# ---- uart_rx_configurable ----
Figure 1. Cells coloured by class (uart_rx_configurable).
Drawn at 3 px/um.
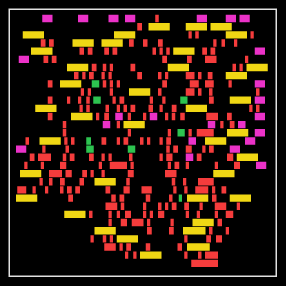

`src/rtl/uart_rx_configurable.sv`:
```
// uart_rx_configurable: oversampled UART receiver with optional parity, stop-bit checks
// and a one-entry holding register with valid/ready handshake and overrun pulse.
module uart_rx_configurable #(
  parameter int DATA_BITS  = 8,
  parameter int OVERSAMPLE = 16,
  parameter int PARITY     = 0,
  parameter int STOP_BITS  = 1
) (
  input  logic                 clk,
  input  logic                 reset,
  input  logic                 en,
  input  logic                 in,
  output logic                 busy,
  output logic                 valid,
  input  logic                 ready,
  output logic [DATA_BITS-1:0] data,
  output logic                 frame_err,
  output logic                 parity_err,
  output logic                 overrun
);
  localparam int CW = $clog2(OVERSAMPLE) + 1;
  localparam int BW = $clog2(DATA_BITS + 1);
  localparam logic [CW-1:0] HALF = CW'(OVERSAMPLE / 2);
  localparam logic [CW-1:0] FULL = CW'(OVERSAMPLE - 1);
  localparam logic [BW-1:0] LAST_DATA = BW'(DATA_BITS - 1);
  localparam logic [BW-1:0] LAST_STOP = BW'(STOP_BITS - 1);
  typedef enum logic [2:0] {S_IDLE, S_START, S_DATA, S_PARITY, S_STOP} state_t;
  state_t state_q, state_d;
  logic sync_q, in_s_q, armed_q, armed_d;
  logic [CW-1:0] cnt_q, cnt_d;
  logic [BW-1:0] bit_q, bit_d;
  logic [DATA_BITS-1:0] shift_q, shift_d, data_q, data_d;
  logic perr_q, perr_d, ferr_q, ferr_d, busy_q, busy_d, valid_q, valid_d;
  logic frame_err_q, frame_err_d, parity_err_q, parity_err_d, overrun_q, overrun_d;
  logic tick, done, load;
  always_comb begin
    tick = cnt_q == FULL;
    state_d = state_q;
    cnt_d = cnt_q + 1'b1;
    bit_d = bit_q;
    shift_d = shift_q;
    perr_d = perr_q;
    ferr_d = ferr_q;
    busy_d = busy_q;
    done = 1'b0;
    case (state_q)
      S_IDLE: begin
        cnt_d = '0;
        if (!in_s_q && armed_q) begin
          state_d = S_START;
          cnt_d = CW'(1);
        end
      end
      S_START:
        if (in_s_q) state_d = S_IDLE;
        else if (cnt_q == HALF) begin
          state_d = S_DATA;
          cnt_d = '0;
          bit_d = '0;
          busy_d = 1'b1;
          perr_d = 1'b0;
          ferr_d = 1'b0;
        end
      S_DATA:
        if (tick) begin
          cnt_d = '0;
          shift_d = {in_s_q, shift_q[DATA_BITS-1:1]};
          bit_d = bit_q == LAST_DATA ? '0 : bit_q + 1'b1;
          if (bit_q == LAST_DATA) state_d = PARITY != 0 ? S_PARITY : S_STOP;
        end
      S_PARITY:
        if (tick) begin
          cnt_d = '0;
          perr_d = ^shift_q ^ in_s_q ^ (PARITY == 2);
          state_d = S_STOP;
        end
      S_STOP:
        if (tick) begin
          cnt_d = '0;
          ferr_d = ferr_q | ~in_s_q;
          bit_d = bit_q + 1'b1;
          if (bit_q == LAST_STOP) begin
            state_d = S_IDLE;
            busy_d = 1'b0;
            done = 1'b1;
          end
        end
      default: state_d = S_IDLE;
    endcase
    if (!en) begin
      state_d = S_IDLE;
      cnt_d = '0;
      busy_d = 1'b0;
      done = 1'b0;
    end
    // a line still low after a frame (break) must go high before a new start is accepted
    armed_d = in_s_q | (state_q == S_IDLE && armed_q);
    load = done & (~valid_q | ready);
    valid_d = load | (valid_q & ~ready);
    data_d = load ? shift_q : data_q;
    frame_err_d = load ? ferr_d : frame_err_q;
    parity_err_d = load ? perr_q : parity_err_q;
    overrun_d = done & valid_q & ~ready;
  end
  always_ff @(posedge clk) begin
    if (reset) begin
      sync_q <= 1'b1;
      in_s_q <= 1'b1;
      armed_q <= 1'b1;
      state_q <= S_IDLE;
      cnt_q <= '0;
      bit_q <= '0;
      shift_q <= '0;
      perr_q <= 1'b0;
      ferr_q <= 1'b0;
      busy_q <= 1'b0;
      valid_q <= 1'b0;
      data_q <= '0;
      frame_err_q <= 1'b0;
      parity_err_q <= 1'b0;
      overrun_q <= 1'b0;
    end else begin
      sync_q <= in;
      in_s_q <= sync_q;
      armed_q <= armed_d;
      state_q <= state_d;
      cnt_q <= cnt_d;
      bit_q <= bit_d;
      shift_q <= shift_d;
      perr_q <= perr_d;
      ferr_q <= ferr_d;
      busy_q <= busy_d;
      valid_q <= valid_d;
      data_q <= data_d;
      frame_err_q <= frame_err_d;
      parity_err_q <= parity_err_d;
      overrun_q <= overrun_d;
    end
  end
  assign busy = busy_q;
  assign valid = valid_q;
  assign data = data_q;
  assign frame_err = frame_err_q;
  assign parity_err = parity_err_q;
  assign overrun = overrun_q;
endmodule

```
`config.mk`:
```
export PLATFORM = sky130hd
export DESIGN_NAME = uart_rx_configurable
export DESIGN_NICKNAME = d
export VERILOG_FILES = /design/src/rtl/uart_rx_configurable.sv
export SDC_FILE = /design/constraint.sdc
export NUM_CORES = 1
export LEC_CHECK = 0
export ABC_AREA = 1
export ABC_CLOCK_PERIOD_IN_PS = 1960
export CAP_MARGIN = 20
export CELL_PAD_IN_SITES_DETAIL_PLACEMENT = 1
export CELL_PAD_IN_SITES_GLOBAL_PLACEMENT = 1
export CORE_UTILIZATION = 25
export CTS_BUF_LIST = sky130_fd_sc_hd__clkbuf_4
export DETAILED_ROUTE_END_ITERATION = 10
export PLACE_DENSITY_LB_ADDON = 0.1
export SYNTH_ARGS = -nofsm -noshare
export SYNTH_HDL_FRONTEND = slang
export SYNTH_SLANG_ARGS = --single-unit
```
`constraint.sdc`:
```
create_clock -name clk -period 1.96 [get_ports clk]
set_input_delay 0.294 -clock clk [delete_from_list [all_inputs] [get_ports clk]]
set_output_delay 0.294 -clock clk [all_outputs]
set_load 0.05 [all_outputs]
```
# ---- instr_prefetch_buffer ----
`src/rtl/prefetch_pkg.sv`:
```
// Shared types and constants for the instruction prefetch buffer.
package prefetch_pkg;

   localparam int XLEN_DEFAULT = 32;
   localparam int INSN_BYTES   = 4;

   // One buffered fetch: the instruction word and the address it came from.
   typedef struct packed {
      logic [XLEN_DEFAULT-1:0] pc;
      logic [XLEN_DEFAULT-1:0] inst;
   } fetch_entry_t;

endpackage

```
`src/rtl/prefetch_fifo.sv`:
```
// Small synchronous FIFO of fetch entries with flush, count, empty and full.
// Storage is not reset; consumers must qualify head with empty.
module prefetch_fifo
   import prefetch_pkg::*;
#(
   parameter  int DEPTH = 4,
   localparam int CW    = $clog2(DEPTH + 1)
) (
   input  logic          clk,
   input  logic          rst,
   input  logic          push,
   input  fetch_entry_t  push_data,
   input  logic          pop,
   input  logic          flush,
   output fetch_entry_t  head,
   output logic [CW-1:0] count,
   output logic          empty,
   output logic          full
);

   localparam int PW = $clog2(DEPTH);

   fetch_entry_t  mem [DEPTH];
   logic [PW-1:0] wr_ptr;
   logic [PW-1:0] rd_ptr;
   logic          do_push;
   logic          do_pop;

   assign empty   = (count == '0);
   assign full    = (count == CW'(DEPTH));
   assign do_push = push && !full;
   assign do_pop  = pop && !empty;
   assign head    = mem[rd_ptr];

   // pointer and occupancy tracking; flush discards everything including a same-cycle push
   always_ff @(posedge clk or negedge rst) begin
      if (!rst) begin
         wr_ptr <= '0;
         rd_ptr <= '0;
         count  <= '0;
      end else if (flush) begin
         wr_ptr <= '0;
         rd_ptr <= '0;
         count  <= '0;
      end else begin
         if (do_push) wr_ptr <= wr_ptr + PW'(1);
         if (do_pop)  rd_ptr <= rd_ptr + PW'(1);
         count <= count + CW'(do_push) - CW'(do_pop);
      end
   end

   // entry storage
   always_ff @(posedge clk) begin
      if (do_push && !flush) mem[wr_ptr] <= push_data;
   end

endmodule

```
`src/rtl/instr_prefetch_buffer.sv`:
```
// Instruction prefetch buffer: owns the fetch PC, keeps up to DEPTH fetches
// in flight or buffered, and hands instructions to the core via valid/ready.
// A redirect flushes the buffer and discards responses still in flight.
// Optional statistics counters are built when PREFETCH_STATS_EN is defined.
// XLEN must equal XLEN_DEFAULT since fetch_entry_t is sized from it.
module instr_prefetch_buffer
   import prefetch_pkg::*;
#(
   parameter int              XLEN     = XLEN_DEFAULT,
   parameter int              DEPTH    = 4,
   parameter logic [XLEN-1:0] RESET_PC = '0
) (
   input  logic            clk,
   input  logic            rst,
   input  logic            redirect,
   input  logic [XLEN-1:0] redirect_pc,
   output logic            mem_req_valid,
   input  logic            mem_req_ready,
   output logic [XLEN-1:0] mem_addr,
   input  logic            mem_rsp_valid,
   input  logic [XLEN-1:0] mem_rsp_data,
   output logic            inst_valid,
   input  logic            inst_ready,
   output logic [XLEN-1:0] inst,
   output logic [XLEN-1:0] inst_pc
`ifdef PREFETCH_STATS_EN
   ,
   output logic [31:0]     stat_redirects,
   output logic [31:0]     stat_dropped,
   output logic [31:0]     stat_empty_stall
`endif
);

   localparam int          CW      = $clog2(DEPTH + 1);
   localparam logic [CW:0] CREDITS = (CW + 1)'(DEPTH);

   logic [XLEN-1:0] fetch_pc;
   logic [XLEN-1:0] rsp_pc;
   logic [XLEN-1:0] target_pc;
   logic [CW-1:0]   outstanding;
   logic [CW-1:0]   outstanding_next;
   logic [CW-1:0]   drop_cnt;
   logic [CW-1:0]   fifo_count;
   logic [CW:0]     credit_used;
   logic            req_fire;
   logic            rsp_ok;
   logic            rsp_drop;
   logic            push;
   logic            pop;
   logic            fifo_empty;
   logic            fifo_full;
   fetch_entry_t    push_entry;
   fetch_entry_t    head;

   assign target_pc   = {redirect_pc[XLEN-1:2], 2'b00};

   // Buffered plus in-flight never exceeds DEPTH, so responses never need backpressure.
   assign credit_used   = {1'b0, fifo_count} + {1'b0, outstanding};
   assign mem_req_valid = rst && !redirect && (credit_used < CREDITS);
   assign mem_addr      = fetch_pc;
   assign req_fire      = mem_req_valid && mem_req_ready;

   // A response with nothing in flight is a protocol error and is ignored.
   assign rsp_ok           = mem_rsp_valid && (outstanding != '0);
   assign rsp_drop         = rsp_ok && ((drop_cnt != '0) || redirect);
   assign push             = rsp_ok && !rsp_drop;
   assign outstanding_next = outstanding + CW'(req_fire) - CW'(rsp_ok);
   assign push_entry       = '{pc: rsp_pc, inst: mem_rsp_data};

   assign inst_valid = !fifo_empty;
   assign pop        = inst_valid && inst_ready && !redirect;
   assign inst       = fifo_empty ? '0 : head.inst;
   assign inst_pc    = fifo_empty ? '0 : head.pc;

   prefetch_fifo #(
      .DEPTH (DEPTH)
   ) u_fifo (
      .clk       (clk),
      .rst       (rst),
      .push      (push),
      .push_data (push_entry),
      .pop       (pop),
      .flush     (redirect),
      .head      (head),
      .count     (fifo_count),
      .empty     (fifo_empty),
      .full      (fifo_full)
   );

   // fetch/response PCs, in-flight count and wrong-path drop count
   always_ff @(posedge clk or negedge rst) begin
      if (!rst) begin
         fetch_pc    <= RESET_PC;
         rsp_pc      <= RESET_PC;
         outstanding <= '0;
         drop_cnt    <= '0;
      end else begin
         outstanding <= outstanding_next;
         if (redirect) begin
            fetch_pc <= target_pc;
            rsp_pc   <= target_pc;
            drop_cnt <= outstanding_next;
         end else begin
            if (req_fire) fetch_pc <= fetch_pc + XLEN'(INSN_BYTES);
            if (push)     rsp_pc   <= rsp_pc + XLEN'(INSN_BYTES);
            if (rsp_drop && (drop_cnt != '0)) drop_cnt <= drop_cnt - CW'(1);
         end
      end
   end

`ifdef PREFETCH_STATS_EN
   // saturating event counters
   always_ff @(posedge clk or negedge rst) begin
      if (!rst) begin
         stat_redirects   <= '0;
         stat_dropped     <= '0;
         stat_empty_stall <= '0;
      end else begin
         if (redirect && (stat_redirects != '1))
            stat_redirects <= stat_redirects + 32'd1;
         if (rsp_drop && (stat_dropped != '1))
            stat_dropped <= stat_dropped + 32'd1;
         if (inst_ready && !inst_valid && (stat_empty_stall != '1))
            stat_empty_stall <= stat_empty_stall + 32'd1;
      end
   end
`endif

   // memory must only answer fetches that are actually in flight
   assert property (@(posedge clk) disable iff (!rst) !(mem_rsp_valid && (outstanding == '0)));

   // credit accounting must keep the buffer from overflowing
   assert property (@(posedge clk) disable iff (!rst) !(push && fifo_full));

endmodule

```
`config.mk`:
```
export PLATFORM = sky130hd
export DESIGN_NAME = instr_prefetch_buffer
export DESIGN_NICKNAME = d
export VERILOG_FILES = /design/src/rtl/prefetch_pkg.sv /design/src/rtl/prefetch_fifo.sv /design/src/rtl/instr_prefetch_buffer.sv
export SDC_FILE = /design/constraint.sdc
export NUM_CORES = 1
export LEC_CHECK = 0
export ABC_CLOCK_PERIOD_IN_PS = 7800
export CAP_MARGIN = 20
export CORE_MARGIN = 4
export CORE_UTILIZATION = 52
export DETAILED_ROUTE_END_ITERATION = 8
export HOLD_SLACK_MARGIN = 0.03
export PLACE_DENSITY = 0.77
export SKIP_CTS_REPAIR_TIMING = 1
export SYNTH_ARGS = -nofsm -noshare
export SYNTH_HDL_FRONTEND = slang
export SYNTH_HIERARCHICAL = 1
export SYNTH_SLANG_ARGS = --single-unit
```
`constraint.sdc`:
```
create_clock -name clk -period 7.8 [get_ports clk]
set_input_delay 0.78 -clock clk [delete_from_list [all_inputs] [get_ports clk]]
set_output_delay 0.78 -clock clk [all_outputs]
set_load 0.05 [all_outputs]
```
Figure 2. Metal layers overlaid (instr_prefetch_buffer).
Drawn at 2 px/um. Two of the layers only.
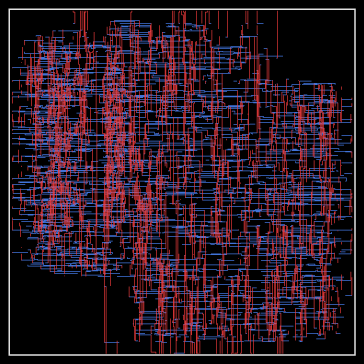
[red] metal 2 | wire length: 13800 um
[blue] metal 1 | wire length: 12800 um

==> results.txt, instr_prefetch_buffer <==
yosys + openroad results -> outcome=completed, total track usage=0.2010, Core Region=26280 um2, CTS Buf Count=35, Net count, final=1141, synthesized area=14010 um2, clock-pin slew on the worst setup and hold paths=0.06 ns, Die Y=172.1 um, DR vias/cell=5.811, via count=8223, Signal buffers=172, Commonest flop=edfxtp_1, Comb area share=0.2481, final worst-path cycle share=0.5523, Post-synth ARST share=0.2219, Synth logic family=multiplexers, endpoint class of the critical path=primary output, Hold Crit Class=input port to asynchronous set/reset pin, total grt overflow=0, clock buffer depth=3, Final Hold Fails=0, worst r2r src=u_fifo/count[1], M1 GR Usage=0.2960, Pint=0.003089 W, number of enable flip-flop cells=256, dpl ws=3.459 ns
Figure 3. Register map, names as in the netlist (uart_rx_configurable).
Drawn at 6 px/um. Other sequential cells in the stronger grey, the rest of the logic in the fainter grey.
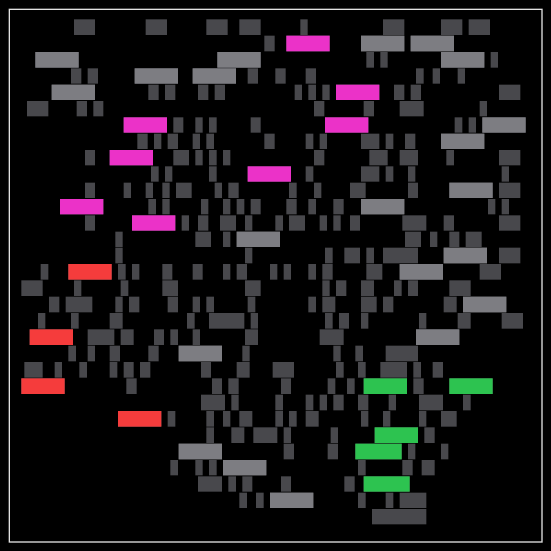
[red] `bit_q` | sequential cells: 4
[magenta] `shift_q` | sequential cells: 8
[green] `cnt_q` | sequential cells: 5
not coloured: 21

About Figure 1:
[magenta] remaining buffers and delay cells | cells: 24 | share of their area: 10%
[red] combinational and other logic | cells: 223 | share of their area: 52%
[green] clock drivers and dummy loads | cells: 8 | share of their area: 2.5%
[yellow] sequential cells | cells: 38 | share of their area: 35%

==> results.txt, uart_rx_configurable <==
yosys + openroad results -> ys cells=264, Post-Layout Inst Area=2293 um2, Worst path depth=9, smallest hold slack=0.4400 ns, reg2reg setup slack=0.15 ns, WP buf/inv=0, Synth area leaders=dfxtp_1, nand2_1, nor2_1, CP Class=register to register, adder share=0.04011, # setup viols final=0, yosys xor share=0.01872, post-CTS sizing=1, P_sw=0.0003245 W, hold path depth=1, CTS tree=yes, CP startpoint kind=register, FFs & Latches=38, outcome=completed

# ---- multicycle_rv_core ----
Figure 4. Cells coloured by class (multicycle_rv_core).
Drawn at 1 px/um.
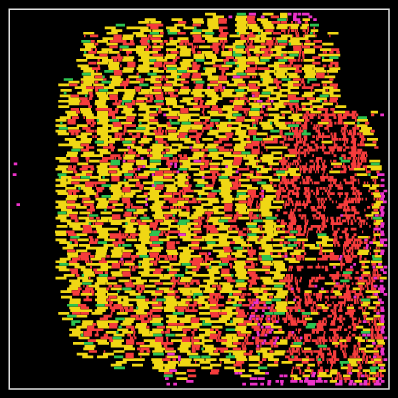

File: src/rtl/mc_rv_pkg.sv
// Shared types and constants for the multi-cycle RV32I-subset core.
package mc_rv_pkg;

  // Major opcodes of the supported subset.
  localparam logic [6:0] OP_R   = 7'b0110011;
  localparam logic [6:0] OP_I   = 7'b0010011;
  localparam logic [6:0] OP_LW  = 7'b0000011;
  localparam logic [6:0] OP_SW  = 7'b0100011;
  localparam logic [6:0] OP_B   = 7'b1100011;
  localparam logic [6:0] OP_JAL = 7'b1101111;

  // Operations of the single shared ALU.
  typedef enum logic [2:0] {
    ALU_ADD,
    ALU_SUB,
    ALU_AND,
    ALU_OR,
    ALU_SLT
  } alu_op_e;

  // Control FSM states.
  typedef enum logic [2:0] {
    FETCH,
    DECODE,
    EXEC,
    MEM,
    WB,
    HALT
  } state_e;

  // Decoded instruction class; CLS_ILL covers every unsupported encoding.
  typedef enum logic [2:0] {
    CLS_R,
    CLS_ADDI,
    CLS_LW,
    CLS_SW,
    CLS_BEQ,
    CLS_BNE,
    CLS_JAL,
    CLS_ILL
  } instr_cls_e;

endpackage

File: src/rtl/mc_regfile.sv
// 32 x XLEN register file: two asynchronous read ports, one synchronous
// write port, x0 reads as zero and ignores writes.
module mc_regfile
  import mc_rv_pkg::*;
#(
  parameter int XLEN = 32
) (
  input  logic            i_clk,
  input  logic [4:0]      i_raddr1,
  input  logic [4:0]      i_raddr2,
  output logic [XLEN-1:0] o_rdata1,
  output logic [XLEN-1:0] o_rdata2,
  input  logic            i_we,
  input  logic [4:0]      i_waddr,
  input  logic [XLEN-1:0] i_wdata
);

  logic [XLEN-1:0] r_regs [32];

  // Write port; writes to x0 are dropped.
  // NOTE: the array has no reset on purpose -- software must initialise
  // registers, and a reset here would force flops instead of a RAM macro.
  always_ff @(posedge i_clk) begin
    if (i_we && (i_waddr != 5'd0)) begin
      r_regs[i_waddr] <= i_wdata;
    end
  end

  assign o_rdata1 = (i_raddr1 == 5'd0) ? '0 : r_regs[i_raddr1];
  assign o_rdata2 = (i_raddr2 == 5'd0) ? '0 : r_regs[i_raddr2];

endmodule

File: src/rtl/multicycle_rv_core.sv
// Multi-cycle RV32I-subset core: one FSM, one shared ALU and one
// request/ready memory port used for both fetch and data access.
module multicycle_rv_core
  import mc_rv_pkg::*;
#(
  parameter int XLEN     = 32,
  parameter int ADDR_W   = 16,
  parameter int RESET_PC = 0
) (
  input  logic              Clk,
  input  logic              Rst,
  output logic              Mem_Req,
  output logic              Mem_We,
  output logic [ADDR_W-1:0] Mem_Addr,
  output logic [XLEN-1:0]   Mem_Wdata,
  input  logic              Mem_Ready,
  input  logic [XLEN-1:0]   Mem_Rdata,
  output logic              Halted,
  output logic [31:0]       Instret,
  output logic [ADDR_W-1:0] Dbg_PC
);

  state_e            r_state;
  logic [ADDR_W-1:0] r_pc;
  logic [XLEN-1:0]   r_ir;
  logic [XLEN-1:0]   r_a;
  logic [XLEN-1:0]   r_b;
  logic [XLEN-1:0]   r_imm;
  logic [XLEN-1:0]   r_alu_out;
  logic [XLEN-1:0]   r_mdr;
  logic              r_mem_req;
  logic              r_mem_we;
  logic [ADDR_W-1:0] r_mem_addr;
  logic [XLEN-1:0]   r_mem_wdata;
  logic              r_halted;
  logic [31:0]       r_instret;

  logic [6:0]        w_opcode;
  logic [2:0]        w_funct3;
  logic [6:0]        w_funct7;
  logic [4:0]        w_rs1;
  logic [4:0]        w_rs2;
  logic [4:0]        w_rd;
  instr_cls_e        w_cls;
  alu_op_e           w_alu_op;
  logic [XLEN-1:0]   w_imm;
  logic [XLEN-1:0]   w_alu_b;
  logic [XLEN-1:0]   w_alu_result;
  logic [XLEN-1:0]   w_rs1_data;
  logic [XLEN-1:0]   w_rs2_data;
  logic [ADDR_W-1:0] w_pc_plus4;
  logic [ADDR_W-1:0] w_pc_target;
  logic              w_taken;
  logic              w_rf_we;
  logic [XLEN-1:0]   w_rf_wdata;

  assign w_opcode = r_ir[6:0];
  assign w_rd     = r_ir[11:7];
  assign w_funct3 = r_ir[14:12];
  assign w_rs1    = r_ir[19:15];
  assign w_rs2    = r_ir[24:20];
  assign w_funct7 = r_ir[31:25];

  // Decode the latched instruction into a class, ALU op and immediate.
  // NOTE: every output gets a default first so no path leaves it unassigned
  // and no latch is inferred.
  always_comb begin
    w_cls    = CLS_ILL;
    w_alu_op = ALU_ADD;
    w_imm    = '0;
    case (w_opcode)
      OP_R: begin
        if (w_funct7 == 7'b0000000) begin
          w_cls = CLS_R;
          case (w_funct3)
            3'b000:  w_alu_op = ALU_ADD;
            3'b111:  w_alu_op = ALU_AND;
            3'b110:  w_alu_op = ALU_OR;
            3'b010:  w_alu_op = ALU_SLT;
            default: w_cls    = CLS_ILL;
          endcase
        end else if ((w_funct7 == 7'b0100000) && (w_funct3 == 3'b000)) begin
          w_cls    = CLS_R;
          w_alu_op = ALU_SUB;
        end
      end
      OP_I: begin
        if (w_funct3 == 3'b000) w_cls = CLS_ADDI;
        w_imm = {{(XLEN-12){r_ir[31]}}, r_ir[31:20]};
      end
      OP_LW: begin
        if (w_funct3 == 3'b010) w_cls = CLS_LW;
        w_imm = {{(XLEN-12){r_ir[31]}}, r_ir[31:20]};
      end
      OP_SW: begin
        if (w_funct3 == 3'b010) w_cls = CLS_SW;
        w_imm = {{(XLEN-12){r_ir[31]}}, r_ir[31:25], r_ir[11:7]};
      end
      OP_B: begin
        if (w_funct3 == 3'b000) w_cls = CLS_BEQ;
        else if (w_funct3 == 3'b001) w_cls = CLS_BNE;
        w_imm = {{(XLEN-12){r_ir[31]}}, r_ir[7], r_ir[30:25], r_ir[11:8], 1'b0};
      end
      OP_JAL: begin
        w_cls = CLS_JAL;
        w_imm = {{(XLEN-20){r_ir[31]}}, r_ir[19:12], r_ir[20], r_ir[30:21], 1'b0};
      end
      default: ;
    endcase
  end

  // Shared ALU: register-register for R-type, register-immediate otherwise
  // (addi and the lw/sw effective address).
  assign w_alu_b = (w_cls == CLS_R) ? r_b : r_imm;

  always_comb begin
    w_alu_result = '0;
    case (w_alu_op)
      ALU_ADD: w_alu_result = r_a + w_alu_b;
      ALU_SUB: w_alu_result = r_a - w_alu_b;
      ALU_AND: w_alu_result = r_a & w_alu_b;
      ALU_OR:  w_alu_result = r_a | w_alu_b;
      ALU_SLT: w_alu_result = {{(XLEN-1){1'b0}}, $signed(r_a) < $signed(w_alu_b)};
      default: w_alu_result = '0;
    endcase
  end

  // PC arithmetic lives in the ADDR_W domain so it wraps there.
  assign w_pc_plus4  = r_pc + ADDR_W'(4);
  assign w_pc_target = r_pc + r_imm[ADDR_W-1:0];
  assign w_taken     = (w_cls == CLS_BEQ) ? (r_a == r_b) : (r_a != r_b);

  assign w_rf_we    = (r_state == WB) && !Rst;
  assign w_rf_wdata = (w_cls == CLS_LW) ? r_mdr : r_alu_out;

  mc_regfile #(.XLEN(XLEN)) u_regfile (
    .i_clk    (Clk),
    .i_raddr1 (w_rs1),
    .i_raddr2 (w_rs2),
    .o_rdata1 (w_rs1_data),
    .o_rdata2 (w_rs2_data),
    .i_we     (w_rf_we),
    .i_waddr  (w_rd),
    .i_wdata  (w_rf_wdata)
  );

  // Control FSM with registered memory-port outputs; the request for the
  // next state is set up on the transition into FETCH or MEM.
  // NOTE: all state here uses non-blocking assignments so every register
  // sees the pre-edge values of the others, regardless of statement order.
  always_ff @(posedge Clk) begin
    if (Rst) begin
      r_state     <= FETCH;
      r_pc        <= ADDR_W'(RESET_PC);
      r_mem_req   <= 1'b0;
      r_mem_we    <= 1'b0;
      r_mem_addr  <= '0;
      r_mem_wdata <= '0;
      r_halted    <= 1'b0;
      r_instret   <= '0;
    end else begin
      case (r_state)
        FETCH: begin
          if (!r_mem_req) begin
            // First fetch after reset: raise the request for the reset PC.
            r_mem_req  <= 1'b1;
            r_mem_we   <= 1'b0;
            r_mem_addr <= r_pc;
          end else if (Mem_Ready) begin
            r_ir      <= Mem_Rdata;
            r_mem_req <= 1'b0;
            r_state   <= DECODE;
          end
        end
        DECODE: begin
          r_a   <= w_rs1_data;
          r_b   <= w_rs2_data;
          r_imm <= w_imm;
          if (w_cls == CLS_ILL) begin
            r_halted <= 1'b1;
            r_state  <= HALT;
          end else begin
            r_state <= EXEC;
          end
        end
        EXEC: begin
          case (w_cls)
            CLS_R, CLS_ADDI: begin
              r_alu_out <= w_alu_result;
              r_state   <= WB;
            end
            CLS_LW, CLS_SW: begin
              r_alu_out <= w_alu_result;
              if (w_alu_result[1:0] != 2'b00) begin
                r_halted <= 1'b1;
                r_state  <= HALT;
              end else begin
                r_mem_req   <= 1'b1;
                r_mem_we    <= (w_cls == CLS_SW);
                r_mem_addr  <= w_alu_result[ADDR_W-1:0];
                r_mem_wdata <= r_b;
                r_state     <= MEM;
              end
            end
            CLS_BEQ, CLS_BNE: begin
              if (w_taken && (w_pc_target[1:0] != 2'b00)) begin
                r_halted <= 1'b1;
                r_state  <= HALT;
              end else begin
                r_pc       <= w_taken ? w_pc_target : w_pc_plus4;
                r_mem_req  <= 1'b1;
                r_mem_we   <= 1'b0;
                r_mem_addr <= w_taken ? w_pc_target : w_pc_plus4;
                r_instret  <= r_instret + 32'd1;
                r_state    <= FETCH;
              end
            end
            CLS_JAL: begin
              if (w_pc_target[1:0] != 2'b00) begin
                r_halted <= 1'b1;
                r_state  <= HALT;
              end else begin
                r_alu_out <= XLEN'(w_pc_plus4);
                r_pc      <= w_pc_target;
                r_state   <= WB;
              end
            end
            default: begin
              r_halted <= 1'b1;
              r_state  <= HALT;
            end
          endcase
        end
        MEM: begin
          if (Mem_Ready) begin
            if (r_mem_we) begin
              // Store retires here and the request rolls straight into fetch.
              r_pc       <= w_pc_plus4;
              r_mem_we   <= 1'b0;
              r_mem_addr <= w_pc_plus4;
              r_instret  <= r_instret + 32'd1;
              r_state    <= FETCH;
            end else begin
              r_mdr     <= Mem_Rdata;
              r_mem_req <= 1'b0;
              r_state   <= WB;
            end
          end
        end
        WB: begin
          // jal already moved the PC in EXEC.
          r_pc       <= (w_cls == CLS_JAL) ? r_pc : w_pc_plus4;
          r_mem_req  <= 1'b1;
          r_mem_we   <= 1'b0;
          r_mem_addr <= (w_cls == CLS_JAL) ? r_pc : w_pc_plus4;
          r_instret  <= r_instret + 32'd1;
          r_state    <= FETCH;
        end
        HALT: begin
          r_halted  <= 1'b1;
          r_mem_req <= 1'b0;
        end
        default: begin
          r_halted  <= 1'b1;
          r_mem_req <= 1'b0;
          r_state   <= HALT;
        end
      endcase
    end
  end

  assign Mem_Req   = r_mem_req;
  assign Mem_We    = r_mem_we;
  assign Mem_Addr  = r_mem_addr;
  assign Mem_Wdata = r_mem_wdata;
  assign Halted    = r_halted;
  assign Instret   = r_instret;
  assign Dbg_PC    = r_pc;

endmodule

File: config.mk
export PLATFORM = sky130hd
export DESIGN_NAME = multicycle_rv_core
export DESIGN_NICKNAME = d
export VERILOG_FILES = /design/src/rtl/mc_rv_pkg.sv /design/src/rtl/mc_regfile.sv /design/src/rtl/multicycle_rv_core.sv
export SDC_FILE = /design/constraint.sdc
export NUM_CORES = 2
export LEC_CHECK = 0
export CORE_UTILIZATION = 46
export CTS_CLUSTER_DIAMETER = 100
export DETAILED_ROUTE_END_ITERATION = 16
export HOLD_SLACK_MARGIN = 0.06
export MAX_ROUTING_LAYER = met4
export PLACE_DENSITY = 0.68
export SKIP_CTS_REPAIR_TIMING = 1
export SYNTH_ARGS = -nofsm -noshare
export SYNTH_HDL_FRONTEND = slang
export SYNTH_SLANG_ARGS = --single-unit
export TNS_END_PERCENT = 20
File: constraint.sdc
create_clock -name Clk -period 10.3 [get_ports Clk]
set_input_delay 1.545 -clock Clk [delete_from_list [all_inputs] [get_ports Clk]]
set_output_delay 1.545 -clock Clk [all_outputs]
set_load 0.01 [all_outputs]
# ---- toggle_cover_collector ----
File: src/rtl/toggle_cover_collector.sv
// Toggle-coverage producer: detects bus bit toggles, keeps a sticky covered bitmap and streams
// each newly covered point's global index once over valid/ready. Define TOGGLE_FALL_EN to add fall points.
module toggle_cover_collector #(
    parameter int unsigned     WIDTH       = 27,
    parameter longint unsigned COVER_INDEX = 0,
    parameter int unsigned     IDX_W       = 64,
`ifdef TOGGLE_FALL_EN
    localparam int unsigned    NPTS        = 2 * WIDTH
`else
    localparam int unsigned    NPTS        = WIDTH
`endif
) (
    input  logic             clock,
    input  logic             reset_n,
    input  logic             enable,
    input  logic [WIDTH-1:0] sig,
    output logic             hit_valid,
    input  logic             hit_ready,
    output logic [IDX_W-1:0] hit_index,
    output logic [NPTS-1:0]  covered,
    output logic             done
);

    logic [WIDTH-1:0] sig_q;
    logic             primed_q;
    logic [NPTS-1:0]  covered_q, covered_d;
    logic [NPTS-1:0]  pending_q, pending_d;
    logic             hit_valid_q, hit_valid_d;
    logic [IDX_W-1:0] hit_index_q, hit_index_d;
    logic             done_q;

    logic [WIDTH-1:0] arm_vec;
    logic [NPTS-1:0]  hit_pts;
    logic [NPTS-1:0]  new_pts;
    logic [NPTS-1:0]  sel_oh;
    logic [IDX_W-1:0] sel_num;
    logic             load;

    assign arm_vec = {WIDTH{primed_q & enable}};

`ifdef TOGGLE_FALL_EN
    assign hit_pts = {arm_vec & sig_q & ~sig, arm_vec & ~sig_q & sig};
`else
    assign hit_pts = arm_vec & ~sig_q & sig;
`endif

    // Only first hits are recorded; a covered point can never re-enter pending.
    assign new_pts = hit_pts & ~covered_q;
    assign load    = (|pending_q) && (!hit_valid_q || hit_ready);

    // Isolate the lowest pending bit so emission is in ascending point order.
    assign sel_oh  = pending_q & (~pending_q + NPTS'(1));

    always_comb begin
        sel_num = '0;
        for (int p = int'(NPTS) - 1; p >= 0; p--) begin
            if (pending_q[p]) begin
                sel_num = IDX_W'(p);
            end
        end
    end

    always_comb begin
        covered_d   = covered_q | new_pts;
        pending_d   = pending_q | new_pts;
        hit_valid_d = hit_valid_q;
        hit_index_d = hit_index_q;
        if (load) begin
            pending_d   = (pending_q & ~sel_oh) | new_pts;
            hit_valid_d = 1'b1;
            hit_index_d = IDX_W'(COVER_INDEX) + sel_num;
        end else if (hit_valid_q && hit_ready) begin
            hit_valid_d = 1'b0;
        end
    end

    always_ff @(posedge clock or negedge reset_n) begin
        if (!reset_n) begin
            sig_q       <= '0;
            primed_q    <= 1'b0;
            covered_q   <= '0;
            pending_q   <= '0;
            hit_valid_q <= 1'b0;
            hit_index_q <= '0;
            done_q      <= 1'b0;
        end else begin
            sig_q       <= sig;
            primed_q    <= 1'b1;
            covered_q   <= covered_d;
            pending_q   <= pending_d;
            hit_valid_q <= hit_valid_d;
            hit_index_q <= hit_index_d;
            done_q      <= &covered_q;
        end
    end

    assign hit_valid = hit_valid_q;
    assign hit_index = hit_index_q;
    assign covered   = covered_q;
    assign done      = done_q;

endmodule

File: config.mk
export PLATFORM = sky130hd
export DESIGN_NAME = toggle_cover_collector
export DESIGN_NICKNAME = d
export VERILOG_FILES = /design/src/rtl/toggle_cover_collector.sv
export SDC_FILE = /design/constraint.sdc
export NUM_CORES = 1
export LEC_CHECK = 0
export CAP_MARGIN = 10
export CORE_MARGIN = 4
export CORE_UTILIZATION = 50
export CTS_CLUSTER_SIZE = 20
export DETAILED_ROUTE_END_ITERATION = 8
export GPL_ROUTABILITY_DRIVEN = 0
export PLACE_DENSITY = 0.85
export SLEW_MARGIN = 10
export SYNTH_ARGS = -nofsm -noshare
export SYNTH_HDL_FRONTEND = slang
export SYNTH_SLANG_ARGS = --single-unit
export TNS_END_PERCENT = 5
File: constraint.sdc
create_clock -name clock -period 3.8 [get_ports clock]
set_input_delay 0.76 -clock clock [delete_from_list [all_inputs] [get_ports clock]]
set_output_delay 0.76 -clock clock [all_outputs]
set_load 0.005 [all_outputs]
Figure 5. Cell outlines without signal wires (multicycle_rv_core).
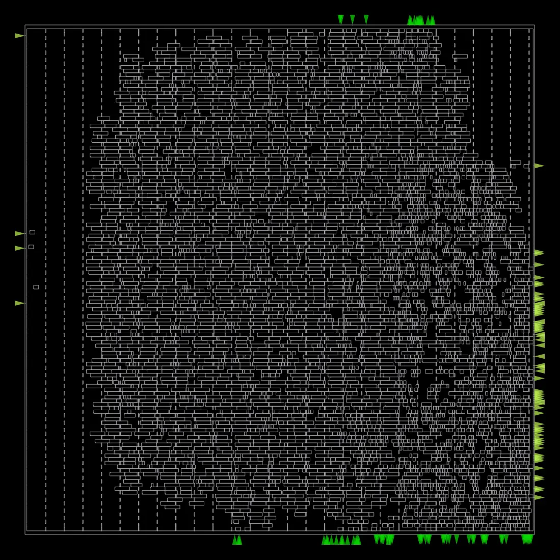
sequential cell area share: 0.5230
fillers: 11350

## Picture notes: Figure 4
[yellow] sequential cells | cells: 1307 | share of their area: 54%
[magenta] remaining buffers and delay cells | cells: 222 | share of their area: 2.9%
[red] combinational and other logic | cells: 2849 | share of their area: 37%
[green] clock drivers and dummy loads | cells: 246 | share of their area: 6.1%

==> results.txt, multicycle_rv_core <==
yosys + openroad results -> placed cells=6254, Max VDD drop=0.0001861 V, outcome=completed, First DRT Iteration DRCs=6081, clock buffer depth=3, most frequent cell after synthesis=edfxtp_1, Top cell area share=0.5558, chip area=143000 um2, logic gate share of total power=0.083, arrival time at the worst endpoint=6.71 ns, critical path cell sequence=nand4bb_4 > or3_1 > o21ai_2 > or3_1 > nand2_1 > nand2_1 > ha_1 > inv_1 > fa_1 > nand2b_1 > a21o_1 > a211oi_1 > o21ai_0 > o221ai_1 > a31oi_1 > o21ai_0 > a41oi_1 > xor2_1 > o22ai_1, Slowest-stage cell, CP=or3_1, ys cells=4423, gate count of the mapped netlist=4423, clock network share of area=0.05897, smallest hold slack=0.4510 ns, yosys xor share=0.01560, Hold Crit Class=register to register, Final Hold Fails=0
Figure 6. Cells coloured by class (toggle_cover_collector).
Drawn at 3 px/um.
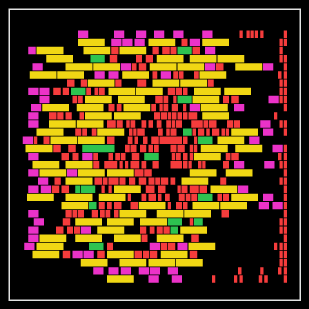
[red] combinational and other logic | cells: 259 | share of their area: 32%
[green] clock drivers and dummy loads | cells: 16 | share of their area: 4.6%
[yellow] sequential cells | cells: 89 | share of their area: 49%
[magenta] remaining buffers and delay cells | cells: 64 | share of their area: 14%

==> results.txt, toggle_cover_collector <==
yosys + openroad results -> CTS Hold Bufs=0, clock buffers=10, busiest grt layer=met2, n_taps=99, capture point of the worst path=pending_q[19], met1 WL=3.449 mm, nonclk inv count=6, CP Launch Point=pending_q[19], critical path cell sequence=or4_1 > or3_4 > o31ai_4 > or4_1 > o31ai_1 > o21ai_1, clock buffer depth=2, outcome=completed, FMAX=382.6 MHz, number of enable flip-flop cells=0, n_diodes=0, total grt overflow=0, # clock sinks=89, detailed-route wire length=7.728 mm, initial antenna violation count=0, Pint=0.001679 W, first-pass GRT wire length=12.52 mm, CTS tree=yes, fin cells=527, DR vias/cell=5.133, Ys Warns=0, PortBufs=64, Final TNS setup=0 ns, placed cells=511, CP Max Fanout=9, placed cell area=4419 um2

# ---- mem_port_arbiter ----
Figure 7. Placement density heat map (mem_port_arbiter).
Drawn at 4 px/um. 10 x 10 tiles, from black (low) to pale yellow (high), 0 to 100% covered.
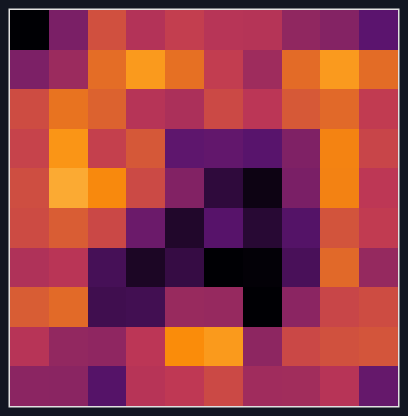

<file path="src/rtl/mem_port_arbiter_pkg.sv">
// Shared types and encodings for the unified memory port arbiter.
`ifndef WIDTH
`define WIDTH 32
`endif

package mem_port_arbiter_pkg;
   typedef enum logic {
      IDLE = 1'b0,
      BUSY = 1'b1
   } arb_state_t;

   localparam logic       OWN_IF  = 1'b0;
   localparam logic       OWN_DM  = 1'b1;
   localparam logic [3:0] BE_FULL = 4'hF;
endpackage

</file>
<file path="src/rtl/mem_port_arbiter_mux32.sv">
// 2:1 word multiplexer steering either the fetch or the data-side word onto the memory port.
`ifndef WIDTH
`define WIDTH 32
`endif

module mem_port_arbiter_mux32 (
   input  logic              i_sel,
   input  logic [`WIDTH-1:0] i_d0,
   input  logic [`WIDTH-1:0] i_d1,
   output logic [`WIDTH-1:0] o_y
);
   assign o_y = i_sel ? i_d1 : i_d0;
endmodule

</file>
<file path="src/rtl/mem_port_arbiter.sv">
// Arbitrates one non-pipelined memory port between instruction fetch and data access.
// Optional macro ARB_FAIRNESS_EN bounds consecutive DM grants while a fetch is waiting.
`ifndef WIDTH
`define WIDTH 32
`endif

module mem_port_arbiter
   import mem_port_arbiter_pkg::*;
#(
   parameter int LAT           = 1,
   parameter int DM_MAX_CONSEC = 4
) (
   input  logic              clk,
   input  logic              rst,
   input  logic              if_req,
   input  logic [`WIDTH-1:0] if_addr,
   output logic              if_gnt,
   output logic              if_rvalid,
   input  logic              dm_req,
   input  logic              dm_we,
   input  logic [3:0]        dm_be,
   input  logic [`WIDTH-1:0] dm_addr,
   input  logic [`WIDTH-1:0] dm_wdata,
   output logic              dm_gnt,
   output logic              dm_rvalid,
   output logic [`WIDTH-1:0] rdata,
   output logic              mem_en,
   output logic              mem_we,
   output logic [3:0]        mem_be,
   output logic              mem_sel,
   output logic [`WIDTH-1:0] mem_addr,
   output logic [`WIDTH-1:0] mem_wdata,
   input  logic [`WIDTH-1:0] mem_rdata,
   output logic              stall_if
);
   localparam int CNT_W = $clog2(LAT + 1);

   arb_state_t        r_state, w_state_next;
   logic [CNT_W-1:0]  r_cnt, w_cnt_next;
   // The owner flag is also the registered mux select held between grants.
   logic              r_owner;
   logic [`WIDTH-1:0] r_rdata;
   logic              r_if_rvalid, r_dm_rvalid;
   logic              w_grant_dm, w_grant_if, w_grant, w_done, w_sel, w_if_wins;

`ifdef ARB_FAIRNESS_EN
   localparam int CONS_W = $clog2(DM_MAX_CONSEC + 1);
   logic [CONS_W-1:0] r_consec;

   assign w_if_wins = if_req & dm_req & (r_consec == CONS_W'(DM_MAX_CONSEC));

   always_ff @(posedge clk) begin
      if (rst || !if_req || w_grant_if) begin
         r_consec <= '0;
      end else if (w_grant_dm && (r_consec != CONS_W'(DM_MAX_CONSEC))) begin
         r_consec <= r_consec + CONS_W'(1);
      end
   end
`else
   assign w_if_wins = 1'b0;
`endif

   always_comb begin
      w_state_next = r_state;
      w_cnt_next   = r_cnt;
      w_grant_dm   = 1'b0;
      w_grant_if   = 1'b0;
      w_done       = 1'b0;
      case (r_state)
         IDLE: begin
            // DM normally wins so the MEM stage can never be blocked by fetches.
            w_grant_dm = dm_req & ~w_if_wins & ~rst;
            w_grant_if = if_req & ~w_grant_dm & ~rst;
            if (w_grant_dm || w_grant_if) begin
               w_state_next = BUSY;
               w_cnt_next   = CNT_W'(LAT);
            end
         end
         BUSY: begin
            w_cnt_next = r_cnt - CNT_W'(1);
            if (r_cnt == CNT_W'(1)) begin
               w_done       = 1'b1;
               w_state_next = IDLE;
            end
         end
         default: w_state_next = IDLE;
      endcase
   end

   assign w_grant = w_grant_dm | w_grant_if;
   assign w_sel   = w_grant ? w_grant_dm : r_owner;

   always_ff @(posedge clk) begin
      if (rst) begin
         r_state     <= IDLE;
         r_cnt       <= '0;
         r_owner     <= OWN_IF;
         r_rdata     <= '0;
         r_if_rvalid <= 1'b0;
         r_dm_rvalid <= 1'b0;
      end else begin
         r_state     <= w_state_next;
         r_cnt       <= w_cnt_next;
         if (w_grant) begin
            r_owner <= w_grant_dm ? OWN_DM : OWN_IF;
         end
         if (w_done) begin
            r_rdata <= mem_rdata;
         end
         r_if_rvalid <= w_done & (r_owner == OWN_IF);
         r_dm_rvalid <= w_done & (r_owner == OWN_DM);
      end
   end

   mem_port_arbiter_mux32 u_addr_mux (
      .i_sel (w_sel),
      .i_d0  (if_addr),
      .i_d1  (dm_addr),
      .o_y   (mem_addr)
   );

   mem_port_arbiter_mux32 u_wdata_mux (
      .i_sel (w_sel),
      .i_d0  ({`WIDTH{1'b0}}),
      .i_d1  (dm_wdata),
      .o_y   (mem_wdata)
   );

   assign if_gnt    = w_grant_if;
   assign dm_gnt    = w_grant_dm;
   assign mem_en    = w_grant;
   assign mem_we    = w_grant_dm & dm_we;
   assign mem_be    = (w_grant_dm && dm_we) ? dm_be : (w_grant ? BE_FULL : 4'h0);
   assign mem_sel   = w_sel;
   assign stall_if  = if_req & ~w_grant_if;
   assign if_rvalid = r_if_rvalid;
   assign dm_rvalid = r_dm_rvalid;
   assign rdata     = r_rdata;
endmodule

</file>
<file path="config.mk">
export PLATFORM = sky130hd
export DESIGN_NAME = mem_port_arbiter
export DESIGN_NICKNAME = d
export VERILOG_FILES = /design/src/rtl/mem_port_arbiter_pkg.sv /design/src/rtl/mem_port_arbiter_mux32.sv /design/src/rtl/mem_port_arbiter.sv
export SDC_FILE = /design/constraint.sdc
export NUM_CORES = 1
export LEC_CHECK = 0
export CORE_AREA = 2 2 95 97
export CTS_CLUSTER_SIZE = 24
export DETAILED_ROUTE_END_ITERATION = 10
export DIE_AREA = 0 0 97 99
export GPL_ROUTABILITY_DRIVEN = 1
export PLACE_DENSITY = 0.71
export SYNTH_ARGS = -nofsm -noshare
export SYNTH_HDL_FRONTEND = slang
export SYNTH_SLANG_ARGS = --single-unit
</file>
<file path="constraint.sdc">
create_clock -name clk -period 5.4 [get_ports clk]
set_input_delay 1.08 -clock clk [delete_from_list [all_inputs] [get_ports clk]]
set_output_delay 1.08 -clock clk [all_outputs]
set_load 0.01 [all_outputs]
</file>
# ---- shift_exec_unit ----
## src/rtl/shift_exec_unit.sv

```systemverilog
// Two-stage pipelined RV64 shift execution unit (SLL/SRL/SRA and W variants).
// Stage 1 registers the prepared operand, stage 2 registers the shifted result.
module shift_exec_unit #(
  parameter int unsigned XLEN = 64,
  parameter int unsigned TAGW = 5
) (
  input  logic            clk,
  input  logic            reset,
  input  logic            flush,
  input  logic            in_valid,
  output logic            in_ready,
  input  logic [2:0]      in_op,
  input  logic [XLEN-1:0] in_rs1,
  input  logic [XLEN-1:0] in_rs2,
  input  logic [TAGW-1:0] in_tag,
  output logic            out_valid,
  input  logic            out_ready,
  output logic [XLEN-1:0] out_result,
  output logic [TAGW-1:0] out_tag
);

  localparam int unsigned AW = $clog2(XLEN);
  localparam int unsigned WW = 32;

  localparam logic [2:0] OP_SLL  = 3'b000;
  localparam logic [2:0] OP_SRL  = 3'b001;
  localparam logic [2:0] OP_SRA  = 3'b010;
  localparam logic [2:0] OP_SLLW = 3'b100;
  localparam logic [2:0] OP_SRLW = 3'b101;
  localparam logic [2:0] OP_SRAW = 3'b110;

  logic            s1_valid;
  logic [2:0]      s1_op;
  logic [TAGW-1:0] s1_tag;
  logic [XLEN-1:0] s1_operand;
  logic [AW-1:0]   s1_amt;

  logic            s2_adv;
  logic            s1_adv;
  logic [XLEN-1:0] prep_operand;
  logic [AW-1:0]   prep_amt;
  logic [XLEN-1:0] shl;
  logic [XLEN-1:0] shr;
  logic [XLEN-1:0] sra;
  logic [XLEN-1:0] result_c;

  // Only the low amount bits of rs2 matter; the rest are intentionally dropped.
  logic unused_rs2;
  assign unused_rs2 = ^in_rs2[XLEN-1:AW];

  assign s2_adv   = !out_valid || out_ready;
  assign s1_adv   = !s1_valid || s2_adv;
  assign in_ready = s1_adv && !flush;

  // Operand preparation: W-ops narrow to 32 bits, SRAW keeps the sign for the right shift.
  always_comb begin
    prep_operand = in_rs1;
    prep_amt     = in_rs2[AW-1:0];
    if (in_op[2]) begin
      prep_amt = AW'(in_rs2[4:0]);
      if (in_op[1:0] == 2'b10) begin
        prep_operand = {{(XLEN-WW){in_rs1[WW-1]}}, in_rs1[WW-1:0]};
      end else begin
        prep_operand = {{(XLEN-WW){1'b0}}, in_rs1[WW-1:0]};
      end
    end
  end

  assign shl = s1_operand << s1_amt;
  assign shr = s1_operand >> s1_amt;
  assign sra = XLEN'($signed(s1_operand) >>> s1_amt);

  // Result select; W-ops return the low word sign-extended, reserved ops return 0.
  always_comb begin
    result_c = '0;
    case (s1_op)
      OP_SLL:  result_c = shl;
      OP_SRL:  result_c = shr;
      OP_SRA:  result_c = sra;
      OP_SLLW: result_c = {{(XLEN-WW){shl[WW-1]}}, shl[WW-1:0]};
      OP_SRLW: result_c = {{(XLEN-WW){shr[WW-1]}}, shr[WW-1:0]};
      OP_SRAW: result_c = {{(XLEN-WW){sra[WW-1]}}, sra[WW-1:0]};
      default: result_c = '0;
    endcase
  end

  // Stage 1: operand/decode register.
  always_ff @(posedge clk or posedge reset) begin
    if (reset) begin
      s1_valid   <= 1'b0;
      s1_op      <= '0;
      s1_tag     <= '0;
      s1_operand <= '0;
      s1_amt     <= '0;
    end else if (flush) begin
      s1_valid <= 1'b0;
    end else if (s1_adv) begin
      s1_valid <= in_valid;
      if (in_valid) begin
        s1_op      <= in_op;
        s1_tag     <= in_tag;
        s1_operand <= prep_operand;
        s1_amt     <= prep_amt;
      end
    end
  end

  // Stage 2: result register; data held while the consumer stalls.
  always_ff @(posedge clk or posedge reset) begin
    if (reset) begin
      out_valid  <= 1'b0;
      out_result <= '0;
      out_tag    <= '0;
    end else if (flush) begin
      out_valid <= 1'b0;
    end else if (s2_adv) begin
      out_valid <= s1_valid;
      if (s1_valid) begin
        out_result <= result_c;
        out_tag    <= s1_tag;
      end
    end
  end

endmodule

```

## config.mk

```make
export PLATFORM = sky130hd
export DESIGN_NAME = shift_exec_unit
export DESIGN_NICKNAME = d
export VERILOG_FILES = /design/src/rtl/shift_exec_unit.sv
export SDC_FILE = /design/constraint.sdc
export NUM_CORES = 1
export LEC_CHECK = 0
export ABC_AREA = 1
export CAP_MARGIN = 20
export CORE_ASPECT_RATIO = 2
export CORE_MARGIN = 3
export CORE_UTILIZATION = 45
export CTS_BUF_LIST = sky130_fd_sc_hd__clkbuf_16
export CTS_CLUSTER_DIAMETER = 80
export DETAILED_ROUTE_END_ITERATION = 6
export PLACE_DENSITY = 0.78
export SLEW_MARGIN = 20
export SYNTH_ARGS = -nofsm -noshare
export SYNTH_HDL_FRONTEND = slang
export SYNTH_SLANG_ARGS = --single-unit
```

## constraint.sdc

```tcl
create_clock -name clk -period 10.85 [get_ports clk]
set_clock_uncertainty 0.15 [all_clocks]
set_input_delay 2.17 -clock clk [delete_from_list [all_inputs] [get_ports clk]]
set_output_delay 2.17 -clock clk [all_outputs]
set_load 0.05 [all_outputs]
```

# ---- reg_access_sequencer ----
$ cat src/rtl/reg_access_seq_pkg.sv
// Shared types for reg_access_sequencer: default widths, FSM state encoding, latched request.
// The request struct is sized by the package defaults; the sequencer is built at those widths.
package reg_access_seq_pkg;

    localparam int DEF_ADDR_W = 5;
    localparam int DEF_DATA_W = 8;

    typedef enum logic [2:0] {
        ST_IDLE,
        ST_WRITE,
        ST_READ1,
        ST_READ2,
        ST_RESP
    } state_e;

    typedef struct packed {
        logic [DEF_ADDR_W-1:0] rs1;
        logic [DEF_ADDR_W-1:0] rs2;
        logic [DEF_ADDR_W-1:0] rd;
        logic                  rs1_en;
        logic                  rs2_en;
        logic                  wr_en;
        logic [DEF_DATA_W-1:0] wdata;
    } req_t;

endpackage

$ cat src/rtl/reg_access_sequencer.sv
// Serialises one write + two reads per request onto a single-port register bank, then returns operands.
// REG_ACCESS_SEQ_ZERO_REG_EN: register 0 reads as zero and is never written or read on the bank port.
module reg_access_sequencer
    import reg_access_seq_pkg::*;
#(
    parameter int ADDR_W = DEF_ADDR_W,
    parameter int DATA_W = DEF_DATA_W
) (
    input  logic              clk,
    input  logic              reset,
    input  logic              req_valid,
    output logic              req_ready,
    input  logic [ADDR_W-1:0] req_rs1,
    input  logic [ADDR_W-1:0] req_rs2,
    input  logic              req_rs1_en,
    input  logic              req_rs2_en,
    input  logic [ADDR_W-1:0] req_rd,
    input  logic              req_wr_en,
    input  logic [DATA_W-1:0] req_wdata,
    output logic              rsp_valid,
    input  logic              rsp_ready,
    output logic [DATA_W-1:0] rsp_op1,
    output logic [DATA_W-1:0] rsp_op2,
    output logic [ADDR_W-1:0] rf_addr,
    output logic [DATA_W-1:0] rf_data_in,
    output logic              rf_write,
    input  logic [DATA_W-1:0] rf_data_out
);

`ifdef REG_ACCESS_SEQ_ZERO_REG_EN
    localparam bit ZERO_REG = 1'b1;
`else
    localparam bit ZERO_REG = 1'b0;
`endif

    state_e            state_q, state_d;
    req_t              req_q, req_d, req_in;
    logic [DATA_W-1:0] op1_q, op1_d, op2_q, op2_d;
    logic              req_ready_c, rsp_valid_c, rf_write_c;
    logic [ADDR_W-1:0] rf_addr_c;
    logic [DATA_W-1:0] rf_data_in_c;

    function automatic logic access_live(logic en, logic [ADDR_W-1:0] a);
        return en && !(ZERO_REG && (a == '0));
    endfunction

    // First access still to be issued after 'cur', in the fixed order WRITE, READ1, READ2.
    function automatic state_e next_access(req_t r, state_e cur);
        logic wr_ok, r1_ok, r2_ok;
        wr_ok = (cur == ST_IDLE) && access_live(r.wr_en, r.rd);
        r1_ok = ((cur == ST_IDLE) || (cur == ST_WRITE)) && access_live(r.rs1_en, r.rs1);
        r2_ok = (cur != ST_READ2) && access_live(r.rs2_en, r.rs2);
        if (wr_ok)      return ST_WRITE;
        else if (r1_ok) return ST_READ1;
        else if (r2_ok) return ST_READ2;
        else            return ST_RESP;
    endfunction

    assign req_in = '{rs1: req_rs1, rs2: req_rs2, rd: req_rd,
                      rs1_en: req_rs1_en, rs2_en: req_rs2_en, wr_en: req_wr_en,
                      wdata: req_wdata};

    always_comb begin
        state_d      = state_q;
        req_d        = req_q;
        op1_d        = op1_q;
        op2_d        = op2_q;
        req_ready_c  = 1'b0;
        rsp_valid_c  = 1'b0;
        rf_write_c   = 1'b0;
        rf_addr_c    = '0;
        rf_data_in_c = '0;
        case (state_q)
            ST_IDLE: begin
                req_ready_c = 1'b1;
                if (req_valid) begin
                    req_d   = req_in;
                    op1_d   = '0;
                    op2_d   = '0;
                    state_d = next_access(req_in, ST_IDLE);
                end
            end
            ST_WRITE: begin
                rf_addr_c    = req_q.rd;
                rf_data_in_c = req_q.wdata;
                rf_write_c   = 1'b1;
                state_d      = next_access(req_q, ST_WRITE);
            end
            ST_READ1: begin
                rf_addr_c = req_q.rs1;
                op1_d     = rf_data_out;
                state_d   = next_access(req_q, ST_READ1);
            end
            ST_READ2: begin
                rf_addr_c = req_q.rs2;
                op2_d     = rf_data_out;
                state_d   = ST_RESP;
            end
            ST_RESP: begin
                rsp_valid_c = 1'b1;
                if (rsp_ready) state_d = ST_IDLE;
            end
            default: state_d = ST_IDLE;
        endcase
    end

    // Gating by reset keeps a coincident write cycle from reaching the bank.
    assign req_ready  = req_ready_c && !reset;
    assign rsp_valid  = rsp_valid_c && !reset;
    assign rf_write   = rf_write_c && !reset;
    assign rf_addr    = reset ? '0 : rf_addr_c;
    assign rf_data_in = reset ? '0 : rf_data_in_c;
    assign rsp_op1    = op1_q;
    assign rsp_op2    = op2_q;

    always_ff @(posedge clk) begin
        if (reset) begin
            state_q <= ST_IDLE;
            req_q   <= '0;
            op1_q   <= '0;
            op2_q   <= '0;
        end else begin
            state_q <= state_d;
            req_q   <= req_d;
            op1_q   <= op1_d;
            op2_q   <= op2_d;
        end
    end

endmodule
$ cat config.mk
export PLATFORM = sky130hd
export DESIGN_NAME = reg_access_sequencer
export DESIGN_NICKNAME = d
export VERILOG_FILES = /design/src/rtl/reg_access_seq_pkg.sv /design/src/rtl/reg_access_sequencer.sv
export SDC_FILE = /design/constraint.sdc
export NUM_CORES = 1
export LEC_CHECK = 0
export ABC_AREA = 1
export CAP_MARGIN = 20
export CORE_ASPECT_RATIO = 0.6
export CORE_MARGIN = 1.5
export CORE_UTILIZATION = 44
export DETAILED_ROUTE_END_ITERATION = 10
export PLACE_DENSITY = 0.8
export SYNTH_ARGS = -nofsm -noshare
export SYNTH_HDL_FRONTEND = slang
export SYNTH_SLANG_ARGS = --single-unit
$ cat constraint.sdc
create_clock -name clk -period 1.7 [get_ports clk]
set_input_delay 0.255 -clock clk [delete_from_list [all_inputs] [get_ports clk]]
set_output_delay 0.255 -clock clk [all_outputs]
set_load 0.1 [all_outputs]
# ---- acos_phase ----
===== src/rtl/acos_phase_pkg.sv =====
// Shared constants, FSM encoding and quadrant mapping for the acos_phase
// coil-current phase estimator.
package acos_phase_pkg;

    localparam int PHASE_W     = 8;
    localparam int IDX_W       = 7;
    localparam int ITER_W      = 3;
    localparam int QUARTER     = 64;
    localparam int SEARCH_ITER = 7;
    localparam int LATENCY     = 16;

    // Last entry of the quarter-wave table; seeds the match flag for q=QUARTER.
    localparam logic [PHASE_W-1:0] C_LAST = 8'd0;

    typedef enum logic [1:0] {
        S_IDLE    = 2'd0,
        S_LOOKUP  = 2'd1,
        S_COMPARE = 2'd2,
        S_RESULT  = 2'd3
    } state_e;

    // Unfold a quarter index into the full revolution; the 9-bit sum wraps to 8 bits.
    function automatic logic [PHASE_W-1:0] map_quadrant(input logic [IDX_W-1:0] q,
                                                        input logic cos_neg,
                                                        input logic sin_neg);
        logic [PHASE_W:0] q9;
        logic [PHASE_W:0] sum;
        q9 = {2'b00, q};
        case ({cos_neg, sin_neg})
            2'b00:   sum = q9;
            2'b10:   sum = 9'd128 - q9;
            2'b11:   sum = 9'd128 + q9;
            default: sum = 9'd256 - q9;
        endcase
        return sum[PHASE_W-1:0];
    endfunction

endpackage


===== src/rtl/acos_phase_cosine_quarter.sv =====
// Registered quarter-wave cosine ROM: entry i = round(255*cos(2*pi*i/256)), i = 0..64.
module cosine_quarter
    import acos_phase_pkg::*;
(
    input  logic               clk,
    input  logic [IDX_W-1:0]   addr,
    output logic [PHASE_W-1:0] data
);

    logic [PHASE_W-1:0] value;

    always_comb begin
        value = '0;
        case (addr)
            7'd0:  value = 8'd255;  7'd1:  value = 8'd255;  7'd2:  value = 8'd255;
            7'd3:  value = 8'd254;  7'd4:  value = 8'd254;  7'd5:  value = 8'd253;
            7'd6:  value = 8'd252;  7'd7:  value = 8'd251;  7'd8:  value = 8'd250;
            7'd9:  value = 8'd249;  7'd10: value = 8'd247;  7'd11: value = 8'd246;
            7'd12: value = 8'd244;  7'd13: value = 8'd242;  7'd14: value = 8'd240;
            7'd15: value = 8'd238;  7'd16: value = 8'd236;  7'd17: value = 8'd233;
            7'd18: value = 8'd231;  7'd19: value = 8'd228;  7'd20: value = 8'd225;
            7'd21: value = 8'd222;  7'd22: value = 8'd219;  7'd23: value = 8'd215;
            7'd24: value = 8'd212;  7'd25: value = 8'd208;  7'd26: value = 8'd205;
            7'd27: value = 8'd201;  7'd28: value = 8'd197;  7'd29: value = 8'd193;
            7'd30: value = 8'd189;  7'd31: value = 8'd185;  7'd32: value = 8'd180;
            7'd33: value = 8'd176;  7'd34: value = 8'd171;  7'd35: value = 8'd167;
            7'd36: value = 8'd162;  7'd37: value = 8'd157;  7'd38: value = 8'd152;
            7'd39: value = 8'd147;  7'd40: value = 8'd142;  7'd41: value = 8'd136;
            7'd42: value = 8'd131;  7'd43: value = 8'd126;  7'd44: value = 8'd120;
            7'd45: value = 8'd115;  7'd46: value = 8'd109;  7'd47: value = 8'd103;
            7'd48: value = 8'd98;   7'd49: value = 8'd92;   7'd50: value = 8'd86;
            7'd51: value = 8'd80;   7'd52: value = 8'd74;   7'd53: value = 8'd68;
            7'd54: value = 8'd62;   7'd55: value = 8'd56;   7'd56: value = 8'd50;
            7'd57: value = 8'd44;   7'd58: value = 8'd37;   7'd59: value = 8'd31;
            7'd60: value = 8'd25;   7'd61: value = 8'd19;   7'd62: value = 8'd13;
            7'd63: value = 8'd6;    7'd64: value = 8'd0;
            default: value = 8'd0;
        endcase
    end

    always_ff @(posedge clk) begin
        data <= value;
    end

endmodule


===== src/rtl/acos_phase.sv =====
// Inverse-cosine phase estimator: binary search of the quarter-wave table for
// the measured cosine magnitude, then quadrant unfolding from the channel signs.
module acos_phase
    import acos_phase_pkg::*;
(
    input  logic               clk,
    input  logic               resetn,
    input  logic               start,
    input  logic [PHASE_W-1:0] cos_mag,
    input  logic               cos_neg,
    input  logic               sin_neg,
    output logic               busy,
    output logic               done,
    output logic [PHASE_W-1:0] phase,
    output logic               exact,
    output state_e             state
);

    state_e             next_state;
    logic [IDX_W-1:0]   lo;
    logic [IDX_W-1:0]   hi;
    logic [IDX_W-1:0]   mid;
    logic [IDX_W-1:0]   mid_calc;
    logic [ITER_W-1:0]  iter;
    logic [PHASE_W-1:0] val;
    logic               cneg;
    logic               sneg;
    logic               hi_eq;
    logic               accept;
    logic [PHASE_W-1:0] rom_q;

    cosine_quarter u_rom (
        .clk  (clk),
        .addr (mid_calc),
        .data (rom_q)
    );

    // Start is ignored during the done cycle so a held request restarts one cycle later.
    always_comb begin
        next_state = state;
        accept     = 1'b0;
        mid_calc   = 7'((8'(lo) + 8'(hi)) >> 1);
        case (state)
            S_IDLE: begin
                if (start && !done) begin
                    accept     = 1'b1;
                    next_state = S_LOOKUP;
                end
            end
            S_LOOKUP:  next_state = S_COMPARE;
            S_COMPARE: next_state = (iter == ITER_W'(SEARCH_ITER - 1)) ? S_RESULT : S_LOOKUP;
            S_RESULT:  next_state = S_IDLE;
            default:   next_state = S_IDLE;
        endcase
    end

    always_ff @(posedge clk or negedge resetn) begin
        if (!resetn) begin
            state <= S_IDLE;
            lo    <= '0;
            hi    <= '0;
            mid   <= '0;
            iter  <= '0;
            val   <= '0;
            cneg  <= 1'b0;
            sneg  <= 1'b0;
            hi_eq <= 1'b0;
            done  <= 1'b0;
            phase <= '0;
            exact <= 1'b0;
        end else begin
            state <= next_state;
            done  <= 1'b0;
            case (state)
                S_IDLE: begin
                    if (accept) begin
                        val   <= cos_mag;
                        cneg  <= cos_neg;
                        sneg  <= sin_neg;
                        lo    <= '0;
                        hi    <= IDX_W'(QUARTER);
                        iter  <= '0;
                        hi_eq <= (cos_mag == C_LAST);
                    end
                end
                S_LOOKUP: mid <= mid_calc;
                S_COMPARE: begin
                    iter <= iter + 1'b1;
                    // hi_eq tracks whether C(hi) matched exactly, so no extra ROM read is needed.
                    if (lo != hi) begin
                        if (rom_q <= val) begin
                            hi    <= mid;
                            hi_eq <= (rom_q == val);
                        end else begin
                            lo <= mid + 1'b1;
                        end
                    end
                end
                S_RESULT: begin
                    done  <= 1'b1;
                    phase <= map_quadrant(hi, cneg, sneg);
                    exact <= hi_eq;
                end
                default: ;
            endcase
        end
    end

    assign busy = (state != S_IDLE);

endmodule


===== config.mk =====
export PLATFORM = sky130hd
export DESIGN_NAME = acos_phase
export DESIGN_NICKNAME = d
export VERILOG_FILES = /design/src/rtl/acos_phase_pkg.sv /design/src/rtl/acos_phase_cosine_quarter.sv /design/src/rtl/acos_phase.sv
export SDC_FILE = /design/constraint.sdc
export NUM_CORES = 1
export LEC_CHECK = 0
export CAP_MARGIN = 20
export CORE_MARGIN = 2
export CORE_UTILIZATION = 50
export CTS_BUF_LIST = sky130_fd_sc_hd__clkbuf_4 sky130_fd_sc_hd__clkbuf_8
export CTS_CLUSTER_SIZE = 25
export DETAILED_ROUTE_END_ITERATION = 6
export PLACE_DENSITY = 0.72
export RECOVER_POWER = 100
export SETUP_SLACK_MARGIN = 0.2
export SYNTH_ARGS = -nofsm -noshare
export SYNTH_HDL_FRONTEND = slang
export SYNTH_SLANG_ARGS = --single-unit

===== constraint.sdc =====
create_clock -name clk -period 2.41 [get_ports clk]
set_input_delay 0.6025 -clock clk [delete_from_list [all_inputs] [get_ports clk]]
set_output_delay 0.6025 -clock clk [all_outputs]
set_load 0.005 [all_outputs]

# ---- div_mant_core ----
**src/rtl/div_mant_core.sv**
```systemverilog
// Restoring mantissa divider: one quotient bit per clock behind a start/busy/done handshake.
// Produces the un-normalised quotient, biased exponent, sticky and divide-by-zero flags.
module div_mant_core #(
    parameter int EXP_WIDTH  = 11,
    parameter int MANT_WIDTH = 52,
    parameter int BIAS       = 1023
) (
    input  logic                  in_Clk,
    input  logic                  in_Rst_N,
    input  logic                  in_Start,
    input  logic [EXP_WIDTH-1:0]  in_ExpA,
    input  logic [EXP_WIDTH-1:0]  in_ExpB,
    input  logic [MANT_WIDTH:0]   in_MantA,
    input  logic [MANT_WIDTH:0]   in_MantB,
    output logic [EXP_WIDTH-1:0]  out_Exp,
    output logic [MANT_WIDTH:0]   out_Mant,
    output logic                  out_Sticky,
    output logic                  out_DivZero,
    output logic                  out_Busy,
    output logic                  out_Done
);

    localparam int CNT_W = $clog2(MANT_WIDTH + 1);

    typedef enum logic [1:0] {IDLE, RUN, DONE} state_t;

    state_t                 state_reg, state_next;
    logic [MANT_WIDTH+1:0]  rem_reg;
    logic [MANT_WIDTH:0]    divisor_reg;
    logic [MANT_WIDTH:0]    mant_reg;
    logic [EXP_WIDTH-1:0]   exp_reg;
    logic [CNT_W-1:0]       cnt_reg;
    logic                   sticky_reg;
    logic                   divzero_reg;

    logic                   accept;
    logic                   rem_ge;
    logic [MANT_WIDTH+1:0]  divisor_ext;
    logic [MANT_WIDTH+1:0]  rem_diff;
    logic [MANT_WIDTH+1:0]  rem_step;

    // One restoring step; the partial remainder stays below 2*divisor so the shift never overflows.
    always_comb begin
        divisor_ext = {1'b0, divisor_reg};
        rem_ge      = (rem_reg >= divisor_ext);
        rem_diff    = rem_ge ? (rem_reg - divisor_ext) : rem_reg;
        rem_step    = rem_diff << 1;
    end

    always_ff @(posedge in_Clk) begin
        if (!in_Rst_N) begin
            state_reg <= IDLE;
        end else begin
            state_reg <= state_next;
        end
    end

    always_comb begin
        state_next = state_reg;
        accept     = 1'b0;
        out_Busy   = (state_reg != IDLE);
        out_Done   = 1'b0;
        case (state_reg)
            IDLE: begin
                if (in_Start) begin
                    accept     = 1'b1;
                    state_next = (in_MantB == '0) ? DONE : RUN;
                end
            end
            RUN: begin
                if (cnt_reg == '0) begin
                    state_next = DONE;
                end
            end
            DONE: begin
                out_Done   = 1'b1;
                state_next = IDLE;
            end
            default: state_next = IDLE;
        endcase
    end

    always_ff @(posedge in_Clk) begin
        if (!in_Rst_N) begin
            rem_reg     <= '0;
            divisor_reg <= '0;
            mant_reg    <= '0;
            exp_reg     <= '0;
            cnt_reg     <= '0;
            sticky_reg  <= 1'b0;
            divzero_reg <= 1'b0;
        end else if (accept) begin
            rem_reg     <= {1'b0, in_MantA};
            divisor_reg <= in_MantB;
            mant_reg    <= '0;
            exp_reg     <= in_ExpA - in_ExpB + EXP_WIDTH'(BIAS);
            cnt_reg     <= CNT_W'(MANT_WIDTH);
            sticky_reg  <= 1'b0;
            divzero_reg <= (in_MantB == '0);
        end else if (state_reg == RUN) begin
            // Quotient bits arrive MSB first, so shifting in lands bit cnt in place.
            rem_reg  <= rem_step;
            mant_reg <= {mant_reg[MANT_WIDTH-1:0], rem_ge};
            cnt_reg  <= cnt_reg - 1'b1;
            if (cnt_reg == '0) begin
                sticky_reg <= (rem_step != '0);
            end
        end
    end

    assign out_Exp     = exp_reg;
    assign out_Mant    = mant_reg;
    assign out_Sticky  = sticky_reg;
    assign out_DivZero = divzero_reg;

endmodule

```
**config.mk**
```make
export PLATFORM = sky130hd
export DESIGN_NAME = div_mant_core
export DESIGN_NICKNAME = d
export VERILOG_FILES = /design/src/rtl/div_mant_core.sv
export SDC_FILE = /design/constraint.sdc
export NUM_CORES = 1
export LEC_CHECK = 0
export CAP_MARGIN = 5
export CELL_PAD_IN_SITES_DETAIL_PLACEMENT = 1
export CELL_PAD_IN_SITES_GLOBAL_PLACEMENT = 2
export CORE_MARGIN = 3
export CORE_UTILIZATION = 33
export DETAILED_ROUTE_END_ITERATION = 16
export PLACE_DENSITY = 0.95
export SYNTH_ARGS = -nofsm -noshare
export SYNTH_HDL_FRONTEND = slang
export SYNTH_SLANG_ARGS = --single-unit
```
**constraint.sdc**
```tcl
create_clock -name in_Clk -period 8.8 [get_ports in_Clk]
set_input_delay 1.76 -clock in_Clk [delete_from_list [all_inputs] [get_ports in_Clk]]
set_output_delay 1.76 -clock in_Clk [all_outputs]
set_load 0.005 [all_outputs]
```
Figure 8. Cells coloured by class (mem_port_arbiter).
Drawn at 3 px/um.
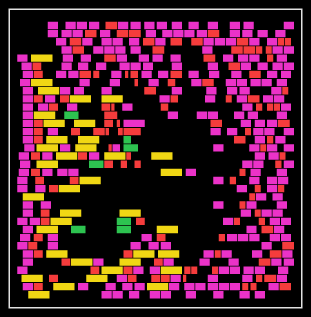
[yellow] sequential cells | cells: 37 | share of their area: 17%
[magenta] remaining buffers and delay cells | cells: 246 | share of their area: 58%
[green] clock drivers and dummy loads | cells: 7 | share of their area: 2.1%
[red] combinational and other logic | cells: 118 | share of their area: 23%

Figure 9. The metal 3 layer (mem_port_arbiter).
Drawn at 4 px/um.
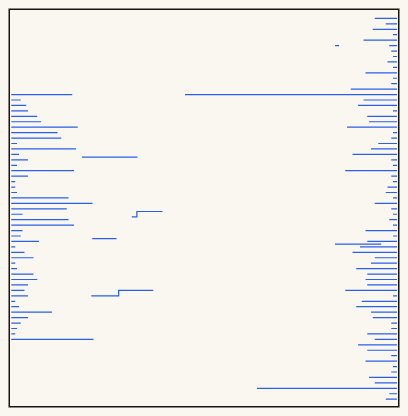
wire length on this layer: 759 um
nets with wire on the layer: 119
main direction: horizontal
share of all routed wire: 8.7%
longest straight run: 52.7 um

## Picture notes: Figure 7
fullest tile: 82%
mean over tiles: 45%
nearly empty tiles: 4.0%
emptiest ninth of the die: centre
tiles over 75% full: 6.0%

==> results.txt, mem_port_arbiter <==
yosys + openroad results -> die width=97 um, commonest cells in the netlist=dfxtp_1, nor2b_1, a22o_1, mux2_2, clkbuf_1, reg2reg setup slack=3.50 ns, dpl ws=0.8066 ns, fillers=799, endpoint class of the critical path=primary output, FP Util=0.2109, OpenROAD warnings=26, relative slew slack=0.1569, met3 GRT Util=0.05674, Met2 Wirelength=4.318 mm, AND-OR/OR-AND Cells, Area Fraction=0.1908, number of enable flip-flop cells=0, clock root cell=clkbuf_8, Critical R2R Capture=rdata[22], Post-Layout Inst Area=4428 um2, met1 WL=3.576 mm, Synth area leaders=dfxtp_1, mux2_2, a22o_1, Signal buffers=246, # setup viols final=0, router iterations before antenna repair=4, CP Launch Point=rst, Post-synth ARST share=0, outcome=completed, WP buf/inv=3, clock network share of area=0.02034
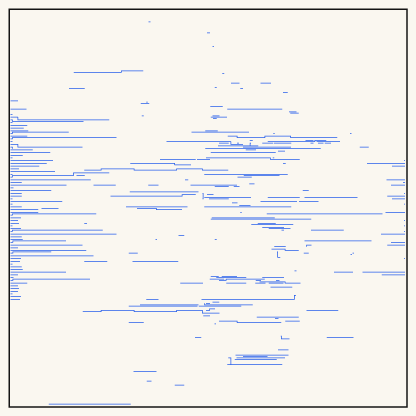
Figure 10: div_mant_core, the metal 3 layer.
Drawn at 2 px/um.
wire length on this layer: 3220 um
longest straight run: 57.5 um
share of all routed wire: 6.6%

==> results.txt, div_mant_core <==
yosys + openroad results -> outcome=completed, n_taps=461, CP Max Fanout=27, # clock sinks=181, Worst path depth=14, Comb area share=0.5213, FFs & Latches=181, n_diodes=3, WP buf/inv=2, final worst-path cycle share=0.5628, first-pass GRT wire length=75.13 mm, measured slew at the worst slew-check pin=1.187 ns, met2 GRT Util=0.4062, Synth logic family=AND-OR/OR-AND gates, Max Slew Vio Count=0, Commonest flop=dfxtp_1, Signal buffers=206, largest net degree at the start of global routing=125, Synth area leaders=dfxtp_1, nand2_1, ha_1, Reg area=3623 um2, Core Region=36000 um2, Final HPWL DP=36.48 mm
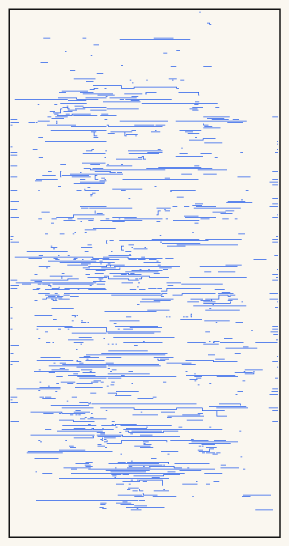
Figure 11: shift_exec_unit, the metal 3 layer.
Drawn at 2 px/um.
main direction: horizontal
longest straight run: 63.0 um

==> results.txt, shift_exec_unit <==
yosys + openroad results -> critical path cell sequence=clkdlybuf4s50_1 > nor2_1 > nand2_1 > nand2_1 > inv_1 > clkdlybuf4s50_1, busiest grt layer=met2, Net count, final=2782, Placer Congestion=1.060, Setup Buffers After CTS=0, Post-synth ARST share=1.000, clk latency late pin=0.47 ns, Met3 Routed Length=5.851 mm, WP buf/inv=3, clock network share of area=0.03452, fillers=3450, CTS Hold Bufs=0, max cap viols=0, RSZ-0062 raised after global routing=no, CTS tree=yes, PortBufs=153, Cell Type Count=37, Ys Warns=0, Final Hold Fails=0, CP startpoint kind=input port, outcome=completed
Figure 12. Register map, names as in the netlist (reg_access_sequencer).
Drawn at 8 px/um. Other sequential cells in the stronger grey, the rest of the logic in the fainter grey.
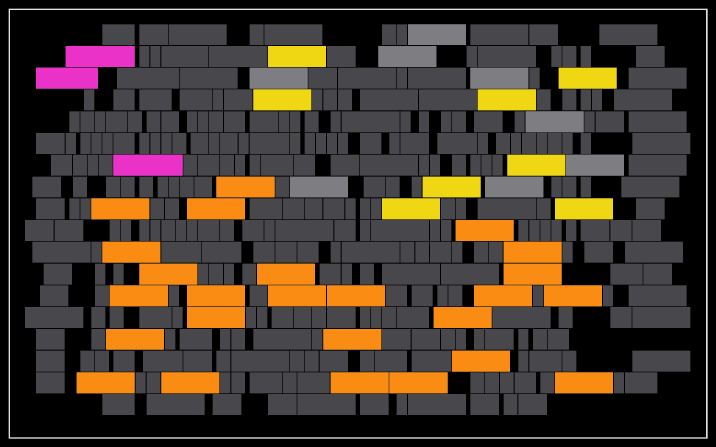
[orange] `req_q` | sequential cells: 25
[yellow] `rsp_op2` | sequential cells: 8
[magenta] `state_q` | sequential cells: 3
not coloured: 8

==> results.txt, reg_access_sequencer <==
yosys + openroad results -> outcome=finished, violations left, violated checks=negative setup slack, nonclk inv count=33, placed cells=395, Setup WS post-layout=-0.3228 ns, fillers=219, Final min period=2.023 ns, Max Slew Vio Count=0, total grt overflow=0, endpoint class of the critical path=primary output, PortBufs=69, Synth logic family=simple AND/OR/NAND/NOR gates, FMAX=494.4 MHz, Top reg by flops=req_q, initial antenna violation count=0, arrival time at the worst endpoint=1.77 ns, Comb area share=0.2802, busiest grt layer=met2, # setup viols final=14, Placer Congestion=0.7840, hold wc startpoint=req_q[17], multi-input gates=177, n_diodes=0, sequential-to-total area share from yosys stat=0.4728, cell type with the largest total area=dfxtp_1, post-CTS sizing=12, post-DR wirelength/cell=15.47 um, capture point of the worst path=rf_addr[4]
Figure 13. Register map, names as in the netlist (acos_phase).
Drawn at 6 px/um. Other sequential cells in the stronger grey, the rest of the logic in the fainter grey.
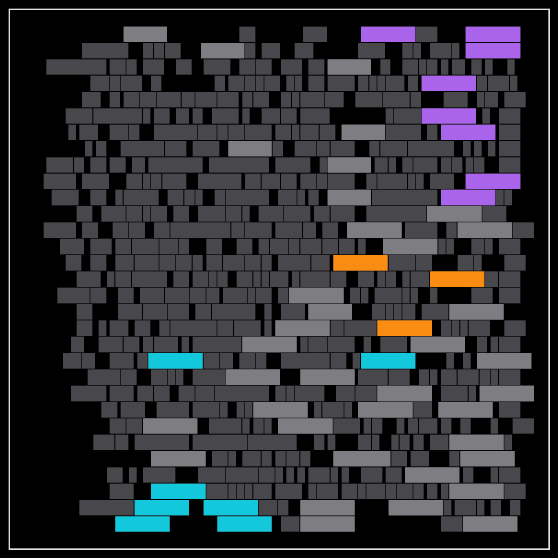
[orange] `iter` | sequential cells: 3
[cyan] `lo` | sequential cells: 7
[purple] `val` | sequential cells: 8 | where: upper right
not coloured: 37

Figure 14. Cells coloured by class (acos_phase).
Drawn at 3 px/um.
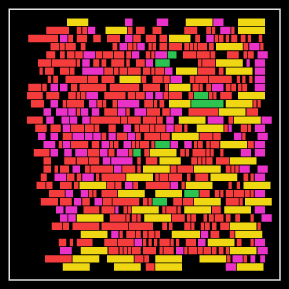
[red] combinational and other logic | cells: 345 | share of their area: 53%
[yellow] sequential cells | cells: 55 | share of their area: 26%
[green] clock drivers and dummy loads | cells: 8 | share of their area: 2.2%
[magenta] remaining buffers and delay cells | cells: 112 | share of their area: 19%

==> results.txt, acos_phase <==
yosys + openroad results -> Cell Type Count=61, Final Hold Fails=0, Synth area leaders=dfrtp_1, ha_1, o21ai_0, synthesized area=3676 um2, placed cell area=4613 um2, FMAX=403.5 MHz, FP Util=0.5123, endpoint class of the critical path=register, Critical R2R Capture=u_rom.data[1], Setup WS post-layout=-0.06855 ns, # setup viols final=6, clock root cell=clkbuf_8, clock buffer depth=2, violated checks=negative setup slack, reg2reg setup slack=-0.07 ns, Comb area share=0.4907, Final TNS setup=-0.2118 ns, CTS Hold Bufs=0, arrival time at the worst endpoint=2.68 ns, largest delay contributor family on the critical path=AND-OR/OR-AND gates, outcome=finished, violations left, chip area=8054 um2, std cell rows=31, yosys stat area=3676 um2

# ---- rv32i_dmem_arbiter ----
Figure 15. Cells coloured by class (rv32i_dmem_arbiter).
Drawn at 1.5 px/um.
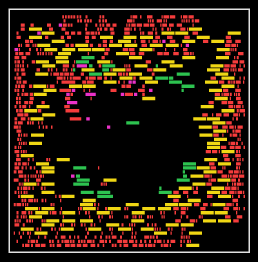

**src/rtl/rv32i_dmem_arbiter.sv**
```systemverilog
// Data-memory / IO arbiter for the rv32i core: shares one RAM port and the IO bus
// between the MEM stage (M) and the loader/debug port (L), and generates the MEM stall.
module rv32i_dmem_arbiter #(
   parameter logic [29:0] IO_BASE    = 30'h3FFF_C000,
   parameter logic [29:0] IO_MASK    = 30'h3FFF_C000,
   parameter int unsigned IO_TIMEOUT = 16,
   parameter int unsigned MAX_BURST  = 4
) (
   input  logic        clk,
   input  logic        reset,
   input  logic        m_req,
   input  logic        m_we,
   input  logic [29:0] m_addr,
   input  logic [3:0]  m_be,
   input  logic [31:0] m_wdata,
   output logic        m_gnt,
   output logic        m_rvalid,
   output logic [31:0] m_rdata,
   output logic        m_stall,
   input  logic        l_req,
   input  logic        l_we,
   input  logic [29:0] l_addr,
   input  logic [3:0]  l_be,
   input  logic [31:0] l_wdata,
   output logic        l_gnt,
   output logic        l_rvalid,
   output logic [31:0] l_rdata,
   output logic        d_we,
   output logic [29:0] d_addr,
   output logic [3:0]  d_be,
   output logic [31:0] d_wdata,
   input  logic [31:0] d_rdata,
   output logic        io_req,
   output logic        io_we,
   output logic [29:0] io_addr,
   output logic [3:0]  io_be,
   output logic [31:0] io_wdata,
   input  logic [31:0] io_rdata,
   input  logic        io_ack,
   output logic        err_timeout
);

   localparam int unsigned BW = $clog2(MAX_BURST + 1);
   localparam int unsigned CW = $clog2(IO_TIMEOUT);

   typedef enum logic [1:0] {IDLE, RAM_RD, IO_WAIT} state_t;

   state_t        state_q, state_d;
   logic [BW-1:0] burst_q;
   logic [CW-1:0] cnt_q;
   logic          own_m_q, we_q;
   logic [29:0]   addr_q;
   logic [3:0]    be_q;
   logic [31:0]   wdata_q;
   logic          m_rvalid_q, l_rvalid_q, err_q;
   logic [31:0]   m_rdata_q, l_rdata_q;

   logic          m_wins, l_wins, w_we, w_io;
   logic [29:0]   w_addr;
   logic [3:0]    w_be;
   logic [31:0]   w_wdata;
   logic          rsp_d, tout_d, ram_rsp;
   logic [31:0]   rsp_data;

   // Arbitration, address decode, next state and same-cycle bus drive
   always_comb begin
      m_wins   = m_req & (~l_req | (burst_q == BW'(MAX_BURST)));
      l_wins   = l_req & ~m_wins;
      w_we     = m_wins ? m_we    : l_we;
      w_addr   = m_wins ? m_addr  : l_addr;
      w_be     = m_wins ? m_be    : l_be;
      w_wdata  = m_wins ? m_wdata : l_wdata;
      w_io     = ((w_addr & IO_MASK) == IO_BASE);

      state_d  = state_q;
      m_gnt    = 1'b0;
      l_gnt    = 1'b0;
      d_we     = 1'b0;
      d_addr   = '0;
      d_be     = '0;
      d_wdata  = '0;
      io_req   = 1'b0;
      io_we    = 1'b0;
      io_addr  = '0;
      io_be    = '0;
      io_wdata = '0;
      rsp_d    = 1'b0;
      tout_d   = 1'b0;
      rsp_data = '0;

      unique case (state_q)
         IDLE: begin
            // reset gating keeps grants low while reset is held
            if (reset && (m_wins || l_wins)) begin
               m_gnt = m_wins;
               l_gnt = l_wins;
               if (w_io) begin
                  io_req   = 1'b1;
                  io_we    = w_we;
                  io_addr  = w_addr;
                  io_be    = w_be;
                  io_wdata = w_wdata;
                  state_d  = IO_WAIT;
               end else begin
                  d_addr = w_addr;
                  d_be   = w_be;
                  if (w_we) begin
                     d_we    = 1'b1;
                     d_wdata = w_wdata;
                  end else begin
                     state_d = RAM_RD;
                  end
               end
            end
         end
         RAM_RD: begin
            d_addr  = addr_q;
            d_be    = be_q;
            state_d = IDLE;
         end
         IO_WAIT: begin
            io_req   = 1'b1;
            io_we    = we_q;
            io_addr  = addr_q;
            io_be    = be_q;
            io_wdata = wdata_q;
            // ack beats a coincident timeout
            if (io_ack) begin
               rsp_d    = ~we_q;
               rsp_data = io_rdata;
               state_d  = IDLE;
            end else if (cnt_q == CW'(IO_TIMEOUT - 1)) begin
               rsp_d    = ~we_q;
               tout_d   = 1'b1;
               state_d  = IDLE;
            end
         end
         default: state_d = IDLE;
      endcase
   end

   assign ram_rsp     = (state_q == RAM_RD);
   assign m_rvalid    = m_rvalid_q | (ram_rsp & own_m_q);
   assign l_rvalid    = l_rvalid_q | (ram_rsp & ~own_m_q);
   assign m_rdata     = (ram_rsp & own_m_q)  ? d_rdata : m_rdata_q;
   assign l_rdata     = (ram_rsp & ~own_m_q) ? d_rdata : l_rdata_q;
   assign err_timeout = err_q;
   // M read in flight stalls from its grant until its rvalid
   assign m_stall     = (m_req & ~m_gnt) | (m_gnt & ~m_we)
                      | (own_m_q & ~we_q & (state_q != IDLE) & ~m_rvalid);

   always_ff @(posedge clk or negedge reset) begin
      if (!reset) begin
         state_q    <= IDLE;
         burst_q    <= '0;
         cnt_q      <= '0;
         own_m_q    <= 1'b0;
         we_q       <= 1'b0;
         addr_q     <= '0;
         be_q       <= '0;
         wdata_q    <= '0;
         m_rvalid_q <= 1'b0;
         l_rvalid_q <= 1'b0;
         m_rdata_q  <= '0;
         l_rdata_q  <= '0;
         err_q      <= 1'b0;
      end else begin
         state_q <= state_d;
         if (!m_req || m_gnt)
            burst_q <= '0;
         else if (l_gnt && (burst_q != BW'(MAX_BURST)))
            burst_q <= burst_q + 1'b1;
         // the grant cycle counts as the first io_req cycle
         cnt_q <= (state_q == IO_WAIT) ? cnt_q + 1'b1 : CW'(1);
         if (m_gnt || l_gnt) begin
            own_m_q <= m_gnt;
            we_q    <= w_we;
            addr_q  <= w_addr;
            be_q    <= w_be;
            wdata_q <= w_wdata;
         end
         m_rvalid_q <= rsp_d & own_m_q;
         l_rvalid_q <= rsp_d & ~own_m_q;
         err_q      <= tout_d;
         if (rsp_d) begin
            if (own_m_q) m_rdata_q <= rsp_data;
            else         l_rdata_q <= rsp_data;
         end else if (ram_rsp) begin
            if (own_m_q) m_rdata_q <= d_rdata;
            else         l_rdata_q <= d_rdata;
         end
      end
   end

endmodule

```
**config.mk**
```make
export PLATFORM = sky130hd
export DESIGN_NAME = rv32i_dmem_arbiter
export DESIGN_NICKNAME = d
export VERILOG_FILES = /design/src/rtl/rv32i_dmem_arbiter.sv
export SDC_FILE = /design/constraint.sdc
export NUM_CORES = 1
export LEC_CHECK = 0
export CORE_AREA = 2 2 157 159
export DETAILED_ROUTE_END_ITERATION = 7
export DIE_AREA = 0 0 159 161
export DONT_BUFFER_PORTS = 1
export GPL_ROUTABILITY_DRIVEN = 0
export SKIP_CTS_REPAIR_TIMING = 1
export SLEW_MARGIN = 20
export SYNTH_ARGS = -nofsm -noshare
export SYNTH_HDL_FRONTEND = slang
export SYNTH_SLANG_ARGS = --single-unit
```
**constraint.sdc**
```tcl
create_clock -name clk -period 3.42 [get_ports clk]
set_input_delay 0.513 -clock clk [delete_from_list [all_inputs] [get_ports clk]]
set_output_delay 0.513 -clock clk [all_outputs]
set_load 0.005 [all_outputs]
```
# ---- mul_div_unit ----
**src/rtl/mul_div_unit.sv**
```systemverilog
`default_nettype none
// ============================================================================
// mul_div_unit : iterative 32-cycle MULT/MULTU/DIV/DIVU unit with HI/LO regs
// Revision     : 1.0
// ============================================================================
module mul_div_unit #(
   parameter int DATA_LEN = 32
) (
   input  logic                clk,
   input  logic                rst_n,
   input  logic                start,
   input  logic [1:0]          op,
   input  logic [DATA_LEN-1:0] src_a,
   input  logic [DATA_LEN-1:0] src_b,
   input  logic                hi_we,
   input  logic                lo_we,
   input  logic [DATA_LEN-1:0] wdata,
   output logic                busy,
   output logic                done,
   output logic [DATA_LEN-1:0] hi,
   output logic [DATA_LEN-1:0] lo
);

   localparam int                CNT_W    = $clog2(DATA_LEN);
   localparam logic [CNT_W-1:0]  CNT_LAST = CNT_W'(DATA_LEN - 1);

   typedef enum logic [0:0] {
      IDLE = 1'b0,
      CALC = 1'b1
   } state_t;

   state_t                    state_q, state_d;
   logic [CNT_W-1:0]          cnt_q, cnt_d;
   logic                      busy_q, busy_d;
   logic                      done_q, done_d;
   logic                      is_div_q, is_div_d;
   logic                      neg_q, neg_d;
   logic                      rem_neg_q, rem_neg_d;
   logic                      div0_q, div0_d;
   logic [DATA_LEN-1:0]       opnd_q, opnd_d;
   logic [2*DATA_LEN-1:0]     work_q, work_d;
   logic [DATA_LEN-1:0]       hi_q, hi_d;
   logic [DATA_LEN-1:0]       lo_q, lo_d;

   logic                      sgn_op;
   logic [DATA_LEN-1:0]       a_mag, b_mag;
   logic [DATA_LEN-1:0]       addend;
   logic [DATA_LEN:0]         add_sum, shifted, diff;
   logic [2*DATA_LEN-1:0]     work_nx, prod_fix;
   logic [DATA_LEN-1:0]       quo_fix, rem_fix;

   // work_q holds {partial product, multiplier} for multiply and
   // {partial remainder, dividend/quotient} for divide.
   always_comb begin
      sgn_op  = ~op[0];
      a_mag   = (sgn_op & src_a[DATA_LEN-1]) ? -src_a : src_a;
      b_mag   = (sgn_op & src_b[DATA_LEN-1]) ? -src_b : src_b;

      addend  = work_q[0] ? opnd_q : {DATA_LEN{1'b0}};
      add_sum = {1'b0, work_q[2*DATA_LEN-1:DATA_LEN]} + {1'b0, addend};
      shifted = {work_q[2*DATA_LEN-1:DATA_LEN], work_q[DATA_LEN-1]};
      diff    = shifted - {1'b0, opnd_q};

      if (is_div_q) begin
         if (diff[DATA_LEN])
            work_nx = {shifted[DATA_LEN-1:0], work_q[DATA_LEN-2:0], 1'b0};
         else
            work_nx = {diff[DATA_LEN-1:0], work_q[DATA_LEN-2:0], 1'b1};
      end else begin
         work_nx = {add_sum, work_q[DATA_LEN-1:1]};
      end

      prod_fix = neg_q ? -work_nx : work_nx;
      rem_fix  = rem_neg_q ? -work_nx[2*DATA_LEN-1:DATA_LEN]
                           :  work_nx[2*DATA_LEN-1:DATA_LEN];
      if (div0_q)
         quo_fix = {DATA_LEN{1'b1}};
      else
         quo_fix = neg_q ? -work_nx[DATA_LEN-1:0] : work_nx[DATA_LEN-1:0];
   end

   always_comb begin
      state_d   = state_q;
      cnt_d     = cnt_q;
      busy_d    = busy_q;
      done_d    = 1'b0;
      is_div_d  = is_div_q;
      neg_d     = neg_q;
      rem_neg_d = rem_neg_q;
      div0_d    = div0_q;
      opnd_d    = opnd_q;
      work_d    = work_q;
      hi_d      = hi_q;
      lo_d      = lo_q;

      case (state_q)
         IDLE: begin
            if (start) begin
               state_d   = CALC;
               busy_d    = 1'b1;
               cnt_d     = '0;
               is_div_d  = op[1];
               neg_d     = sgn_op & (src_a[DATA_LEN-1] ^ src_b[DATA_LEN-1]);
               rem_neg_d = sgn_op & op[1] & src_a[DATA_LEN-1];
               div0_d    = op[1] & (src_b == {DATA_LEN{1'b0}});
               opnd_d    = op[1] ? b_mag : a_mag;
               work_d    = {{DATA_LEN{1'b0}}, (op[1] ? a_mag : b_mag)};
            end else begin
               if (hi_we) hi_d = wdata;
               if (lo_we) lo_d = wdata;
            end
         end
         CALC: begin
            work_d = work_nx;
            cnt_d  = cnt_q + CNT_W'(1);
            if (cnt_q == CNT_LAST) begin
               state_d = IDLE;
               busy_d  = 1'b0;
               done_d  = 1'b1;
               if (is_div_q) begin
                  hi_d = rem_fix;
                  lo_d = quo_fix;
               end else begin
                  hi_d = prod_fix[2*DATA_LEN-1:DATA_LEN];
                  lo_d = prod_fix[DATA_LEN-1:0];
               end
            end
         end
         default: state_d = IDLE;
      endcase
   end

   always_ff @(posedge clk or negedge rst_n) begin
      if (!rst_n) begin
         state_q   <= IDLE;
         cnt_q     <= '0;
         busy_q    <= 1'b0;
         done_q    <= 1'b0;
         is_div_q  <= 1'b0;
         neg_q     <= 1'b0;
         rem_neg_q <= 1'b0;
         div0_q    <= 1'b0;
         opnd_q    <= '0;
         work_q    <= '0;
         hi_q      <= '0;
         lo_q      <= '0;
      end else begin
         state_q   <= state_d;
         cnt_q     <= cnt_d;
         busy_q    <= busy_d;
         done_q    <= done_d;
         is_div_q  <= is_div_d;
         neg_q     <= neg_d;
         rem_neg_q <= rem_neg_d;
         div0_q    <= div0_d;
         opnd_q    <= opnd_d;
         work_q    <= work_d;
         hi_q      <= hi_d;
         lo_q      <= lo_d;
      end
   end

   assign busy = busy_q;
   assign done = done_q;
   assign hi   = hi_q;
   assign lo   = lo_q;

endmodule
`default_nettype wire
```
**config.mk**
```make
export PLATFORM = sky130hd
export DESIGN_NAME = mul_div_unit
export DESIGN_NICKNAME = d
export VERILOG_FILES = /design/src/rtl/mul_div_unit.sv
export SDC_FILE = /design/constraint.sdc
export NUM_CORES = 1
export LEC_CHECK = 0
export ABC_AREA = 1
export CORE_UTILIZATION = 33
export CTS_CLUSTER_SIZE = 20
export DETAILED_ROUTE_END_ITERATION = 16
export DONT_BUFFER_PORTS = 1
export SLEW_MARGIN = 20
export SYNTH_ARGS = -nofsm -noshare
export SYNTH_HDL_FRONTEND = slang
export SYNTH_SLANG_ARGS = --single-unit
```
**constraint.sdc**
```tcl
create_clock -name clk -period 4 [get_ports clk]
set_clock_uncertainty 0.15 [all_clocks]
set_input_delay 0.8 -clock clk [delete_from_list [all_inputs] [get_ports clk]]
set_output_delay 0.8 -clock clk [all_outputs]
set_load 0.01 [all_outputs]
```
# ---- dc_motor_cmd_ctrl ----
**src/rtl/motor_pkg.sv**
```systemverilog
// motor_pkg: shared state encoding, direction codes and duty limits for the DC-motor command stage.
//   state_t  : RUN, RAMP_DN, DEAD, RAMP_UP
//   DIR_*    : bridge direction codes as seen on motor_dir
//   sat_step : duty/target +1/-1 with saturation at 0..DUTY_MAX; simultaneous up+down is a no-op
package motor_pkg;
    typedef enum logic [1:0] {RUN, RAMP_DN, DEAD, RAMP_UP} state_t;
    localparam logic [1:0] DIR_FWD  = 2'b01;
    localparam logic [1:0] DIR_REV  = 2'b10;
    localparam logic [1:0] DIR_STOP = 2'b00;
    localparam logic [3:0] DUTY_MAX = 4'd9;
    localparam int SLOTS = 10;
    function automatic logic [3:0] sat_step(input logic [3:0] v, input logic up, input logic dn);
        return (up && !dn && v < DUTY_MAX) ? v + 4'd1 :
               (dn && !up && v != 4'd0)    ? v - 4'd1 : v;
    endfunction
endpackage

```
**src/rtl/motor_pwm_gen.sv**
```systemverilog
// motor_pwm_gen: free-running PWM with SLOTS slots of PWM_STEP clocks each.
//   clk   in   system clock
//   reset in   asynchronous active-low reset
//   duty  in   number of high slots per period, 0..9
//   pwm   out  registered PWM, high while slot < duty
module motor_pwm_gen
    import motor_pkg::*;
#(
    parameter int PWM_STEP = 100_000
) (
    input  logic       clk,
    input  logic       reset,
    input  logic [3:0] duty,
    output logic       pwm
);
    localparam int PW = $clog2(PWM_STEP + 1);
    logic [PW-1:0] pre_q;
    logic [3:0]    slot_q;
    logic          pwm_q;
    always_ff @(posedge clk or negedge reset) begin
        if (!reset) begin
            pre_q  <= '0;
            slot_q <= '0;
            pwm_q  <= 1'b0;
        end else begin
            pwm_q <= slot_q < duty;
            if (pre_q == PW'(PWM_STEP - 1)) begin
                pre_q  <= '0;
                slot_q <= (slot_q == 4'(SLOTS - 1)) ? 4'd0 : slot_q + 4'd1;
            end else begin
                pre_q <= pre_q + PW'(1);
            end
        end
    end
    assign pwm = pwm_q;
endmodule

```
**src/rtl/dc_motor_cmd_ctrl.sv**
```systemverilog
// dc_motor_cmd_ctrl: button-driven duty/direction control with safe ramp-down / dead-time / ramp-up reversal.
//   clk        in   system clock
//   reset      in   asynchronous active-low reset
//   btn_up     in   1-clk pulse, duty (or target while busy) +1
//   btn_down   in   1-clk pulse, duty (or target while busy) -1
//   btn_dir    in   1-clk pulse, request reversal (ignored while busy)
//   duty_cycle out  applied duty 0..9
//   motor_dir  out  01 fwd, 10 rev, 00 bridge off during dead time
//   pwm_out    out  registered PWM
//   in1/in2    out  PWM steered to the active bridge leg
//   busy       out  reversal sequence in progress
// Build option: MOTOR_RAMP_EN defined ramps duty one step per RAMP_TICKS; undefined jumps in one cycle.
module dc_motor_cmd_ctrl
    import motor_pkg::*;
#(
    parameter int PWM_STEP    = 100_000,
    parameter int RAMP_TICKS  = 5_000_000,
    parameter int DEAD_CYCLES = 10_000_000
) (
    input  logic       clk,
    input  logic       reset,
    input  logic       btn_up,
    input  logic       btn_down,
    input  logic       btn_dir,
    output logic [3:0] duty_cycle,
    output logic [1:0] motor_dir,
    output logic       pwm_out,
    output logic       in1,
    output logic       in2,
    output logic       busy
);
    localparam int DW = $clog2(DEAD_CYCLES + 1);
    state_t        state_q, state_d;
    logic [3:0]    duty_q, duty_d, target_q, target_d;
    logic [1:0]    dir_q, dir_d, new_dir_q, new_dir_d;
    logic [DW-1:0] dead_q, dead_d;
    logic          pwm_q;
`ifdef MOTOR_RAMP_EN
    localparam int RW = $clog2(RAMP_TICKS + 1);
    logic [RW-1:0] ramp_q, ramp_d;
    logic          tick;
    assign tick = ramp_q == RW'(RAMP_TICKS - 1);
    // restarts on every state entry so the first step lands RAMP_TICKS after entry
    assign ramp_d = (state_d == state_q && (state_q == RAMP_DN || state_q == RAMP_UP) && !tick) ?
                    ramp_q + RW'(1) : '0;
    always_ff @(posedge clk or negedge reset) begin
        if (!reset) ramp_q <= '0;
        else        ramp_q <= ramp_d;
    end
`else
    logic unused_ramp;
    assign unused_ramp = RAMP_TICKS == 0;
`endif
    always_comb begin
        state_d   = state_q;
        duty_d    = duty_q;
        target_d  = (state_q == RUN) ? target_q : sat_step(target_q, btn_up, btn_down);
        dir_d     = dir_q;
        new_dir_d = new_dir_q;
        dead_d    = '0;
        case (state_q)
            RUN: begin
                if (btn_dir) begin
                    target_d  = sat_step(duty_q, btn_up, btn_down);
                    new_dir_d = (dir_q == DIR_FWD) ? DIR_REV : DIR_FWD;
                    state_d   = RAMP_DN;
                end else begin
                    duty_d = sat_step(duty_q, btn_up, btn_down);
                end
            end
            RAMP_DN: begin
`ifdef MOTOR_RAMP_EN
                if (duty_q == 4'd0) begin
                    dir_d   = DIR_STOP;
                    state_d = DEAD;
                end else if (tick) begin
                    duty_d = duty_q - 4'd1;
                end
`else
                duty_d  = 4'd0;
                dir_d   = DIR_STOP;
                state_d = DEAD;
`endif
            end
            DEAD: begin
                if (dead_q == DW'(DEAD_CYCLES - 1)) begin
                    dir_d   = new_dir_q;
                    state_d = RAMP_UP;
                end else begin
                    dead_d = dead_q + DW'(1);
                end
            end
            RAMP_UP: begin
`ifdef MOTOR_RAMP_EN
                // a target lowered below the current duty ends the ramp at once
                if (duty_q >= target_q) begin
                    duty_d  = target_q;
                    state_d = RUN;
                end else if (tick) begin
                    duty_d = duty_q + 4'd1;
                end
`else
                duty_d  = target_q;
                state_d = RUN;
`endif
            end
        endcase
    end
    always_ff @(posedge clk or negedge reset) begin
        if (!reset) begin
            state_q   <= RUN;
            duty_q    <= '0;
            target_q  <= '0;
            dir_q     <= DIR_FWD;
            new_dir_q <= DIR_FWD;
            dead_q    <= '0;
        end else begin
            state_q   <= state_d;
            duty_q    <= duty_d;
            target_q  <= target_d;
            dir_q     <= dir_d;
            new_dir_q <= new_dir_d;
            dead_q    <= dead_d;
        end
    end
    motor_pwm_gen #(.PWM_STEP(PWM_STEP)) u_pwm (
        .clk  (clk),
        .reset(reset),
        .duty (duty_q),
        .pwm  (pwm_q)
    );
    assign duty_cycle = duty_q;
    assign motor_dir  = dir_q;
    assign pwm_out    = pwm_q;
    assign in1        = pwm_q && dir_q == DIR_FWD;
    assign in2        = pwm_q && dir_q == DIR_REV;
    assign busy       = state_q != RUN;
endmodule

```
**config.mk**
```make
export PLATFORM = sky130hd
export DESIGN_NAME = dc_motor_cmd_ctrl
export DESIGN_NICKNAME = d
export VERILOG_FILES = /design/src/rtl/motor_pkg.sv /design/src/rtl/motor_pwm_gen.sv /design/src/rtl/dc_motor_cmd_ctrl.sv
export SDC_FILE = /design/constraint.sdc
export NUM_CORES = 1
export LEC_CHECK = 0
export CORE_ASPECT_RATIO = 1.1
export CORE_UTILIZATION = 41
export CTS_BUF_LIST = sky130_fd_sc_hd__clkbuf_4
export CTS_CLUSTER_SIZE = 16
export DETAILED_ROUTE_END_ITERATION = 8
export PLACE_DENSITY_LB_ADDON = 0.2
export SLEW_MARGIN = 5
export SYNTH_ARGS = -nofsm -noshare
export SYNTH_HDL_FRONTEND = slang
export SYNTH_HIERARCHICAL = 1
export SYNTH_SLANG_ARGS = --single-unit
```
**constraint.sdc**
```tcl
create_clock -name clk -period 4.4 [get_ports clk]
set_input_delay 0.44 -clock clk [delete_from_list [all_inputs] [get_ports clk]]
set_output_delay 0.44 -clock clk [all_outputs]
set_load 0.05 [all_outputs]
```
# ---- cbus_rr_arbiter ----
--- src/rtl/cbus_rr_arbiter.sv ---
// Round-robin arbiter sharing one downstream CBus port between NUM_INPUTS requesters.
// Grants in the same cycle, locks the owner until the last beat, and watches grant hold time.

package cbus_pkg;

    typedef struct packed {
        logic        valid;
        logic        is_write;
        logic [2:0]  size;
        logic [31:0] addr;
        logic [3:0]  strobe;
        logic [31:0] data;
        logic [7:0]  len;
        logic [1:0]  burst;
    } cbus_req_t;

    typedef struct packed {
        logic        ready;
        logic        last;
        logic [31:0] data;
    } cbus_resp_t;

endpackage

module cbus_rr_arbiter
    import cbus_pkg::*;
#(
    parameter  int NUM_INPUTS = 2,
    parameter  int MAX_HOLD   = 1024,
    localparam int IDX_W      = (NUM_INPUTS > 1) ? $clog2(NUM_INPUTS) : 1
) (
    input  logic                             clk,
    input  logic                             reset,
    input  cbus_req_t  [NUM_INPUTS-1:0]      ireqs,
    output cbus_resp_t [NUM_INPUTS-1:0]      iresps,
    output cbus_req_t                        oreq,
    input  cbus_resp_t                       oresp,
    output logic       [IDX_W-1:0]           owner,
    output logic                             busy,
    output logic                             timeout
);

    localparam int HOLD_W = $clog2(MAX_HOLD + 1);

    typedef enum logic {
        S_IDLE,
        S_LOCKED
    } state_t;

    state_t            state_q, state_d;
    logic [IDX_W-1:0]  rr_ptr_q, rr_ptr_d;
    logic [IDX_W-1:0]  owner_q, owner_d;
    logic [HOLD_W-1:0] hold_cnt_q, hold_cnt_d;
    logic              timeout_q, timeout_d;

    logic [IDX_W-1:0]  pick;
    logic [IDX_W-1:0]  cand;
    logic              any_valid;
    logic              done;
    int                idx;

    function automatic logic [IDX_W-1:0] next_idx(input logic [IDX_W-1:0] cur);
        if (int'(cur) >= NUM_INPUTS - 1) return '0;
        return cur + IDX_W'(1);
    endfunction

    assign done    = oresp.ready && oresp.last;
    assign timeout = timeout_q;

    // Scan from the farthest offset down so the closest valid index to rr_ptr wins.
    always_comb begin
        pick      = rr_ptr_q;
        any_valid = 1'b0;
        idx       = 0;
        cand      = '0;
        for (int off = NUM_INPUTS - 1; off >= 0; off--) begin
            idx = int'(rr_ptr_q) + off;
            if (idx >= NUM_INPUTS) idx = idx - NUM_INPUTS;
            cand = IDX_W'(idx);
            if (ireqs[cand].valid) begin
                pick      = cand;
                any_valid = 1'b1;
            end
        end
    end

    always_comb begin
        // NOTE: every output and next-state value gets a default first so no path infers a latch.
        state_d    = state_q;
        rr_ptr_d   = rr_ptr_q;
        owner_d    = owner_q;
        hold_cnt_d = hold_cnt_q;
        timeout_d  = 1'b0;
        oreq       = '0;
        iresps     = '0;
        owner      = '0;
        busy       = 1'b0;

        if (!reset) begin
            case (state_q)
                S_IDLE: begin
                    if (any_valid) begin
                        oreq         = ireqs[pick];
                        iresps[pick] = oresp;
                        owner        = pick;
                        busy         = 1'b1;
                        if (done) begin
                            rr_ptr_d = next_idx(pick);
                        end else begin
                            state_d    = S_LOCKED;
                            owner_d    = pick;
                            hold_cnt_d = HOLD_W'(1);
                            timeout_d  = (MAX_HOLD == 1);
                        end
                    end
                end
                S_LOCKED: begin
                    busy  = 1'b1;
                    owner = owner_q;
                    // A dropped valid without last is an abort: nothing is forwarded that cycle.
                    if (done || ireqs[owner_q].valid) begin
                        oreq            = ireqs[owner_q];
                        iresps[owner_q] = oresp;
                    end
                    if (done || !ireqs[owner_q].valid) begin
                        state_d    = S_IDLE;
                        rr_ptr_d   = next_idx(owner_q);
                        hold_cnt_d = '0;
                    end else if (hold_cnt_q != HOLD_W'(MAX_HOLD)) begin
                        hold_cnt_d = hold_cnt_q + HOLD_W'(1);
                        timeout_d  = (hold_cnt_q == HOLD_W'(MAX_HOLD - 1));
                    end
                end
                default: state_d = S_IDLE;
            endcase
        end
    end

    always_ff @(posedge clk) begin
        if (reset) begin
            state_q    <= S_IDLE;
            rr_ptr_q   <= '0;
            owner_q    <= '0;
            hold_cnt_q <= '0;
            timeout_q  <= 1'b0;
        end else begin
            state_q    <= state_d;
            rr_ptr_q   <= rr_ptr_d;
            owner_q    <= owner_d;
            hold_cnt_q <= hold_cnt_d;
            timeout_q  <= timeout_d;
        end
    end

endmodule

--- config.mk ---
export PLATFORM = sky130hd
export DESIGN_NAME = cbus_rr_arbiter
export DESIGN_NICKNAME = d
export VERILOG_FILES = /design/src/rtl/cbus_rr_arbiter.sv
export SDC_FILE = /design/constraint.sdc
export NUM_CORES = 1
export LEC_CHECK = 0
export CAP_MARGIN = 10
export CORE_AREA = 2 2 137 139
export DETAILED_ROUTE_END_ITERATION = 8
export DIE_AREA = 0 0 139 141
export GPL_TIMING_DRIVEN = 0
export HOLD_SLACK_MARGIN = 0.12
export PLACE_DENSITY = 0.69
export SLEW_MARGIN = 0
export SYNTH_ARGS = -nofsm -noshare
export SYNTH_HDL_FRONTEND = slang
export SYNTH_SLANG_ARGS = --single-unit
--- constraint.sdc ---
create_clock -name clk -period 1.6 [get_ports clk]
set_input_delay 0.32 -clock clk [delete_from_list [all_inputs] [get_ports clk]]
set_output_delay 0.32 -clock clk [all_outputs]
set_load 0.03 [all_outputs]
Figure 16. Cells coloured by class (cbus_rr_arbiter).
Drawn at 2 px/um.
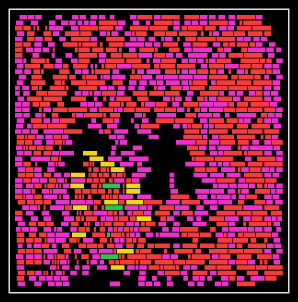
[green] clock drivers and dummy loads | cells: 4 | share of their area: 0.59%
[yellow] sequential cells | cells: 15 | share of their area: 2.3%
[red] combinational and other logic | cells: 520 | share of their area: 53%
[magenta] remaining buffers and delay cells | cells: 520 | share of their area: 44%

==> results.txt, cbus_rr_arbiter <==
yosys + openroad results -> sequential-to-total area share from yosys stat=0.06281, Hold Crit Endpoint=owner_q, critical path cell sequence=buf_8 > and2_4 > o21a_4 > buf_12 > buf_12 > a21boi_4 > buf_12 > buf_12 > buf_12 > nor2_4 > buf_6, # clock sinks=15, violated checks=negative setup slack, worst reg2reg path depth=6, highest routing layer actually used=met4, hold wc startpoint=ireqs[82], worst r2r src=state_q, placed cell area=10280 um2, first-pass GRT wire length=48.27 mm, Worst path depth=11, Setup WS post-layout=-0.5388 ns, met2 GRT Util=0.5574, Ys Warns=0, Comb area share=0.5130, Mean Syn Cell Area=7.686 um2, max reg flops=11, outcome=finished, violations left, n_taps=234, CP dominant cell by count=buf_12, Die Y=141 um, CP Max Fanout=7, number of enable flip-flop cells=0, CTS tree=yes, # setup viols final=153, most frequent cells in the layout=clkdlybuf4s50_1, buf_6, nor4_4
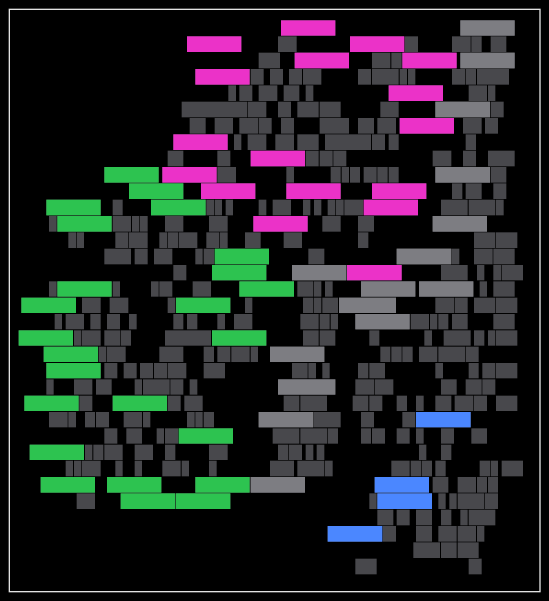
Figure 17: dc_motor_cmd_ctrl, register map, names as in the netlist.
Drawn at 6 px/um. Other sequential cells in the stronger grey, the rest of the logic in the fainter grey.
[blue] `target_q` | sequential cells: 4 | where: lower right
[magenta] `u_pwm/pre_q` | sequential cells: 17
[green] `dead_q` | sequential cells: 24

==> results.txt, dc_motor_cmd_ctrl <==
yosys + openroad results -> clock-pin slew on the worst setup and hold paths=0.13 ns, endpoint class of the critical path=primary output, CTS Hold Bufs=0, fillers=774, outcome=completed, Slowest-stage cell, CP=clkdlybuf4s50_1, Reg area=1504 um2, measured slew at the worst slew-check pin=0.9547 ns, Required @ worst endpoint=3.96 ns, n_diodes=0, Final HPWL DP=4.371 mm, Commonest flop=dfrtp_1, Synth area leaders=dfrtp_1, xor2_1, ha_1, met2 GRT Util=0.2639, multi-input gates=260, RSZ-0062 raised after global routing=no, area delta synth->final=11.68%, smallest hold slack=0.1608 ns
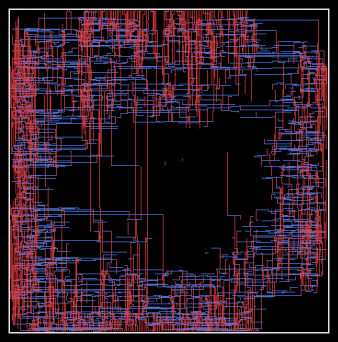
Figure 18: rv32i_dmem_arbiter, metal layers overlaid.
Drawn at 2 px/um. Two of the layers only.
[blue] metal 1 | wire length: 11000 um
[red] metal 2 | wire length: 12300 um

Notes on Figure 15 above:
[yellow] sequential cells | cells: 144 | share of their area: 39%
[red] combinational and other logic | cells: 746 | share of their area: 53%
[magenta] remaining buffers and delay cells | cells: 18 | share of their area: 1.9%
[green] clock drivers and dummy loads | cells: 29 | share of their area: 6.1%

==> results.txt, rv32i_dmem_arbiter <==
yosys + openroad results -> Residual DRC=0, Layout Utilization=0.4005, Ys Warns=0, #FFs+latches synth=144, Final min period=3.153 ns, post-DR wirelength/cell=20.48 um, detailed-route wire length=25.83 mm, Basic Gates by Area=0.1428, DR vias/cell=5.539, Largest regs=l_rdata_q: 32 flops, m_rdata_q: 32 flops, wdata_q: 32 flops, violated checks=negative hold slack, CTS tree=yes, PortBufs=0, smallest hold slack=-0.2042 ns, OpenROAD warnings=30, clock-pin slew on the worst setup and hold paths=0.06 ns, First DRT Iteration DRCs=373, Final TNS setup=0 ns, WP buf/inv=2, Leading cell kind=multi-input combinational cells, Mean Syn Cell Area=9.014 um2, outcome=finished, violations left, capture point of the worst path=d_addr[26], # setup viols final=0, I/O pin count=408, Final Hold Fails=144
Figure 19. Cell outlines without signal wires (mul_div_unit).
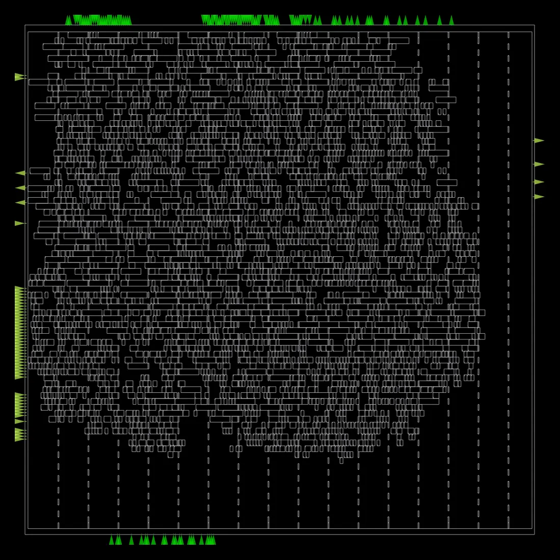
fin cells: 3856
Core Region: 52970 um2
FFs & Latches: 172
sequential cell area share: 0.1997

==> results.txt, mul_div_unit <==
yosys + openroad results -> outcome=finished, violations left, violated checks=negative hold slack, I/O pin count=169, OpenROAD warnings=36, # setup viols final=0, Placer Congestion=1.037, Final Hold Fails=172, Post-synth ARST share=1.000, commonest cells in the netlist=nand2_1, inv_1, nor2_1, nand3_1, dfrtp_1, std cell rows=84, CP dominant cell by count=buf_4, Required @ worst endpoint=4.27 ns, Cell Type Count=63, most frequent logic cell in the layout=nand2_1, detailed-route wire length=78.64 mm, post-CTS sizing=33, Synth logic family=simple AND/OR/NAND/NOR gates, Max Slew Vio Count=0, number of global-route vias before repair=19420, n_diodes=1, Worst path depth=29, smallest hold slack=-0.1440 ns, First DRT Iteration DRCs=2335, Mapped Nets=3113, via count=20610, measured slew at the worst slew-check pin=1.116 ns

# ---- protocol_resp_framer ----
Figure 20. Cell outlines without signal wires (protocol_resp_framer).
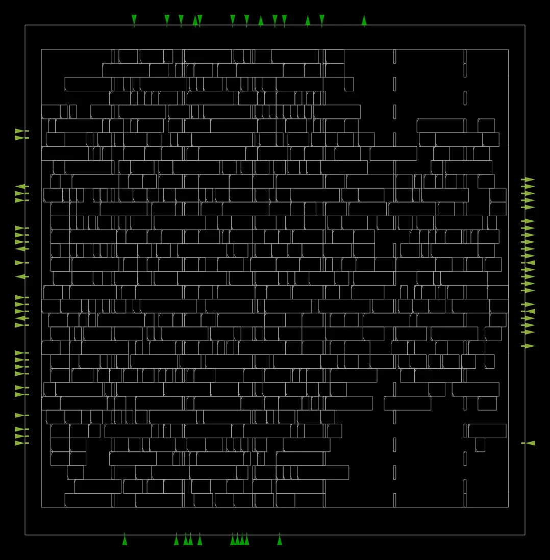

**src/rtl/protocol_resp_framer.sv**
```systemverilog
// protocol_resp_framer
//   Serializes one sensor-protocol response into a byte stream for the UART
//   transmitter. The stream is: header, status, sensor address, command,
//   DATA_BYTES payload bytes (MSB first), an optional XOR checksum, then the
//   footer.
//
// Parameters
//   DATA_BYTES  - payload bytes per frame (1..16)
//   HEADER      - first byte of every frame
//   FOOTER      - last byte of every frame
//   CHECKSUM_EN - nonzero inserts XOR(status, addr, cmd, data) before footer
//
// Ports
//   clk          - clock, rising edge
//   reset        - asynchronous reset, active low
//   req_valid    - response fields valid        (in)
//   req_ready    - block idle, can take a frame (out)
//   status       - status byte                  (in)
//   sensor_addr  - sensor address byte          (in)
//   command      - command echo byte            (in)
//   data         - payload, top byte sent first (in)
//   out_valid    - out_byte valid               (out)
//   out_ready    - downstream accepts out_byte  (in)
//   out_byte     - current stream byte          (out)
//   out_last     - high with the footer byte    (out)
//   busy         - frame in progress            (out)
//   frame_count  - completed frames, wrapping   (out)
module protocol_resp_framer #(
  parameter int          DATA_BYTES  = 2,
  parameter logic [7:0]  HEADER      = 8'hFF,
  parameter logic [7:0]  FOOTER      = 8'h7F,
  parameter int          CHECKSUM_EN = 0
) (
  input  logic                    clk,
  input  logic                    reset,
  input  logic                    req_valid,
  output logic                    req_ready,
  input  logic [7:0]              status,
  input  logic [7:0]              sensor_addr,
  input  logic [7:0]              command,
  input  logic [8*DATA_BYTES-1:0] data,
  output logic                    out_valid,
  input  logic                    out_ready,
  output logic [7:0]              out_byte,
  output logic                    out_last,
  output logic                    busy,
  output logic [15:0]             frame_count
);

  if (DATA_BYTES < 1 || DATA_BYTES > 16) begin : g_param_check
    $error("protocol_resp_framer: DATA_BYTES must be in 1..16");
  end

  localparam logic [4:0] LAST_IDX = 5'(DATA_BYTES - 1);

  typedef enum logic [2:0] {
    S_IDLE,
    S_HEADER,
    S_STATUS,
    S_ADDR,
    S_CMD,
    S_DATA,
    S_CHK,
    S_FOOTER
  } state_t;

  state_t                  state;
  state_t                  next_state;
  logic [7:0]              status_q;
  logic [7:0]              addr_q;
  logic [7:0]              cmd_q;
  logic [8*DATA_BYTES-1:0] data_q;
  logic [4:0]              idx;
  logic [7:0]              chk;
  logic                    accept;
  logic                    xfer;

  assign accept    = (state == S_IDLE) && req_valid;
  assign out_valid = (state != S_IDLE);
  assign xfer      = out_valid && out_ready;
  assign req_ready = (state == S_IDLE);
  assign busy      = (state != S_IDLE);
  assign out_last  = (state == S_FOOTER);

  always_ff @(posedge clk or negedge reset) begin
    if (!reset) begin
      state <= S_IDLE;
    end else begin
      state <= next_state;
    end
  end

  // Every non-idle state holds until its byte is taken downstream.
  always_comb begin
    next_state = state;
    case (state)
      S_IDLE:   if (req_valid) next_state = S_HEADER;
      S_HEADER: if (out_ready) next_state = S_STATUS;
      S_STATUS: if (out_ready) next_state = S_ADDR;
      S_ADDR:   if (out_ready) next_state = S_CMD;
      S_CMD:    if (out_ready) next_state = S_DATA;
      S_DATA: begin
        if (out_ready && (idx == LAST_IDX)) begin
          next_state = (CHECKSUM_EN != 0) ? S_CHK : S_FOOTER;
        end
      end
      S_CHK:    if (out_ready) next_state = S_FOOTER;
      S_FOOTER: if (out_ready) next_state = S_IDLE;
      default:  next_state = S_IDLE;
    endcase
  end

  // Output byte is decoded from state and the latched copy of the request,
  // so it never depends on out_ready.
  always_comb begin
    out_byte = 8'h00;
    case (state)
      S_HEADER: out_byte = HEADER;
      S_STATUS: out_byte = status_q;
      S_ADDR:   out_byte = addr_q;
      S_CMD:    out_byte = cmd_q;
      S_DATA:   out_byte = data_q[8*DATA_BYTES-1 -: 8];
      S_CHK:    out_byte = chk;
      S_FOOTER: out_byte = FOOTER;
      default:  out_byte = 8'h00;
    endcase
  end

  // Payload is kept in a shift register: the byte on the wire is always the
  // top byte, and each accepted data byte shifts the next one up. The
  // checksum accumulates the field bytes as they are handed off.
  always_ff @(posedge clk or negedge reset) begin
    if (!reset) begin
      status_q    <= 8'h00;
      addr_q      <= 8'h00;
      cmd_q       <= 8'h00;
      data_q      <= '0;
      idx         <= 5'd0;
      chk         <= 8'h00;
      frame_count <= 16'h0000;
    end else if (accept) begin
      status_q <= status;
      addr_q   <= sensor_addr;
      cmd_q    <= command;
      data_q   <= data;
      idx      <= 5'd0;
      chk      <= 8'h00;
    end else if (xfer) begin
      case (state)
        S_STATUS, S_ADDR, S_CMD: chk <= chk ^ out_byte;
        S_DATA: begin
          chk    <= chk ^ out_byte;
          data_q <= data_q << 8;
          idx    <= idx + 5'd1;
        end
        S_FOOTER: frame_count <= frame_count + 16'd1;
        default: ;
      endcase
    end
  end

endmodule

```
**config.mk**
```make
export PLATFORM = sky130hd
export DESIGN_NAME = protocol_resp_framer
export DESIGN_NICKNAME = d
export VERILOG_FILES = /design/src/rtl/protocol_resp_framer.sv
export SDC_FILE = /design/constraint.sdc
export NUM_CORES = 1
export LEC_CHECK = 0
export CORE_AREA = 3 3 95 97
export DETAILED_ROUTE_END_ITERATION = 16
export DIE_AREA = 0 0 98 100
export PLACE_DENSITY = 0.78
export SYNTH_ARGS = -nofsm -noshare
export SYNTH_HDL_FRONTEND = slang
export SYNTH_SLANG_ARGS = --single-unit
```
**constraint.sdc**
```tcl
create_clock -name clk -period 1.9 [get_ports clk]
set_clock_uncertainty 0.15 [all_clocks]
set_input_delay 0.57 -clock clk [delete_from_list [all_inputs] [get_ports clk]]
set_output_delay 0.57 -clock clk [all_outputs]
set_load 0.02 [all_outputs]
```
# ---- motor_ramp ----
File: src/rtl/motor_pkg.sv
// Shared definitions for the motor command path: widths, reserved tag and {dir,mag} packing.
// Used by motor_ramp and its per-channel ramp stage.
package motor_pkg;

    localparam int MAG_W  = 11;
    localparam int TAG_W  = 4;
    localparam int DATA_W = 24;
    localparam int CHAN_W = MAG_W + 1;

    // Tag used by the driver for counter-overflow reports; never accepted as a command.
    localparam logic [TAG_W-1:0] TAG_OVF = 4'hF;

    // Channel field offsets inside cmd_data / motor_data.
    localparam int CH0_LSB = 0;
    localparam int CH1_LSB = CHAN_W;

    typedef struct packed {
        logic             dir;
        logic [MAG_W-1:0] mag;
    } chan_t;

endpackage

File: src/rtl/motor_ramp_chan.sv
// One motor channel: target register plus bounded-step ramp of the applied {dir,mag}.
// Optional clear input exists only when MOTOR_RAMP_ESTOP_EN is defined.
module motor_ramp_chan
    import motor_pkg::*;
#(
    parameter int unsigned STEP = 16
) (
    input  logic  clk,
    input  logic  rst_n,
    input  logic  tick,
    input  logic  load,
    input  chan_t target,
`ifdef MOTOR_RAMP_ESTOP_EN
    input  logic  clear,
`endif
    output chan_t applied,
    output logic  changed,
    output logic  busy
);

    localparam logic [MAG_W-1:0]  STEP_M = MAG_W'(STEP);
    localparam logic [CHAN_W-1:0] STEP_W = CHAN_W'(STEP);

    chan_t              tgt_q, tgt_d;
    chan_t              app_q, app_d;
    chan_t              ramp;
    logic               busy_q, busy_d;
    logic [CHAN_W-1:0]  diff;

    always_comb begin
        tgt_d = tgt_q;
        if (load)
            tgt_d = target;

        // Ramp always works from the target held before this edge.
        ramp = app_q;
        diff = '0;
        if (app_q.mag != '0 && (tgt_q.mag == '0 || tgt_q.dir != app_q.dir)) begin
            ramp.mag = (app_q.mag > STEP_M) ? app_q.mag - STEP_M : '0;
        end else if (tgt_q.mag != '0 && tgt_q.dir != app_q.dir) begin
            ramp.dir = tgt_q.dir;
        end else if (tgt_q.mag > app_q.mag) begin
            diff     = {1'b0, tgt_q.mag} - {1'b0, app_q.mag};
            ramp.mag = (diff > STEP_W) ? app_q.mag + STEP_M : tgt_q.mag;
        end else begin
            diff     = {1'b0, app_q.mag} - {1'b0, tgt_q.mag};
            ramp.mag = (diff > STEP_W) ? app_q.mag - STEP_M : tgt_q.mag;
        end

        app_d = tick ? ramp : app_q;

`ifdef MOTOR_RAMP_ESTOP_EN
        if (clear) begin
            tgt_d.mag = '0;
            app_d.mag = '0;
        end
`endif

        changed = (app_d != app_q);
        busy_d  = (tgt_d.mag == '0) ? (app_d.mag != '0) : (app_d != tgt_d);
    end

    always_ff @(posedge clk or negedge rst_n) begin
        if (!rst_n) begin
            tgt_q  <= '0;
            app_q  <= '0;
            busy_q <= 1'b0;
        end else begin
            tgt_q  <= tgt_d;
            app_q  <= app_d;
            busy_q <= busy_d;
        end
    end

    assign applied = app_q;
    assign busy    = busy_q;

endmodule

File: src/rtl/motor_ramp.sv
// Host command stage for the two-channel motor driver: ramps applied PWM toward targets and
// owns the driver write channel. Define MOTOR_RAMP_ESTOP_EN to add the estop input.
module motor_ramp
    import motor_pkg::*;
#(
    parameter int unsigned RAMP_DIV = 50000,
    parameter int unsigned STEP     = 16
) (
    input  logic              clk,
    input  logic              rst_n,
    input  logic [TAG_W-1:0]  cmd_ctrl,
    input  logic [DATA_W-1:0] cmd_data,
    input  logic              cmd_wr,
`ifdef MOTOR_RAMP_ESTOP_EN
    input  logic              estop,
`endif
    output logic [TAG_W-1:0]  motor_ctrl,
    output logic [DATA_W-1:0] motor_data,
    output logic              motor_wr,
    output logic              ramp_busy
);

    localparam int unsigned CNT_W = (RAMP_DIV > 2) ? $clog2(RAMP_DIV) : 1;

    logic [CNT_W-1:0] cnt_q;
    logic             tick;
    logic             accept;
    logic             extra_wr;
    logic [TAG_W-1:0] tag_q;
    logic             wr_q;
    chan_t            app0, app1;
    logic             changed0, changed1;
    logic             busy0, busy1;

    assign tick = (cnt_q == CNT_W'(RAMP_DIV - 1));

    always_ff @(posedge clk or negedge rst_n) begin
        if (!rst_n)
            cnt_q <= '0;
        else if (tick)
            cnt_q <= '0;
        else
            cnt_q <= cnt_q + CNT_W'(1);
    end

`ifdef MOTOR_RAMP_ESTOP_EN
    logic estop_q;
    logic estop_rise;

    assign estop_rise = estop & ~estop_q;
    assign accept     = cmd_wr & (cmd_ctrl != TAG_OVF) & ~estop;
    assign extra_wr   = estop_rise;

    always_ff @(posedge clk or negedge rst_n) begin
        if (!rst_n)
            estop_q <= 1'b0;
        else
            estop_q <= estop;
    end
`else
    assign accept   = cmd_wr & (cmd_ctrl != TAG_OVF);
    assign extra_wr = 1'b0;
`endif

    motor_ramp_chan #(.STEP(STEP)) u_chan0 (
        .clk     (clk),
        .rst_n   (rst_n),
        .tick    (tick),
        .load    (accept),
        .target  (chan_t'(cmd_data[CH0_LSB +: CHAN_W])),
`ifdef MOTOR_RAMP_ESTOP_EN
        .clear   (estop),
`endif
        .applied (app0),
        .changed (changed0),
        .busy    (busy0)
    );

    motor_ramp_chan #(.STEP(STEP)) u_chan1 (
        .clk     (clk),
        .rst_n   (rst_n),
        .tick    (tick),
        .load    (accept),
        .target  (chan_t'(cmd_data[CH1_LSB +: CHAN_W])),
`ifdef MOTOR_RAMP_ESTOP_EN
        .clear   (estop),
`endif
        .applied (app1),
        .changed (changed1),
        .busy    (busy1)
    );

    // Echo, ramp and estop events on one edge collapse into a single strobe.
    always_ff @(posedge clk or negedge rst_n) begin
        if (!rst_n) begin
            tag_q <= '0;
            wr_q  <= 1'b0;
        end else begin
            if (extra_wr)
                tag_q <= '0;
            else if (accept)
                tag_q <= cmd_ctrl;
            wr_q <= accept | changed0 | changed1 | extra_wr;
        end
    end

    assign motor_ctrl                    = tag_q;
    assign motor_data[CH0_LSB +: CHAN_W] = app0;
    assign motor_data[CH1_LSB +: CHAN_W] = app1;
    assign motor_wr                      = wr_q;
    assign ramp_busy                     = busy0 | busy1;

endmodule
File: config.mk
export PLATFORM = sky130hd
export DESIGN_NAME = motor_ramp
export DESIGN_NICKNAME = d
export VERILOG_FILES = /design/src/rtl/motor_pkg.sv /design/src/rtl/motor_ramp_chan.sv /design/src/rtl/motor_ramp.sv
export SDC_FILE = /design/constraint.sdc
export NUM_CORES = 1
export LEC_CHECK = 0
export ABC_CLOCK_PERIOD_IN_PS = 7300
export CORE_ASPECT_RATIO = 1.1
export CORE_MARGIN = 3
export CORE_UTILIZATION = 50
export DETAILED_ROUTE_END_ITERATION = 8
export PLACE_DENSITY = 0.7
export SLEW_MARGIN = 5
export SYNTH_ARGS = -nofsm -noshare
export SYNTH_HDL_FRONTEND = slang
export SYNTH_SLANG_ARGS = --single-unit
File: constraint.sdc
create_clock -name clk -period 7.3 [get_ports clk]
set_input_delay 2.19 -clock clk [delete_from_list [all_inputs] [get_ports clk]]
set_output_delay 2.19 -clock clk [all_outputs]
set_load 0.02 [all_outputs]
Figure 21. Register map, names as in the netlist (motor_ramp).
Drawn at 4 px/um. Other sequential cells in the stronger grey, the rest of the logic in the fainter grey.
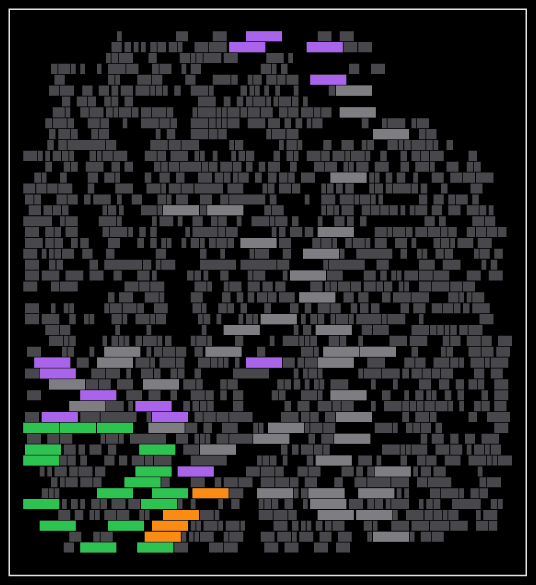
[purple] `u_chan1.applied` | sequential cells: 12
[green] `cnt_q` | sequential cells: 16 | where: lower left
[orange] `motor_ctrl` | sequential cells: 4
not coloured: 39

==> results.txt, motor_ramp <==
yosys + openroad results -> total track usage=0.3135, layout cells sized above 1=0.07091, antenna viol nets, final=0, NonClk Buf Share=0.07034, Power Clock=0.000433 W, Mux area share=0.02425, yosys xor share=0.06009, worst r2r src=u_chan1.applied[4], reg2reg setup slack=1.90 ns, AND-OR/OR-AND Cells, Area Fraction=0.2911, capture point of the worst path=u_chan0.busy, Setup Buffers After CTS=0, Worst path depth=14, CTS Hold Bufs=0, Required @ worst endpoint=7.52 ns, largest net degree at the start of global routing=72, outcome=completed, Comb area share=0.6526, via count=8868, placed cell area=8959 um2, Mean Syn Cell Area=7.757 um2, Setup WS post-layout=1.466 ns, arrival time at the worst endpoint=6.05 ns, dpl ws=1.144 ns, chip area=18200 um2, Die Y=141.2 um, CP dominant cell by count=nand2_1, FP Util=0.5201, fin cells=1300, clock network share of area=0.03152
Figure 22. Cells coloured by class (protocol_resp_framer).
Drawn at 3 px/um.
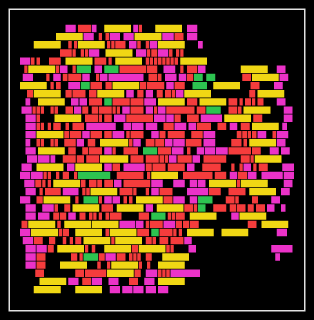
[yellow] sequential cells | cells: 72 | share of their area: 33%
[red] combinational and other logic | cells: 279 | share of their area: 37%
[magenta] remaining buffers and delay cells | cells: 154 | share of their area: 27%
[green] clock drivers and dummy loads | cells: 16 | share of their area: 3.7%

## Picture notes: Figure 20
FFs & Latches: 72
fillers: 574
Layout Utilization: 0.6909
sequential cell area share: 0.3178

==> results.txt, protocol_resp_framer <==
yosys + openroad results -> Final min period=2.518 ns, Clk pwr share=0.134, number of global-route vias before repair=3559, capture point of the worst path=out_byte[6], CP Launch Point=state[1], violated checks=negative setup slack, Met3 Routed Length=726 um, gate count of the mapped netlist=373, # setup viols final=68, Setup WS post-layout=-0.6176 ns, #FFs+latches synth=72, detailed-route wire length=11.65 mm, Power Clock=0.00125 W, P_sw=0.003865 W, Post-Layout Inst Area=5677 um2, Post-synth ARST share=1.000, most frequent cell after synthesis=nand2_1, largest delay contributor family on the critical path=flip-flops, Critical R2R Capture=state[0], outcome=finished, violations left, Commonest flop=dfrtp_1, initial antenna violation count=0, first-pass GRT wire length=17.67 mm

# ---- div_freq_meter ----
Figure 23. Register map, names as in the netlist (div_freq_meter).
Drawn at 6 px/um. Other sequential cells in the stronger grey, the rest of the logic in the fainter grey.
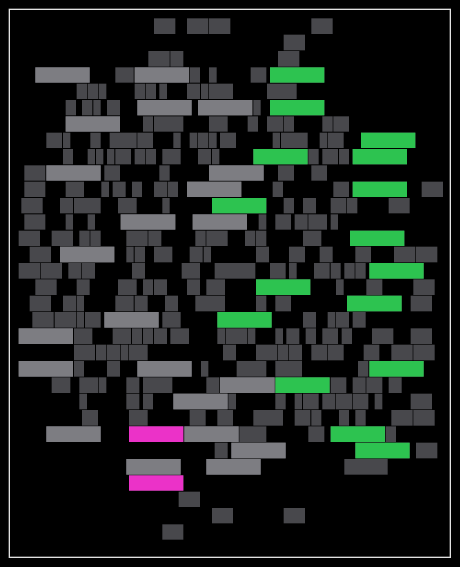

[config.mk]
export PLATFORM = sky130hd
export DESIGN_NAME = div_freq_meter
export DESIGN_NICKNAME = d
export VERILOG_FILES = /design/src/rtl/div_freq_meter.sv
export SDC_FILE = /design/constraint.sdc
export NUM_CORES = 1
export LEC_CHECK = 0
export CAP_MARGIN = 40
export CORE_ASPECT_RATIO = 1.25
export CORE_UTILIZATION = 35
export CTS_CLUSTER_DIAMETER = 50
export CTS_CLUSTER_SIZE = 24
export DETAILED_ROUTE_END_ITERATION = 8
export GPL_ROUTABILITY_DRIVEN = 0
export PLACE_DENSITY = 0.66
export SLEW_MARGIN = 15
export SYNTH_ARGS = -nofsm -noshare
export SYNTH_HDL_FRONTEND = slang
export SYNTH_SLANG_ARGS = --single-unit
[constraint.sdc]
create_clock -name clk -period 4 [get_ports clk]
set_clock_uncertainty 0.05 [all_clocks]
set_input_delay 0.4 -clock clk [delete_from_list [all_inputs] [get_ports clk]]
set_output_delay 0.4 -clock clk [all_outputs]
set_load 0.005 [all_outputs]
[src/rtl/div_freq_meter.sv]
// div_freq_meter: gated frequency meter for a divided clock.
// Counts synchronised rising edges of sig_in over a window of gate_len clk
// cycles and reports the result in count with a one-cycle done strobe.
// Optional macro FREQ_METER_AUTO_EN: free-running mode, DONE reloads the
// latched window length and starts the next window immediately.

module div_freq_meter #(
    parameter int unsigned GATE_W = 16,
    parameter int unsigned CNT_W  = 16
) (
    input  logic              clk,
    input  logic              rst,
    input  logic              start,
    input  logic [GATE_W-1:0] gate_len,
    input  logic              sig_in,
    output logic              busy,
    output logic              done,
    output logic [CNT_W-1:0]  count,
    output logic              ovf
);

    typedef enum logic [1:0] {
        ST_IDLE = 2'd0,
        ST_GATE = 2'd1,
        ST_DONE = 2'd2
    } state_t;

    localparam logic [CNT_W-1:0] CNT_MAX = '1;

    state_t            state_q;
    state_t            state_d;
    logic              s1;
    logic              s2;
    logic              s3;
    logic              sig_edge_c;
    logic [GATE_W-1:0] gate_cnt_q;
    logic [GATE_W-1:0] gate_cnt_d;
    logic [CNT_W-1:0]  count_d;
    logic              ovf_d;
    logic              busy_d;
    logic              done_d;
`ifdef FREQ_METER_AUTO_EN
    logic [GATE_W-1:0] gate_len_q;
    logic [GATE_W-1:0] gate_len_d;
`endif

    // Synchronise sig_in and keep one cycle of history for edge detection
    always_ff @(posedge clk or negedge rst) begin
        if (!rst) begin
            s1 <= 1'b0;
            s2 <= 1'b0;
            s3 <= 1'b0;
        end else begin
            s1 <= sig_in;
            s2 <= s1;
            s3 <= s2;
        end
    end

    assign sig_edge_c = s2 & ~s3;

    // State and datapath registers
    always_ff @(posedge clk or negedge rst) begin
        if (!rst) begin
            state_q    <= ST_IDLE;
            gate_cnt_q <= '0;
            count      <= '0;
            ovf        <= 1'b0;
            busy       <= 1'b0;
            done       <= 1'b0;
`ifdef FREQ_METER_AUTO_EN
            gate_len_q <= '0;
`endif
        end else begin
            state_q    <= state_d;
            gate_cnt_q <= gate_cnt_d;
            count      <= count_d;
            ovf        <= ovf_d;
            busy       <= busy_d;
            done       <= done_d;
`ifdef FREQ_METER_AUTO_EN
            gate_len_q <= gate_len_d;
`endif
        end
    end

    // Next-state and next-output decode; done is asserted on entry to DONE
    always_comb begin
        state_d    = state_q;
        gate_cnt_d = gate_cnt_q;
        count_d    = count;
        ovf_d      = ovf;
        busy_d     = busy;
        done_d     = 1'b0;
`ifdef FREQ_METER_AUTO_EN
        gate_len_d = gate_len_q;
`endif
        case (state_q)
            ST_IDLE: begin
                if (start) begin
                    gate_cnt_d = gate_len;
                    count_d    = '0;
                    ovf_d      = 1'b0;
                    busy_d     = 1'b1;
`ifdef FREQ_METER_AUTO_EN
                    gate_len_d = gate_len;
`endif
                    if (gate_len == '0) begin
                        state_d = ST_DONE;
                        done_d  = 1'b1;
                    end else begin
                        state_d = ST_GATE;
                    end
                end
            end
            ST_GATE: begin
                if (sig_edge_c) begin
                    if (count == CNT_MAX) begin
                        ovf_d = 1'b1;
                    end else begin
                        count_d = count + CNT_W'(1);
                    end
                end
                gate_cnt_d = gate_cnt_q - GATE_W'(1);
                if (gate_cnt_q == GATE_W'(1)) begin
                    state_d = ST_DONE;
                    done_d  = 1'b1;
                end
            end
            ST_DONE: begin
`ifdef FREQ_METER_AUTO_EN
                gate_cnt_d = gate_len_q;
                count_d    = '0;
                ovf_d      = 1'b0;
                if (gate_len_q == '0) begin
                    state_d = ST_DONE;
                    done_d  = 1'b1;
                end else begin
                    state_d = ST_GATE;
                end
`else
                state_d = ST_IDLE;
                busy_d  = 1'b0;
`endif
            end
            default: begin
                state_d = ST_IDLE;
                busy_d  = 1'b0;
            end
        endcase
    end

endmodule

# ---- decode_stage ----
--- src/rtl/decode_pkg.sv ---
// decode_pkg
// Shared types and helpers for the IF/ID stage and later decode consumers.
//   imm_src_e      : immediate-select code seen by the immediate generator
//   state_e        : occupancy of the IF/ID skid buffer
//   if_entry_t     : one buffered fetch {instr, pc}
//   dec_t          : opcode decode result {imm_src, has_imm, illegal}
//   decode_opcode  : opcode -> dec_t
// Build option: DECODE_ILLEGAL_TRAP_EN makes decode_opcode flag unknown
// opcodes and non-32-bit encodings (instr[1:0] != 2'b11) as illegal;
// without it, illegal is always 0.
package decode_pkg;

  localparam int PKG_XLEN = 32;

  typedef enum logic [2:0] {
    IMM_I = 3'b000,
    IMM_S = 3'b001,
    IMM_U = 3'b010,
    IMM_B = 3'b101,
    IMM_J = 3'b110
  } imm_src_e;

  typedef enum logic [1:0] {
    ST_EMPTY = 2'd0,
    ST_ONE   = 2'd1,
    ST_TWO   = 2'd2
  } state_e;

  localparam logic [6:0] OPC_LOAD   = 7'b0000011;
  localparam logic [6:0] OPC_OP_IMM = 7'b0010011;
  localparam logic [6:0] OPC_JALR   = 7'b1100111;
  localparam logic [6:0] OPC_SYSTEM = 7'b1110011;
  localparam logic [6:0] OPC_STORE  = 7'b0100011;
  localparam logic [6:0] OPC_BRANCH = 7'b1100011;
  localparam logic [6:0] OPC_LUI    = 7'b0110111;
  localparam logic [6:0] OPC_AUIPC  = 7'b0010111;
  localparam logic [6:0] OPC_JAL    = 7'b1101111;
  localparam logic [6:0] OPC_OP     = 7'b0110011;

  typedef struct packed {
    logic [PKG_XLEN-1:0] instr;
    logic [PKG_XLEN-1:0] pc;
  } if_entry_t;

  typedef struct packed {
    imm_src_e imm_src;
    logic     has_imm;
    logic     illegal;
  } dec_t;

  function automatic dec_t decode_opcode(input logic [6:0] opcode);
    dec_t d;
    d.imm_src = IMM_I;
    d.has_imm = 1'b0;
    d.illegal = 1'b0;
    case (opcode)
      OPC_LOAD, OPC_OP_IMM, OPC_JALR, OPC_SYSTEM: d.has_imm = 1'b1;
      OPC_STORE: begin
        d.imm_src = IMM_S;
        d.has_imm = 1'b1;
      end
      OPC_BRANCH: begin
        d.imm_src = IMM_B;
        d.has_imm = 1'b1;
      end
      OPC_LUI, OPC_AUIPC: begin
        d.imm_src = IMM_U;
        d.has_imm = 1'b1;
      end
      OPC_JAL: begin
        d.imm_src = IMM_J;
        d.has_imm = 1'b1;
      end
      OPC_OP: d.has_imm = 1'b0;
      default: begin
`ifdef DECODE_ILLEGAL_TRAP_EN
        d.illegal = 1'b1;
`endif
      end
    endcase
`ifdef DECODE_ILLEGAL_TRAP_EN
    if (opcode[1:0] != 2'b11) d.illegal = 1'b1;
`endif
    return d;
  endfunction

endpackage

--- src/rtl/decode_stage_opcode_decoder.sv ---
// opcode_decoder
// Combinational opcode decode, shared with later pipeline stages.
// Ports:
//   opcode  in  7  instr[6:0]
//   imm_src out 3  immediate select code
//   has_imm out 1  instruction carries an immediate
//   illegal out 1  unknown/non-32-bit opcode (only with DECODE_ILLEGAL_TRAP_EN)
module opcode_decoder
  import decode_pkg::*;
(
  input  logic [6:0] opcode,
  output logic [2:0] imm_src,
  output logic       has_imm,
  output logic       illegal
);

  dec_t dec;

  always_comb begin
    dec     = decode_opcode(opcode);
    imm_src = dec.imm_src;
    has_imm = dec.has_imm;
    illegal = dec.illegal;
  end

endmodule

--- src/rtl/decode_stage.sv ---
// decode_stage
// IF/ID pipeline register built as a 2-entry skid buffer, with opcode
// decode of the presented (main) entry for the immediate generator.
// Ports:
//   clk, rst_n            clock, async active-low reset
//   flush                 synchronous kill of all buffered instructions
//   if_valid/if_ready     upstream handshake (if_ready is registered)
//   if_instr, if_pc       fetched instruction and its PC
//   id_valid/id_ready     downstream handshake
//   id_imm_inst           instr[31:7] for the immediate generator
//   id_imm_src, id_has_imm, id_illegal   decode of the main entry
//   id_opcode, id_rd, id_rs1, id_rs2, id_funct3, id_pc   main entry fields
// Build option: DECODE_ILLEGAL_TRAP_EN adds illegal detection and holds
// if_ready low while an illegal instruction is presented.
//
// state    | meaning
// ST_EMPTY | no entries, id_* show NOP_INSTR decode
// ST_ONE   | main entry valid
// ST_TWO   | main and skid entries valid, upstream stalled
module decode_stage
  import decode_pkg::*;
#(
  parameter int              XLEN      = 32,
  parameter logic [XLEN-1:0] NOP_INSTR = 32'h0000_0013
) (
  input  logic            clk,
  input  logic            rst_n,
  input  logic            flush,
  input  logic            if_valid,
  output logic            if_ready,
  input  logic [XLEN-1:0] if_instr,
  input  logic [XLEN-1:0] if_pc,
  output logic            id_valid,
  input  logic            id_ready,
  output logic [24:0]     id_imm_inst,
  output logic [2:0]      id_imm_src,
  output logic            id_has_imm,
  output logic [6:0]      id_opcode,
  output logic [4:0]      id_rd,
  output logic [4:0]      id_rs1,
  output logic [4:0]      id_rs2,
  output logic [2:0]      id_funct3,
  output logic [XLEN-1:0] id_pc,
  output logic            id_illegal
);

  localparam if_entry_t NOP_ENTRY = '{instr: NOP_INSTR, pc: '0};

  state_e    state_q, state_d;
  if_entry_t main_q, main_d;
  if_entry_t skid_q, skid_d;
  logic      if_ready_q, if_ready_d;
  logic      xfer_in, xfer_out;
`ifdef DECODE_ILLEGAL_TRAP_EN
  dec_t      next_dec;
`endif

  assign xfer_in  = if_valid && if_ready_q;
  assign xfer_out = (state_q != ST_EMPTY) && id_ready;

  always_comb begin
    state_d = state_q;
    main_d  = main_q;
    skid_d  = skid_q;
    if (flush) begin
      // A concurrent transfer-out has already been consumed downstream;
      // a concurrent transfer-in is simply dropped.
      state_d = ST_EMPTY;
      main_d  = NOP_ENTRY;
      skid_d  = NOP_ENTRY;
    end else begin
      unique case (state_q)
        ST_EMPTY: begin
          if (xfer_in) begin
            state_d = ST_ONE;
            main_d  = '{instr: if_instr, pc: if_pc};
          end
        end
        ST_ONE: begin
          if (xfer_in && xfer_out) begin
            main_d = '{instr: if_instr, pc: if_pc};
          end else if (xfer_in) begin
            state_d = ST_TWO;
            skid_d  = '{instr: if_instr, pc: if_pc};
          end else if (xfer_out) begin
            state_d = ST_EMPTY;
            main_d  = NOP_ENTRY;
          end
        end
        ST_TWO: begin
          // if_ready is low here, so only a drain can happen.
          if (xfer_out) begin
            state_d = ST_ONE;
            main_d  = skid_q;
            skid_d  = NOP_ENTRY;
          end
        end
        default: begin
          state_d = ST_EMPTY;
          main_d  = NOP_ENTRY;
          skid_d  = NOP_ENTRY;
        end
      endcase
    end

    // Ready is computed from next-cycle occupancy so that the output is a
    // plain flop with no path from id_ready.
    if_ready_d = (state_d != ST_TWO);
`ifdef DECODE_ILLEGAL_TRAP_EN
    next_dec = decode_opcode(main_d.instr[6:0]);
    if ((state_d != ST_EMPTY) && next_dec.illegal) if_ready_d = 1'b0;
`endif
  end

  always_ff @(posedge clk or negedge rst_n) begin
    if (!rst_n) begin
      state_q    <= ST_EMPTY;
      main_q     <= NOP_ENTRY;
      skid_q     <= NOP_ENTRY;
      if_ready_q <= 1'b1;
    end else begin
      state_q    <= state_d;
      main_q     <= main_d;
      skid_q     <= skid_d;
      if_ready_q <= if_ready_d;
    end
  end

  opcode_decoder u_opcode_decoder (
    .opcode  (main_q.instr[6:0]),
    .imm_src (id_imm_src),
    .has_imm (id_has_imm),
    .illegal (id_illegal)
  );

  assign if_ready    = if_ready_q;
  assign id_valid    = (state_q != ST_EMPTY);
  assign id_imm_inst = main_q.instr[31:7];
  assign id_opcode   = main_q.instr[6:0];
  assign id_rd       = main_q.instr[11:7];
  assign id_funct3   = main_q.instr[14:12];
  assign id_rs1      = main_q.instr[19:15];
  assign id_rs2      = main_q.instr[24:20];
  assign id_pc       = main_q.pc;

endmodule

--- config.mk ---
export PLATFORM = sky130hd
export DESIGN_NAME = decode_stage
export DESIGN_NICKNAME = d
export VERILOG_FILES = /design/src/rtl/decode_pkg.sv /design/src/rtl/decode_stage_opcode_decoder.sv /design/src/rtl/decode_stage.sv
export SDC_FILE = /design/constraint.sdc
export NUM_CORES = 1
export LEC_CHECK = 0
export CAP_MARGIN = 20
export CORE_ASPECT_RATIO = 0.7
export CORE_MARGIN = 2
export CORE_UTILIZATION = 45
export CTS_CLUSTER_DIAMETER = 200
export DETAILED_ROUTE_END_ITERATION = 8
export PLACE_DENSITY = 0.8
export SLEW_MARGIN = 10
export SYNTH_ARGS = -nofsm -noshare
export SYNTH_HDL_FRONTEND = slang
export SYNTH_SLANG_ARGS = --single-unit
--- constraint.sdc ---
create_clock -name clk -period 3.1 [get_ports clk]
set_input_delay 0.62 -clock clk [delete_from_list [all_inputs] [get_ports clk]]
set_output_delay 0.62 -clock clk [all_outputs]
set_load 0.05 [all_outputs]
# ---- instruction_encoder ----
File: config.mk
export PLATFORM = sky130hd
export DESIGN_NAME = instruction_encoder
export DESIGN_NICKNAME = d
export VERILOG_FILES = /design/src/rtl/instruction_encoder.sv
export SDC_FILE = /design/constraint.sdc
export NUM_CORES = 1
export LEC_CHECK = 0
export ABC_CLOCK_PERIOD_IN_PS = 4200
export CAP_MARGIN = 20
export CORE_MARGIN = 5
export CORE_UTILIZATION = 40
export CTS_CLUSTER_DIAMETER = 60
export DETAILED_ROUTE_END_ITERATION = 8
export PLACE_DENSITY = 0.72
export SKIP_CTS_REPAIR_TIMING = 1
export SLEW_MARGIN = 10
export SYNTH_ARGS = -nofsm -noshare
export SYNTH_HDL_FRONTEND = slang
export SYNTH_SLANG_ARGS = --single-unit
File: constraint.sdc
create_clock -name clk -period 4.2 [get_ports clk]
set_input_delay 0.84 -clock clk [delete_from_list [all_inputs] [get_ports clk]]
set_output_delay 0.84 -clock clk [all_outputs]
set_load 0.02 [all_outputs]
File: src/rtl/instruction_encoder.sv
// Packs RISC-V R/I/S/B field sets into 32-bit machine words and streams them out
// through a single registered output stage, tagging each word with its address.
module instruction_encoder #(
    parameter int unsigned          WORDSIZE  = 64,
    parameter int unsigned          SIZE      = 32,
    parameter logic [WORDSIZE-1:0]  BASE_ADDR = '0
) (
    input  logic                clk,
    input  logic                rst_n,
    input  logic                restart,
    input  logic                in_valid,
    output logic                in_ready,
    input  logic [1:0]          fmt,
    input  logic [6:0]          op_code,
    input  logic [6:0]          funct7,
    input  logic [2:0]          funct3,
    input  logic [4:0]          rs1,
    input  logic [4:0]          rs2,
    input  logic [4:0]          rd,
    input  logic [12:0]         imm,
    output logic                out_valid,
    input  logic                out_ready,
    output logic [SIZE-1:0]     machine_instruction,
    output logic [WORDSIZE-1:0] instr_addr,
    output logic                encode_error,
    output logic [7:0]          error_count
);

    localparam logic [1:0] FMT_R = 2'b00;
    localparam logic [1:0] FMT_I = 2'b01;
    localparam logic [1:0] FMT_S = 2'b10;

    logic [SIZE-1:0]     enc_word;
    logic                enc_err;
    logic                accept;
    logic                load;
    logic                transfer;
    logic [WORDSIZE-1:0] next_addr;

    // Handshake: a beat moves on either side only when valid and ready are both
    // high in the same cycle; in_ready depends on the output stage alone, never on
    // in_valid, and restart suppresses the input beat without changing in_ready.
    assign in_ready = !out_valid || out_ready;
    assign accept   = in_valid && in_ready && !restart;
    assign load     = accept && !enc_err;
    assign transfer = out_valid && out_ready;

    always_comb begin
        enc_word = '0;
        enc_err  = 1'b0;
        case (fmt)
            FMT_R: begin
                enc_word = {funct7, rs2, rs1, funct3, rd, op_code};
            end
            FMT_I: begin
                enc_word = {imm[11:0], rs1, funct3, rd, op_code};
                enc_err  = imm[12] != imm[11];
            end
            FMT_S: begin
                enc_word = {imm[11:5], rs2, rs1, funct3, imm[4:0], op_code};
                enc_err  = imm[12] != imm[11];
            end
            default: begin
                // B offsets are always even, so imm[0] has no slot in the word.
                enc_word = {imm[12], imm[10:5], rs2, rs1, funct3, imm[4:1], imm[11], op_code};
                enc_err  = imm[0];
            end
        endcase
    end

    always_ff @(posedge clk or negedge rst_n) begin
        if (!rst_n) begin
            out_valid           <= 1'b0;
            machine_instruction <= '0;
            instr_addr          <= BASE_ADDR;
            next_addr           <= BASE_ADDR;
            encode_error        <= 1'b0;
            error_count         <= 8'd0;
        end else if (restart) begin
            out_valid    <= 1'b0;
            next_addr    <= BASE_ADDR;
            encode_error <= 1'b0;
        end else begin
            encode_error <= accept && enc_err;
            if (accept && enc_err && error_count != 8'hFF) begin
                error_count <= error_count + 8'd1;
            end
            if (load) begin
                out_valid           <= 1'b1;
                machine_instruction <= enc_word;
                instr_addr          <= next_addr;
                next_addr           <= next_addr + WORDSIZE'(4);
            end else if (transfer) begin
                out_valid <= 1'b0;
            end
        end
    end

endmodule
Figure 24. Register map, names as in the netlist (instruction_encoder).
Drawn at 4 px/um. Other sequential cells in the stronger grey, the rest of the logic in the fainter grey.
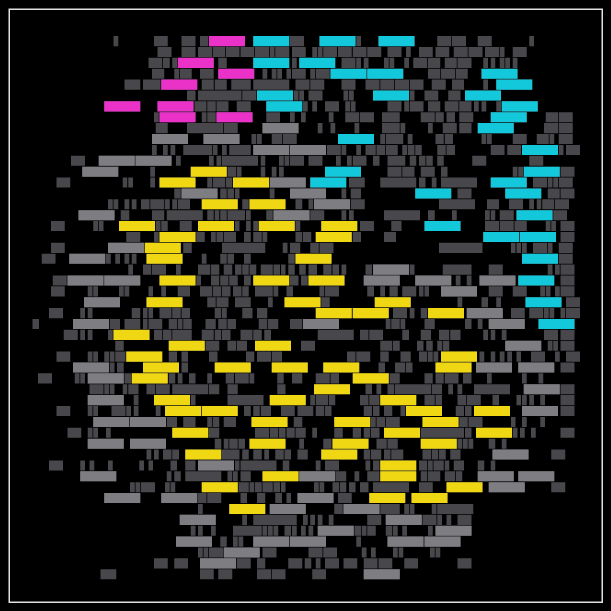
[magenta] `error_count` | sequential cells: 8
[yellow] `next_addr` | sequential cells: 62
[cyan] `machine_instruction` | sequential cells: 32

==> results.txt, instruction_encoder <==
yosys + openroad results -> Critical R2R Capture=next_addr[44], outcome=completed, logic gate share of total power=0.149, CP Launch Point=out_ready, max cap viols=0, detailed-route wire length=19.29 mm, number of global-route vias before repair=6299, CP Max Fanout=5, yosys xor share=0.01843, chip area=21860 um2, Leading cell kind=registers, met3 GRT Util=0.04506, clock buffer depth=2, arrival time at the worst endpoint=2.18 ns, std cell rows=50, highest routing layer actually used=met4
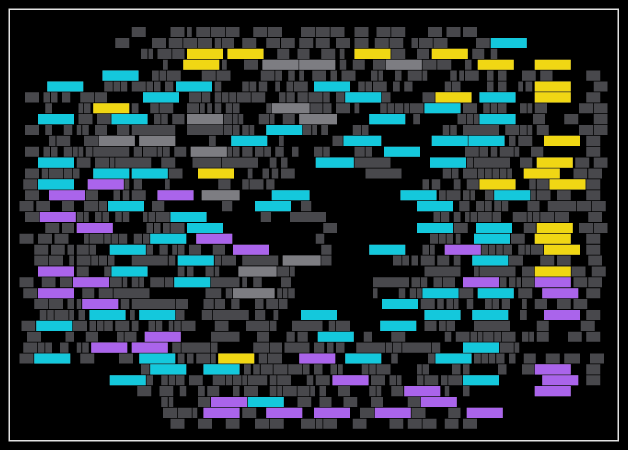
Figure 25: decode_stage, register map, names as in the netlist.
Drawn at 4 px/um. Other sequential cells in the stronger grey, the rest of the logic in the fainter grey.
[purple] `id_pc` | sequential cells: 32
[yellow] `id_imm_inst` | sequential cells: 22
[cyan] `skid_q` | sequential cells: 64 | where: widely spread
not coloured: 13

==> results.txt, decode_stage <==
yosys + openroad results -> outcome=completed, capture point of the worst path=id_has_imm, most frequent logic cell in the layout=clkdlybuf4s50_1, OpenROAD warnings=26, n_taps=195, Signal buffers=174, critical path cell sequence=nand2b_1 > o211ai_1 > a211oi_1 > clkdlybuf4s50_1, Comb area share=0.3426, Reg power frac=0.380, Die Y=107.5 um, sequential cell area share=0.3672, clock-pin slew on the worst setup and hold paths=0.06 ns, Final HPWL DP=11.00 mm, arrival time at the worst endpoint=2.33 ns, fillers=1203, max reg flops=64
Figure 26. Metal layers overlaid (div_freq_meter).
Drawn at 4 px/um. Two of the layers only.
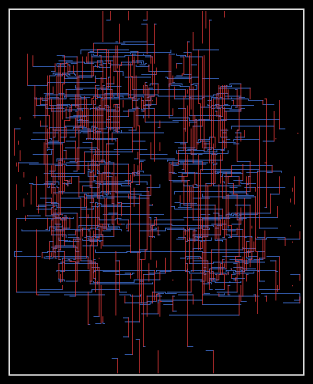
[blue] metal 1 | wire length: 2520 um
[red] metal 2 | wire length: 2800 um

## Picture notes: Figure 23
[magenta] `state_q` | sequential cells: 2
[green] `count` | sequential cells: 16
not coloured: 22

==> results.txt, div_freq_meter <==
yosys + openroad results -> logic gate share of total power=0.258, PortBufs=38, Power, Total=0.001212 W, outcome=completed, number of enable flip-flop cells=0, relative slew slack=0.3670, number of global-route vias before repair=2106, endpoint class of the critical path=register, Max VDD drop=0.0002103 V, Final HPWL DP=4.210 mm, first-pass GRT wire length=9.929 mm, sw frac=0.3490, AND-OR/OR-AND Cells, Area Fraction=0.2309, Setup Buffers After CTS=0, gate count of the mapped netlist=240, P_sw=0.0004229 W, met2 GRT Util=0.3040, Cell Type Count=44, std cell rows=32, Pint=0.0007887 W, reg2reg setup slack=1.75 ns, M1 GR Usage=0.2456, max cap viols=0

# ---- shift_add_mul_flat ----
Figure 27. Register map, names as in the netlist (shift_add_mul_flat).
Drawn at 8 px/um. Other sequential cells in the stronger grey, the rest of the logic in the fainter grey.
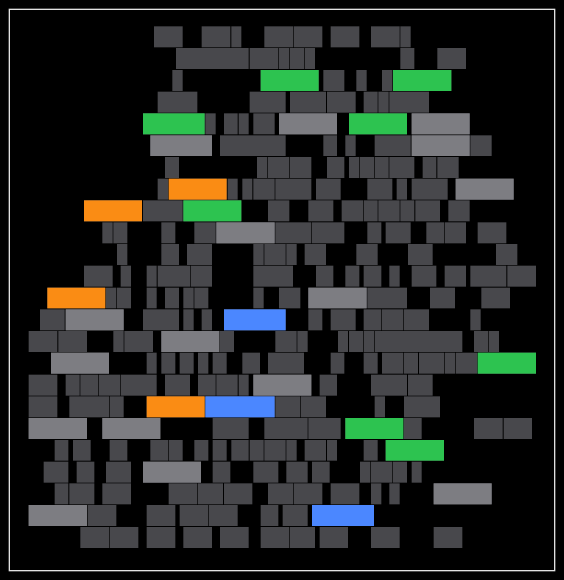

## config.mk

```make
export PLATFORM = sky130hd
export DESIGN_NAME = shift_add_mul_flat
export DESIGN_NICKNAME = d
export VERILOG_FILES = /design/src/rtl/shift_add_mul_if.sv /design/src/rtl/shift_add_mul.sv /design/src/flat_wrapper.sv
export SDC_FILE = /design/constraint.sdc
export NUM_CORES = 1
export LEC_CHECK = 0
export CAP_MARGIN = 20
export CORE_AREA = 2 2 66 68
export DETAILED_ROUTE_END_ITERATION = 8
export DIE_AREA = 0 0 68 70
export PLACE_DENSITY = 0.74
export RECOVER_POWER = 100
export SLEW_MARGIN = 40
export SYNTH_ARGS = -nofsm -noshare
export SYNTH_HDL_FRONTEND = slang
export SYNTH_SLANG_ARGS = --single-unit
export TNS_END_PERCENT = 1
```

## constraint.sdc

```tcl
create_clock -name clk -period 1.7 [get_ports clk]
set_input_delay 0.34 -clock clk [delete_from_list [all_inputs] [get_ports clk]]
set_output_delay 0.34 -clock clk [all_outputs]
set_load 0.005 [all_outputs]
```

## src/rtl/shift_add_mul_if.sv

```systemverilog
// Start/end handshake and operand/result bus for the shift-and-add multiplier.
interface shift_add_mul_if;
  logic        ini_mul;
  logic [7:0]  A;
  logic [7:0]  B;
  logic [7:0]  C;
  logic [15:0] product;
  logic        mulEnd;
  logic        busy;
  logic [2:0]  state;

  modport master (
    output ini_mul, A, B, C,
    input  product, mulEnd, busy, state
  );

  modport slave (
    input  ini_mul, A, B, C,
    output product, mulEnd, busy, state
  );
endinterface

```

## src/rtl/shift_add_mul.sv

```systemverilog
// Sequential 8x8 unsigned multiplier, one partial product per clock; result A*B, or A*B+C
// when MUL_ADDEND_EN is defined (rebuilds Q*D+R to check divider results).
module shift_add_mul (
  input  logic             clk,
  input  logic             rst,
  shift_add_mul_if.slave   bus
);

  typedef enum logic [2:0] {
    S_IDLE = 3'd0,
    S_LOAD = 3'd1,
    S_STEP = 3'd2,
    S_ADDC = 3'd3,
    S_DONE = 3'd4
  } state_t;

  state_t      r_state;
  state_t      w_next;
  logic [7:0]  r_m;
  logic [8:0]  r_hi;
  logic [7:0]  r_lo;
  logic [3:0]  r_cnt;
  logic [8:0]  w_t;
`ifdef MUL_ADDEND_EN
  logic [7:0]  r_cr;
  logic [15:0] w_sum;
`endif

  always_ff @(posedge clk) begin
    if (rst) begin
      r_state <= S_IDLE;
    end else begin
      r_state <= w_next;
    end
  end

  always_comb begin
    w_next = S_IDLE;
    case (r_state)
      S_IDLE: w_next = bus.ini_mul ? S_LOAD : S_IDLE;
      S_LOAD: w_next = S_STEP;
      S_STEP: begin
        if (r_cnt == 4'd1) begin
`ifdef MUL_ADDEND_EN
          w_next = S_ADDC;
`else
          w_next = S_DONE;
`endif
        end else begin
          w_next = S_STEP;
        end
      end
`ifdef MUL_ADDEND_EN
      S_ADDC: w_next = S_DONE;
`endif
      S_DONE: w_next = S_IDLE;
      default: w_next = S_IDLE;
    endcase
  end

  // hi[8] is always zero entering a step, so the 9-bit sum cannot overflow
  assign w_t = r_lo[0] ? (r_hi + {1'b0, r_m}) : r_hi;
`ifdef MUL_ADDEND_EN
  assign w_sum = {r_hi[7:0], r_lo} + {8'h00, r_cr};
`endif

  always_ff @(posedge clk) begin
    if (rst) begin
      r_m   <= '0;
      r_hi  <= '0;
      r_lo  <= '0;
      r_cnt <= '0;
`ifdef MUL_ADDEND_EN
      r_cr  <= '0;
`endif
    end else begin
      case (r_state)
        S_LOAD: begin
          r_m   <= bus.A;
          r_lo  <= bus.B;
          r_hi  <= '0;
          r_cnt <= 4'd8;
`ifdef MUL_ADDEND_EN
          r_cr  <= bus.C;
`endif
        end
        S_STEP: begin
          {r_hi, r_lo} <= {1'b0, w_t, r_lo[7:1]};
          r_cnt        <= r_cnt - 4'd1;
        end
`ifdef MUL_ADDEND_EN
        S_ADDC: begin
          r_hi <= {1'b0, w_sum[15:8]};
          r_lo <= w_sum[7:0];
        end
`endif
        default: ;
      endcase
    end
  end

  assign bus.product = {r_hi[7:0], r_lo};
  assign bus.mulEnd  = (r_state == S_DONE);
  assign bus.busy    = (r_state == S_LOAD) || (r_state == S_STEP) ||
                       (r_state == S_ADDC) || (r_state == S_DONE);
  assign bus.state   = r_state;

endmodule
```

## src/flat_wrapper.sv

```systemverilog
// flat-port wrapper written by rule: the top's interface ports become plain ports
module shift_add_mul_flat 
  (clk, rst, bus_ini_mul, bus_A, bus_B, bus_C, bus_product, bus_mulEnd, bus_busy, bus_state);
  shift_add_mul_if bus_i ();
  input  logic clk;
  input  logic rst;
  input wire logic [$bits(bus_i.ini_mul)-1:0] bus_ini_mul;
  input wire logic [$bits(bus_i.A)-1:0] bus_A;
  input wire logic [$bits(bus_i.B)-1:0] bus_B;
  input wire logic [$bits(bus_i.C)-1:0] bus_C;
  output wire logic [$bits(bus_i.product)-1:0] bus_product;
  output wire logic [$bits(bus_i.mulEnd)-1:0] bus_mulEnd;
  output wire logic [$bits(bus_i.busy)-1:0] bus_busy;
  output wire logic [$bits(bus_i.state)-1:0] bus_state;
  assign bus_i.ini_mul = bus_ini_mul;
  assign bus_i.A = bus_A;
  assign bus_i.B = bus_B;
  assign bus_i.C = bus_C;
  assign bus_product = bus_i.product;
  assign bus_mulEnd = bus_i.mulEnd;
  assign bus_busy = bus_i.busy;
  assign bus_state = bus_i.state;
  shift_add_mul u_core (.clk(clk), .rst(rst), .bus(bus_i));
endmodule
```

# ---- hz_tick_gen ----
--- config.mk ---
export PLATFORM = sky130hd
export DESIGN_NAME = hz_tick_gen
export DESIGN_NICKNAME = d
export VERILOG_FILES = /design/src/rtl/hz_pkg.sv /design/src/rtl/dip_debounce.sv /design/src/rtl/hz_tick_gen.sv
export SDC_FILE = /design/constraint.sdc
export NUM_CORES = 1
export LEC_CHECK = 0
export CAP_MARGIN = 20
export CORE_ASPECT_RATIO = 0.5
export CORE_MARGIN = 5
export CORE_UTILIZATION = 45
export CTS_CLUSTER_DIAMETER = 100
export DETAILED_ROUTE_END_ITERATION = 8
export PLACE_DENSITY_LB_ADDON = 0.12
export SETUP_SLACK_MARGIN = 0.2
export SLEW_MARGIN = 20
export SYNTH_ARGS = -nofsm -noshare
export SYNTH_HDL_FRONTEND = slang
export SYNTH_HIERARCHICAL = 1
export SYNTH_SLANG_ARGS = --single-unit
--- constraint.sdc ---
create_clock -name CLK -period 3.3 [get_ports CLK]
set_clock_uncertainty 0.2 [all_clocks]
set_input_delay 0.66 -clock CLK [delete_from_list [all_inputs] [get_ports CLK]]
set_output_delay 0.66 -clock CLK [all_outputs]
set_load 0.005 [all_outputs]
--- src/rtl/hz_pkg.sv ---
// hz_pkg: shared constants and helpers for the 1/2 Hz tick generator
package hz_pkg;
  localparam int CLK_FREQ_HZ_DEF = 50000000;
  localparam int DB_CYCLES_DEF = 500000;
  localparam int HALF2_DEF = CLK_FREQ_HZ_DEF / 4;
  function automatic int clog2(input int v);
    int r;
    r = 0;
    while ((1 << r) < v) r++;
    return (r < 1) ? 1 : r;
  endfunction
  function automatic int half2(input int freq);
    return freq / 4;
  endfunction
endpackage

--- src/rtl/dip_debounce.sv ---
// dip_debounce: 2-flop synchronizer plus stable-count debouncer for a raw switch
module dip_debounce
  import hz_pkg::*;
#(
  parameter int DB_CYCLES = DB_CYCLES_DEF
) (
  input  logic CLK,
  input  logic RST,
  input  logic GPIO_DIP1,
  output logic GPIO_DIP1_DB
);
  localparam int CW = clog2(DB_CYCLES + 1);
  logic s1_q, s2_q, db_q, db_d, settle;
  logic [CW-1:0] cnt_q, cnt_d;
  // output follows only after the new level has been seen for DB_CYCLES+1 evaluations
  always_comb begin
    settle = (s2_q != db_q) && (cnt_q == CW'(DB_CYCLES));
    cnt_d = (s2_q == db_q || settle) ? '0 : cnt_q + 1'b1;
    db_d = settle ? s2_q : db_q;
  end
  always_ff @(posedge CLK or posedge RST) begin
    if (RST) begin
      s1_q <= 1'b0;
      s2_q <= 1'b0;
      db_q <= 1'b0;
      cnt_q <= '0;
    end else begin
      s1_q <= GPIO_DIP1;
      s2_q <= s1_q;
      db_q <= db_d;
      cnt_q <= cnt_d;
    end
  end
  assign GPIO_DIP1_DB = db_q;
endmodule

--- src/rtl/hz_tick_gen.sv ---
// hz_tick_gen: phase-aligned 2 Hz / 1 Hz square waves plus debounced DIP select
module hz_tick_gen
  import hz_pkg::*;
#(
  parameter int CLK_FREQ_HZ = CLK_FREQ_HZ_DEF,
  parameter int DB_CYCLES = DB_CYCLES_DEF
) (
  input  logic CLK,
  input  logic RST,
  input  logic EN,
  input  logic GPIO_DIP1,
  output logic CLK2HZ,
  output logic CLK1HZ,
  output logic GPIO_DIP1_DB,
  output logic TICK2HZ
);
  localparam int HALF2 = half2(CLK_FREQ_HZ);
  localparam int CW = clog2(HALF2);
  logic [CW-1:0] cnt_q, cnt_d;
  logic clk2_q, clk2_d, clk1_q, clk1_d, tick_q, tick_d, term;
  // 1 Hz toggles only when 2 Hz rises, so both rising edges coincide
  always_comb begin
    term = EN && (cnt_q == CW'(HALF2 - 1));
    cnt_d = term ? '0 : (EN ? cnt_q + 1'b1 : cnt_q);
    clk2_d = clk2_q ^ term;
    clk1_d = clk1_q ^ (term & ~clk2_q);
    tick_d = term;
  end
  always_ff @(posedge CLK or posedge RST) begin
    if (RST) begin
      cnt_q <= '0;
      clk2_q <= 1'b0;
      clk1_q <= 1'b0;
      tick_q <= 1'b0;
    end else begin
      cnt_q <= cnt_d;
      clk2_q <= clk2_d;
      clk1_q <= clk1_d;
      tick_q <= tick_d;
    end
  end
  dip_debounce #(.DB_CYCLES(DB_CYCLES)) u_db (
    .CLK(CLK),
    .RST(RST),
    .GPIO_DIP1(GPIO_DIP1),
    .GPIO_DIP1_DB(GPIO_DIP1_DB)
  );
  assign CLK2HZ = clk2_q;
  assign CLK1HZ = clk1_q;
  assign TICK2HZ = tick_q;
endmodule

# ---- line_window_feeder_flat ----
$ cat src/rtl/line_window_feeder_pkg.sv
// Shared types and constants for the 5-row line window feeder.
// Four line banks feed the five-tap vertical FIR alongside the live pixel.
package line_window_feeder_pkg;

    localparam int unsigned PIXEL_W    = 8;
    localparam int unsigned FIR_TAPS   = 5;
    localparam int unsigned LINE_BANKS = FIR_TAPS - 1;

    typedef logic [PIXEL_W-1:0] pixel_t;
    typedef logic [1:0]         bank_t;

    // Circular bank index arithmetic; the 2-bit width wraps mod 4.
    function automatic bank_t bank_add(bank_t b, int unsigned k);
        return b + bank_t'(k);
    endfunction

endpackage

$ cat src/rtl/line_window_feeder_if.sv
// Pixel stream in, 5-pixel vertical column out.
// The master drives the raster stream; the slave is the feeder itself.
interface line_window_feeder_if;
    import line_window_feeder_pkg::*;

    logic   in_valid;
    logic   in_sof;
    pixel_t in_pixel;
    pixel_t pixel0;
    pixel_t pixel1;
    pixel_t pixel2;
    pixel_t pixel3;
    pixel_t pixel4;
    logic   out_valid;
    logic   frame_done;

    modport master (
        output in_valid, in_sof, in_pixel,
        input  pixel0, pixel1, pixel2, pixel3, pixel4, out_valid, frame_done
    );

    modport slave (
        input  in_valid, in_sof, in_pixel,
        output pixel0, pixel1, pixel2, pixel3, pixel4, out_valid, frame_done
    );

endinterface

$ cat src/rtl/line_window_feeder_line_ram.sv
// Single-port line buffer, synchronous read-before-write, BRAM-inferable.
// Read and write enables are separate so the read register can hold its value.
module line_ram
    import line_window_feeder_pkg::*;
#(
    parameter int unsigned DEPTH  = 64,
    parameter int unsigned ADDR_W = 6
) (
    input  logic              clk,
    input  logic              rd_en,
    input  logic              we,
    input  logic [ADDR_W-1:0] addr,
    input  pixel_t            wdata,
    output pixel_t            rdata
);

    pixel_t mem [DEPTH];
    pixel_t rdata_q;

    always_ff @(posedge clk) begin
        if (rd_en) begin
            rdata_q <= mem[addr];
        end
        if (we) begin
            mem[addr] <= wdata;
        end
    end

    assign rdata = rdata_q;

endmodule

$ cat src/rtl/line_window_feeder.sv
// Buffers the previous four lines of a raster stream and emits one vertical
// 5-pixel column per accepted pixel once four full lines are available.
module line_window_feeder
    import line_window_feeder_pkg::*;
#(
    parameter int unsigned IMG_WIDTH  = 64,
    parameter int unsigned IMG_HEIGHT = 64,
    parameter int unsigned COL_W      = 6,
    parameter int unsigned ROW_W      = 6
) (
    input  logic                 clk,
    input  logic                 rst,
    line_window_feeder_if.slave  bus
);

    logic [COL_W-1:0] col_q, col_d, col_eff;
    logic [ROW_W-1:0] row_q, row_d, row_eff;
    bank_t            wr_bank_q, wr_bank_d, bank_eff;

    bank_t            sel_q;
    pixel_t           pix4_q;
    logic             primed_q;
    logic             out_valid_q;
    logic             frame_done_q;

    logic             sof;
    logic             last_col;
    logic             last_pix;
    logic             emit;
    pixel_t           rd_data [LINE_BANKS];

    // A start-of-frame pixel overrides whatever position the counters hold.
    always_comb begin
        sof      = bus.in_valid && bus.in_sof;
        col_eff  = sof ? '0 : col_q;
        row_eff  = sof ? '0 : row_q;
        bank_eff = sof ? '0 : wr_bank_q;

        last_col = (col_eff == COL_W'(IMG_WIDTH - 1));
        last_pix = last_col && (row_eff == ROW_W'(IMG_HEIGHT - 1));
        emit     = bus.in_valid && (row_eff >= ROW_W'(LINE_BANKS));

        col_d     = col_q;
        row_d     = row_q;
        wr_bank_d = wr_bank_q;
        if (bus.in_valid) begin
            if (last_pix) begin
                col_d     = '0;
                row_d     = '0;
                wr_bank_d = '0;
            end else if (last_col) begin
                col_d     = '0;
                row_d     = row_eff + 1'b1;
                wr_bank_d = bank_add(bank_eff, 1);
            end else begin
                col_d     = col_eff + 1'b1;
                row_d     = row_eff;
                wr_bank_d = bank_eff;
            end
        end
    end

    // The bank being overwritten still holds row r-4 on its read port.
    for (genvar b = 0; b < LINE_BANKS; b++) begin : g_bank
        line_ram #(
            .DEPTH  (IMG_WIDTH),
            .ADDR_W (COL_W)
        ) u_line_ram (
            .clk   (clk),
            .rd_en (emit),
            .we    (bus.in_valid && (bank_eff == bank_t'(b))),
            .addr  (col_eff),
            .wdata (bus.in_pixel),
            .rdata (rd_data[b])
        );
    end

    always_ff @(posedge clk or negedge rst) begin
        if (!rst) begin
            col_q        <= '0;
            row_q        <= '0;
            wr_bank_q    <= '0;
            sel_q        <= '0;
            pix4_q       <= '0;
            primed_q     <= 1'b0;
            out_valid_q  <= 1'b0;
            frame_done_q <= 1'b0;
        end else begin
            col_q        <= col_d;
            row_q        <= row_d;
            wr_bank_q    <= wr_bank_d;
            out_valid_q  <= emit;
            frame_done_q <= bus.in_valid && last_pix;
            if (emit) begin
                sel_q    <= bank_eff;
                pix4_q   <= bus.in_pixel;
                primed_q <= 1'b1;
            end
        end
    end

    // RAM read registers have no reset; primed_q masks them until the first column.
    assign bus.pixel0     = primed_q ? rd_data[sel_q]              : '0;
    assign bus.pixel1     = primed_q ? rd_data[bank_add(sel_q, 1)] : '0;
    assign bus.pixel2     = primed_q ? rd_data[bank_add(sel_q, 2)] : '0;
    assign bus.pixel3     = primed_q ? rd_data[bank_add(sel_q, 3)] : '0;
    assign bus.pixel4     = pix4_q;
    assign bus.out_valid  = out_valid_q;
    assign bus.frame_done = frame_done_q;

endmodule

$ cat src/flat_wrapper.sv
// flat-port wrapper written by rule: the top's interface ports become plain ports
module line_window_feeder_flat import line_window_feeder_pkg::*;
#(
    parameter int unsigned IMG_WIDTH  = 64,
    parameter int unsigned IMG_HEIGHT = 64,
    parameter int unsigned COL_W      = 6,
    parameter int unsigned ROW_W      = 6
)
  (clk, rst, bus_in_valid, bus_in_sof, bus_in_pixel, bus_pixel0, bus_pixel1, bus_pixel2, bus_pixel3, bus_pixel4, bus_out_valid, bus_frame_done);
  line_window_feeder_if bus_i ();
  input  logic clk;
  input  logic rst;
  input wire logic [$bits(bus_i.in_valid)-1:0] bus_in_valid;
  input wire logic [$bits(bus_i.in_sof)-1:0] bus_in_sof;
  input wire logic [$bits(bus_i.in_pixel)-1:0] bus_in_pixel;
  output wire logic [$bits(bus_i.pixel0)-1:0] bus_pixel0;
  output wire logic [$bits(bus_i.pixel1)-1:0] bus_pixel1;
  output wire logic [$bits(bus_i.pixel2)-1:0] bus_pixel2;
  output wire logic [$bits(bus_i.pixel3)-1:0] bus_pixel3;
  output wire logic [$bits(bus_i.pixel4)-1:0] bus_pixel4;
  output wire logic [$bits(bus_i.out_valid)-1:0] bus_out_valid;
  output wire logic [$bits(bus_i.frame_done)-1:0] bus_frame_done;
  assign bus_i.in_valid = bus_in_valid;
  assign bus_i.in_sof = bus_in_sof;
  assign bus_i.in_pixel = bus_in_pixel;
  assign bus_pixel0 = bus_i.pixel0;
  assign bus_pixel1 = bus_i.pixel1;
  assign bus_pixel2 = bus_i.pixel2;
  assign bus_pixel3 = bus_i.pixel3;
  assign bus_pixel4 = bus_i.pixel4;
  assign bus_out_valid = bus_i.out_valid;
  assign bus_frame_done = bus_i.frame_done;
  line_window_feeder #(.IMG_WIDTH(IMG_WIDTH), .IMG_HEIGHT(IMG_HEIGHT), .COL_W(COL_W), .ROW_W(ROW_W)) u_core (.clk(clk), .rst(rst), .bus(bus_i));
endmodule
$ cat config.mk
export PLATFORM = sky130hd
export DESIGN_NAME = line_window_feeder_flat
export DESIGN_NICKNAME = d
export VERILOG_FILES = /design/src/rtl/line_window_feeder_pkg.sv /design/src/rtl/line_window_feeder_if.sv /design/src/rtl/line_window_feeder_line_ram.sv /design/src/rtl/line_window_feeder.sv /design/src/flat_wrapper.sv
export SDC_FILE = /design/constraint.sdc
export NUM_CORES = 2
export LEC_CHECK = 0
export CORE_ASPECT_RATIO = 1.25
export CORE_UTILIZATION = 30
export CTS_CLUSTER_SIZE = 24
export DETAILED_ROUTE_END_ITERATION = 8
export GPL_ROUTABILITY_DRIVEN = 0
export HOLD_SLACK_MARGIN = 0.03
export SLEW_MARGIN = 25
export SYNTH_ARGS = -nofsm -noshare
export SYNTH_HDL_FRONTEND = slang
export SYNTH_SLANG_ARGS = --single-unit
$ cat constraint.sdc
create_clock -name clk -period 6.2 [get_ports clk]
set_input_delay 1.24 -clock clk [delete_from_list [all_inputs] [get_ports clk]]
set_output_delay 1.24 -clock clk [all_outputs]
set_load 0.05 [all_outputs]
# ---- led_scan_driver ----
### config.mk
export PLATFORM = sky130hd
export DESIGN_NAME = led_scan_driver
export DESIGN_NICKNAME = d
export VERILOG_FILES = /design/src/rtl/led_scan_driver.sv
export SDC_FILE = /design/constraint.sdc
export NUM_CORES = 1
export LEC_CHECK = 0
export CORE_ASPECT_RATIO = 0.9
export CORE_UTILIZATION = 39
export DETAILED_ROUTE_END_ITERATION = 16
export DONT_BUFFER_PORTS = 1
export PLACE_DENSITY = 0.56
export REMOVE_ABC_BUFFERS = 1
export SLEW_MARGIN = 5
export SYNTH_ARGS = -nofsm -noshare
export SYNTH_HDL_FRONTEND = slang
export SYNTH_SLANG_ARGS = --single-unit
export TNS_END_PERCENT = 10
### constraint.sdc
create_clock -name clk -period 3.9 [get_ports clk]
set_clock_uncertainty 0.05 [all_clocks]
set_input_delay 0.585 -clock clk [delete_from_list [all_inputs] [get_ports clk]]
set_output_delay 0.585 -clock clk [all_outputs]
set_load 0.01 [all_outputs]
### src/rtl/led_scan_driver.sv
// Time-multiplexed 7-segment scan driver with frame-aligned shadow buffer and leading-zero blanking.
// Define HEX_EN to decode values 10..15 as A,b,C,d,E,F instead of a minus sign.
module led_scan_driver #(
  parameter int DIGITS   = 4,
  parameter int SCAN_DIV = 1000,
  parameter int CNT_W    = 10
) (
  input  logic                  clk,
  input  logic                  rst_n,
  input  logic [4*DIGITS-1:0]   bin_in,
  input  logic [DIGITS-1:0]     dp_in,
  input  logic                  load,
  input  logic                  blank_lz,
  output logic [7:0]            led,
  output logic [DIGITS-1:0]     digit_sel,
  output logic                  frame_done
);
  localparam int IDX_W = $clog2(DIGITS);

  logic [CNT_W-1:0]    pre_q, pre_d;
  logic [IDX_W-1:0]    idx_q, idx_d;
  logic [4*DIGITS-1:0] pend_bin_q, disp_bin_q, disp_bin_d;
  logic [DIGITS-1:0]   pend_dp_q, disp_dp_q, disp_dp_d;
  logic [7:0]          led_q, led_d;
  logic [DIGITS-1:0]   sel_q, sel_d;
  logic                fd_q;
  logic                tc, wrap;
  logic [DIGITS:0]     hi_zero;
  logic [DIGITS-1:0]   blank_vec;
  logic [3:0]          cur_val;

  function automatic logic [6:0] seg(input logic [3:0] v);
    case (v)
      4'd0: seg = 7'b1111110;
      4'd1: seg = 7'b0110000;
      4'd2: seg = 7'b1101101;
      4'd3: seg = 7'b1111001;
      4'd4: seg = 7'b0110011;
      4'd5: seg = 7'b1011011;
      4'd6: seg = 7'b1011111;
      4'd7: seg = 7'b1110000;
      4'd8: seg = 7'b1111111;
      4'd9: seg = 7'b1111011;
`ifdef HEX_EN
      4'd10: seg = 7'b1110111;
      4'd11: seg = 7'b0011111;
      4'd12: seg = 7'b1001110;
      4'd13: seg = 7'b0111101;
      4'd14: seg = 7'b1001111;
      default: seg = 7'b1000111;
`else
      default: seg = 7'b0000001;
`endif
    endcase
  endfunction

  assign tc   = (pre_q == CNT_W'(SCAN_DIV - 1));
  assign wrap = tc && (idx_q == IDX_W'(DIGITS - 1));

  // hi_zero[k]: digit k and every digit above it are zero
  assign hi_zero[DIGITS] = 1'b1;
  assign blank_vec[0]    = 1'b0;
  for (genvar k = DIGITS - 1; k >= 0; k--) begin : g_lz
    assign hi_zero[k] = hi_zero[k+1] && (disp_bin_q[4*k +: 4] == 4'd0);
    if (k > 0) begin : g_bl
      assign blank_vec[k] = blank_lz && hi_zero[k];
    end
  end

  always_comb begin
    pre_d      = tc ? '0 : pre_q + 1'b1;
    idx_d      = idx_q;
    disp_bin_d = disp_bin_q;
    disp_dp_d  = disp_dp_q;
    if (tc) idx_d = wrap ? '0 : idx_q + 1'b1;
    // A load coinciding with the boundary bypasses the pending buffer
    if (wrap) begin
      disp_bin_d = load ? bin_in : pend_bin_q;
      disp_dp_d  = load ? dp_in  : pend_dp_q;
    end
    cur_val = disp_bin_q[4*int'(idx_q) +: 4];
    sel_d   = DIGITS'(1) << idx_q;
    led_d   = {blank_vec[idx_q] ? 7'b0 : seg(cur_val), disp_dp_q[idx_q]};
  end

  always_ff @(posedge clk or negedge rst_n) begin
    if (!rst_n) begin
      pre_q      <= '0;
      idx_q      <= '0;
      pend_bin_q <= '0;
      pend_dp_q  <= '0;
      disp_bin_q <= '0;
      disp_dp_q  <= '0;
      led_q      <= '0;
      sel_q      <= '0;
      fd_q       <= 1'b0;
    end else begin
      pre_q      <= pre_d;
      idx_q      <= idx_d;
      disp_bin_q <= disp_bin_d;
      disp_dp_q  <= disp_dp_d;
      if (load) begin
        pend_bin_q <= bin_in;
        pend_dp_q  <= dp_in;
      end
      led_q      <= led_d;
      sel_q      <= sel_d;
      fd_q       <= wrap;
    end
  end

  assign led        = led_q;
  assign digit_sel  = sel_q;
  assign frame_done = fd_q;
endmodule

# ---- sound_sample_decimator ----
$ cat config.mk
export PLATFORM = sky130hd
export DESIGN_NAME = sound_sample_decimator
export DESIGN_NICKNAME = d
export VERILOG_FILES = /design/src/rtl/sound_sample_decimator.sv
export SDC_FILE = /design/constraint.sdc
export NUM_CORES = 1
export LEC_CHECK = 0
export ABC_AREA = 1
export CAP_MARGIN = 15
export CORE_ASPECT_RATIO = 0.8
export CORE_MARGIN = 10
export CORE_UTILIZATION = 45
export CTS_BUF_LIST = sky130_fd_sc_hd__clkbuf_2
export CTS_CLUSTER_SIZE = 20
export DETAILED_ROUTE_END_ITERATION = 8
export DONT_BUFFER_PORTS = 1
export GPL_TIMING_DRIVEN = 0
export PLACE_DENSITY_LB_ADDON = 0.15
export REMOVE_ABC_BUFFERS = 1
export SLEW_MARGIN = 20
export SYNTH_ARGS = -nofsm -noshare
export SYNTH_HDL_FRONTEND = slang
export SYNTH_SLANG_ARGS = --single-unit
$ cat constraint.sdc
create_clock -name I_CLK -period 4.3 [get_ports I_CLK]
set_clock_uncertainty 0.05 [all_clocks]
set_input_delay 0.86 -clock I_CLK [delete_from_list [all_inputs] [get_ports I_CLK]]
set_output_delay 0.86 -clock I_CLK [all_outputs]
set_load 0.03 [all_outputs]
$ cat src/rtl/sound_sample_decimator.sv
// sound_sample_decimator: box-car averages SO1/SO2 over 2^DECIM_LOG2 ticks into a FWFT FIFO with overflow/underrun flags
module sound_sample_decimator #(
  parameter int DECIM_LOG2 = 4,
  parameter int FIFO_LOG2  = 2
) (
  input  logic                 I_CLK,
  input  logic                 I_RESET_L,
  input  logic [19:0]          I_SO1,
  input  logic [19:0]          I_SO2,
  input  logic                 I_SAMPLE_TICK,
  output logic [19:0]          O_SAMPLE_L,
  output logic [19:0]          O_SAMPLE_R,
  output logic                 O_VALID,
  input  logic                 I_READY,
  output logic [FIFO_LOG2:0]   O_FIFO_LEVEL,
  output logic                 O_OVERFLOW,
  output logic                 O_UNDERRUN,
  input  logic                 I_CLR_FLAGS
);
  localparam int AW    = 20 + DECIM_LOG2;
  localparam int LW    = FIFO_LOG2 + 1;
  localparam int DEPTH = 1 << FIFO_LOG2;
  logic [AW-1:0]        acc_l_q, acc_l_d, acc_r_q, acc_r_d, sum_l, sum_r;
  logic [DECIM_LOG2-1:0] cnt_q, cnt_d;
  logic [FIFO_LOG2-1:0] wptr_q, wptr_d, rptr_q, rptr_d;
  logic [LW-1:0]        level_q, level_d;
  logic                 ovf_q, ovf_d, unr_q, unr_d;
  logic [39:0]          mem_q [DEPTH];
  logic [39:0]          head, wdata;
  logic                 final_tick, pop, accept, full, valid;
  // accumulate, decide push/pop and compute next pointer, level and flag state
  always_comb begin
    sum_l      = acc_l_q + AW'(I_SO1);
    sum_r      = acc_r_q + AW'(I_SO2);
    wdata      = {20'(sum_l >> DECIM_LOG2), 20'(sum_r >> DECIM_LOG2)};
    final_tick = I_SAMPLE_TICK & (cnt_q == '1);
    acc_l_d    = final_tick ? '0 : I_SAMPLE_TICK ? sum_l : acc_l_q;
    acc_r_d    = final_tick ? '0 : I_SAMPLE_TICK ? sum_r : acc_r_q;
    cnt_d      = I_SAMPLE_TICK ? cnt_q + DECIM_LOG2'(1) : cnt_q;
    valid      = level_q != '0;
    full       = level_q == LW'(DEPTH);
    pop        = valid & I_READY;
    accept     = final_tick & (~full | pop);
    wptr_d     = accept ? wptr_q + FIFO_LOG2'(1) : wptr_q;
    rptr_d     = pop ? rptr_q + FIFO_LOG2'(1) : rptr_q;
    level_d    = level_q + LW'(accept) - LW'(pop);
    ovf_d      = (final_tick & ~accept) | (ovf_q & ~I_CLR_FLAGS);
    unr_d      = (I_READY & ~valid) | (unr_q & ~I_CLR_FLAGS);
    head       = mem_q[rptr_q];
  end
  // state registers; reset drops any partial sum and empties the FIFO
  always_ff @(posedge I_CLK or negedge I_RESET_L) begin
    if (!I_RESET_L) begin
      acc_l_q <= '0;
      acc_r_q <= '0;
      cnt_q   <= '0;
      wptr_q  <= '0;
      rptr_q  <= '0;
      level_q <= '0;
      ovf_q   <= 1'b0;
      unr_q   <= 1'b0;
    end else begin
      acc_l_q <= acc_l_d;
      acc_r_q <= acc_r_d;
      cnt_q   <= cnt_d;
      wptr_q  <= wptr_d;
      rptr_q  <= rptr_d;
      level_q <= level_d;
      ovf_q   <= ovf_d;
      unr_q   <= unr_d;
    end
  end
  // FIFO storage needs no reset since reads are masked while empty
  always_ff @(posedge I_CLK) begin
    if (accept) mem_q[wptr_q] <= wdata;
  end
  assign O_VALID      = valid;
  assign O_SAMPLE_L   = valid ? head[39:20] : '0;
  assign O_SAMPLE_R   = valid ? head[19:0] : '0;
  assign O_FIFO_LEVEL = level_q;
  assign O_OVERFLOW   = ovf_q;
  assign O_UNDERRUN   = unr_q;
endmodule
Figure 28. The metal 3 layer (shift_add_mul_flat).
Drawn at 6 px/um.
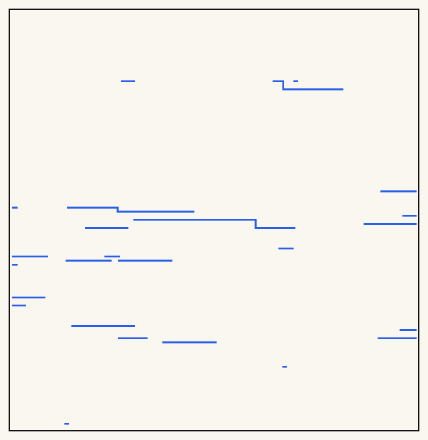
longest straight run: 20.2 um
nets with wire on the layer: 20

About Figure 27:
[green] `u_core.r_m` | sequential cells: 8
[blue] `u_core.bus.state` | sequential cells: 3
[orange] `u_core.r_cnt` | sequential cells: 4 | where: middle left

==> results.txt, shift_add_mul_flat <==
yosys + openroad results -> met2 GRT Util=0.3517, sw frac=0.2627, FMAX=576.6 MHz, Synth area leaders=dfxtp_1, a21oi_1, ha_1, max incr delay on CP=0.36 ns, Setup WS post-layout=-0.03433 ns, FP Util=0.4043, I/O pin count=48, Synth logic family=AND-OR/OR-AND gates, # setup viols final=2, placed cells=299, CTS tree=yes, outcome=finished, violations left, violated checks=negative setup slack, Met3 Routed Length=156 um, clk latency late pin=0.30 ns, Die Y=70 um, Reg power frac=0.422, Comb area share=0.4082, total track usage=0.2093, NonClk Buf Share=0.2371, smallest hold slack=0.4600 ns, fillers=386, Cell Type Count=44, Net count, final=292, Slowest-stage cell, CP=dfxtp_2, # clock sinks=31, P_sw=0.0005078 W, Hold Crit Endpoint=u_core.r_m[2]
Figure 29. Register map, names as in the netlist (hz_tick_gen).
Drawn at 6 px/um. Other sequential cells in the stronger grey, the rest of the logic in the fainter grey.
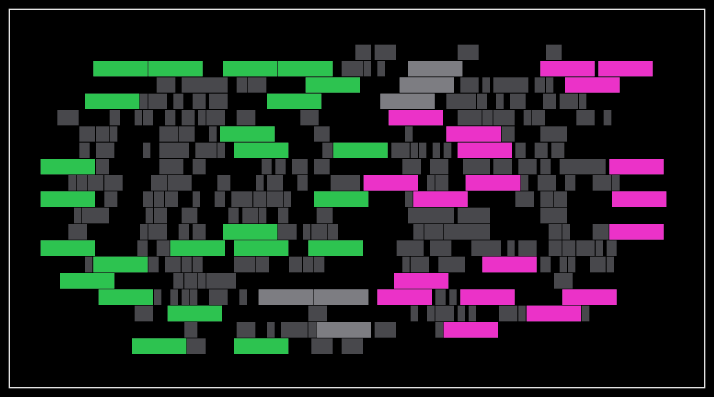
[magenta] `u_db/cnt_q` | sequential cells: 19
[green] `cnt_q` | sequential cells: 24

Figure 30. Metal layers overlaid (hz_tick_gen).
Drawn at 4 px/um. Two of the layers only.
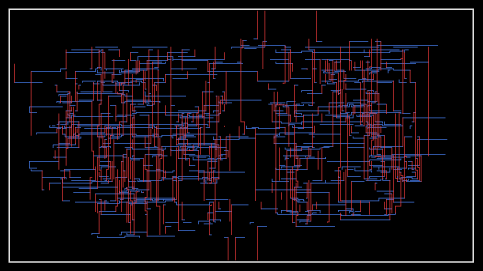
[red] metal 2 | wire length: 2170 um
[blue] metal 1 | wire length: 2210 um

==> results.txt, hz_tick_gen <==
yosys + openroad results -> outcome=completed, antenna viol nets, final=0, die width=115.6 um, PortBufs=7, Final min period=2.674 ns, M1 GR Usage=0.1835, Mean Syn Cell Area=10.42 um2, largest power group=sequential cells, Pint=0.0008192 W, # clock sinks=49, clock root cell=clkbuf_8, combinational gate power=0.0000886 W, Reg power frac=0.607, fillers=517, NonClk Buf Share=0.03898, Power, Total=0.001119 W
Figure 31. Metal layers overlaid (line_window_feeder_flat).
Drawn at 1 px/um. Two of the layers only.
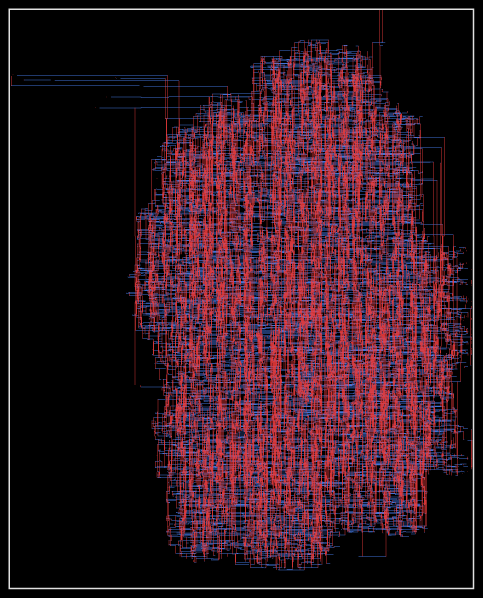
[red] metal 2 | wire length: 121 mm
[blue] metal 1 | wire length: 94.5 mm

Figure 32. Cell outlines without signal wires (line_window_feeder_flat).
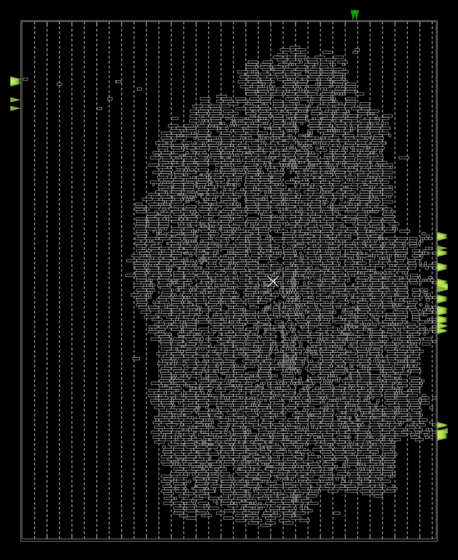
Layout Utilization: 0.3467
n_taps: 3514

==> results.txt, line_window_feeder_flat <==
yosys + openroad results -> gate count of the mapped netlist=4697, Residual DRC=4, violated checks=design-rule violations, Post-synth ARST share=0.01281, worst r2r src=u_core.col_q[2], Required @ worst endpoint=6.65 ns, CP startpoint kind=input port, worst reg2reg path depth=9, outcome=finished, violations left, most frequent cells in the layout=edfxtp_1, a22oi_1, and3_1, total grt overflow=0, met2 GRT Util=0.3024, DR vias/cell=5.611, chip area=267300 um2, Met2 Wirelength=121.0 mm, most frequent cell after synthesis=edfxtp_1, Post-Layout Inst Area=91540 um2, sequential-to-total area share from yosys stat=0.7934
Figure 33. Metal layers overlaid (sound_sample_decimator).
Drawn at 2 px/um. Two of the layers only.
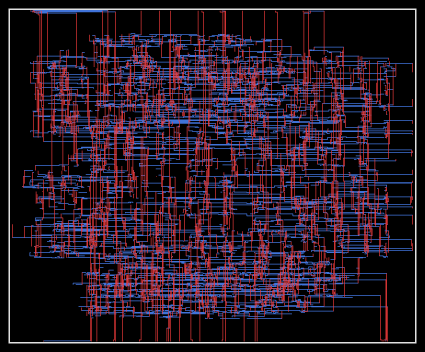
[red] metal 2 | wire length: 12900 um
[blue] metal 1 | wire length: 15600 um

Figure 34. Register map, names as in the netlist (sound_sample_decimator).
Drawn at 3 px/um. Other sequential cells in the stronger grey, the rest of the logic in the fainter grey.
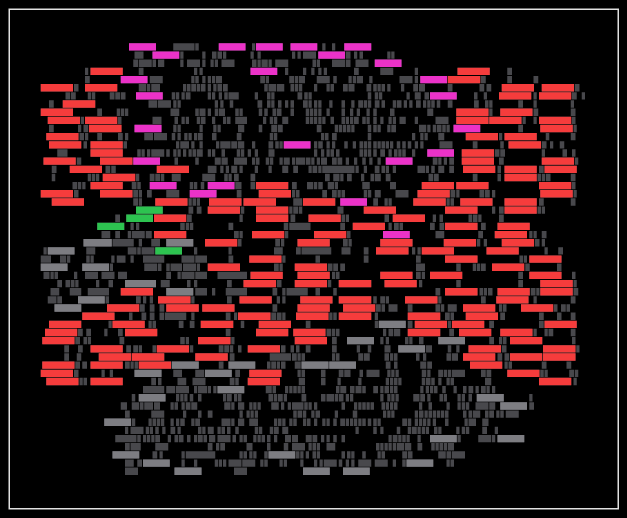
[red] `mem_q` | sequential cells: 160
[magenta] `acc_r_q` | sequential cells: 24
[green] `cnt_q` | sequential cells: 4 | where: middle left
not coloured: 33

==> results.txt, sound_sample_decimator <==
yosys + openroad results -> outcome=completed, Met3 Routed Length=2.244 mm, std cell rows=53, max cap viols=0, CP Max Fanout=80, most frequent logic cell in the layout=nand2_1, Mux area share=0, P_sw=0.004954 W, Power, Total=0.01010 W, largest net degree at the start of global routing=81, Commonest flop=edfxtp_1, post-DR wirelength/cell=16.87 um, yosys stat area=11990 um2, # setup viols final=0, Signal buffers=14
Figure 35. Cell outlines without signal wires (led_scan_driver).
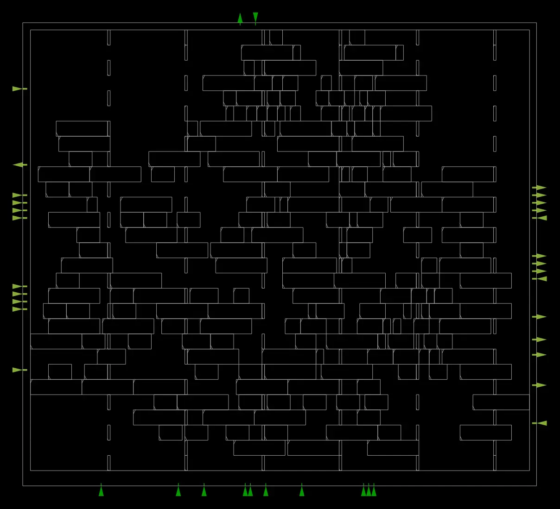
std cell rows: 29
FFs & Latches: 65
Layout Utilization: 0.4477
Core Region: 7039 um2
n_taps: 93

==> results.txt, led_scan_driver <==
yosys + openroad results -> First DRT Iteration DRCs=135, largest delay contributor family on the critical path=multiplexers, max cap viols=0, antenna viol nets, final=0, Die Y=82.89 um, Max Slew Vio Count=0, Setup WS post-layout=1.677 ns, n_diodes=0, yosys stat area=2835 um2, CTS Buf Count=9, CTS tree=yes, busiest grt layer=met2, Mean Syn Cell Area=14.54 um2, WP buf/inv=1, DR vias/cell=5.237, initial antenna violation count=0, Required @ worst endpoint=4.04 ns, Leading cell kind=registers, CP Launch Point=idx_q[0], outcome=completed, max incr delay on CP=0.72 ns, Signal buffers=2, most frequent cell after synthesis=dfrtp_1, multi-input gates=112, PD cells=412.1 nW/um2, PortBufs=0, Post-synth ARST share=1.000, Synth area leaders=dfrtp_1, mux2_2, ha_1, OpenROAD warnings=32

# ---- multicycle_ctrl ----
==> config.mk <==
export PLATFORM = sky130hd
export DESIGN_NAME = multicycle_ctrl
export DESIGN_NICKNAME = d
export VERILOG_FILES = /design/src/rtl/mips_ctrl_pkg.sv /design/src/rtl/mc_outdec.sv /design/src/rtl/multicycle_ctrl.sv
export SDC_FILE = /design/constraint.sdc
export NUM_CORES = 1
export LEC_CHECK = 0
export CORE_MARGIN = 4
export CORE_UTILIZATION = 36
export CTS_CLUSTER_DIAMETER = 200
export CTS_CLUSTER_SIZE = 12
export DETAILED_ROUTE_END_ITERATION = 16
export PLACE_DENSITY = 0.76
export SYNTH_ARGS = -nofsm -noshare
export SYNTH_HDL_FRONTEND = slang
export SYNTH_SLANG_ARGS = --single-unit
==> constraint.sdc <==
create_clock -name clk -period 1.8 [get_ports clk]
set_input_delay 0.54 -clock clk [delete_from_list [all_inputs] [get_ports clk]]
set_output_delay 0.54 -clock clk [all_outputs]
set_load 0.005 [all_outputs]
==> src/rtl/mips_ctrl_pkg.sv <==
// ----------------------------------------------------------------------------
// mips_ctrl_pkg
//  Shared definitions for the multicycle MIPS control path.
//  Contains the opcode values, the FSM state encodings, the aluop,
//  alusrcb and pcsrc encodings, the control-word struct and the helper
//  that reports whether an opcode is supported.
//  Optional feature macro: MULTICYCLE_CTRL_BNE_EN (adds bne support).
// ----------------------------------------------------------------------------
package mips_ctrl_pkg;

    localparam int OP_W    = 6;
    localparam int ALUOP_W = 3;
    localparam int ST_W    = 4;

    // Opcodes (instr[31:26])
    localparam logic [OP_W-1:0] OP_RTYPE = 6'b000000;
    localparam logic [OP_W-1:0] OP_J     = 6'b000010;
    localparam logic [OP_W-1:0] OP_BEQ   = 6'b000100;
    localparam logic [OP_W-1:0] OP_BNE   = 6'b000101;
    localparam logic [OP_W-1:0] OP_ADDI  = 6'b001000;
    localparam logic [OP_W-1:0] OP_LW    = 6'b100011;
    localparam logic [OP_W-1:0] OP_SW    = 6'b101011;

    // aluop encodings understood by aludec
    localparam logic [ALUOP_W-1:0] ALUOP_ADD   = 3'b000;
    localparam logic [ALUOP_W-1:0] ALUOP_SUB   = 3'b001;
    localparam logic [ALUOP_W-1:0] ALUOP_FUNCT = 3'b010;

    // ALU B-operand select
    localparam logic [1:0] SRCB_REGB   = 2'b00;
    localparam logic [1:0] SRCB_FOUR   = 2'b01;
    localparam logic [1:0] SRCB_IMM    = 2'b10;
    localparam logic [1:0] SRCB_IMMSH2 = 2'b11;

    // Next-PC select
    localparam logic [1:0] PCSRC_ALURES = 2'b00;
    localparam logic [1:0] PCSRC_ALUOUT = 2'b01;
    localparam logic [1:0] PCSRC_JUMP   = 2'b10;

    // FSM states; 13-15 are never entered in normal operation
    typedef enum logic [ST_W-1:0] {
        S_FETCH   = 4'd0,
        S_DECODE  = 4'd1,
        S_MEMADR  = 4'd2,
        S_MEMRD   = 4'd3,
        S_MEMWB   = 4'd4,
        S_MEMWR   = 4'd5,
        S_RTYPEEX = 4'd6,
        S_RTYPEWB = 4'd7,
        S_BEQEX   = 4'd8,
        S_ADDIEX  = 4'd9,
        S_ADDIWB  = 4'd10,
        S_JEX     = 4'd11,
        S_BNEEX   = 4'd12
    } state_t;

    // Moore control word produced from the current state
    typedef struct packed {
        logic                pcwrite;
        logic                branch;
        logic                bne;
        logic                memwrite;
        logic                irwrite;
        logic                regwrite;
        logic                alusrca;
        logic [1:0]          alusrcb;
        logic                iord;
        logic                memtoreg;
        logic                regdst;
        logic [1:0]          pcsrc;
        logic [ALUOP_W-1:0]  aluop;
    } ctrl_t;

    // True for opcodes that DECODE can dispatch
    function automatic logic op_supported(input logic [OP_W-1:0] op);
        logic ok;
        case (op)
            OP_RTYPE, OP_J, OP_BEQ, OP_ADDI, OP_LW, OP_SW: ok = 1'b1;
`ifdef MULTICYCLE_CTRL_BNE_EN
            OP_BNE:                                        ok = 1'b1;
`endif
            default:                                       ok = 1'b0;
        endcase
        return ok;
    endfunction

endpackage

==> src/rtl/mc_outdec.sv <==
// ----------------------------------------------------------------------------
// mc_outdec
//  Combinational state -> control-word decoder for the multicycle control
//  FSM. Every field not named for a state is 0, so unused encodings
//  produce an all-zero (no strobe) control word.
//  Optional feature macro: MULTICYCLE_CTRL_BNE_EN (decodes BNEEX).
// Ports
//  state  in   state_t  current FSM state
//  ctrl   out  ctrl_t   control word for that state
// ----------------------------------------------------------------------------
module mc_outdec
    import mips_ctrl_pkg::*;
(
    input  state_t state,
    output ctrl_t  ctrl
);

    always_comb begin
        ctrl = '0;
        case (state)
            S_FETCH: begin
                ctrl.iord    = 1'b0;
                ctrl.alusrcb = SRCB_FOUR;
                ctrl.aluop   = ALUOP_ADD;
                ctrl.irwrite = 1'b1;
                ctrl.pcwrite = 1'b1;
                ctrl.pcsrc   = PCSRC_ALURES;
            end
            S_DECODE: begin
                // Branch target precomputed into ALUOut
                ctrl.alusrcb = SRCB_IMMSH2;
                ctrl.aluop   = ALUOP_ADD;
            end
            S_MEMADR: begin
                ctrl.alusrca = 1'b1;
                ctrl.alusrcb = SRCB_IMM;
                ctrl.aluop   = ALUOP_ADD;
            end
            S_MEMRD: begin
                ctrl.iord = 1'b1;
            end
            S_MEMWB: begin
                ctrl.regdst   = 1'b0;
                ctrl.memtoreg = 1'b1;
                ctrl.regwrite = 1'b1;
            end
            S_MEMWR: begin
                ctrl.iord     = 1'b1;
                ctrl.memwrite = 1'b1;
            end
            S_RTYPEEX: begin
                ctrl.alusrca = 1'b1;
                ctrl.alusrcb = SRCB_REGB;
                ctrl.aluop   = ALUOP_FUNCT;
            end
            S_RTYPEWB: begin
                ctrl.regdst   = 1'b1;
                ctrl.regwrite = 1'b1;
            end
            S_BEQEX: begin
                ctrl.alusrca = 1'b1;
                ctrl.alusrcb = SRCB_REGB;
                ctrl.aluop   = ALUOP_SUB;
                ctrl.pcsrc   = PCSRC_ALUOUT;
                ctrl.branch  = 1'b1;
            end
            S_ADDIEX: begin
                ctrl.alusrca = 1'b1;
                ctrl.alusrcb = SRCB_IMM;
                ctrl.aluop   = ALUOP_ADD;
            end
            S_ADDIWB: begin
                ctrl.regdst   = 1'b0;
                ctrl.regwrite = 1'b1;
            end
            S_JEX: begin
                ctrl.pcsrc   = PCSRC_JUMP;
                ctrl.pcwrite = 1'b1;
            end
`ifdef MULTICYCLE_CTRL_BNE_EN
            S_BNEEX: begin
                // Same datapath setup as beq; taken on the inverted flag
                ctrl.alusrca = 1'b1;
                ctrl.alusrcb = SRCB_REGB;
                ctrl.aluop   = ALUOP_SUB;
                ctrl.pcsrc   = PCSRC_ALUOUT;
                ctrl.bne     = 1'b1;
            end
`endif
            default: ctrl = '0;
        endcase
    end

endmodule

==> src/rtl/multicycle_ctrl.sv <==
// ----------------------------------------------------------------------------
// multicycle_ctrl
//  Main control FSM for the multicycle MIPS core. Holds the state register
//  and next-state logic; control outputs are Moore-decoded by mc_outdec.
//  pcen and illegal_op are the only outputs with a combinational input path.
//  Optional feature macro: MULTICYCLE_CTRL_BNE_EN (bne -> BNEEX state).
// Ports
//  clk         in   1  rising-edge clock
//  reset       in   1  asynchronous active-high, forces FETCH
//  op          in   6  instr[31:26] from IR
//  zero        in   1  ALU zero flag
//  pcen        out  1  PC register enable
//  memwrite    out  1  memory write strobe
//  irwrite     out  1  instruction register load
//  regwrite    out  1  register file write
//  alusrca     out  1  0 = PC, 1 = regA
//  alusrcb     out  2  B operand select
//  iord        out  1  0 = PC address, 1 = ALUOut address
//  memtoreg    out  1  write back the Data register
//  regdst      out  1  1 = rd, 0 = rt
//  pcsrc       out  2  next-PC select
//  aluop       out  3  to aludec
//  illegal_op  out  1  pulse when DECODE sees an unsupported opcode
//  state_dbg   out  4  current state encoding
// ----------------------------------------------------------------------------
module multicycle_ctrl
    import mips_ctrl_pkg::*;
#(
    parameter int OP_W    = mips_ctrl_pkg::OP_W,
    parameter int ALUOP_W = mips_ctrl_pkg::ALUOP_W,
    parameter int ST_W    = mips_ctrl_pkg::ST_W
) (
    input  logic               clk,
    input  logic               reset,
    input  logic [OP_W-1:0]    op,
    input  logic               zero,
    output logic               pcen,
    output logic               memwrite,
    output logic               irwrite,
    output logic               regwrite,
    output logic               alusrca,
    output logic [1:0]         alusrcb,
    output logic               iord,
    output logic               memtoreg,
    output logic               regdst,
    output logic [1:0]         pcsrc,
    output logic [ALUOP_W-1:0] aluop,
    output logic               illegal_op,
    output logic [ST_W-1:0]    state_dbg
);

    state_t state_reg;
    state_t state_next;
    ctrl_t  ctrl;

    always_ff @(posedge clk or posedge reset) begin
        if (reset) begin
            state_reg <= S_FETCH;
        end else begin
            state_reg <= state_next;
        end
    end

    // op only matters in DECODE and MEMADR; elsewhere the path is fixed
    always_comb begin
        state_next = S_FETCH;
        case (state_reg)
            S_FETCH:   state_next = S_DECODE;
            S_DECODE: begin
                case (op)
                    OP_LW, OP_SW: state_next = S_MEMADR;
                    OP_RTYPE:     state_next = S_RTYPEEX;
                    OP_BEQ:       state_next = S_BEQEX;
                    OP_ADDI:      state_next = S_ADDIEX;
                    OP_J:         state_next = S_JEX;
`ifdef MULTICYCLE_CTRL_BNE_EN
                    OP_BNE:       state_next = S_BNEEX;
`endif
                    default:      state_next = S_FETCH;
                endcase
            end
            S_MEMADR:  state_next = (op == OP_SW) ? S_MEMWR : S_MEMRD;
            S_MEMRD:   state_next = S_MEMWB;
            S_RTYPEEX: state_next = S_RTYPEWB;
            S_ADDIEX:  state_next = S_ADDIWB;
            // Final states and any stray encoding all return to FETCH
            default:   state_next = S_FETCH;
        endcase
    end

    mc_outdec u_outdec (
        .state (state_reg),
        .ctrl  (ctrl)
    );

    assign memwrite = ctrl.memwrite;
    assign irwrite  = ctrl.irwrite;
    assign regwrite = ctrl.regwrite;
    assign alusrca  = ctrl.alusrca;
    assign alusrcb  = ctrl.alusrcb;
    assign iord     = ctrl.iord;
    assign memtoreg = ctrl.memtoreg;
    assign regdst   = ctrl.regdst;
    assign pcsrc    = ctrl.pcsrc;
    assign aluop    = ctrl.aluop;

    // zero reaches pcen without a register so a branch resolves in one cycle
    assign pcen = ctrl.pcwrite | (ctrl.branch & zero) | (ctrl.bne & ~zero);

    assign illegal_op = (state_reg == S_DECODE) && !op_supported(op);

    assign state_dbg = state_reg;

endmodule

# ---- ps2_host_tx ----
===== config.mk =====
export PLATFORM = sky130hd
export DESIGN_NAME = ps2_host_tx
export DESIGN_NICKNAME = d
export VERILOG_FILES = /design/src/rtl/ps2_host_tx.sv
export SDC_FILE = /design/constraint.sdc
export NUM_CORES = 1
export LEC_CHECK = 0
export CAP_MARGIN = 20
export CELL_PAD_IN_SITES_DETAIL_PLACEMENT = 1
export CELL_PAD_IN_SITES_GLOBAL_PLACEMENT = 1
export CORE_ASPECT_RATIO = 0.75
export CORE_MARGIN = 2
export CORE_UTILIZATION = 46
export DETAILED_ROUTE_END_ITERATION = 10
export PLACE_DENSITY_LB_ADDON = 0.12
export SETUP_SLACK_MARGIN = 0.4
export SLEW_MARGIN = 20
export SYNTH_ARGS = -nofsm -noshare
export SYNTH_HDL_FRONTEND = slang
export SYNTH_SLANG_ARGS = --single-unit
export TNS_END_PERCENT = 20

===== constraint.sdc =====
create_clock -name clk -period 3.2 [get_ports clk]
set_input_delay 0.32 -clock clk [delete_from_list [all_inputs] [get_ports clk]]
set_output_delay 0.32 -clock clk [all_outputs]
set_load 0.02 [all_outputs]

===== src/rtl/ps2_host_tx.sv =====
// ps2_host_tx: host-to-device PS/2 command byte transmitter driving open-collector pull-low enables
module ps2_host_tx #(
  parameter int INHIBIT_CYCLES = 5000,
  parameter int TIMEOUT_CYCLES = 750000
) (
  input  logic       clk,
  input  logic       reset_n,
  input  logic       send,
  input  logic [7:0] tx_data,
  input  logic       ps2_clk_in,
  input  logic       ps2_data_in,
  output logic       ps2_clk_oe,
  output logic       ps2_data_oe,
  output logic       busy,
  output logic       done,
  output logic       nack,
  output logic       timeout
);
  localparam int MAXC = TIMEOUT_CYCLES > INHIBIT_CYCLES ? TIMEOUT_CYCLES : INHIBIT_CYCLES;
  localparam int CW = $clog2(MAXC + 1);
  localparam logic [CW-1:0] INH_LAST = CW'(INHIBIT_CYCLES - 1);
  localparam logic [CW-1:0] TO_LAST = CW'(TIMEOUT_CYCLES - 1);
  typedef enum logic [2:0] {IDLE, INHIBIT, REQ, BITS, ACK, WAIT_IDLE} state_t;
  state_t state, state_n;
  logic [CW-1:0] cnt, cnt_n;
  logic [3:0] idx, idx_n;
  logic [7:0] data_r, data_n;
  logic nack_f, nack_f_n;
  logic clk_s1, clk_s2, clk_prev, data_s1, data_s2;
  logic fall, data_oe_n, done_n, nack_n, to_n;
  assign fall = clk_prev & ~clk_s2;
  always_ff @(posedge clk or negedge reset_n) begin
    if (!reset_n) begin
      {clk_s1, clk_s2, clk_prev, data_s1, data_s2} <= 5'b11111;
    end else begin
      {clk_s1, clk_s2, clk_prev} <= {ps2_clk_in, clk_s1, clk_s2};
      {data_s1, data_s2} <= {ps2_data_in, data_s1};
    end
  end
  always_ff @(posedge clk or negedge reset_n) begin
    if (!reset_n) begin
      state <= IDLE;
      cnt <= '0;
      idx <= '0;
      data_r <= '0;
      nack_f <= 1'b0;
      ps2_clk_oe <= 1'b0;
      ps2_data_oe <= 1'b0;
      busy <= 1'b0;
      done <= 1'b0;
      nack <= 1'b0;
      timeout <= 1'b0;
    end else begin
      state <= state_n;
      cnt <= cnt_n;
      idx <= idx_n;
      data_r <= data_n;
      nack_f <= nack_f_n;
      ps2_clk_oe <= state_n == INHIBIT;
      ps2_data_oe <= data_oe_n;
      busy <= state_n != IDLE;
      done <= done_n;
      nack <= nack_n;
      timeout <= to_n;
    end
  end
  always_comb begin
    state_n = state;
    cnt_n = cnt;
    idx_n = idx;
    data_n = data_r;
    nack_f_n = nack_f;
    data_oe_n = ps2_data_oe;
    done_n = 1'b0;
    nack_n = 1'b0;
    to_n = 1'b0;
    if (state == IDLE) begin
      data_oe_n = 1'b0;
      if (send) begin
        state_n = INHIBIT;
        data_n = tx_data;
        cnt_n = INH_LAST;
        nack_f_n = 1'b0;
        data_oe_n = INH_LAST == '0;
      end
    end else if (state == INHIBIT) begin
      cnt_n = cnt - CW'(1);
      data_oe_n = cnt == CW'(1);
      if (cnt == '0) begin
        state_n = REQ;
        cnt_n = '0;
        idx_n = '0;
        data_oe_n = 1'b1;
      end
    end else if (cnt == TO_LAST) begin
      state_n = IDLE;
      cnt_n = '0;
      data_oe_n = 1'b0;
      done_n = 1'b1;
      to_n = 1'b1;
    end else begin
      cnt_n = cnt + CW'(1);
      if (state == REQ) begin
        data_oe_n = 1'b1;
        if (fall) begin
          data_oe_n = ~data_r[0];
          idx_n = 4'd1;
          state_n = BITS;
        end
      end else if (state == BITS) begin
        if (fall) begin
          data_oe_n = idx < 4'd8 ? ~data_r[idx[2:0]] : idx == 4'd8 ? ^data_r : 1'b0;
          idx_n = idx == 4'hf ? idx : idx + 4'd1;
          state_n = idx >= 4'd9 ? ACK : BITS;
        end
      end else if (state == ACK) begin
        data_oe_n = 1'b0;
        if (fall) begin
          nack_f_n = data_s2;
          state_n = WAIT_IDLE;
        end
      end else begin
        data_oe_n = 1'b0;
        if (clk_s2 && data_s2) begin
          state_n = IDLE;
          cnt_n = '0;
          done_n = 1'b1;
          nack_n = nack_f;
        end
      end
    end
  end
endmodule


# ---- rstation_dispatch ----
File: config.mk
export PLATFORM = sky130hd
export DESIGN_NAME = rstation_dispatch
export DESIGN_NICKNAME = d
export VERILOG_FILES = /design/src/rtl/rstation_dispatch.sv
export SDC_FILE = /design/constraint.sdc
export NUM_CORES = 1
export LEC_CHECK = 0
export ABC_AREA = 1
export ABC_CLOCK_PERIOD_IN_PS = 5200
export CORE_MARGIN = 2
export CORE_UTILIZATION = 54
export CTS_BUF_LIST = sky130_fd_sc_hd__clkbuf_4
export CTS_CLUSTER_DIAMETER = 60
export DETAILED_ROUTE_END_ITERATION = 8
export PLACE_DENSITY_LB_ADDON = 0.25
export SLEW_MARGIN = 10
export SYNTH_ARGS = -nofsm -noshare
export SYNTH_HDL_FRONTEND = slang
export SYNTH_SLANG_ARGS = --single-unit
File: constraint.sdc
create_clock -name clk2 -period 5.2 [get_ports clk2]
set_input_delay 0.52 -clock clk2 [delete_from_list [all_inputs] [get_ports clk2]]
set_output_delay 0.52 -clock clk2 [all_outputs]
set_load 0.01 [all_outputs]
File: src/rtl/rstation_dispatch.sv
// rstation_dispatch: reservation station with CDB wakeup, oldest-first select and a registered dispatch stage
module rstation_dispatch #(
   parameter int DEPTH = 4,
   parameter int DW = 8,
   parameter int TW = 3
) (
   input  logic                     clk2,
   input  logic                     rst,
   input  logic                     flush,
   input  logic                     alloc_valid,
   output logic                     alloc_ready,
   input  logic [3:0]               alloc_func,
   input  logic                     alloc_j_rdy,
   input  logic                     alloc_k_rdy,
   input  logic [DW-1:0]            alloc_vj,
   input  logic [DW-1:0]            alloc_vk,
   input  logic [TW-1:0]            alloc_qj,
   input  logic [TW-1:0]            alloc_qk,
   input  logic [TW-1:0]            alloc_rob,
   input  logic                     cdb_valid,
   input  logic [TW-1:0]            cdb_rob,
   input  logic [DW-1:0]            cdb_data,
   output logic                     disp_valid,
   input  logic                     disp_ready,
   output logic [3:0]               disp_func,
   output logic [DW-1:0]            disp_vj,
   output logic [DW-1:0]            disp_vk,
   output logic [TW-1:0]            disp_rob,
   output logic [$clog2(DEPTH):0]   count
);
   localparam int IW = (DEPTH > 1) ? $clog2(DEPTH) : 1;
   localparam int CW = $clog2(DEPTH) + 1;
   logic [DEPTH-1:0] busy, j_rdy, k_rdy;
   logic [3:0]       func_q [DEPTH];
   logic [DW-1:0]    vj_q   [DEPTH];
   logic [DW-1:0]    vk_q   [DEPTH];
   logic [TW-1:0]    qj_q   [DEPTH];
   logic [TW-1:0]    qk_q   [DEPTH];
   logic [TW-1:0]    rob_q  [DEPTH];
   logic [CW-1:0]    age    [DEPTH];
   logic [IW-1:0]    free_idx, sel_idx;
   logic [CW-1:0]    sel_age;
   logic             any_elig, fire, load, new_jr, new_kr;
   logic [DW-1:0]    new_vj, new_vk;

   assign alloc_ready = count < CW'(DEPTH);
   assign fire = alloc_valid && alloc_ready;
   assign load = (!disp_valid || disp_ready) && any_elig;
   assign new_jr = alloc_j_rdy || (cdb_valid && cdb_rob == alloc_qj);
   assign new_kr = alloc_k_rdy || (cdb_valid && cdb_rob == alloc_qk);
   assign new_vj = alloc_j_rdy ? alloc_vj : cdb_data;
   assign new_vk = alloc_k_rdy ? alloc_vk : cdb_data;

   // lowest free slot for allocation; smallest age stamp among ready entries for dispatch
   always_comb begin
      free_idx = '0;
      sel_idx = '0;
      sel_age = '0;
      any_elig = 1'b0;
      for (int i = DEPTH - 1; i >= 0; i--)
         if (!busy[i]) free_idx = IW'(i);
      for (int i = 0; i < DEPTH; i++)
         if (busy[i] && j_rdy[i] && k_rdy[i] && (!any_elig || age[i] < sel_age)) begin
            sel_idx = IW'(i);
            sel_age = age[i];
            any_elig = 1'b1;
         end
   end

   // entry array: allocation with bypass, CDB capture, and age ranks compacted on dispatch
   always_ff @(posedge clk2) begin
      for (int i = 0; i < DEPTH; i++) begin
         if (rst || flush) begin
            busy[i] <= 1'b0;
            age[i] <= '0;
         end else if (fire && free_idx == IW'(i)) begin
            busy[i] <= 1'b1;
            func_q[i] <= alloc_func;
            j_rdy[i] <= new_jr;
            k_rdy[i] <= new_kr;
            vj_q[i] <= new_vj;
            vk_q[i] <= new_vk;
            qj_q[i] <= alloc_qj;
            qk_q[i] <= alloc_qk;
            rob_q[i] <= alloc_rob;
            age[i] <= count - CW'(load);
         end else begin
            if (load && sel_idx == IW'(i)) busy[i] <= 1'b0;
            if (load && busy[i] && age[i] > sel_age) age[i] <= age[i] - CW'(1);
            if (cdb_valid && !j_rdy[i] && qj_q[i] == cdb_rob) begin
               vj_q[i] <= cdb_data;
               j_rdy[i] <= 1'b1;
            end
            if (cdb_valid && !k_rdy[i] && qk_q[i] == cdb_rob) begin
               vk_q[i] <= cdb_data;
               k_rdy[i] <= 1'b1;
            end
         end
      end
   end

   // output register: loads the selected entry when empty or being consumed, holds under backpressure
   always_ff @(posedge clk2) begin
      if (rst) begin
         disp_valid <= 1'b0;
         disp_func <= '0;
         disp_vj <= '0;
         disp_vk <= '0;
         disp_rob <= '0;
      end else if (flush) begin
         disp_valid <= 1'b0;
      end else if (load) begin
         disp_valid <= 1'b1;
         disp_func <= func_q[sel_idx];
         disp_vj <= vj_q[sel_idx];
         disp_vk <= vk_q[sel_idx];
         disp_rob <= rob_q[sel_idx];
      end else if (disp_ready) begin
         disp_valid <= 1'b0;
      end
   end

   // occupancy of the station, excluding the output register
   always_ff @(posedge clk2) begin
      if (rst || flush) count <= '0;
      else count <= count + CW'(fire) - CW'(load);
   end
endmodule
# ---- vga_scanout ----
### config.mk
export PLATFORM = sky130hd
export DESIGN_NAME = vga_scanout
export DESIGN_NICKNAME = d
export VERILOG_FILES = /design/src/rtl/vga_scanout.sv
export SDC_FILE = /design/constraint.sdc
export NUM_CORES = 1
export LEC_CHECK = 0
export CAP_MARGIN = 20
export CORE_UTILIZATION = 55
export DETAILED_ROUTE_END_ITERATION = 10
export HOLD_SLACK_MARGIN = 0.1
export PLACE_DENSITY = 0.81
export SYNTH_ARGS = -nofsm -noshare
export SYNTH_HDL_FRONTEND = slang
export SYNTH_SLANG_ARGS = --single-unit
### constraint.sdc
create_clock -name clk -period 4.65 [get_ports clk]
set_clock_uncertainty 0.05 [all_clocks]
set_input_delay 0.93 -clock clk [delete_from_list [all_inputs] [get_ports clk]]
set_output_delay 0.93 -clock clk [all_outputs]
set_load 0.005 [all_outputs]
### src/rtl/vga_scanout.sv
// -----------------------------------------------------------------------------
// vga_scanout
//
// Scan-out stage for a 160x120, 8 bpp (RGB332) frame buffer. It generates VGA
// timing (640x480@60 by default) from the system clock. It drives the frame
// buffer read coordinates with 2^SCALE_SHIFT pixel and line replication. It
// turns the returned pixel data into colour outputs that are aligned with sync.
//
// Ports
//   clk         system clock
//   rst         asynchronous, active-low reset (release taken synchronously)
//   pixelData   frame-buffer read data, RGB332, combinational in x_data/y_data
//   x_data      frame-buffer read column (screen h >> SCALE_SHIFT)
//   y_data      frame-buffer read row    (screen v >> SCALE_SHIFT)
//   vga_r/g/b   colour outputs, forced to zero outside the visible area
//   hsync       horizontal sync, active-low
//   vsync       vertical sync, active-low
//   vblank      high while the output stage shows a line >= V_ACTIVE
//   frame_done  one-clk pulse when the last visible pixel reaches the outputs
// -----------------------------------------------------------------------------
module vga_scanout #(
    parameter int H_ACTIVE    = 640,
    parameter int H_FP        = 16,
    parameter int H_SYNC      = 96,
    parameter int H_BP        = 48,
    parameter int V_ACTIVE    = 480,
    parameter int V_FP        = 10,
    parameter int V_SYNC      = 2,
    parameter int V_BP        = 33,
    parameter int CLK_DIV     = 2,
    parameter int SCALE_SHIFT = 2
) (
    input  logic       clk,
    input  logic       rst,
    input  logic [7:0] pixelData,
    output logic [7:0] x_data,
    output logic [7:0] y_data,
    output logic [2:0] vga_r,
    output logic [2:0] vga_g,
    output logic [1:0] vga_b,
    output logic       hsync,
    output logic       vsync,
    output logic       vblank,
    output logic       frame_done
);

    localparam int H_TOTAL = H_ACTIVE + H_FP + H_SYNC + H_BP;
    localparam int V_TOTAL = V_ACTIVE + V_FP + V_SYNC + V_BP;
    localparam int HW      = $clog2(H_TOTAL);
    localparam int VW      = $clog2(V_TOTAL);
    localparam int DW      = (CLK_DIV > 1) ? $clog2(CLK_DIV) : 1;

    logic [DW-1:0] div_p0;
    logic          pix_en;
    logic [HW-1:0] h_p0;
    logic [VW-1:0] v_p0;

    logic          act_c, hs_c, vs_c, vb_c, last_c;
    logic          act_p1, hs_p1, vs_p1, vb_p1, last_p1;

    // With CLK_DIV=1 the divider never leaves 0, so pix_en stays high.
    assign pix_en = (div_p0 == DW'(CLK_DIV - 1));

    // ---- stage 0: pixel divider and raster counters ----
    always_ff @(posedge clk or negedge rst) begin
        if (!rst) begin
            div_p0 <= '0;
            h_p0   <= '0;
            v_p0   <= '0;
        end else begin
            if (pix_en) begin
                div_p0 <= '0;
                if (h_p0 == HW'(H_TOTAL - 1)) begin
                    h_p0 <= '0;
                    if (v_p0 == VW'(V_TOTAL - 1)) begin
                        v_p0 <= '0;
                    end else begin
                        v_p0 <= v_p0 + VW'(1);
                    end
                end else begin
                    h_p0 <= h_p0 + HW'(1);
                end
            end else begin
                div_p0 <= div_p0 + DW'(1);
            end
        end
    end

    always_comb begin
        act_c  = (h_p0 < HW'(H_ACTIVE)) && (v_p0 < VW'(V_ACTIVE));
        hs_c   = !((h_p0 >= HW'(H_ACTIVE + H_FP)) &&
                   (h_p0 <  HW'(H_ACTIVE + H_FP + H_SYNC)));
        vs_c   = !((v_p0 >= VW'(V_ACTIVE + V_FP)) &&
                   (v_p0 <  VW'(V_ACTIVE + V_FP + V_SYNC)));
        vb_c   = (v_p0 >= VW'(V_ACTIVE));
        last_c = (h_p0 == HW'(H_ACTIVE - 1)) && (v_p0 == VW'(V_ACTIVE - 1));
    end

    // ---- stage 1: frame-buffer address and per-pixel flags ----
    // Coordinates past 159/119 during blanking are harmless: colour is masked.
    always_ff @(posedge clk or negedge rst) begin
        if (!rst) begin
            x_data  <= '0;
            y_data  <= '0;
            act_p1  <= 1'b0;
            hs_p1   <= 1'b1;
            vs_p1   <= 1'b1;
            vb_p1   <= 1'b0;
            last_p1 <= 1'b0;
        end else if (pix_en) begin
            x_data  <= 8'(h_p0 >> SCALE_SHIFT);
            y_data  <= 8'(v_p0 >> SCALE_SHIFT);
            act_p1  <= act_c;
            hs_p1   <= hs_c;
            vs_p1   <= vs_c;
            vb_p1   <= vb_c;
            last_p1 <= last_c;
        end
    end

    // ---- stage 2: colour sample and output sync ----
    always_ff @(posedge clk or negedge rst) begin
        if (!rst) begin
            vga_r      <= '0;
            vga_g      <= '0;
            vga_b      <= '0;
            hsync      <= 1'b1;
            vsync      <= 1'b1;
            vblank     <= 1'b0;
            frame_done <= 1'b0;
        end else begin
            if (pix_en) begin
                {vga_r, vga_g, vga_b} <= act_p1 ? pixelData : 8'd0;
                hsync  <= hs_p1;
                vsync  <= vs_p1;
                vblank <= vb_p1;
            end
            // Only the tick that moves last_p1 into the outputs raises it,
            // so the pulse is one clk wide whatever CLK_DIV is.
            frame_done <= pix_en && last_p1;
        end
    end

endmodule

Figure 36. Metal layers overlaid (multicycle_ctrl).
Drawn at 8 px/um. Two of the layers only.
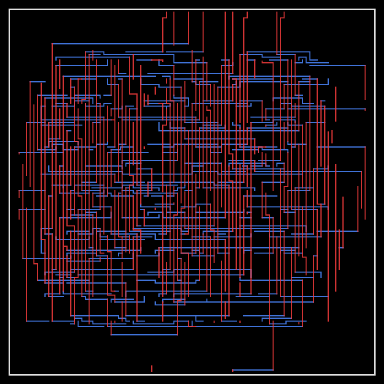
[red] metal 2 | wire length: 1730 um
[blue] metal 1 | wire length: 1200 um

==> results.txt, multicycle_ctrl <==
yosys + openroad results -> post-CTS sizing=104, violated checks=negative setup slack, FFs & Latches=4, met1 WL=1.200 mm, Setup WS post-layout=-0.2756 ns, most frequent cell after synthesis=nor3_1, most frequent cells in the layout=buf_4, buf_6, buf_2, n_taps=15, PortBufs=27, nonclk inv count=4, max reg flops=4, reg2reg setup slack=0.06 ns, Lkg Pwr=0.6038 nW, Core Region=1318 um2, Synth logic family=simple AND/OR/NAND/NOR gates, Layout Utilization=0.9639, Setup Buffers After CTS=15, CTS Buf Count=3, Critical R2R Capture=state_dbg[1], Power, Total=0.001732 W, outcome=finished, violations left, number of global-route vias before repair=764, total grt overflow=0, Gate Area=500.5 um2, # setup viols final=13, largest net degree at the start of global routing=11, FP Util=0.3846
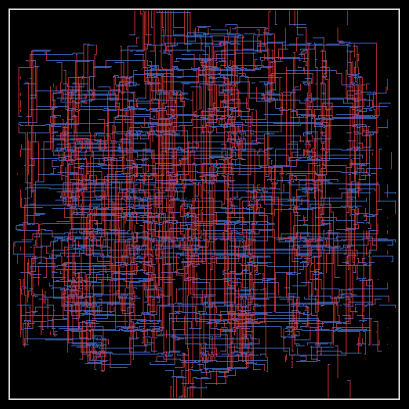
Figure 37: rstation_dispatch, metal layers overlaid.
Drawn at 3 px/um. Two of the layers only.
[red] metal 2 | wire length: 10100 um
[blue] metal 1 | wire length: 8740 um

==> results.txt, rstation_dispatch <==
yosys + openroad results -> outcome=completed, combinational gate power=0.000224 W, Clk pwr share=0.305, Basic Gates by Area=0.2052, CP Launch Point=j_rdy[0], cell type with the largest total area=edfxtp_1, clock buffer depth=2, hold path depth=2, FP Util=0.5554, gate count of the mapped netlist=925, Power Clock=0.000748 W, Max VDD drop=0.0001834 V, Pint=0.001858 W, logic gate share of total power=0.091, WP buf/inv=3, sequential cell area share=0.4824, initial antenna violation count=1, Final min period=4.788 ns, met2 GRT Util=0.4356, smallest hold slack=0.5295 ns, post-DR wirelength/cell=16.91 um, sequential group power=0.00148 W, Residual DRC=0, Slowest-stage cell, CP=edfxtp_1, Mux area share=0, Leading cell kind=registers, Ys Warns=0, Die Y=129.5 um, Mean Syn Cell Area=9.195 um2, antenna viol nets, final=0
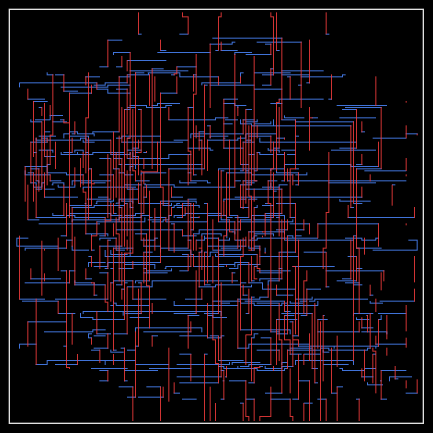
Figure 38: vga_scanout, metal layers overlaid.
Drawn at 6 px/um. Two of the layers only.
[red] metal 2 | wire length: 2080 um
[blue] metal 1 | wire length: 1950 um

==> results.txt, vga_scanout <==
yosys + openroad results -> outcome=completed, highest routing layer actually used=met4, Ys Warns=0, OpenROAD warnings=30, CP startpoint kind=register, met3 GRT Util=0.03947, commonest cells in the netlist=dfrtp_1, nand3_1, inv_1, mux2_2, o21ai_0, most frequent cells in the layout=dfrtp_1, clkdlybuf4s50_1, nand3_1, Setup Buffers After CTS=0, Final TNS setup=0 ns, Post-synth ARST share=1.000, measured slew at the worst slew-check pin=0.8442 ns, Mapped Nets=234, Cell Type Count=39, Power Clock=0.000377 W, worst reg2reg path depth=4, first-pass GRT wire length=7.176 mm, Signal buffers=39, clk latency late pin=0.30 ns, FP Util=0.5918, clock-pin slew on the worst setup and hold paths=0.09 ns, CP Max Fanout=2
Figure 39. Cells coloured by class (ps2_host_tx).
Drawn at 3 px/um.
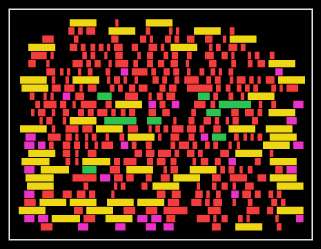
[red] combinational and other logic | cells: 291 | share of their area: 55%
[green] clock drivers and dummy loads | cells: 8 | share of their area: 4.0%
[yellow] sequential cells | cells: 47 | share of their area: 34%
[magenta] remaining buffers and delay cells | cells: 28 | share of their area: 7.2%

Figure 40. Metal layers overlaid (ps2_host_tx).
Drawn at 4 px/um. Two of the layers only.
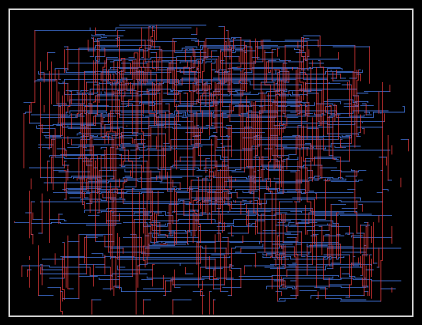
[blue] metal 1 | wire length: 4880 um
[red] metal 2 | wire length: 4220 um

==> results.txt, ps2_host_tx <==
yosys + openroad results -> outcome=completed, die width=100.5 um, AND-OR/OR-AND Cells, Area Fraction=0.2302, CP startpoint kind=register, largest net degree at the start of global routing=48, largest delay contributor family on the critical path=simple AND/OR/NAND/NOR gates, Reg power frac=0.342, arrival time at the worst endpoint=2.87 ns, P_sw=0.001382 W, sequential group power=0.00107 W, FMAX=375.3 MHz, fin cells=458, sequential cell area share=0.3290, sw frac=0.4405, largest power group=combinational cells, yosys stat area=3212 um2, Post-Layout Inst Area=3593 um2, placed cell area=3441 um2, max incr delay on CP=0.59 ns, Required @ worst endpoint=3.40 ns

==> layout pictures side by side <==
Cell outlines without signal wires.
panel A
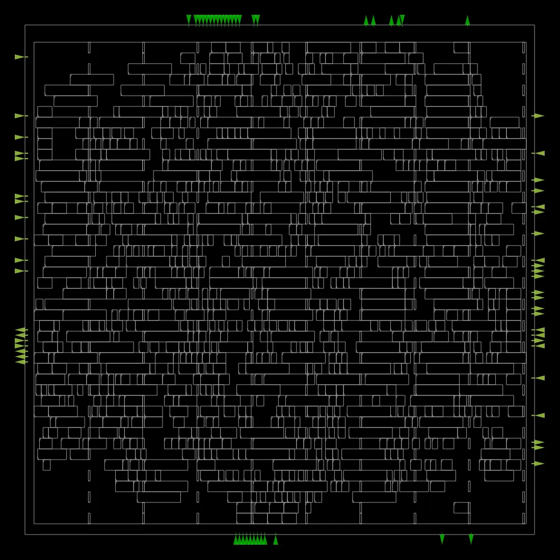
panel B
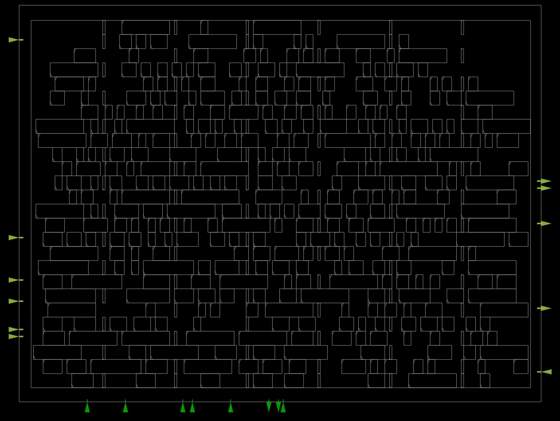
panel C
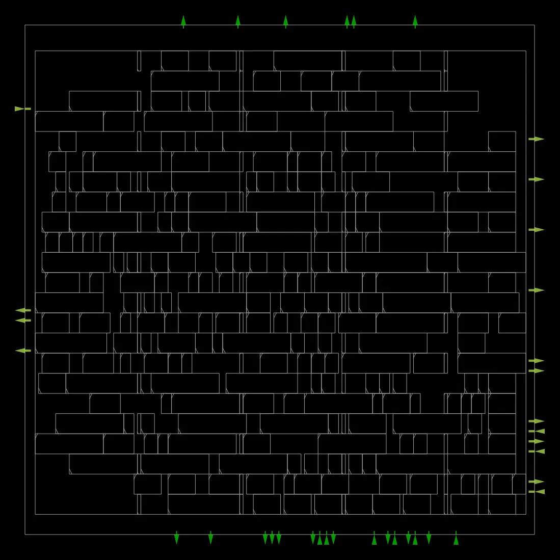
panel D
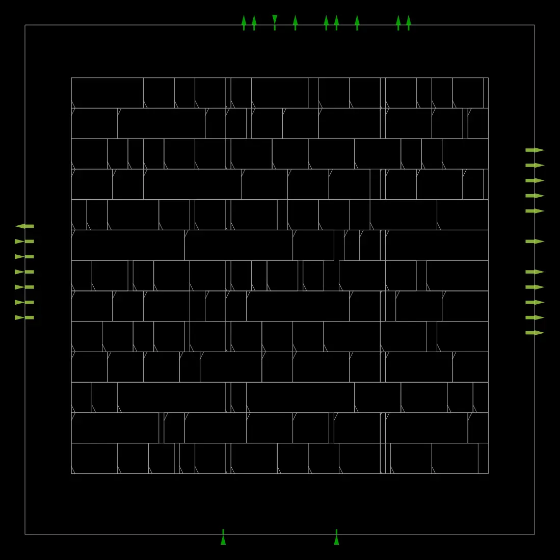
panel D: multicycle_ctrl
panel C: vga_scanout
panel B: ps2_host_tx
panel A: rstation_dispatch



## Gallery

Cells coloured by class.
shot_01.png
Drawn at 2 px/um.
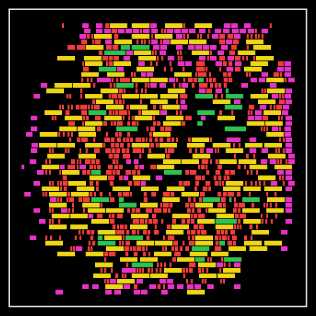
shot_02.png
Drawn at 6 px/um.
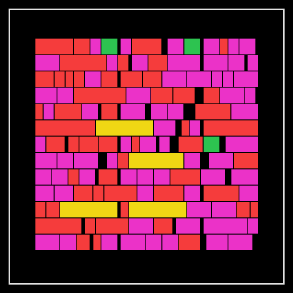
shot_03.png
Drawn at 1.5 px/um.
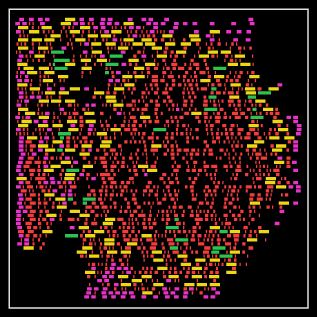
shot_04.png
Drawn at 4 px/um.
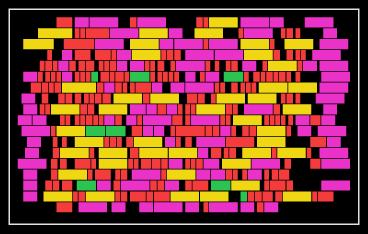
shot_05.png
Drawn at 1 px/um.
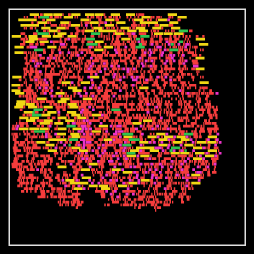
shot_06.png
Drawn at 1 px/um.
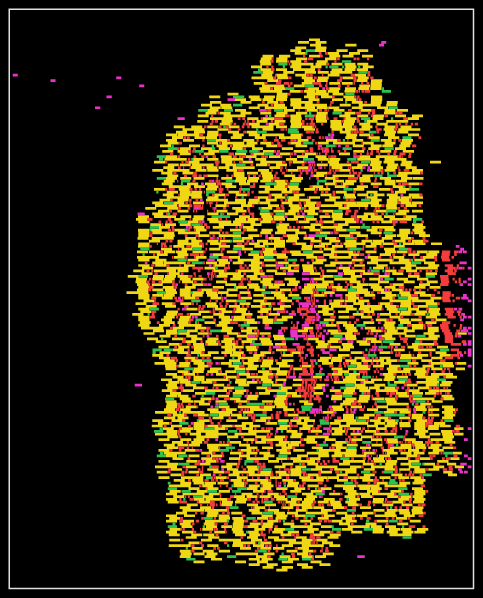
Of these, most cells: shot_06.png
Of these, largest die: shot_06.png
shot_06.png -> line_window_feeder_flat
shot_02.png -> multicycle_ctrl
shot_03.png -> div_mant_core
shot_05.png -> mul_div_unit
shot_01.png -> instruction_encoder
shot_04.png -> reg_access_sequencer


==> layout pictures side by side <==
The metal 3 layer.
picture 1
Drawn at 3 px/um.
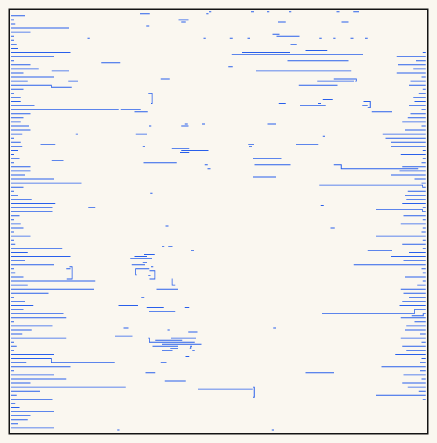
picture 2
Drawn at 4 px/um.
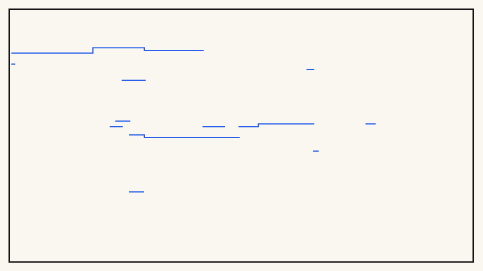
picture 3
Drawn at 2 px/um.
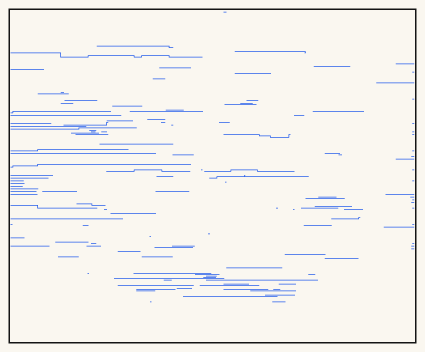
picture 4
Drawn at 4 px/um.
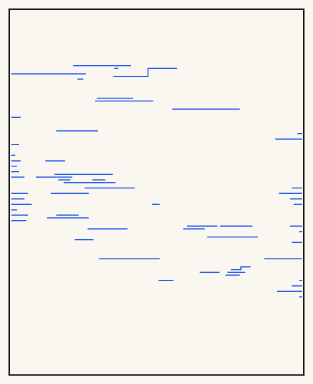
picture 5
Drawn at 1 px/um.
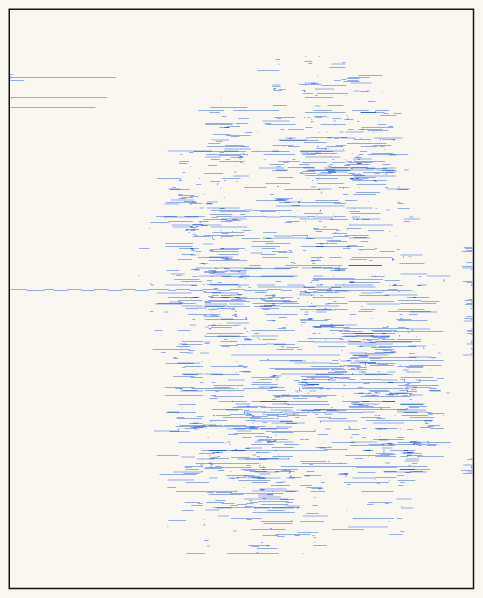
picture 6
Drawn at 4 px/um.
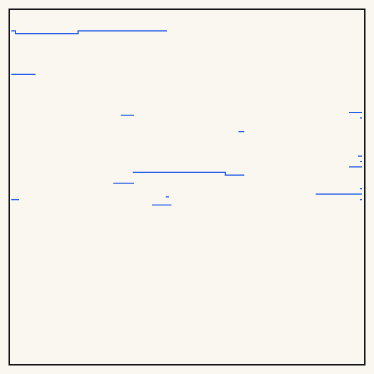
| picture | from |
|---|---|
| picture 6 | uart_rx_configurable |
| picture 4 | div_freq_meter |
| picture 3 | sound_sample_decimator |
| picture 2 | hz_tick_gen |
| picture 5 | line_window_feeder_flat |
| picture 1 | cbus_rr_arbiter |
Of these, largest die: picture 5

Key to picture 4:
longest straight run: 18.4 um
wire length on this layer: 344 um
main direction: horizontal
share of all routed wire: 5.9%

No activity file was given, so power comes from the tool's default toggle rates.
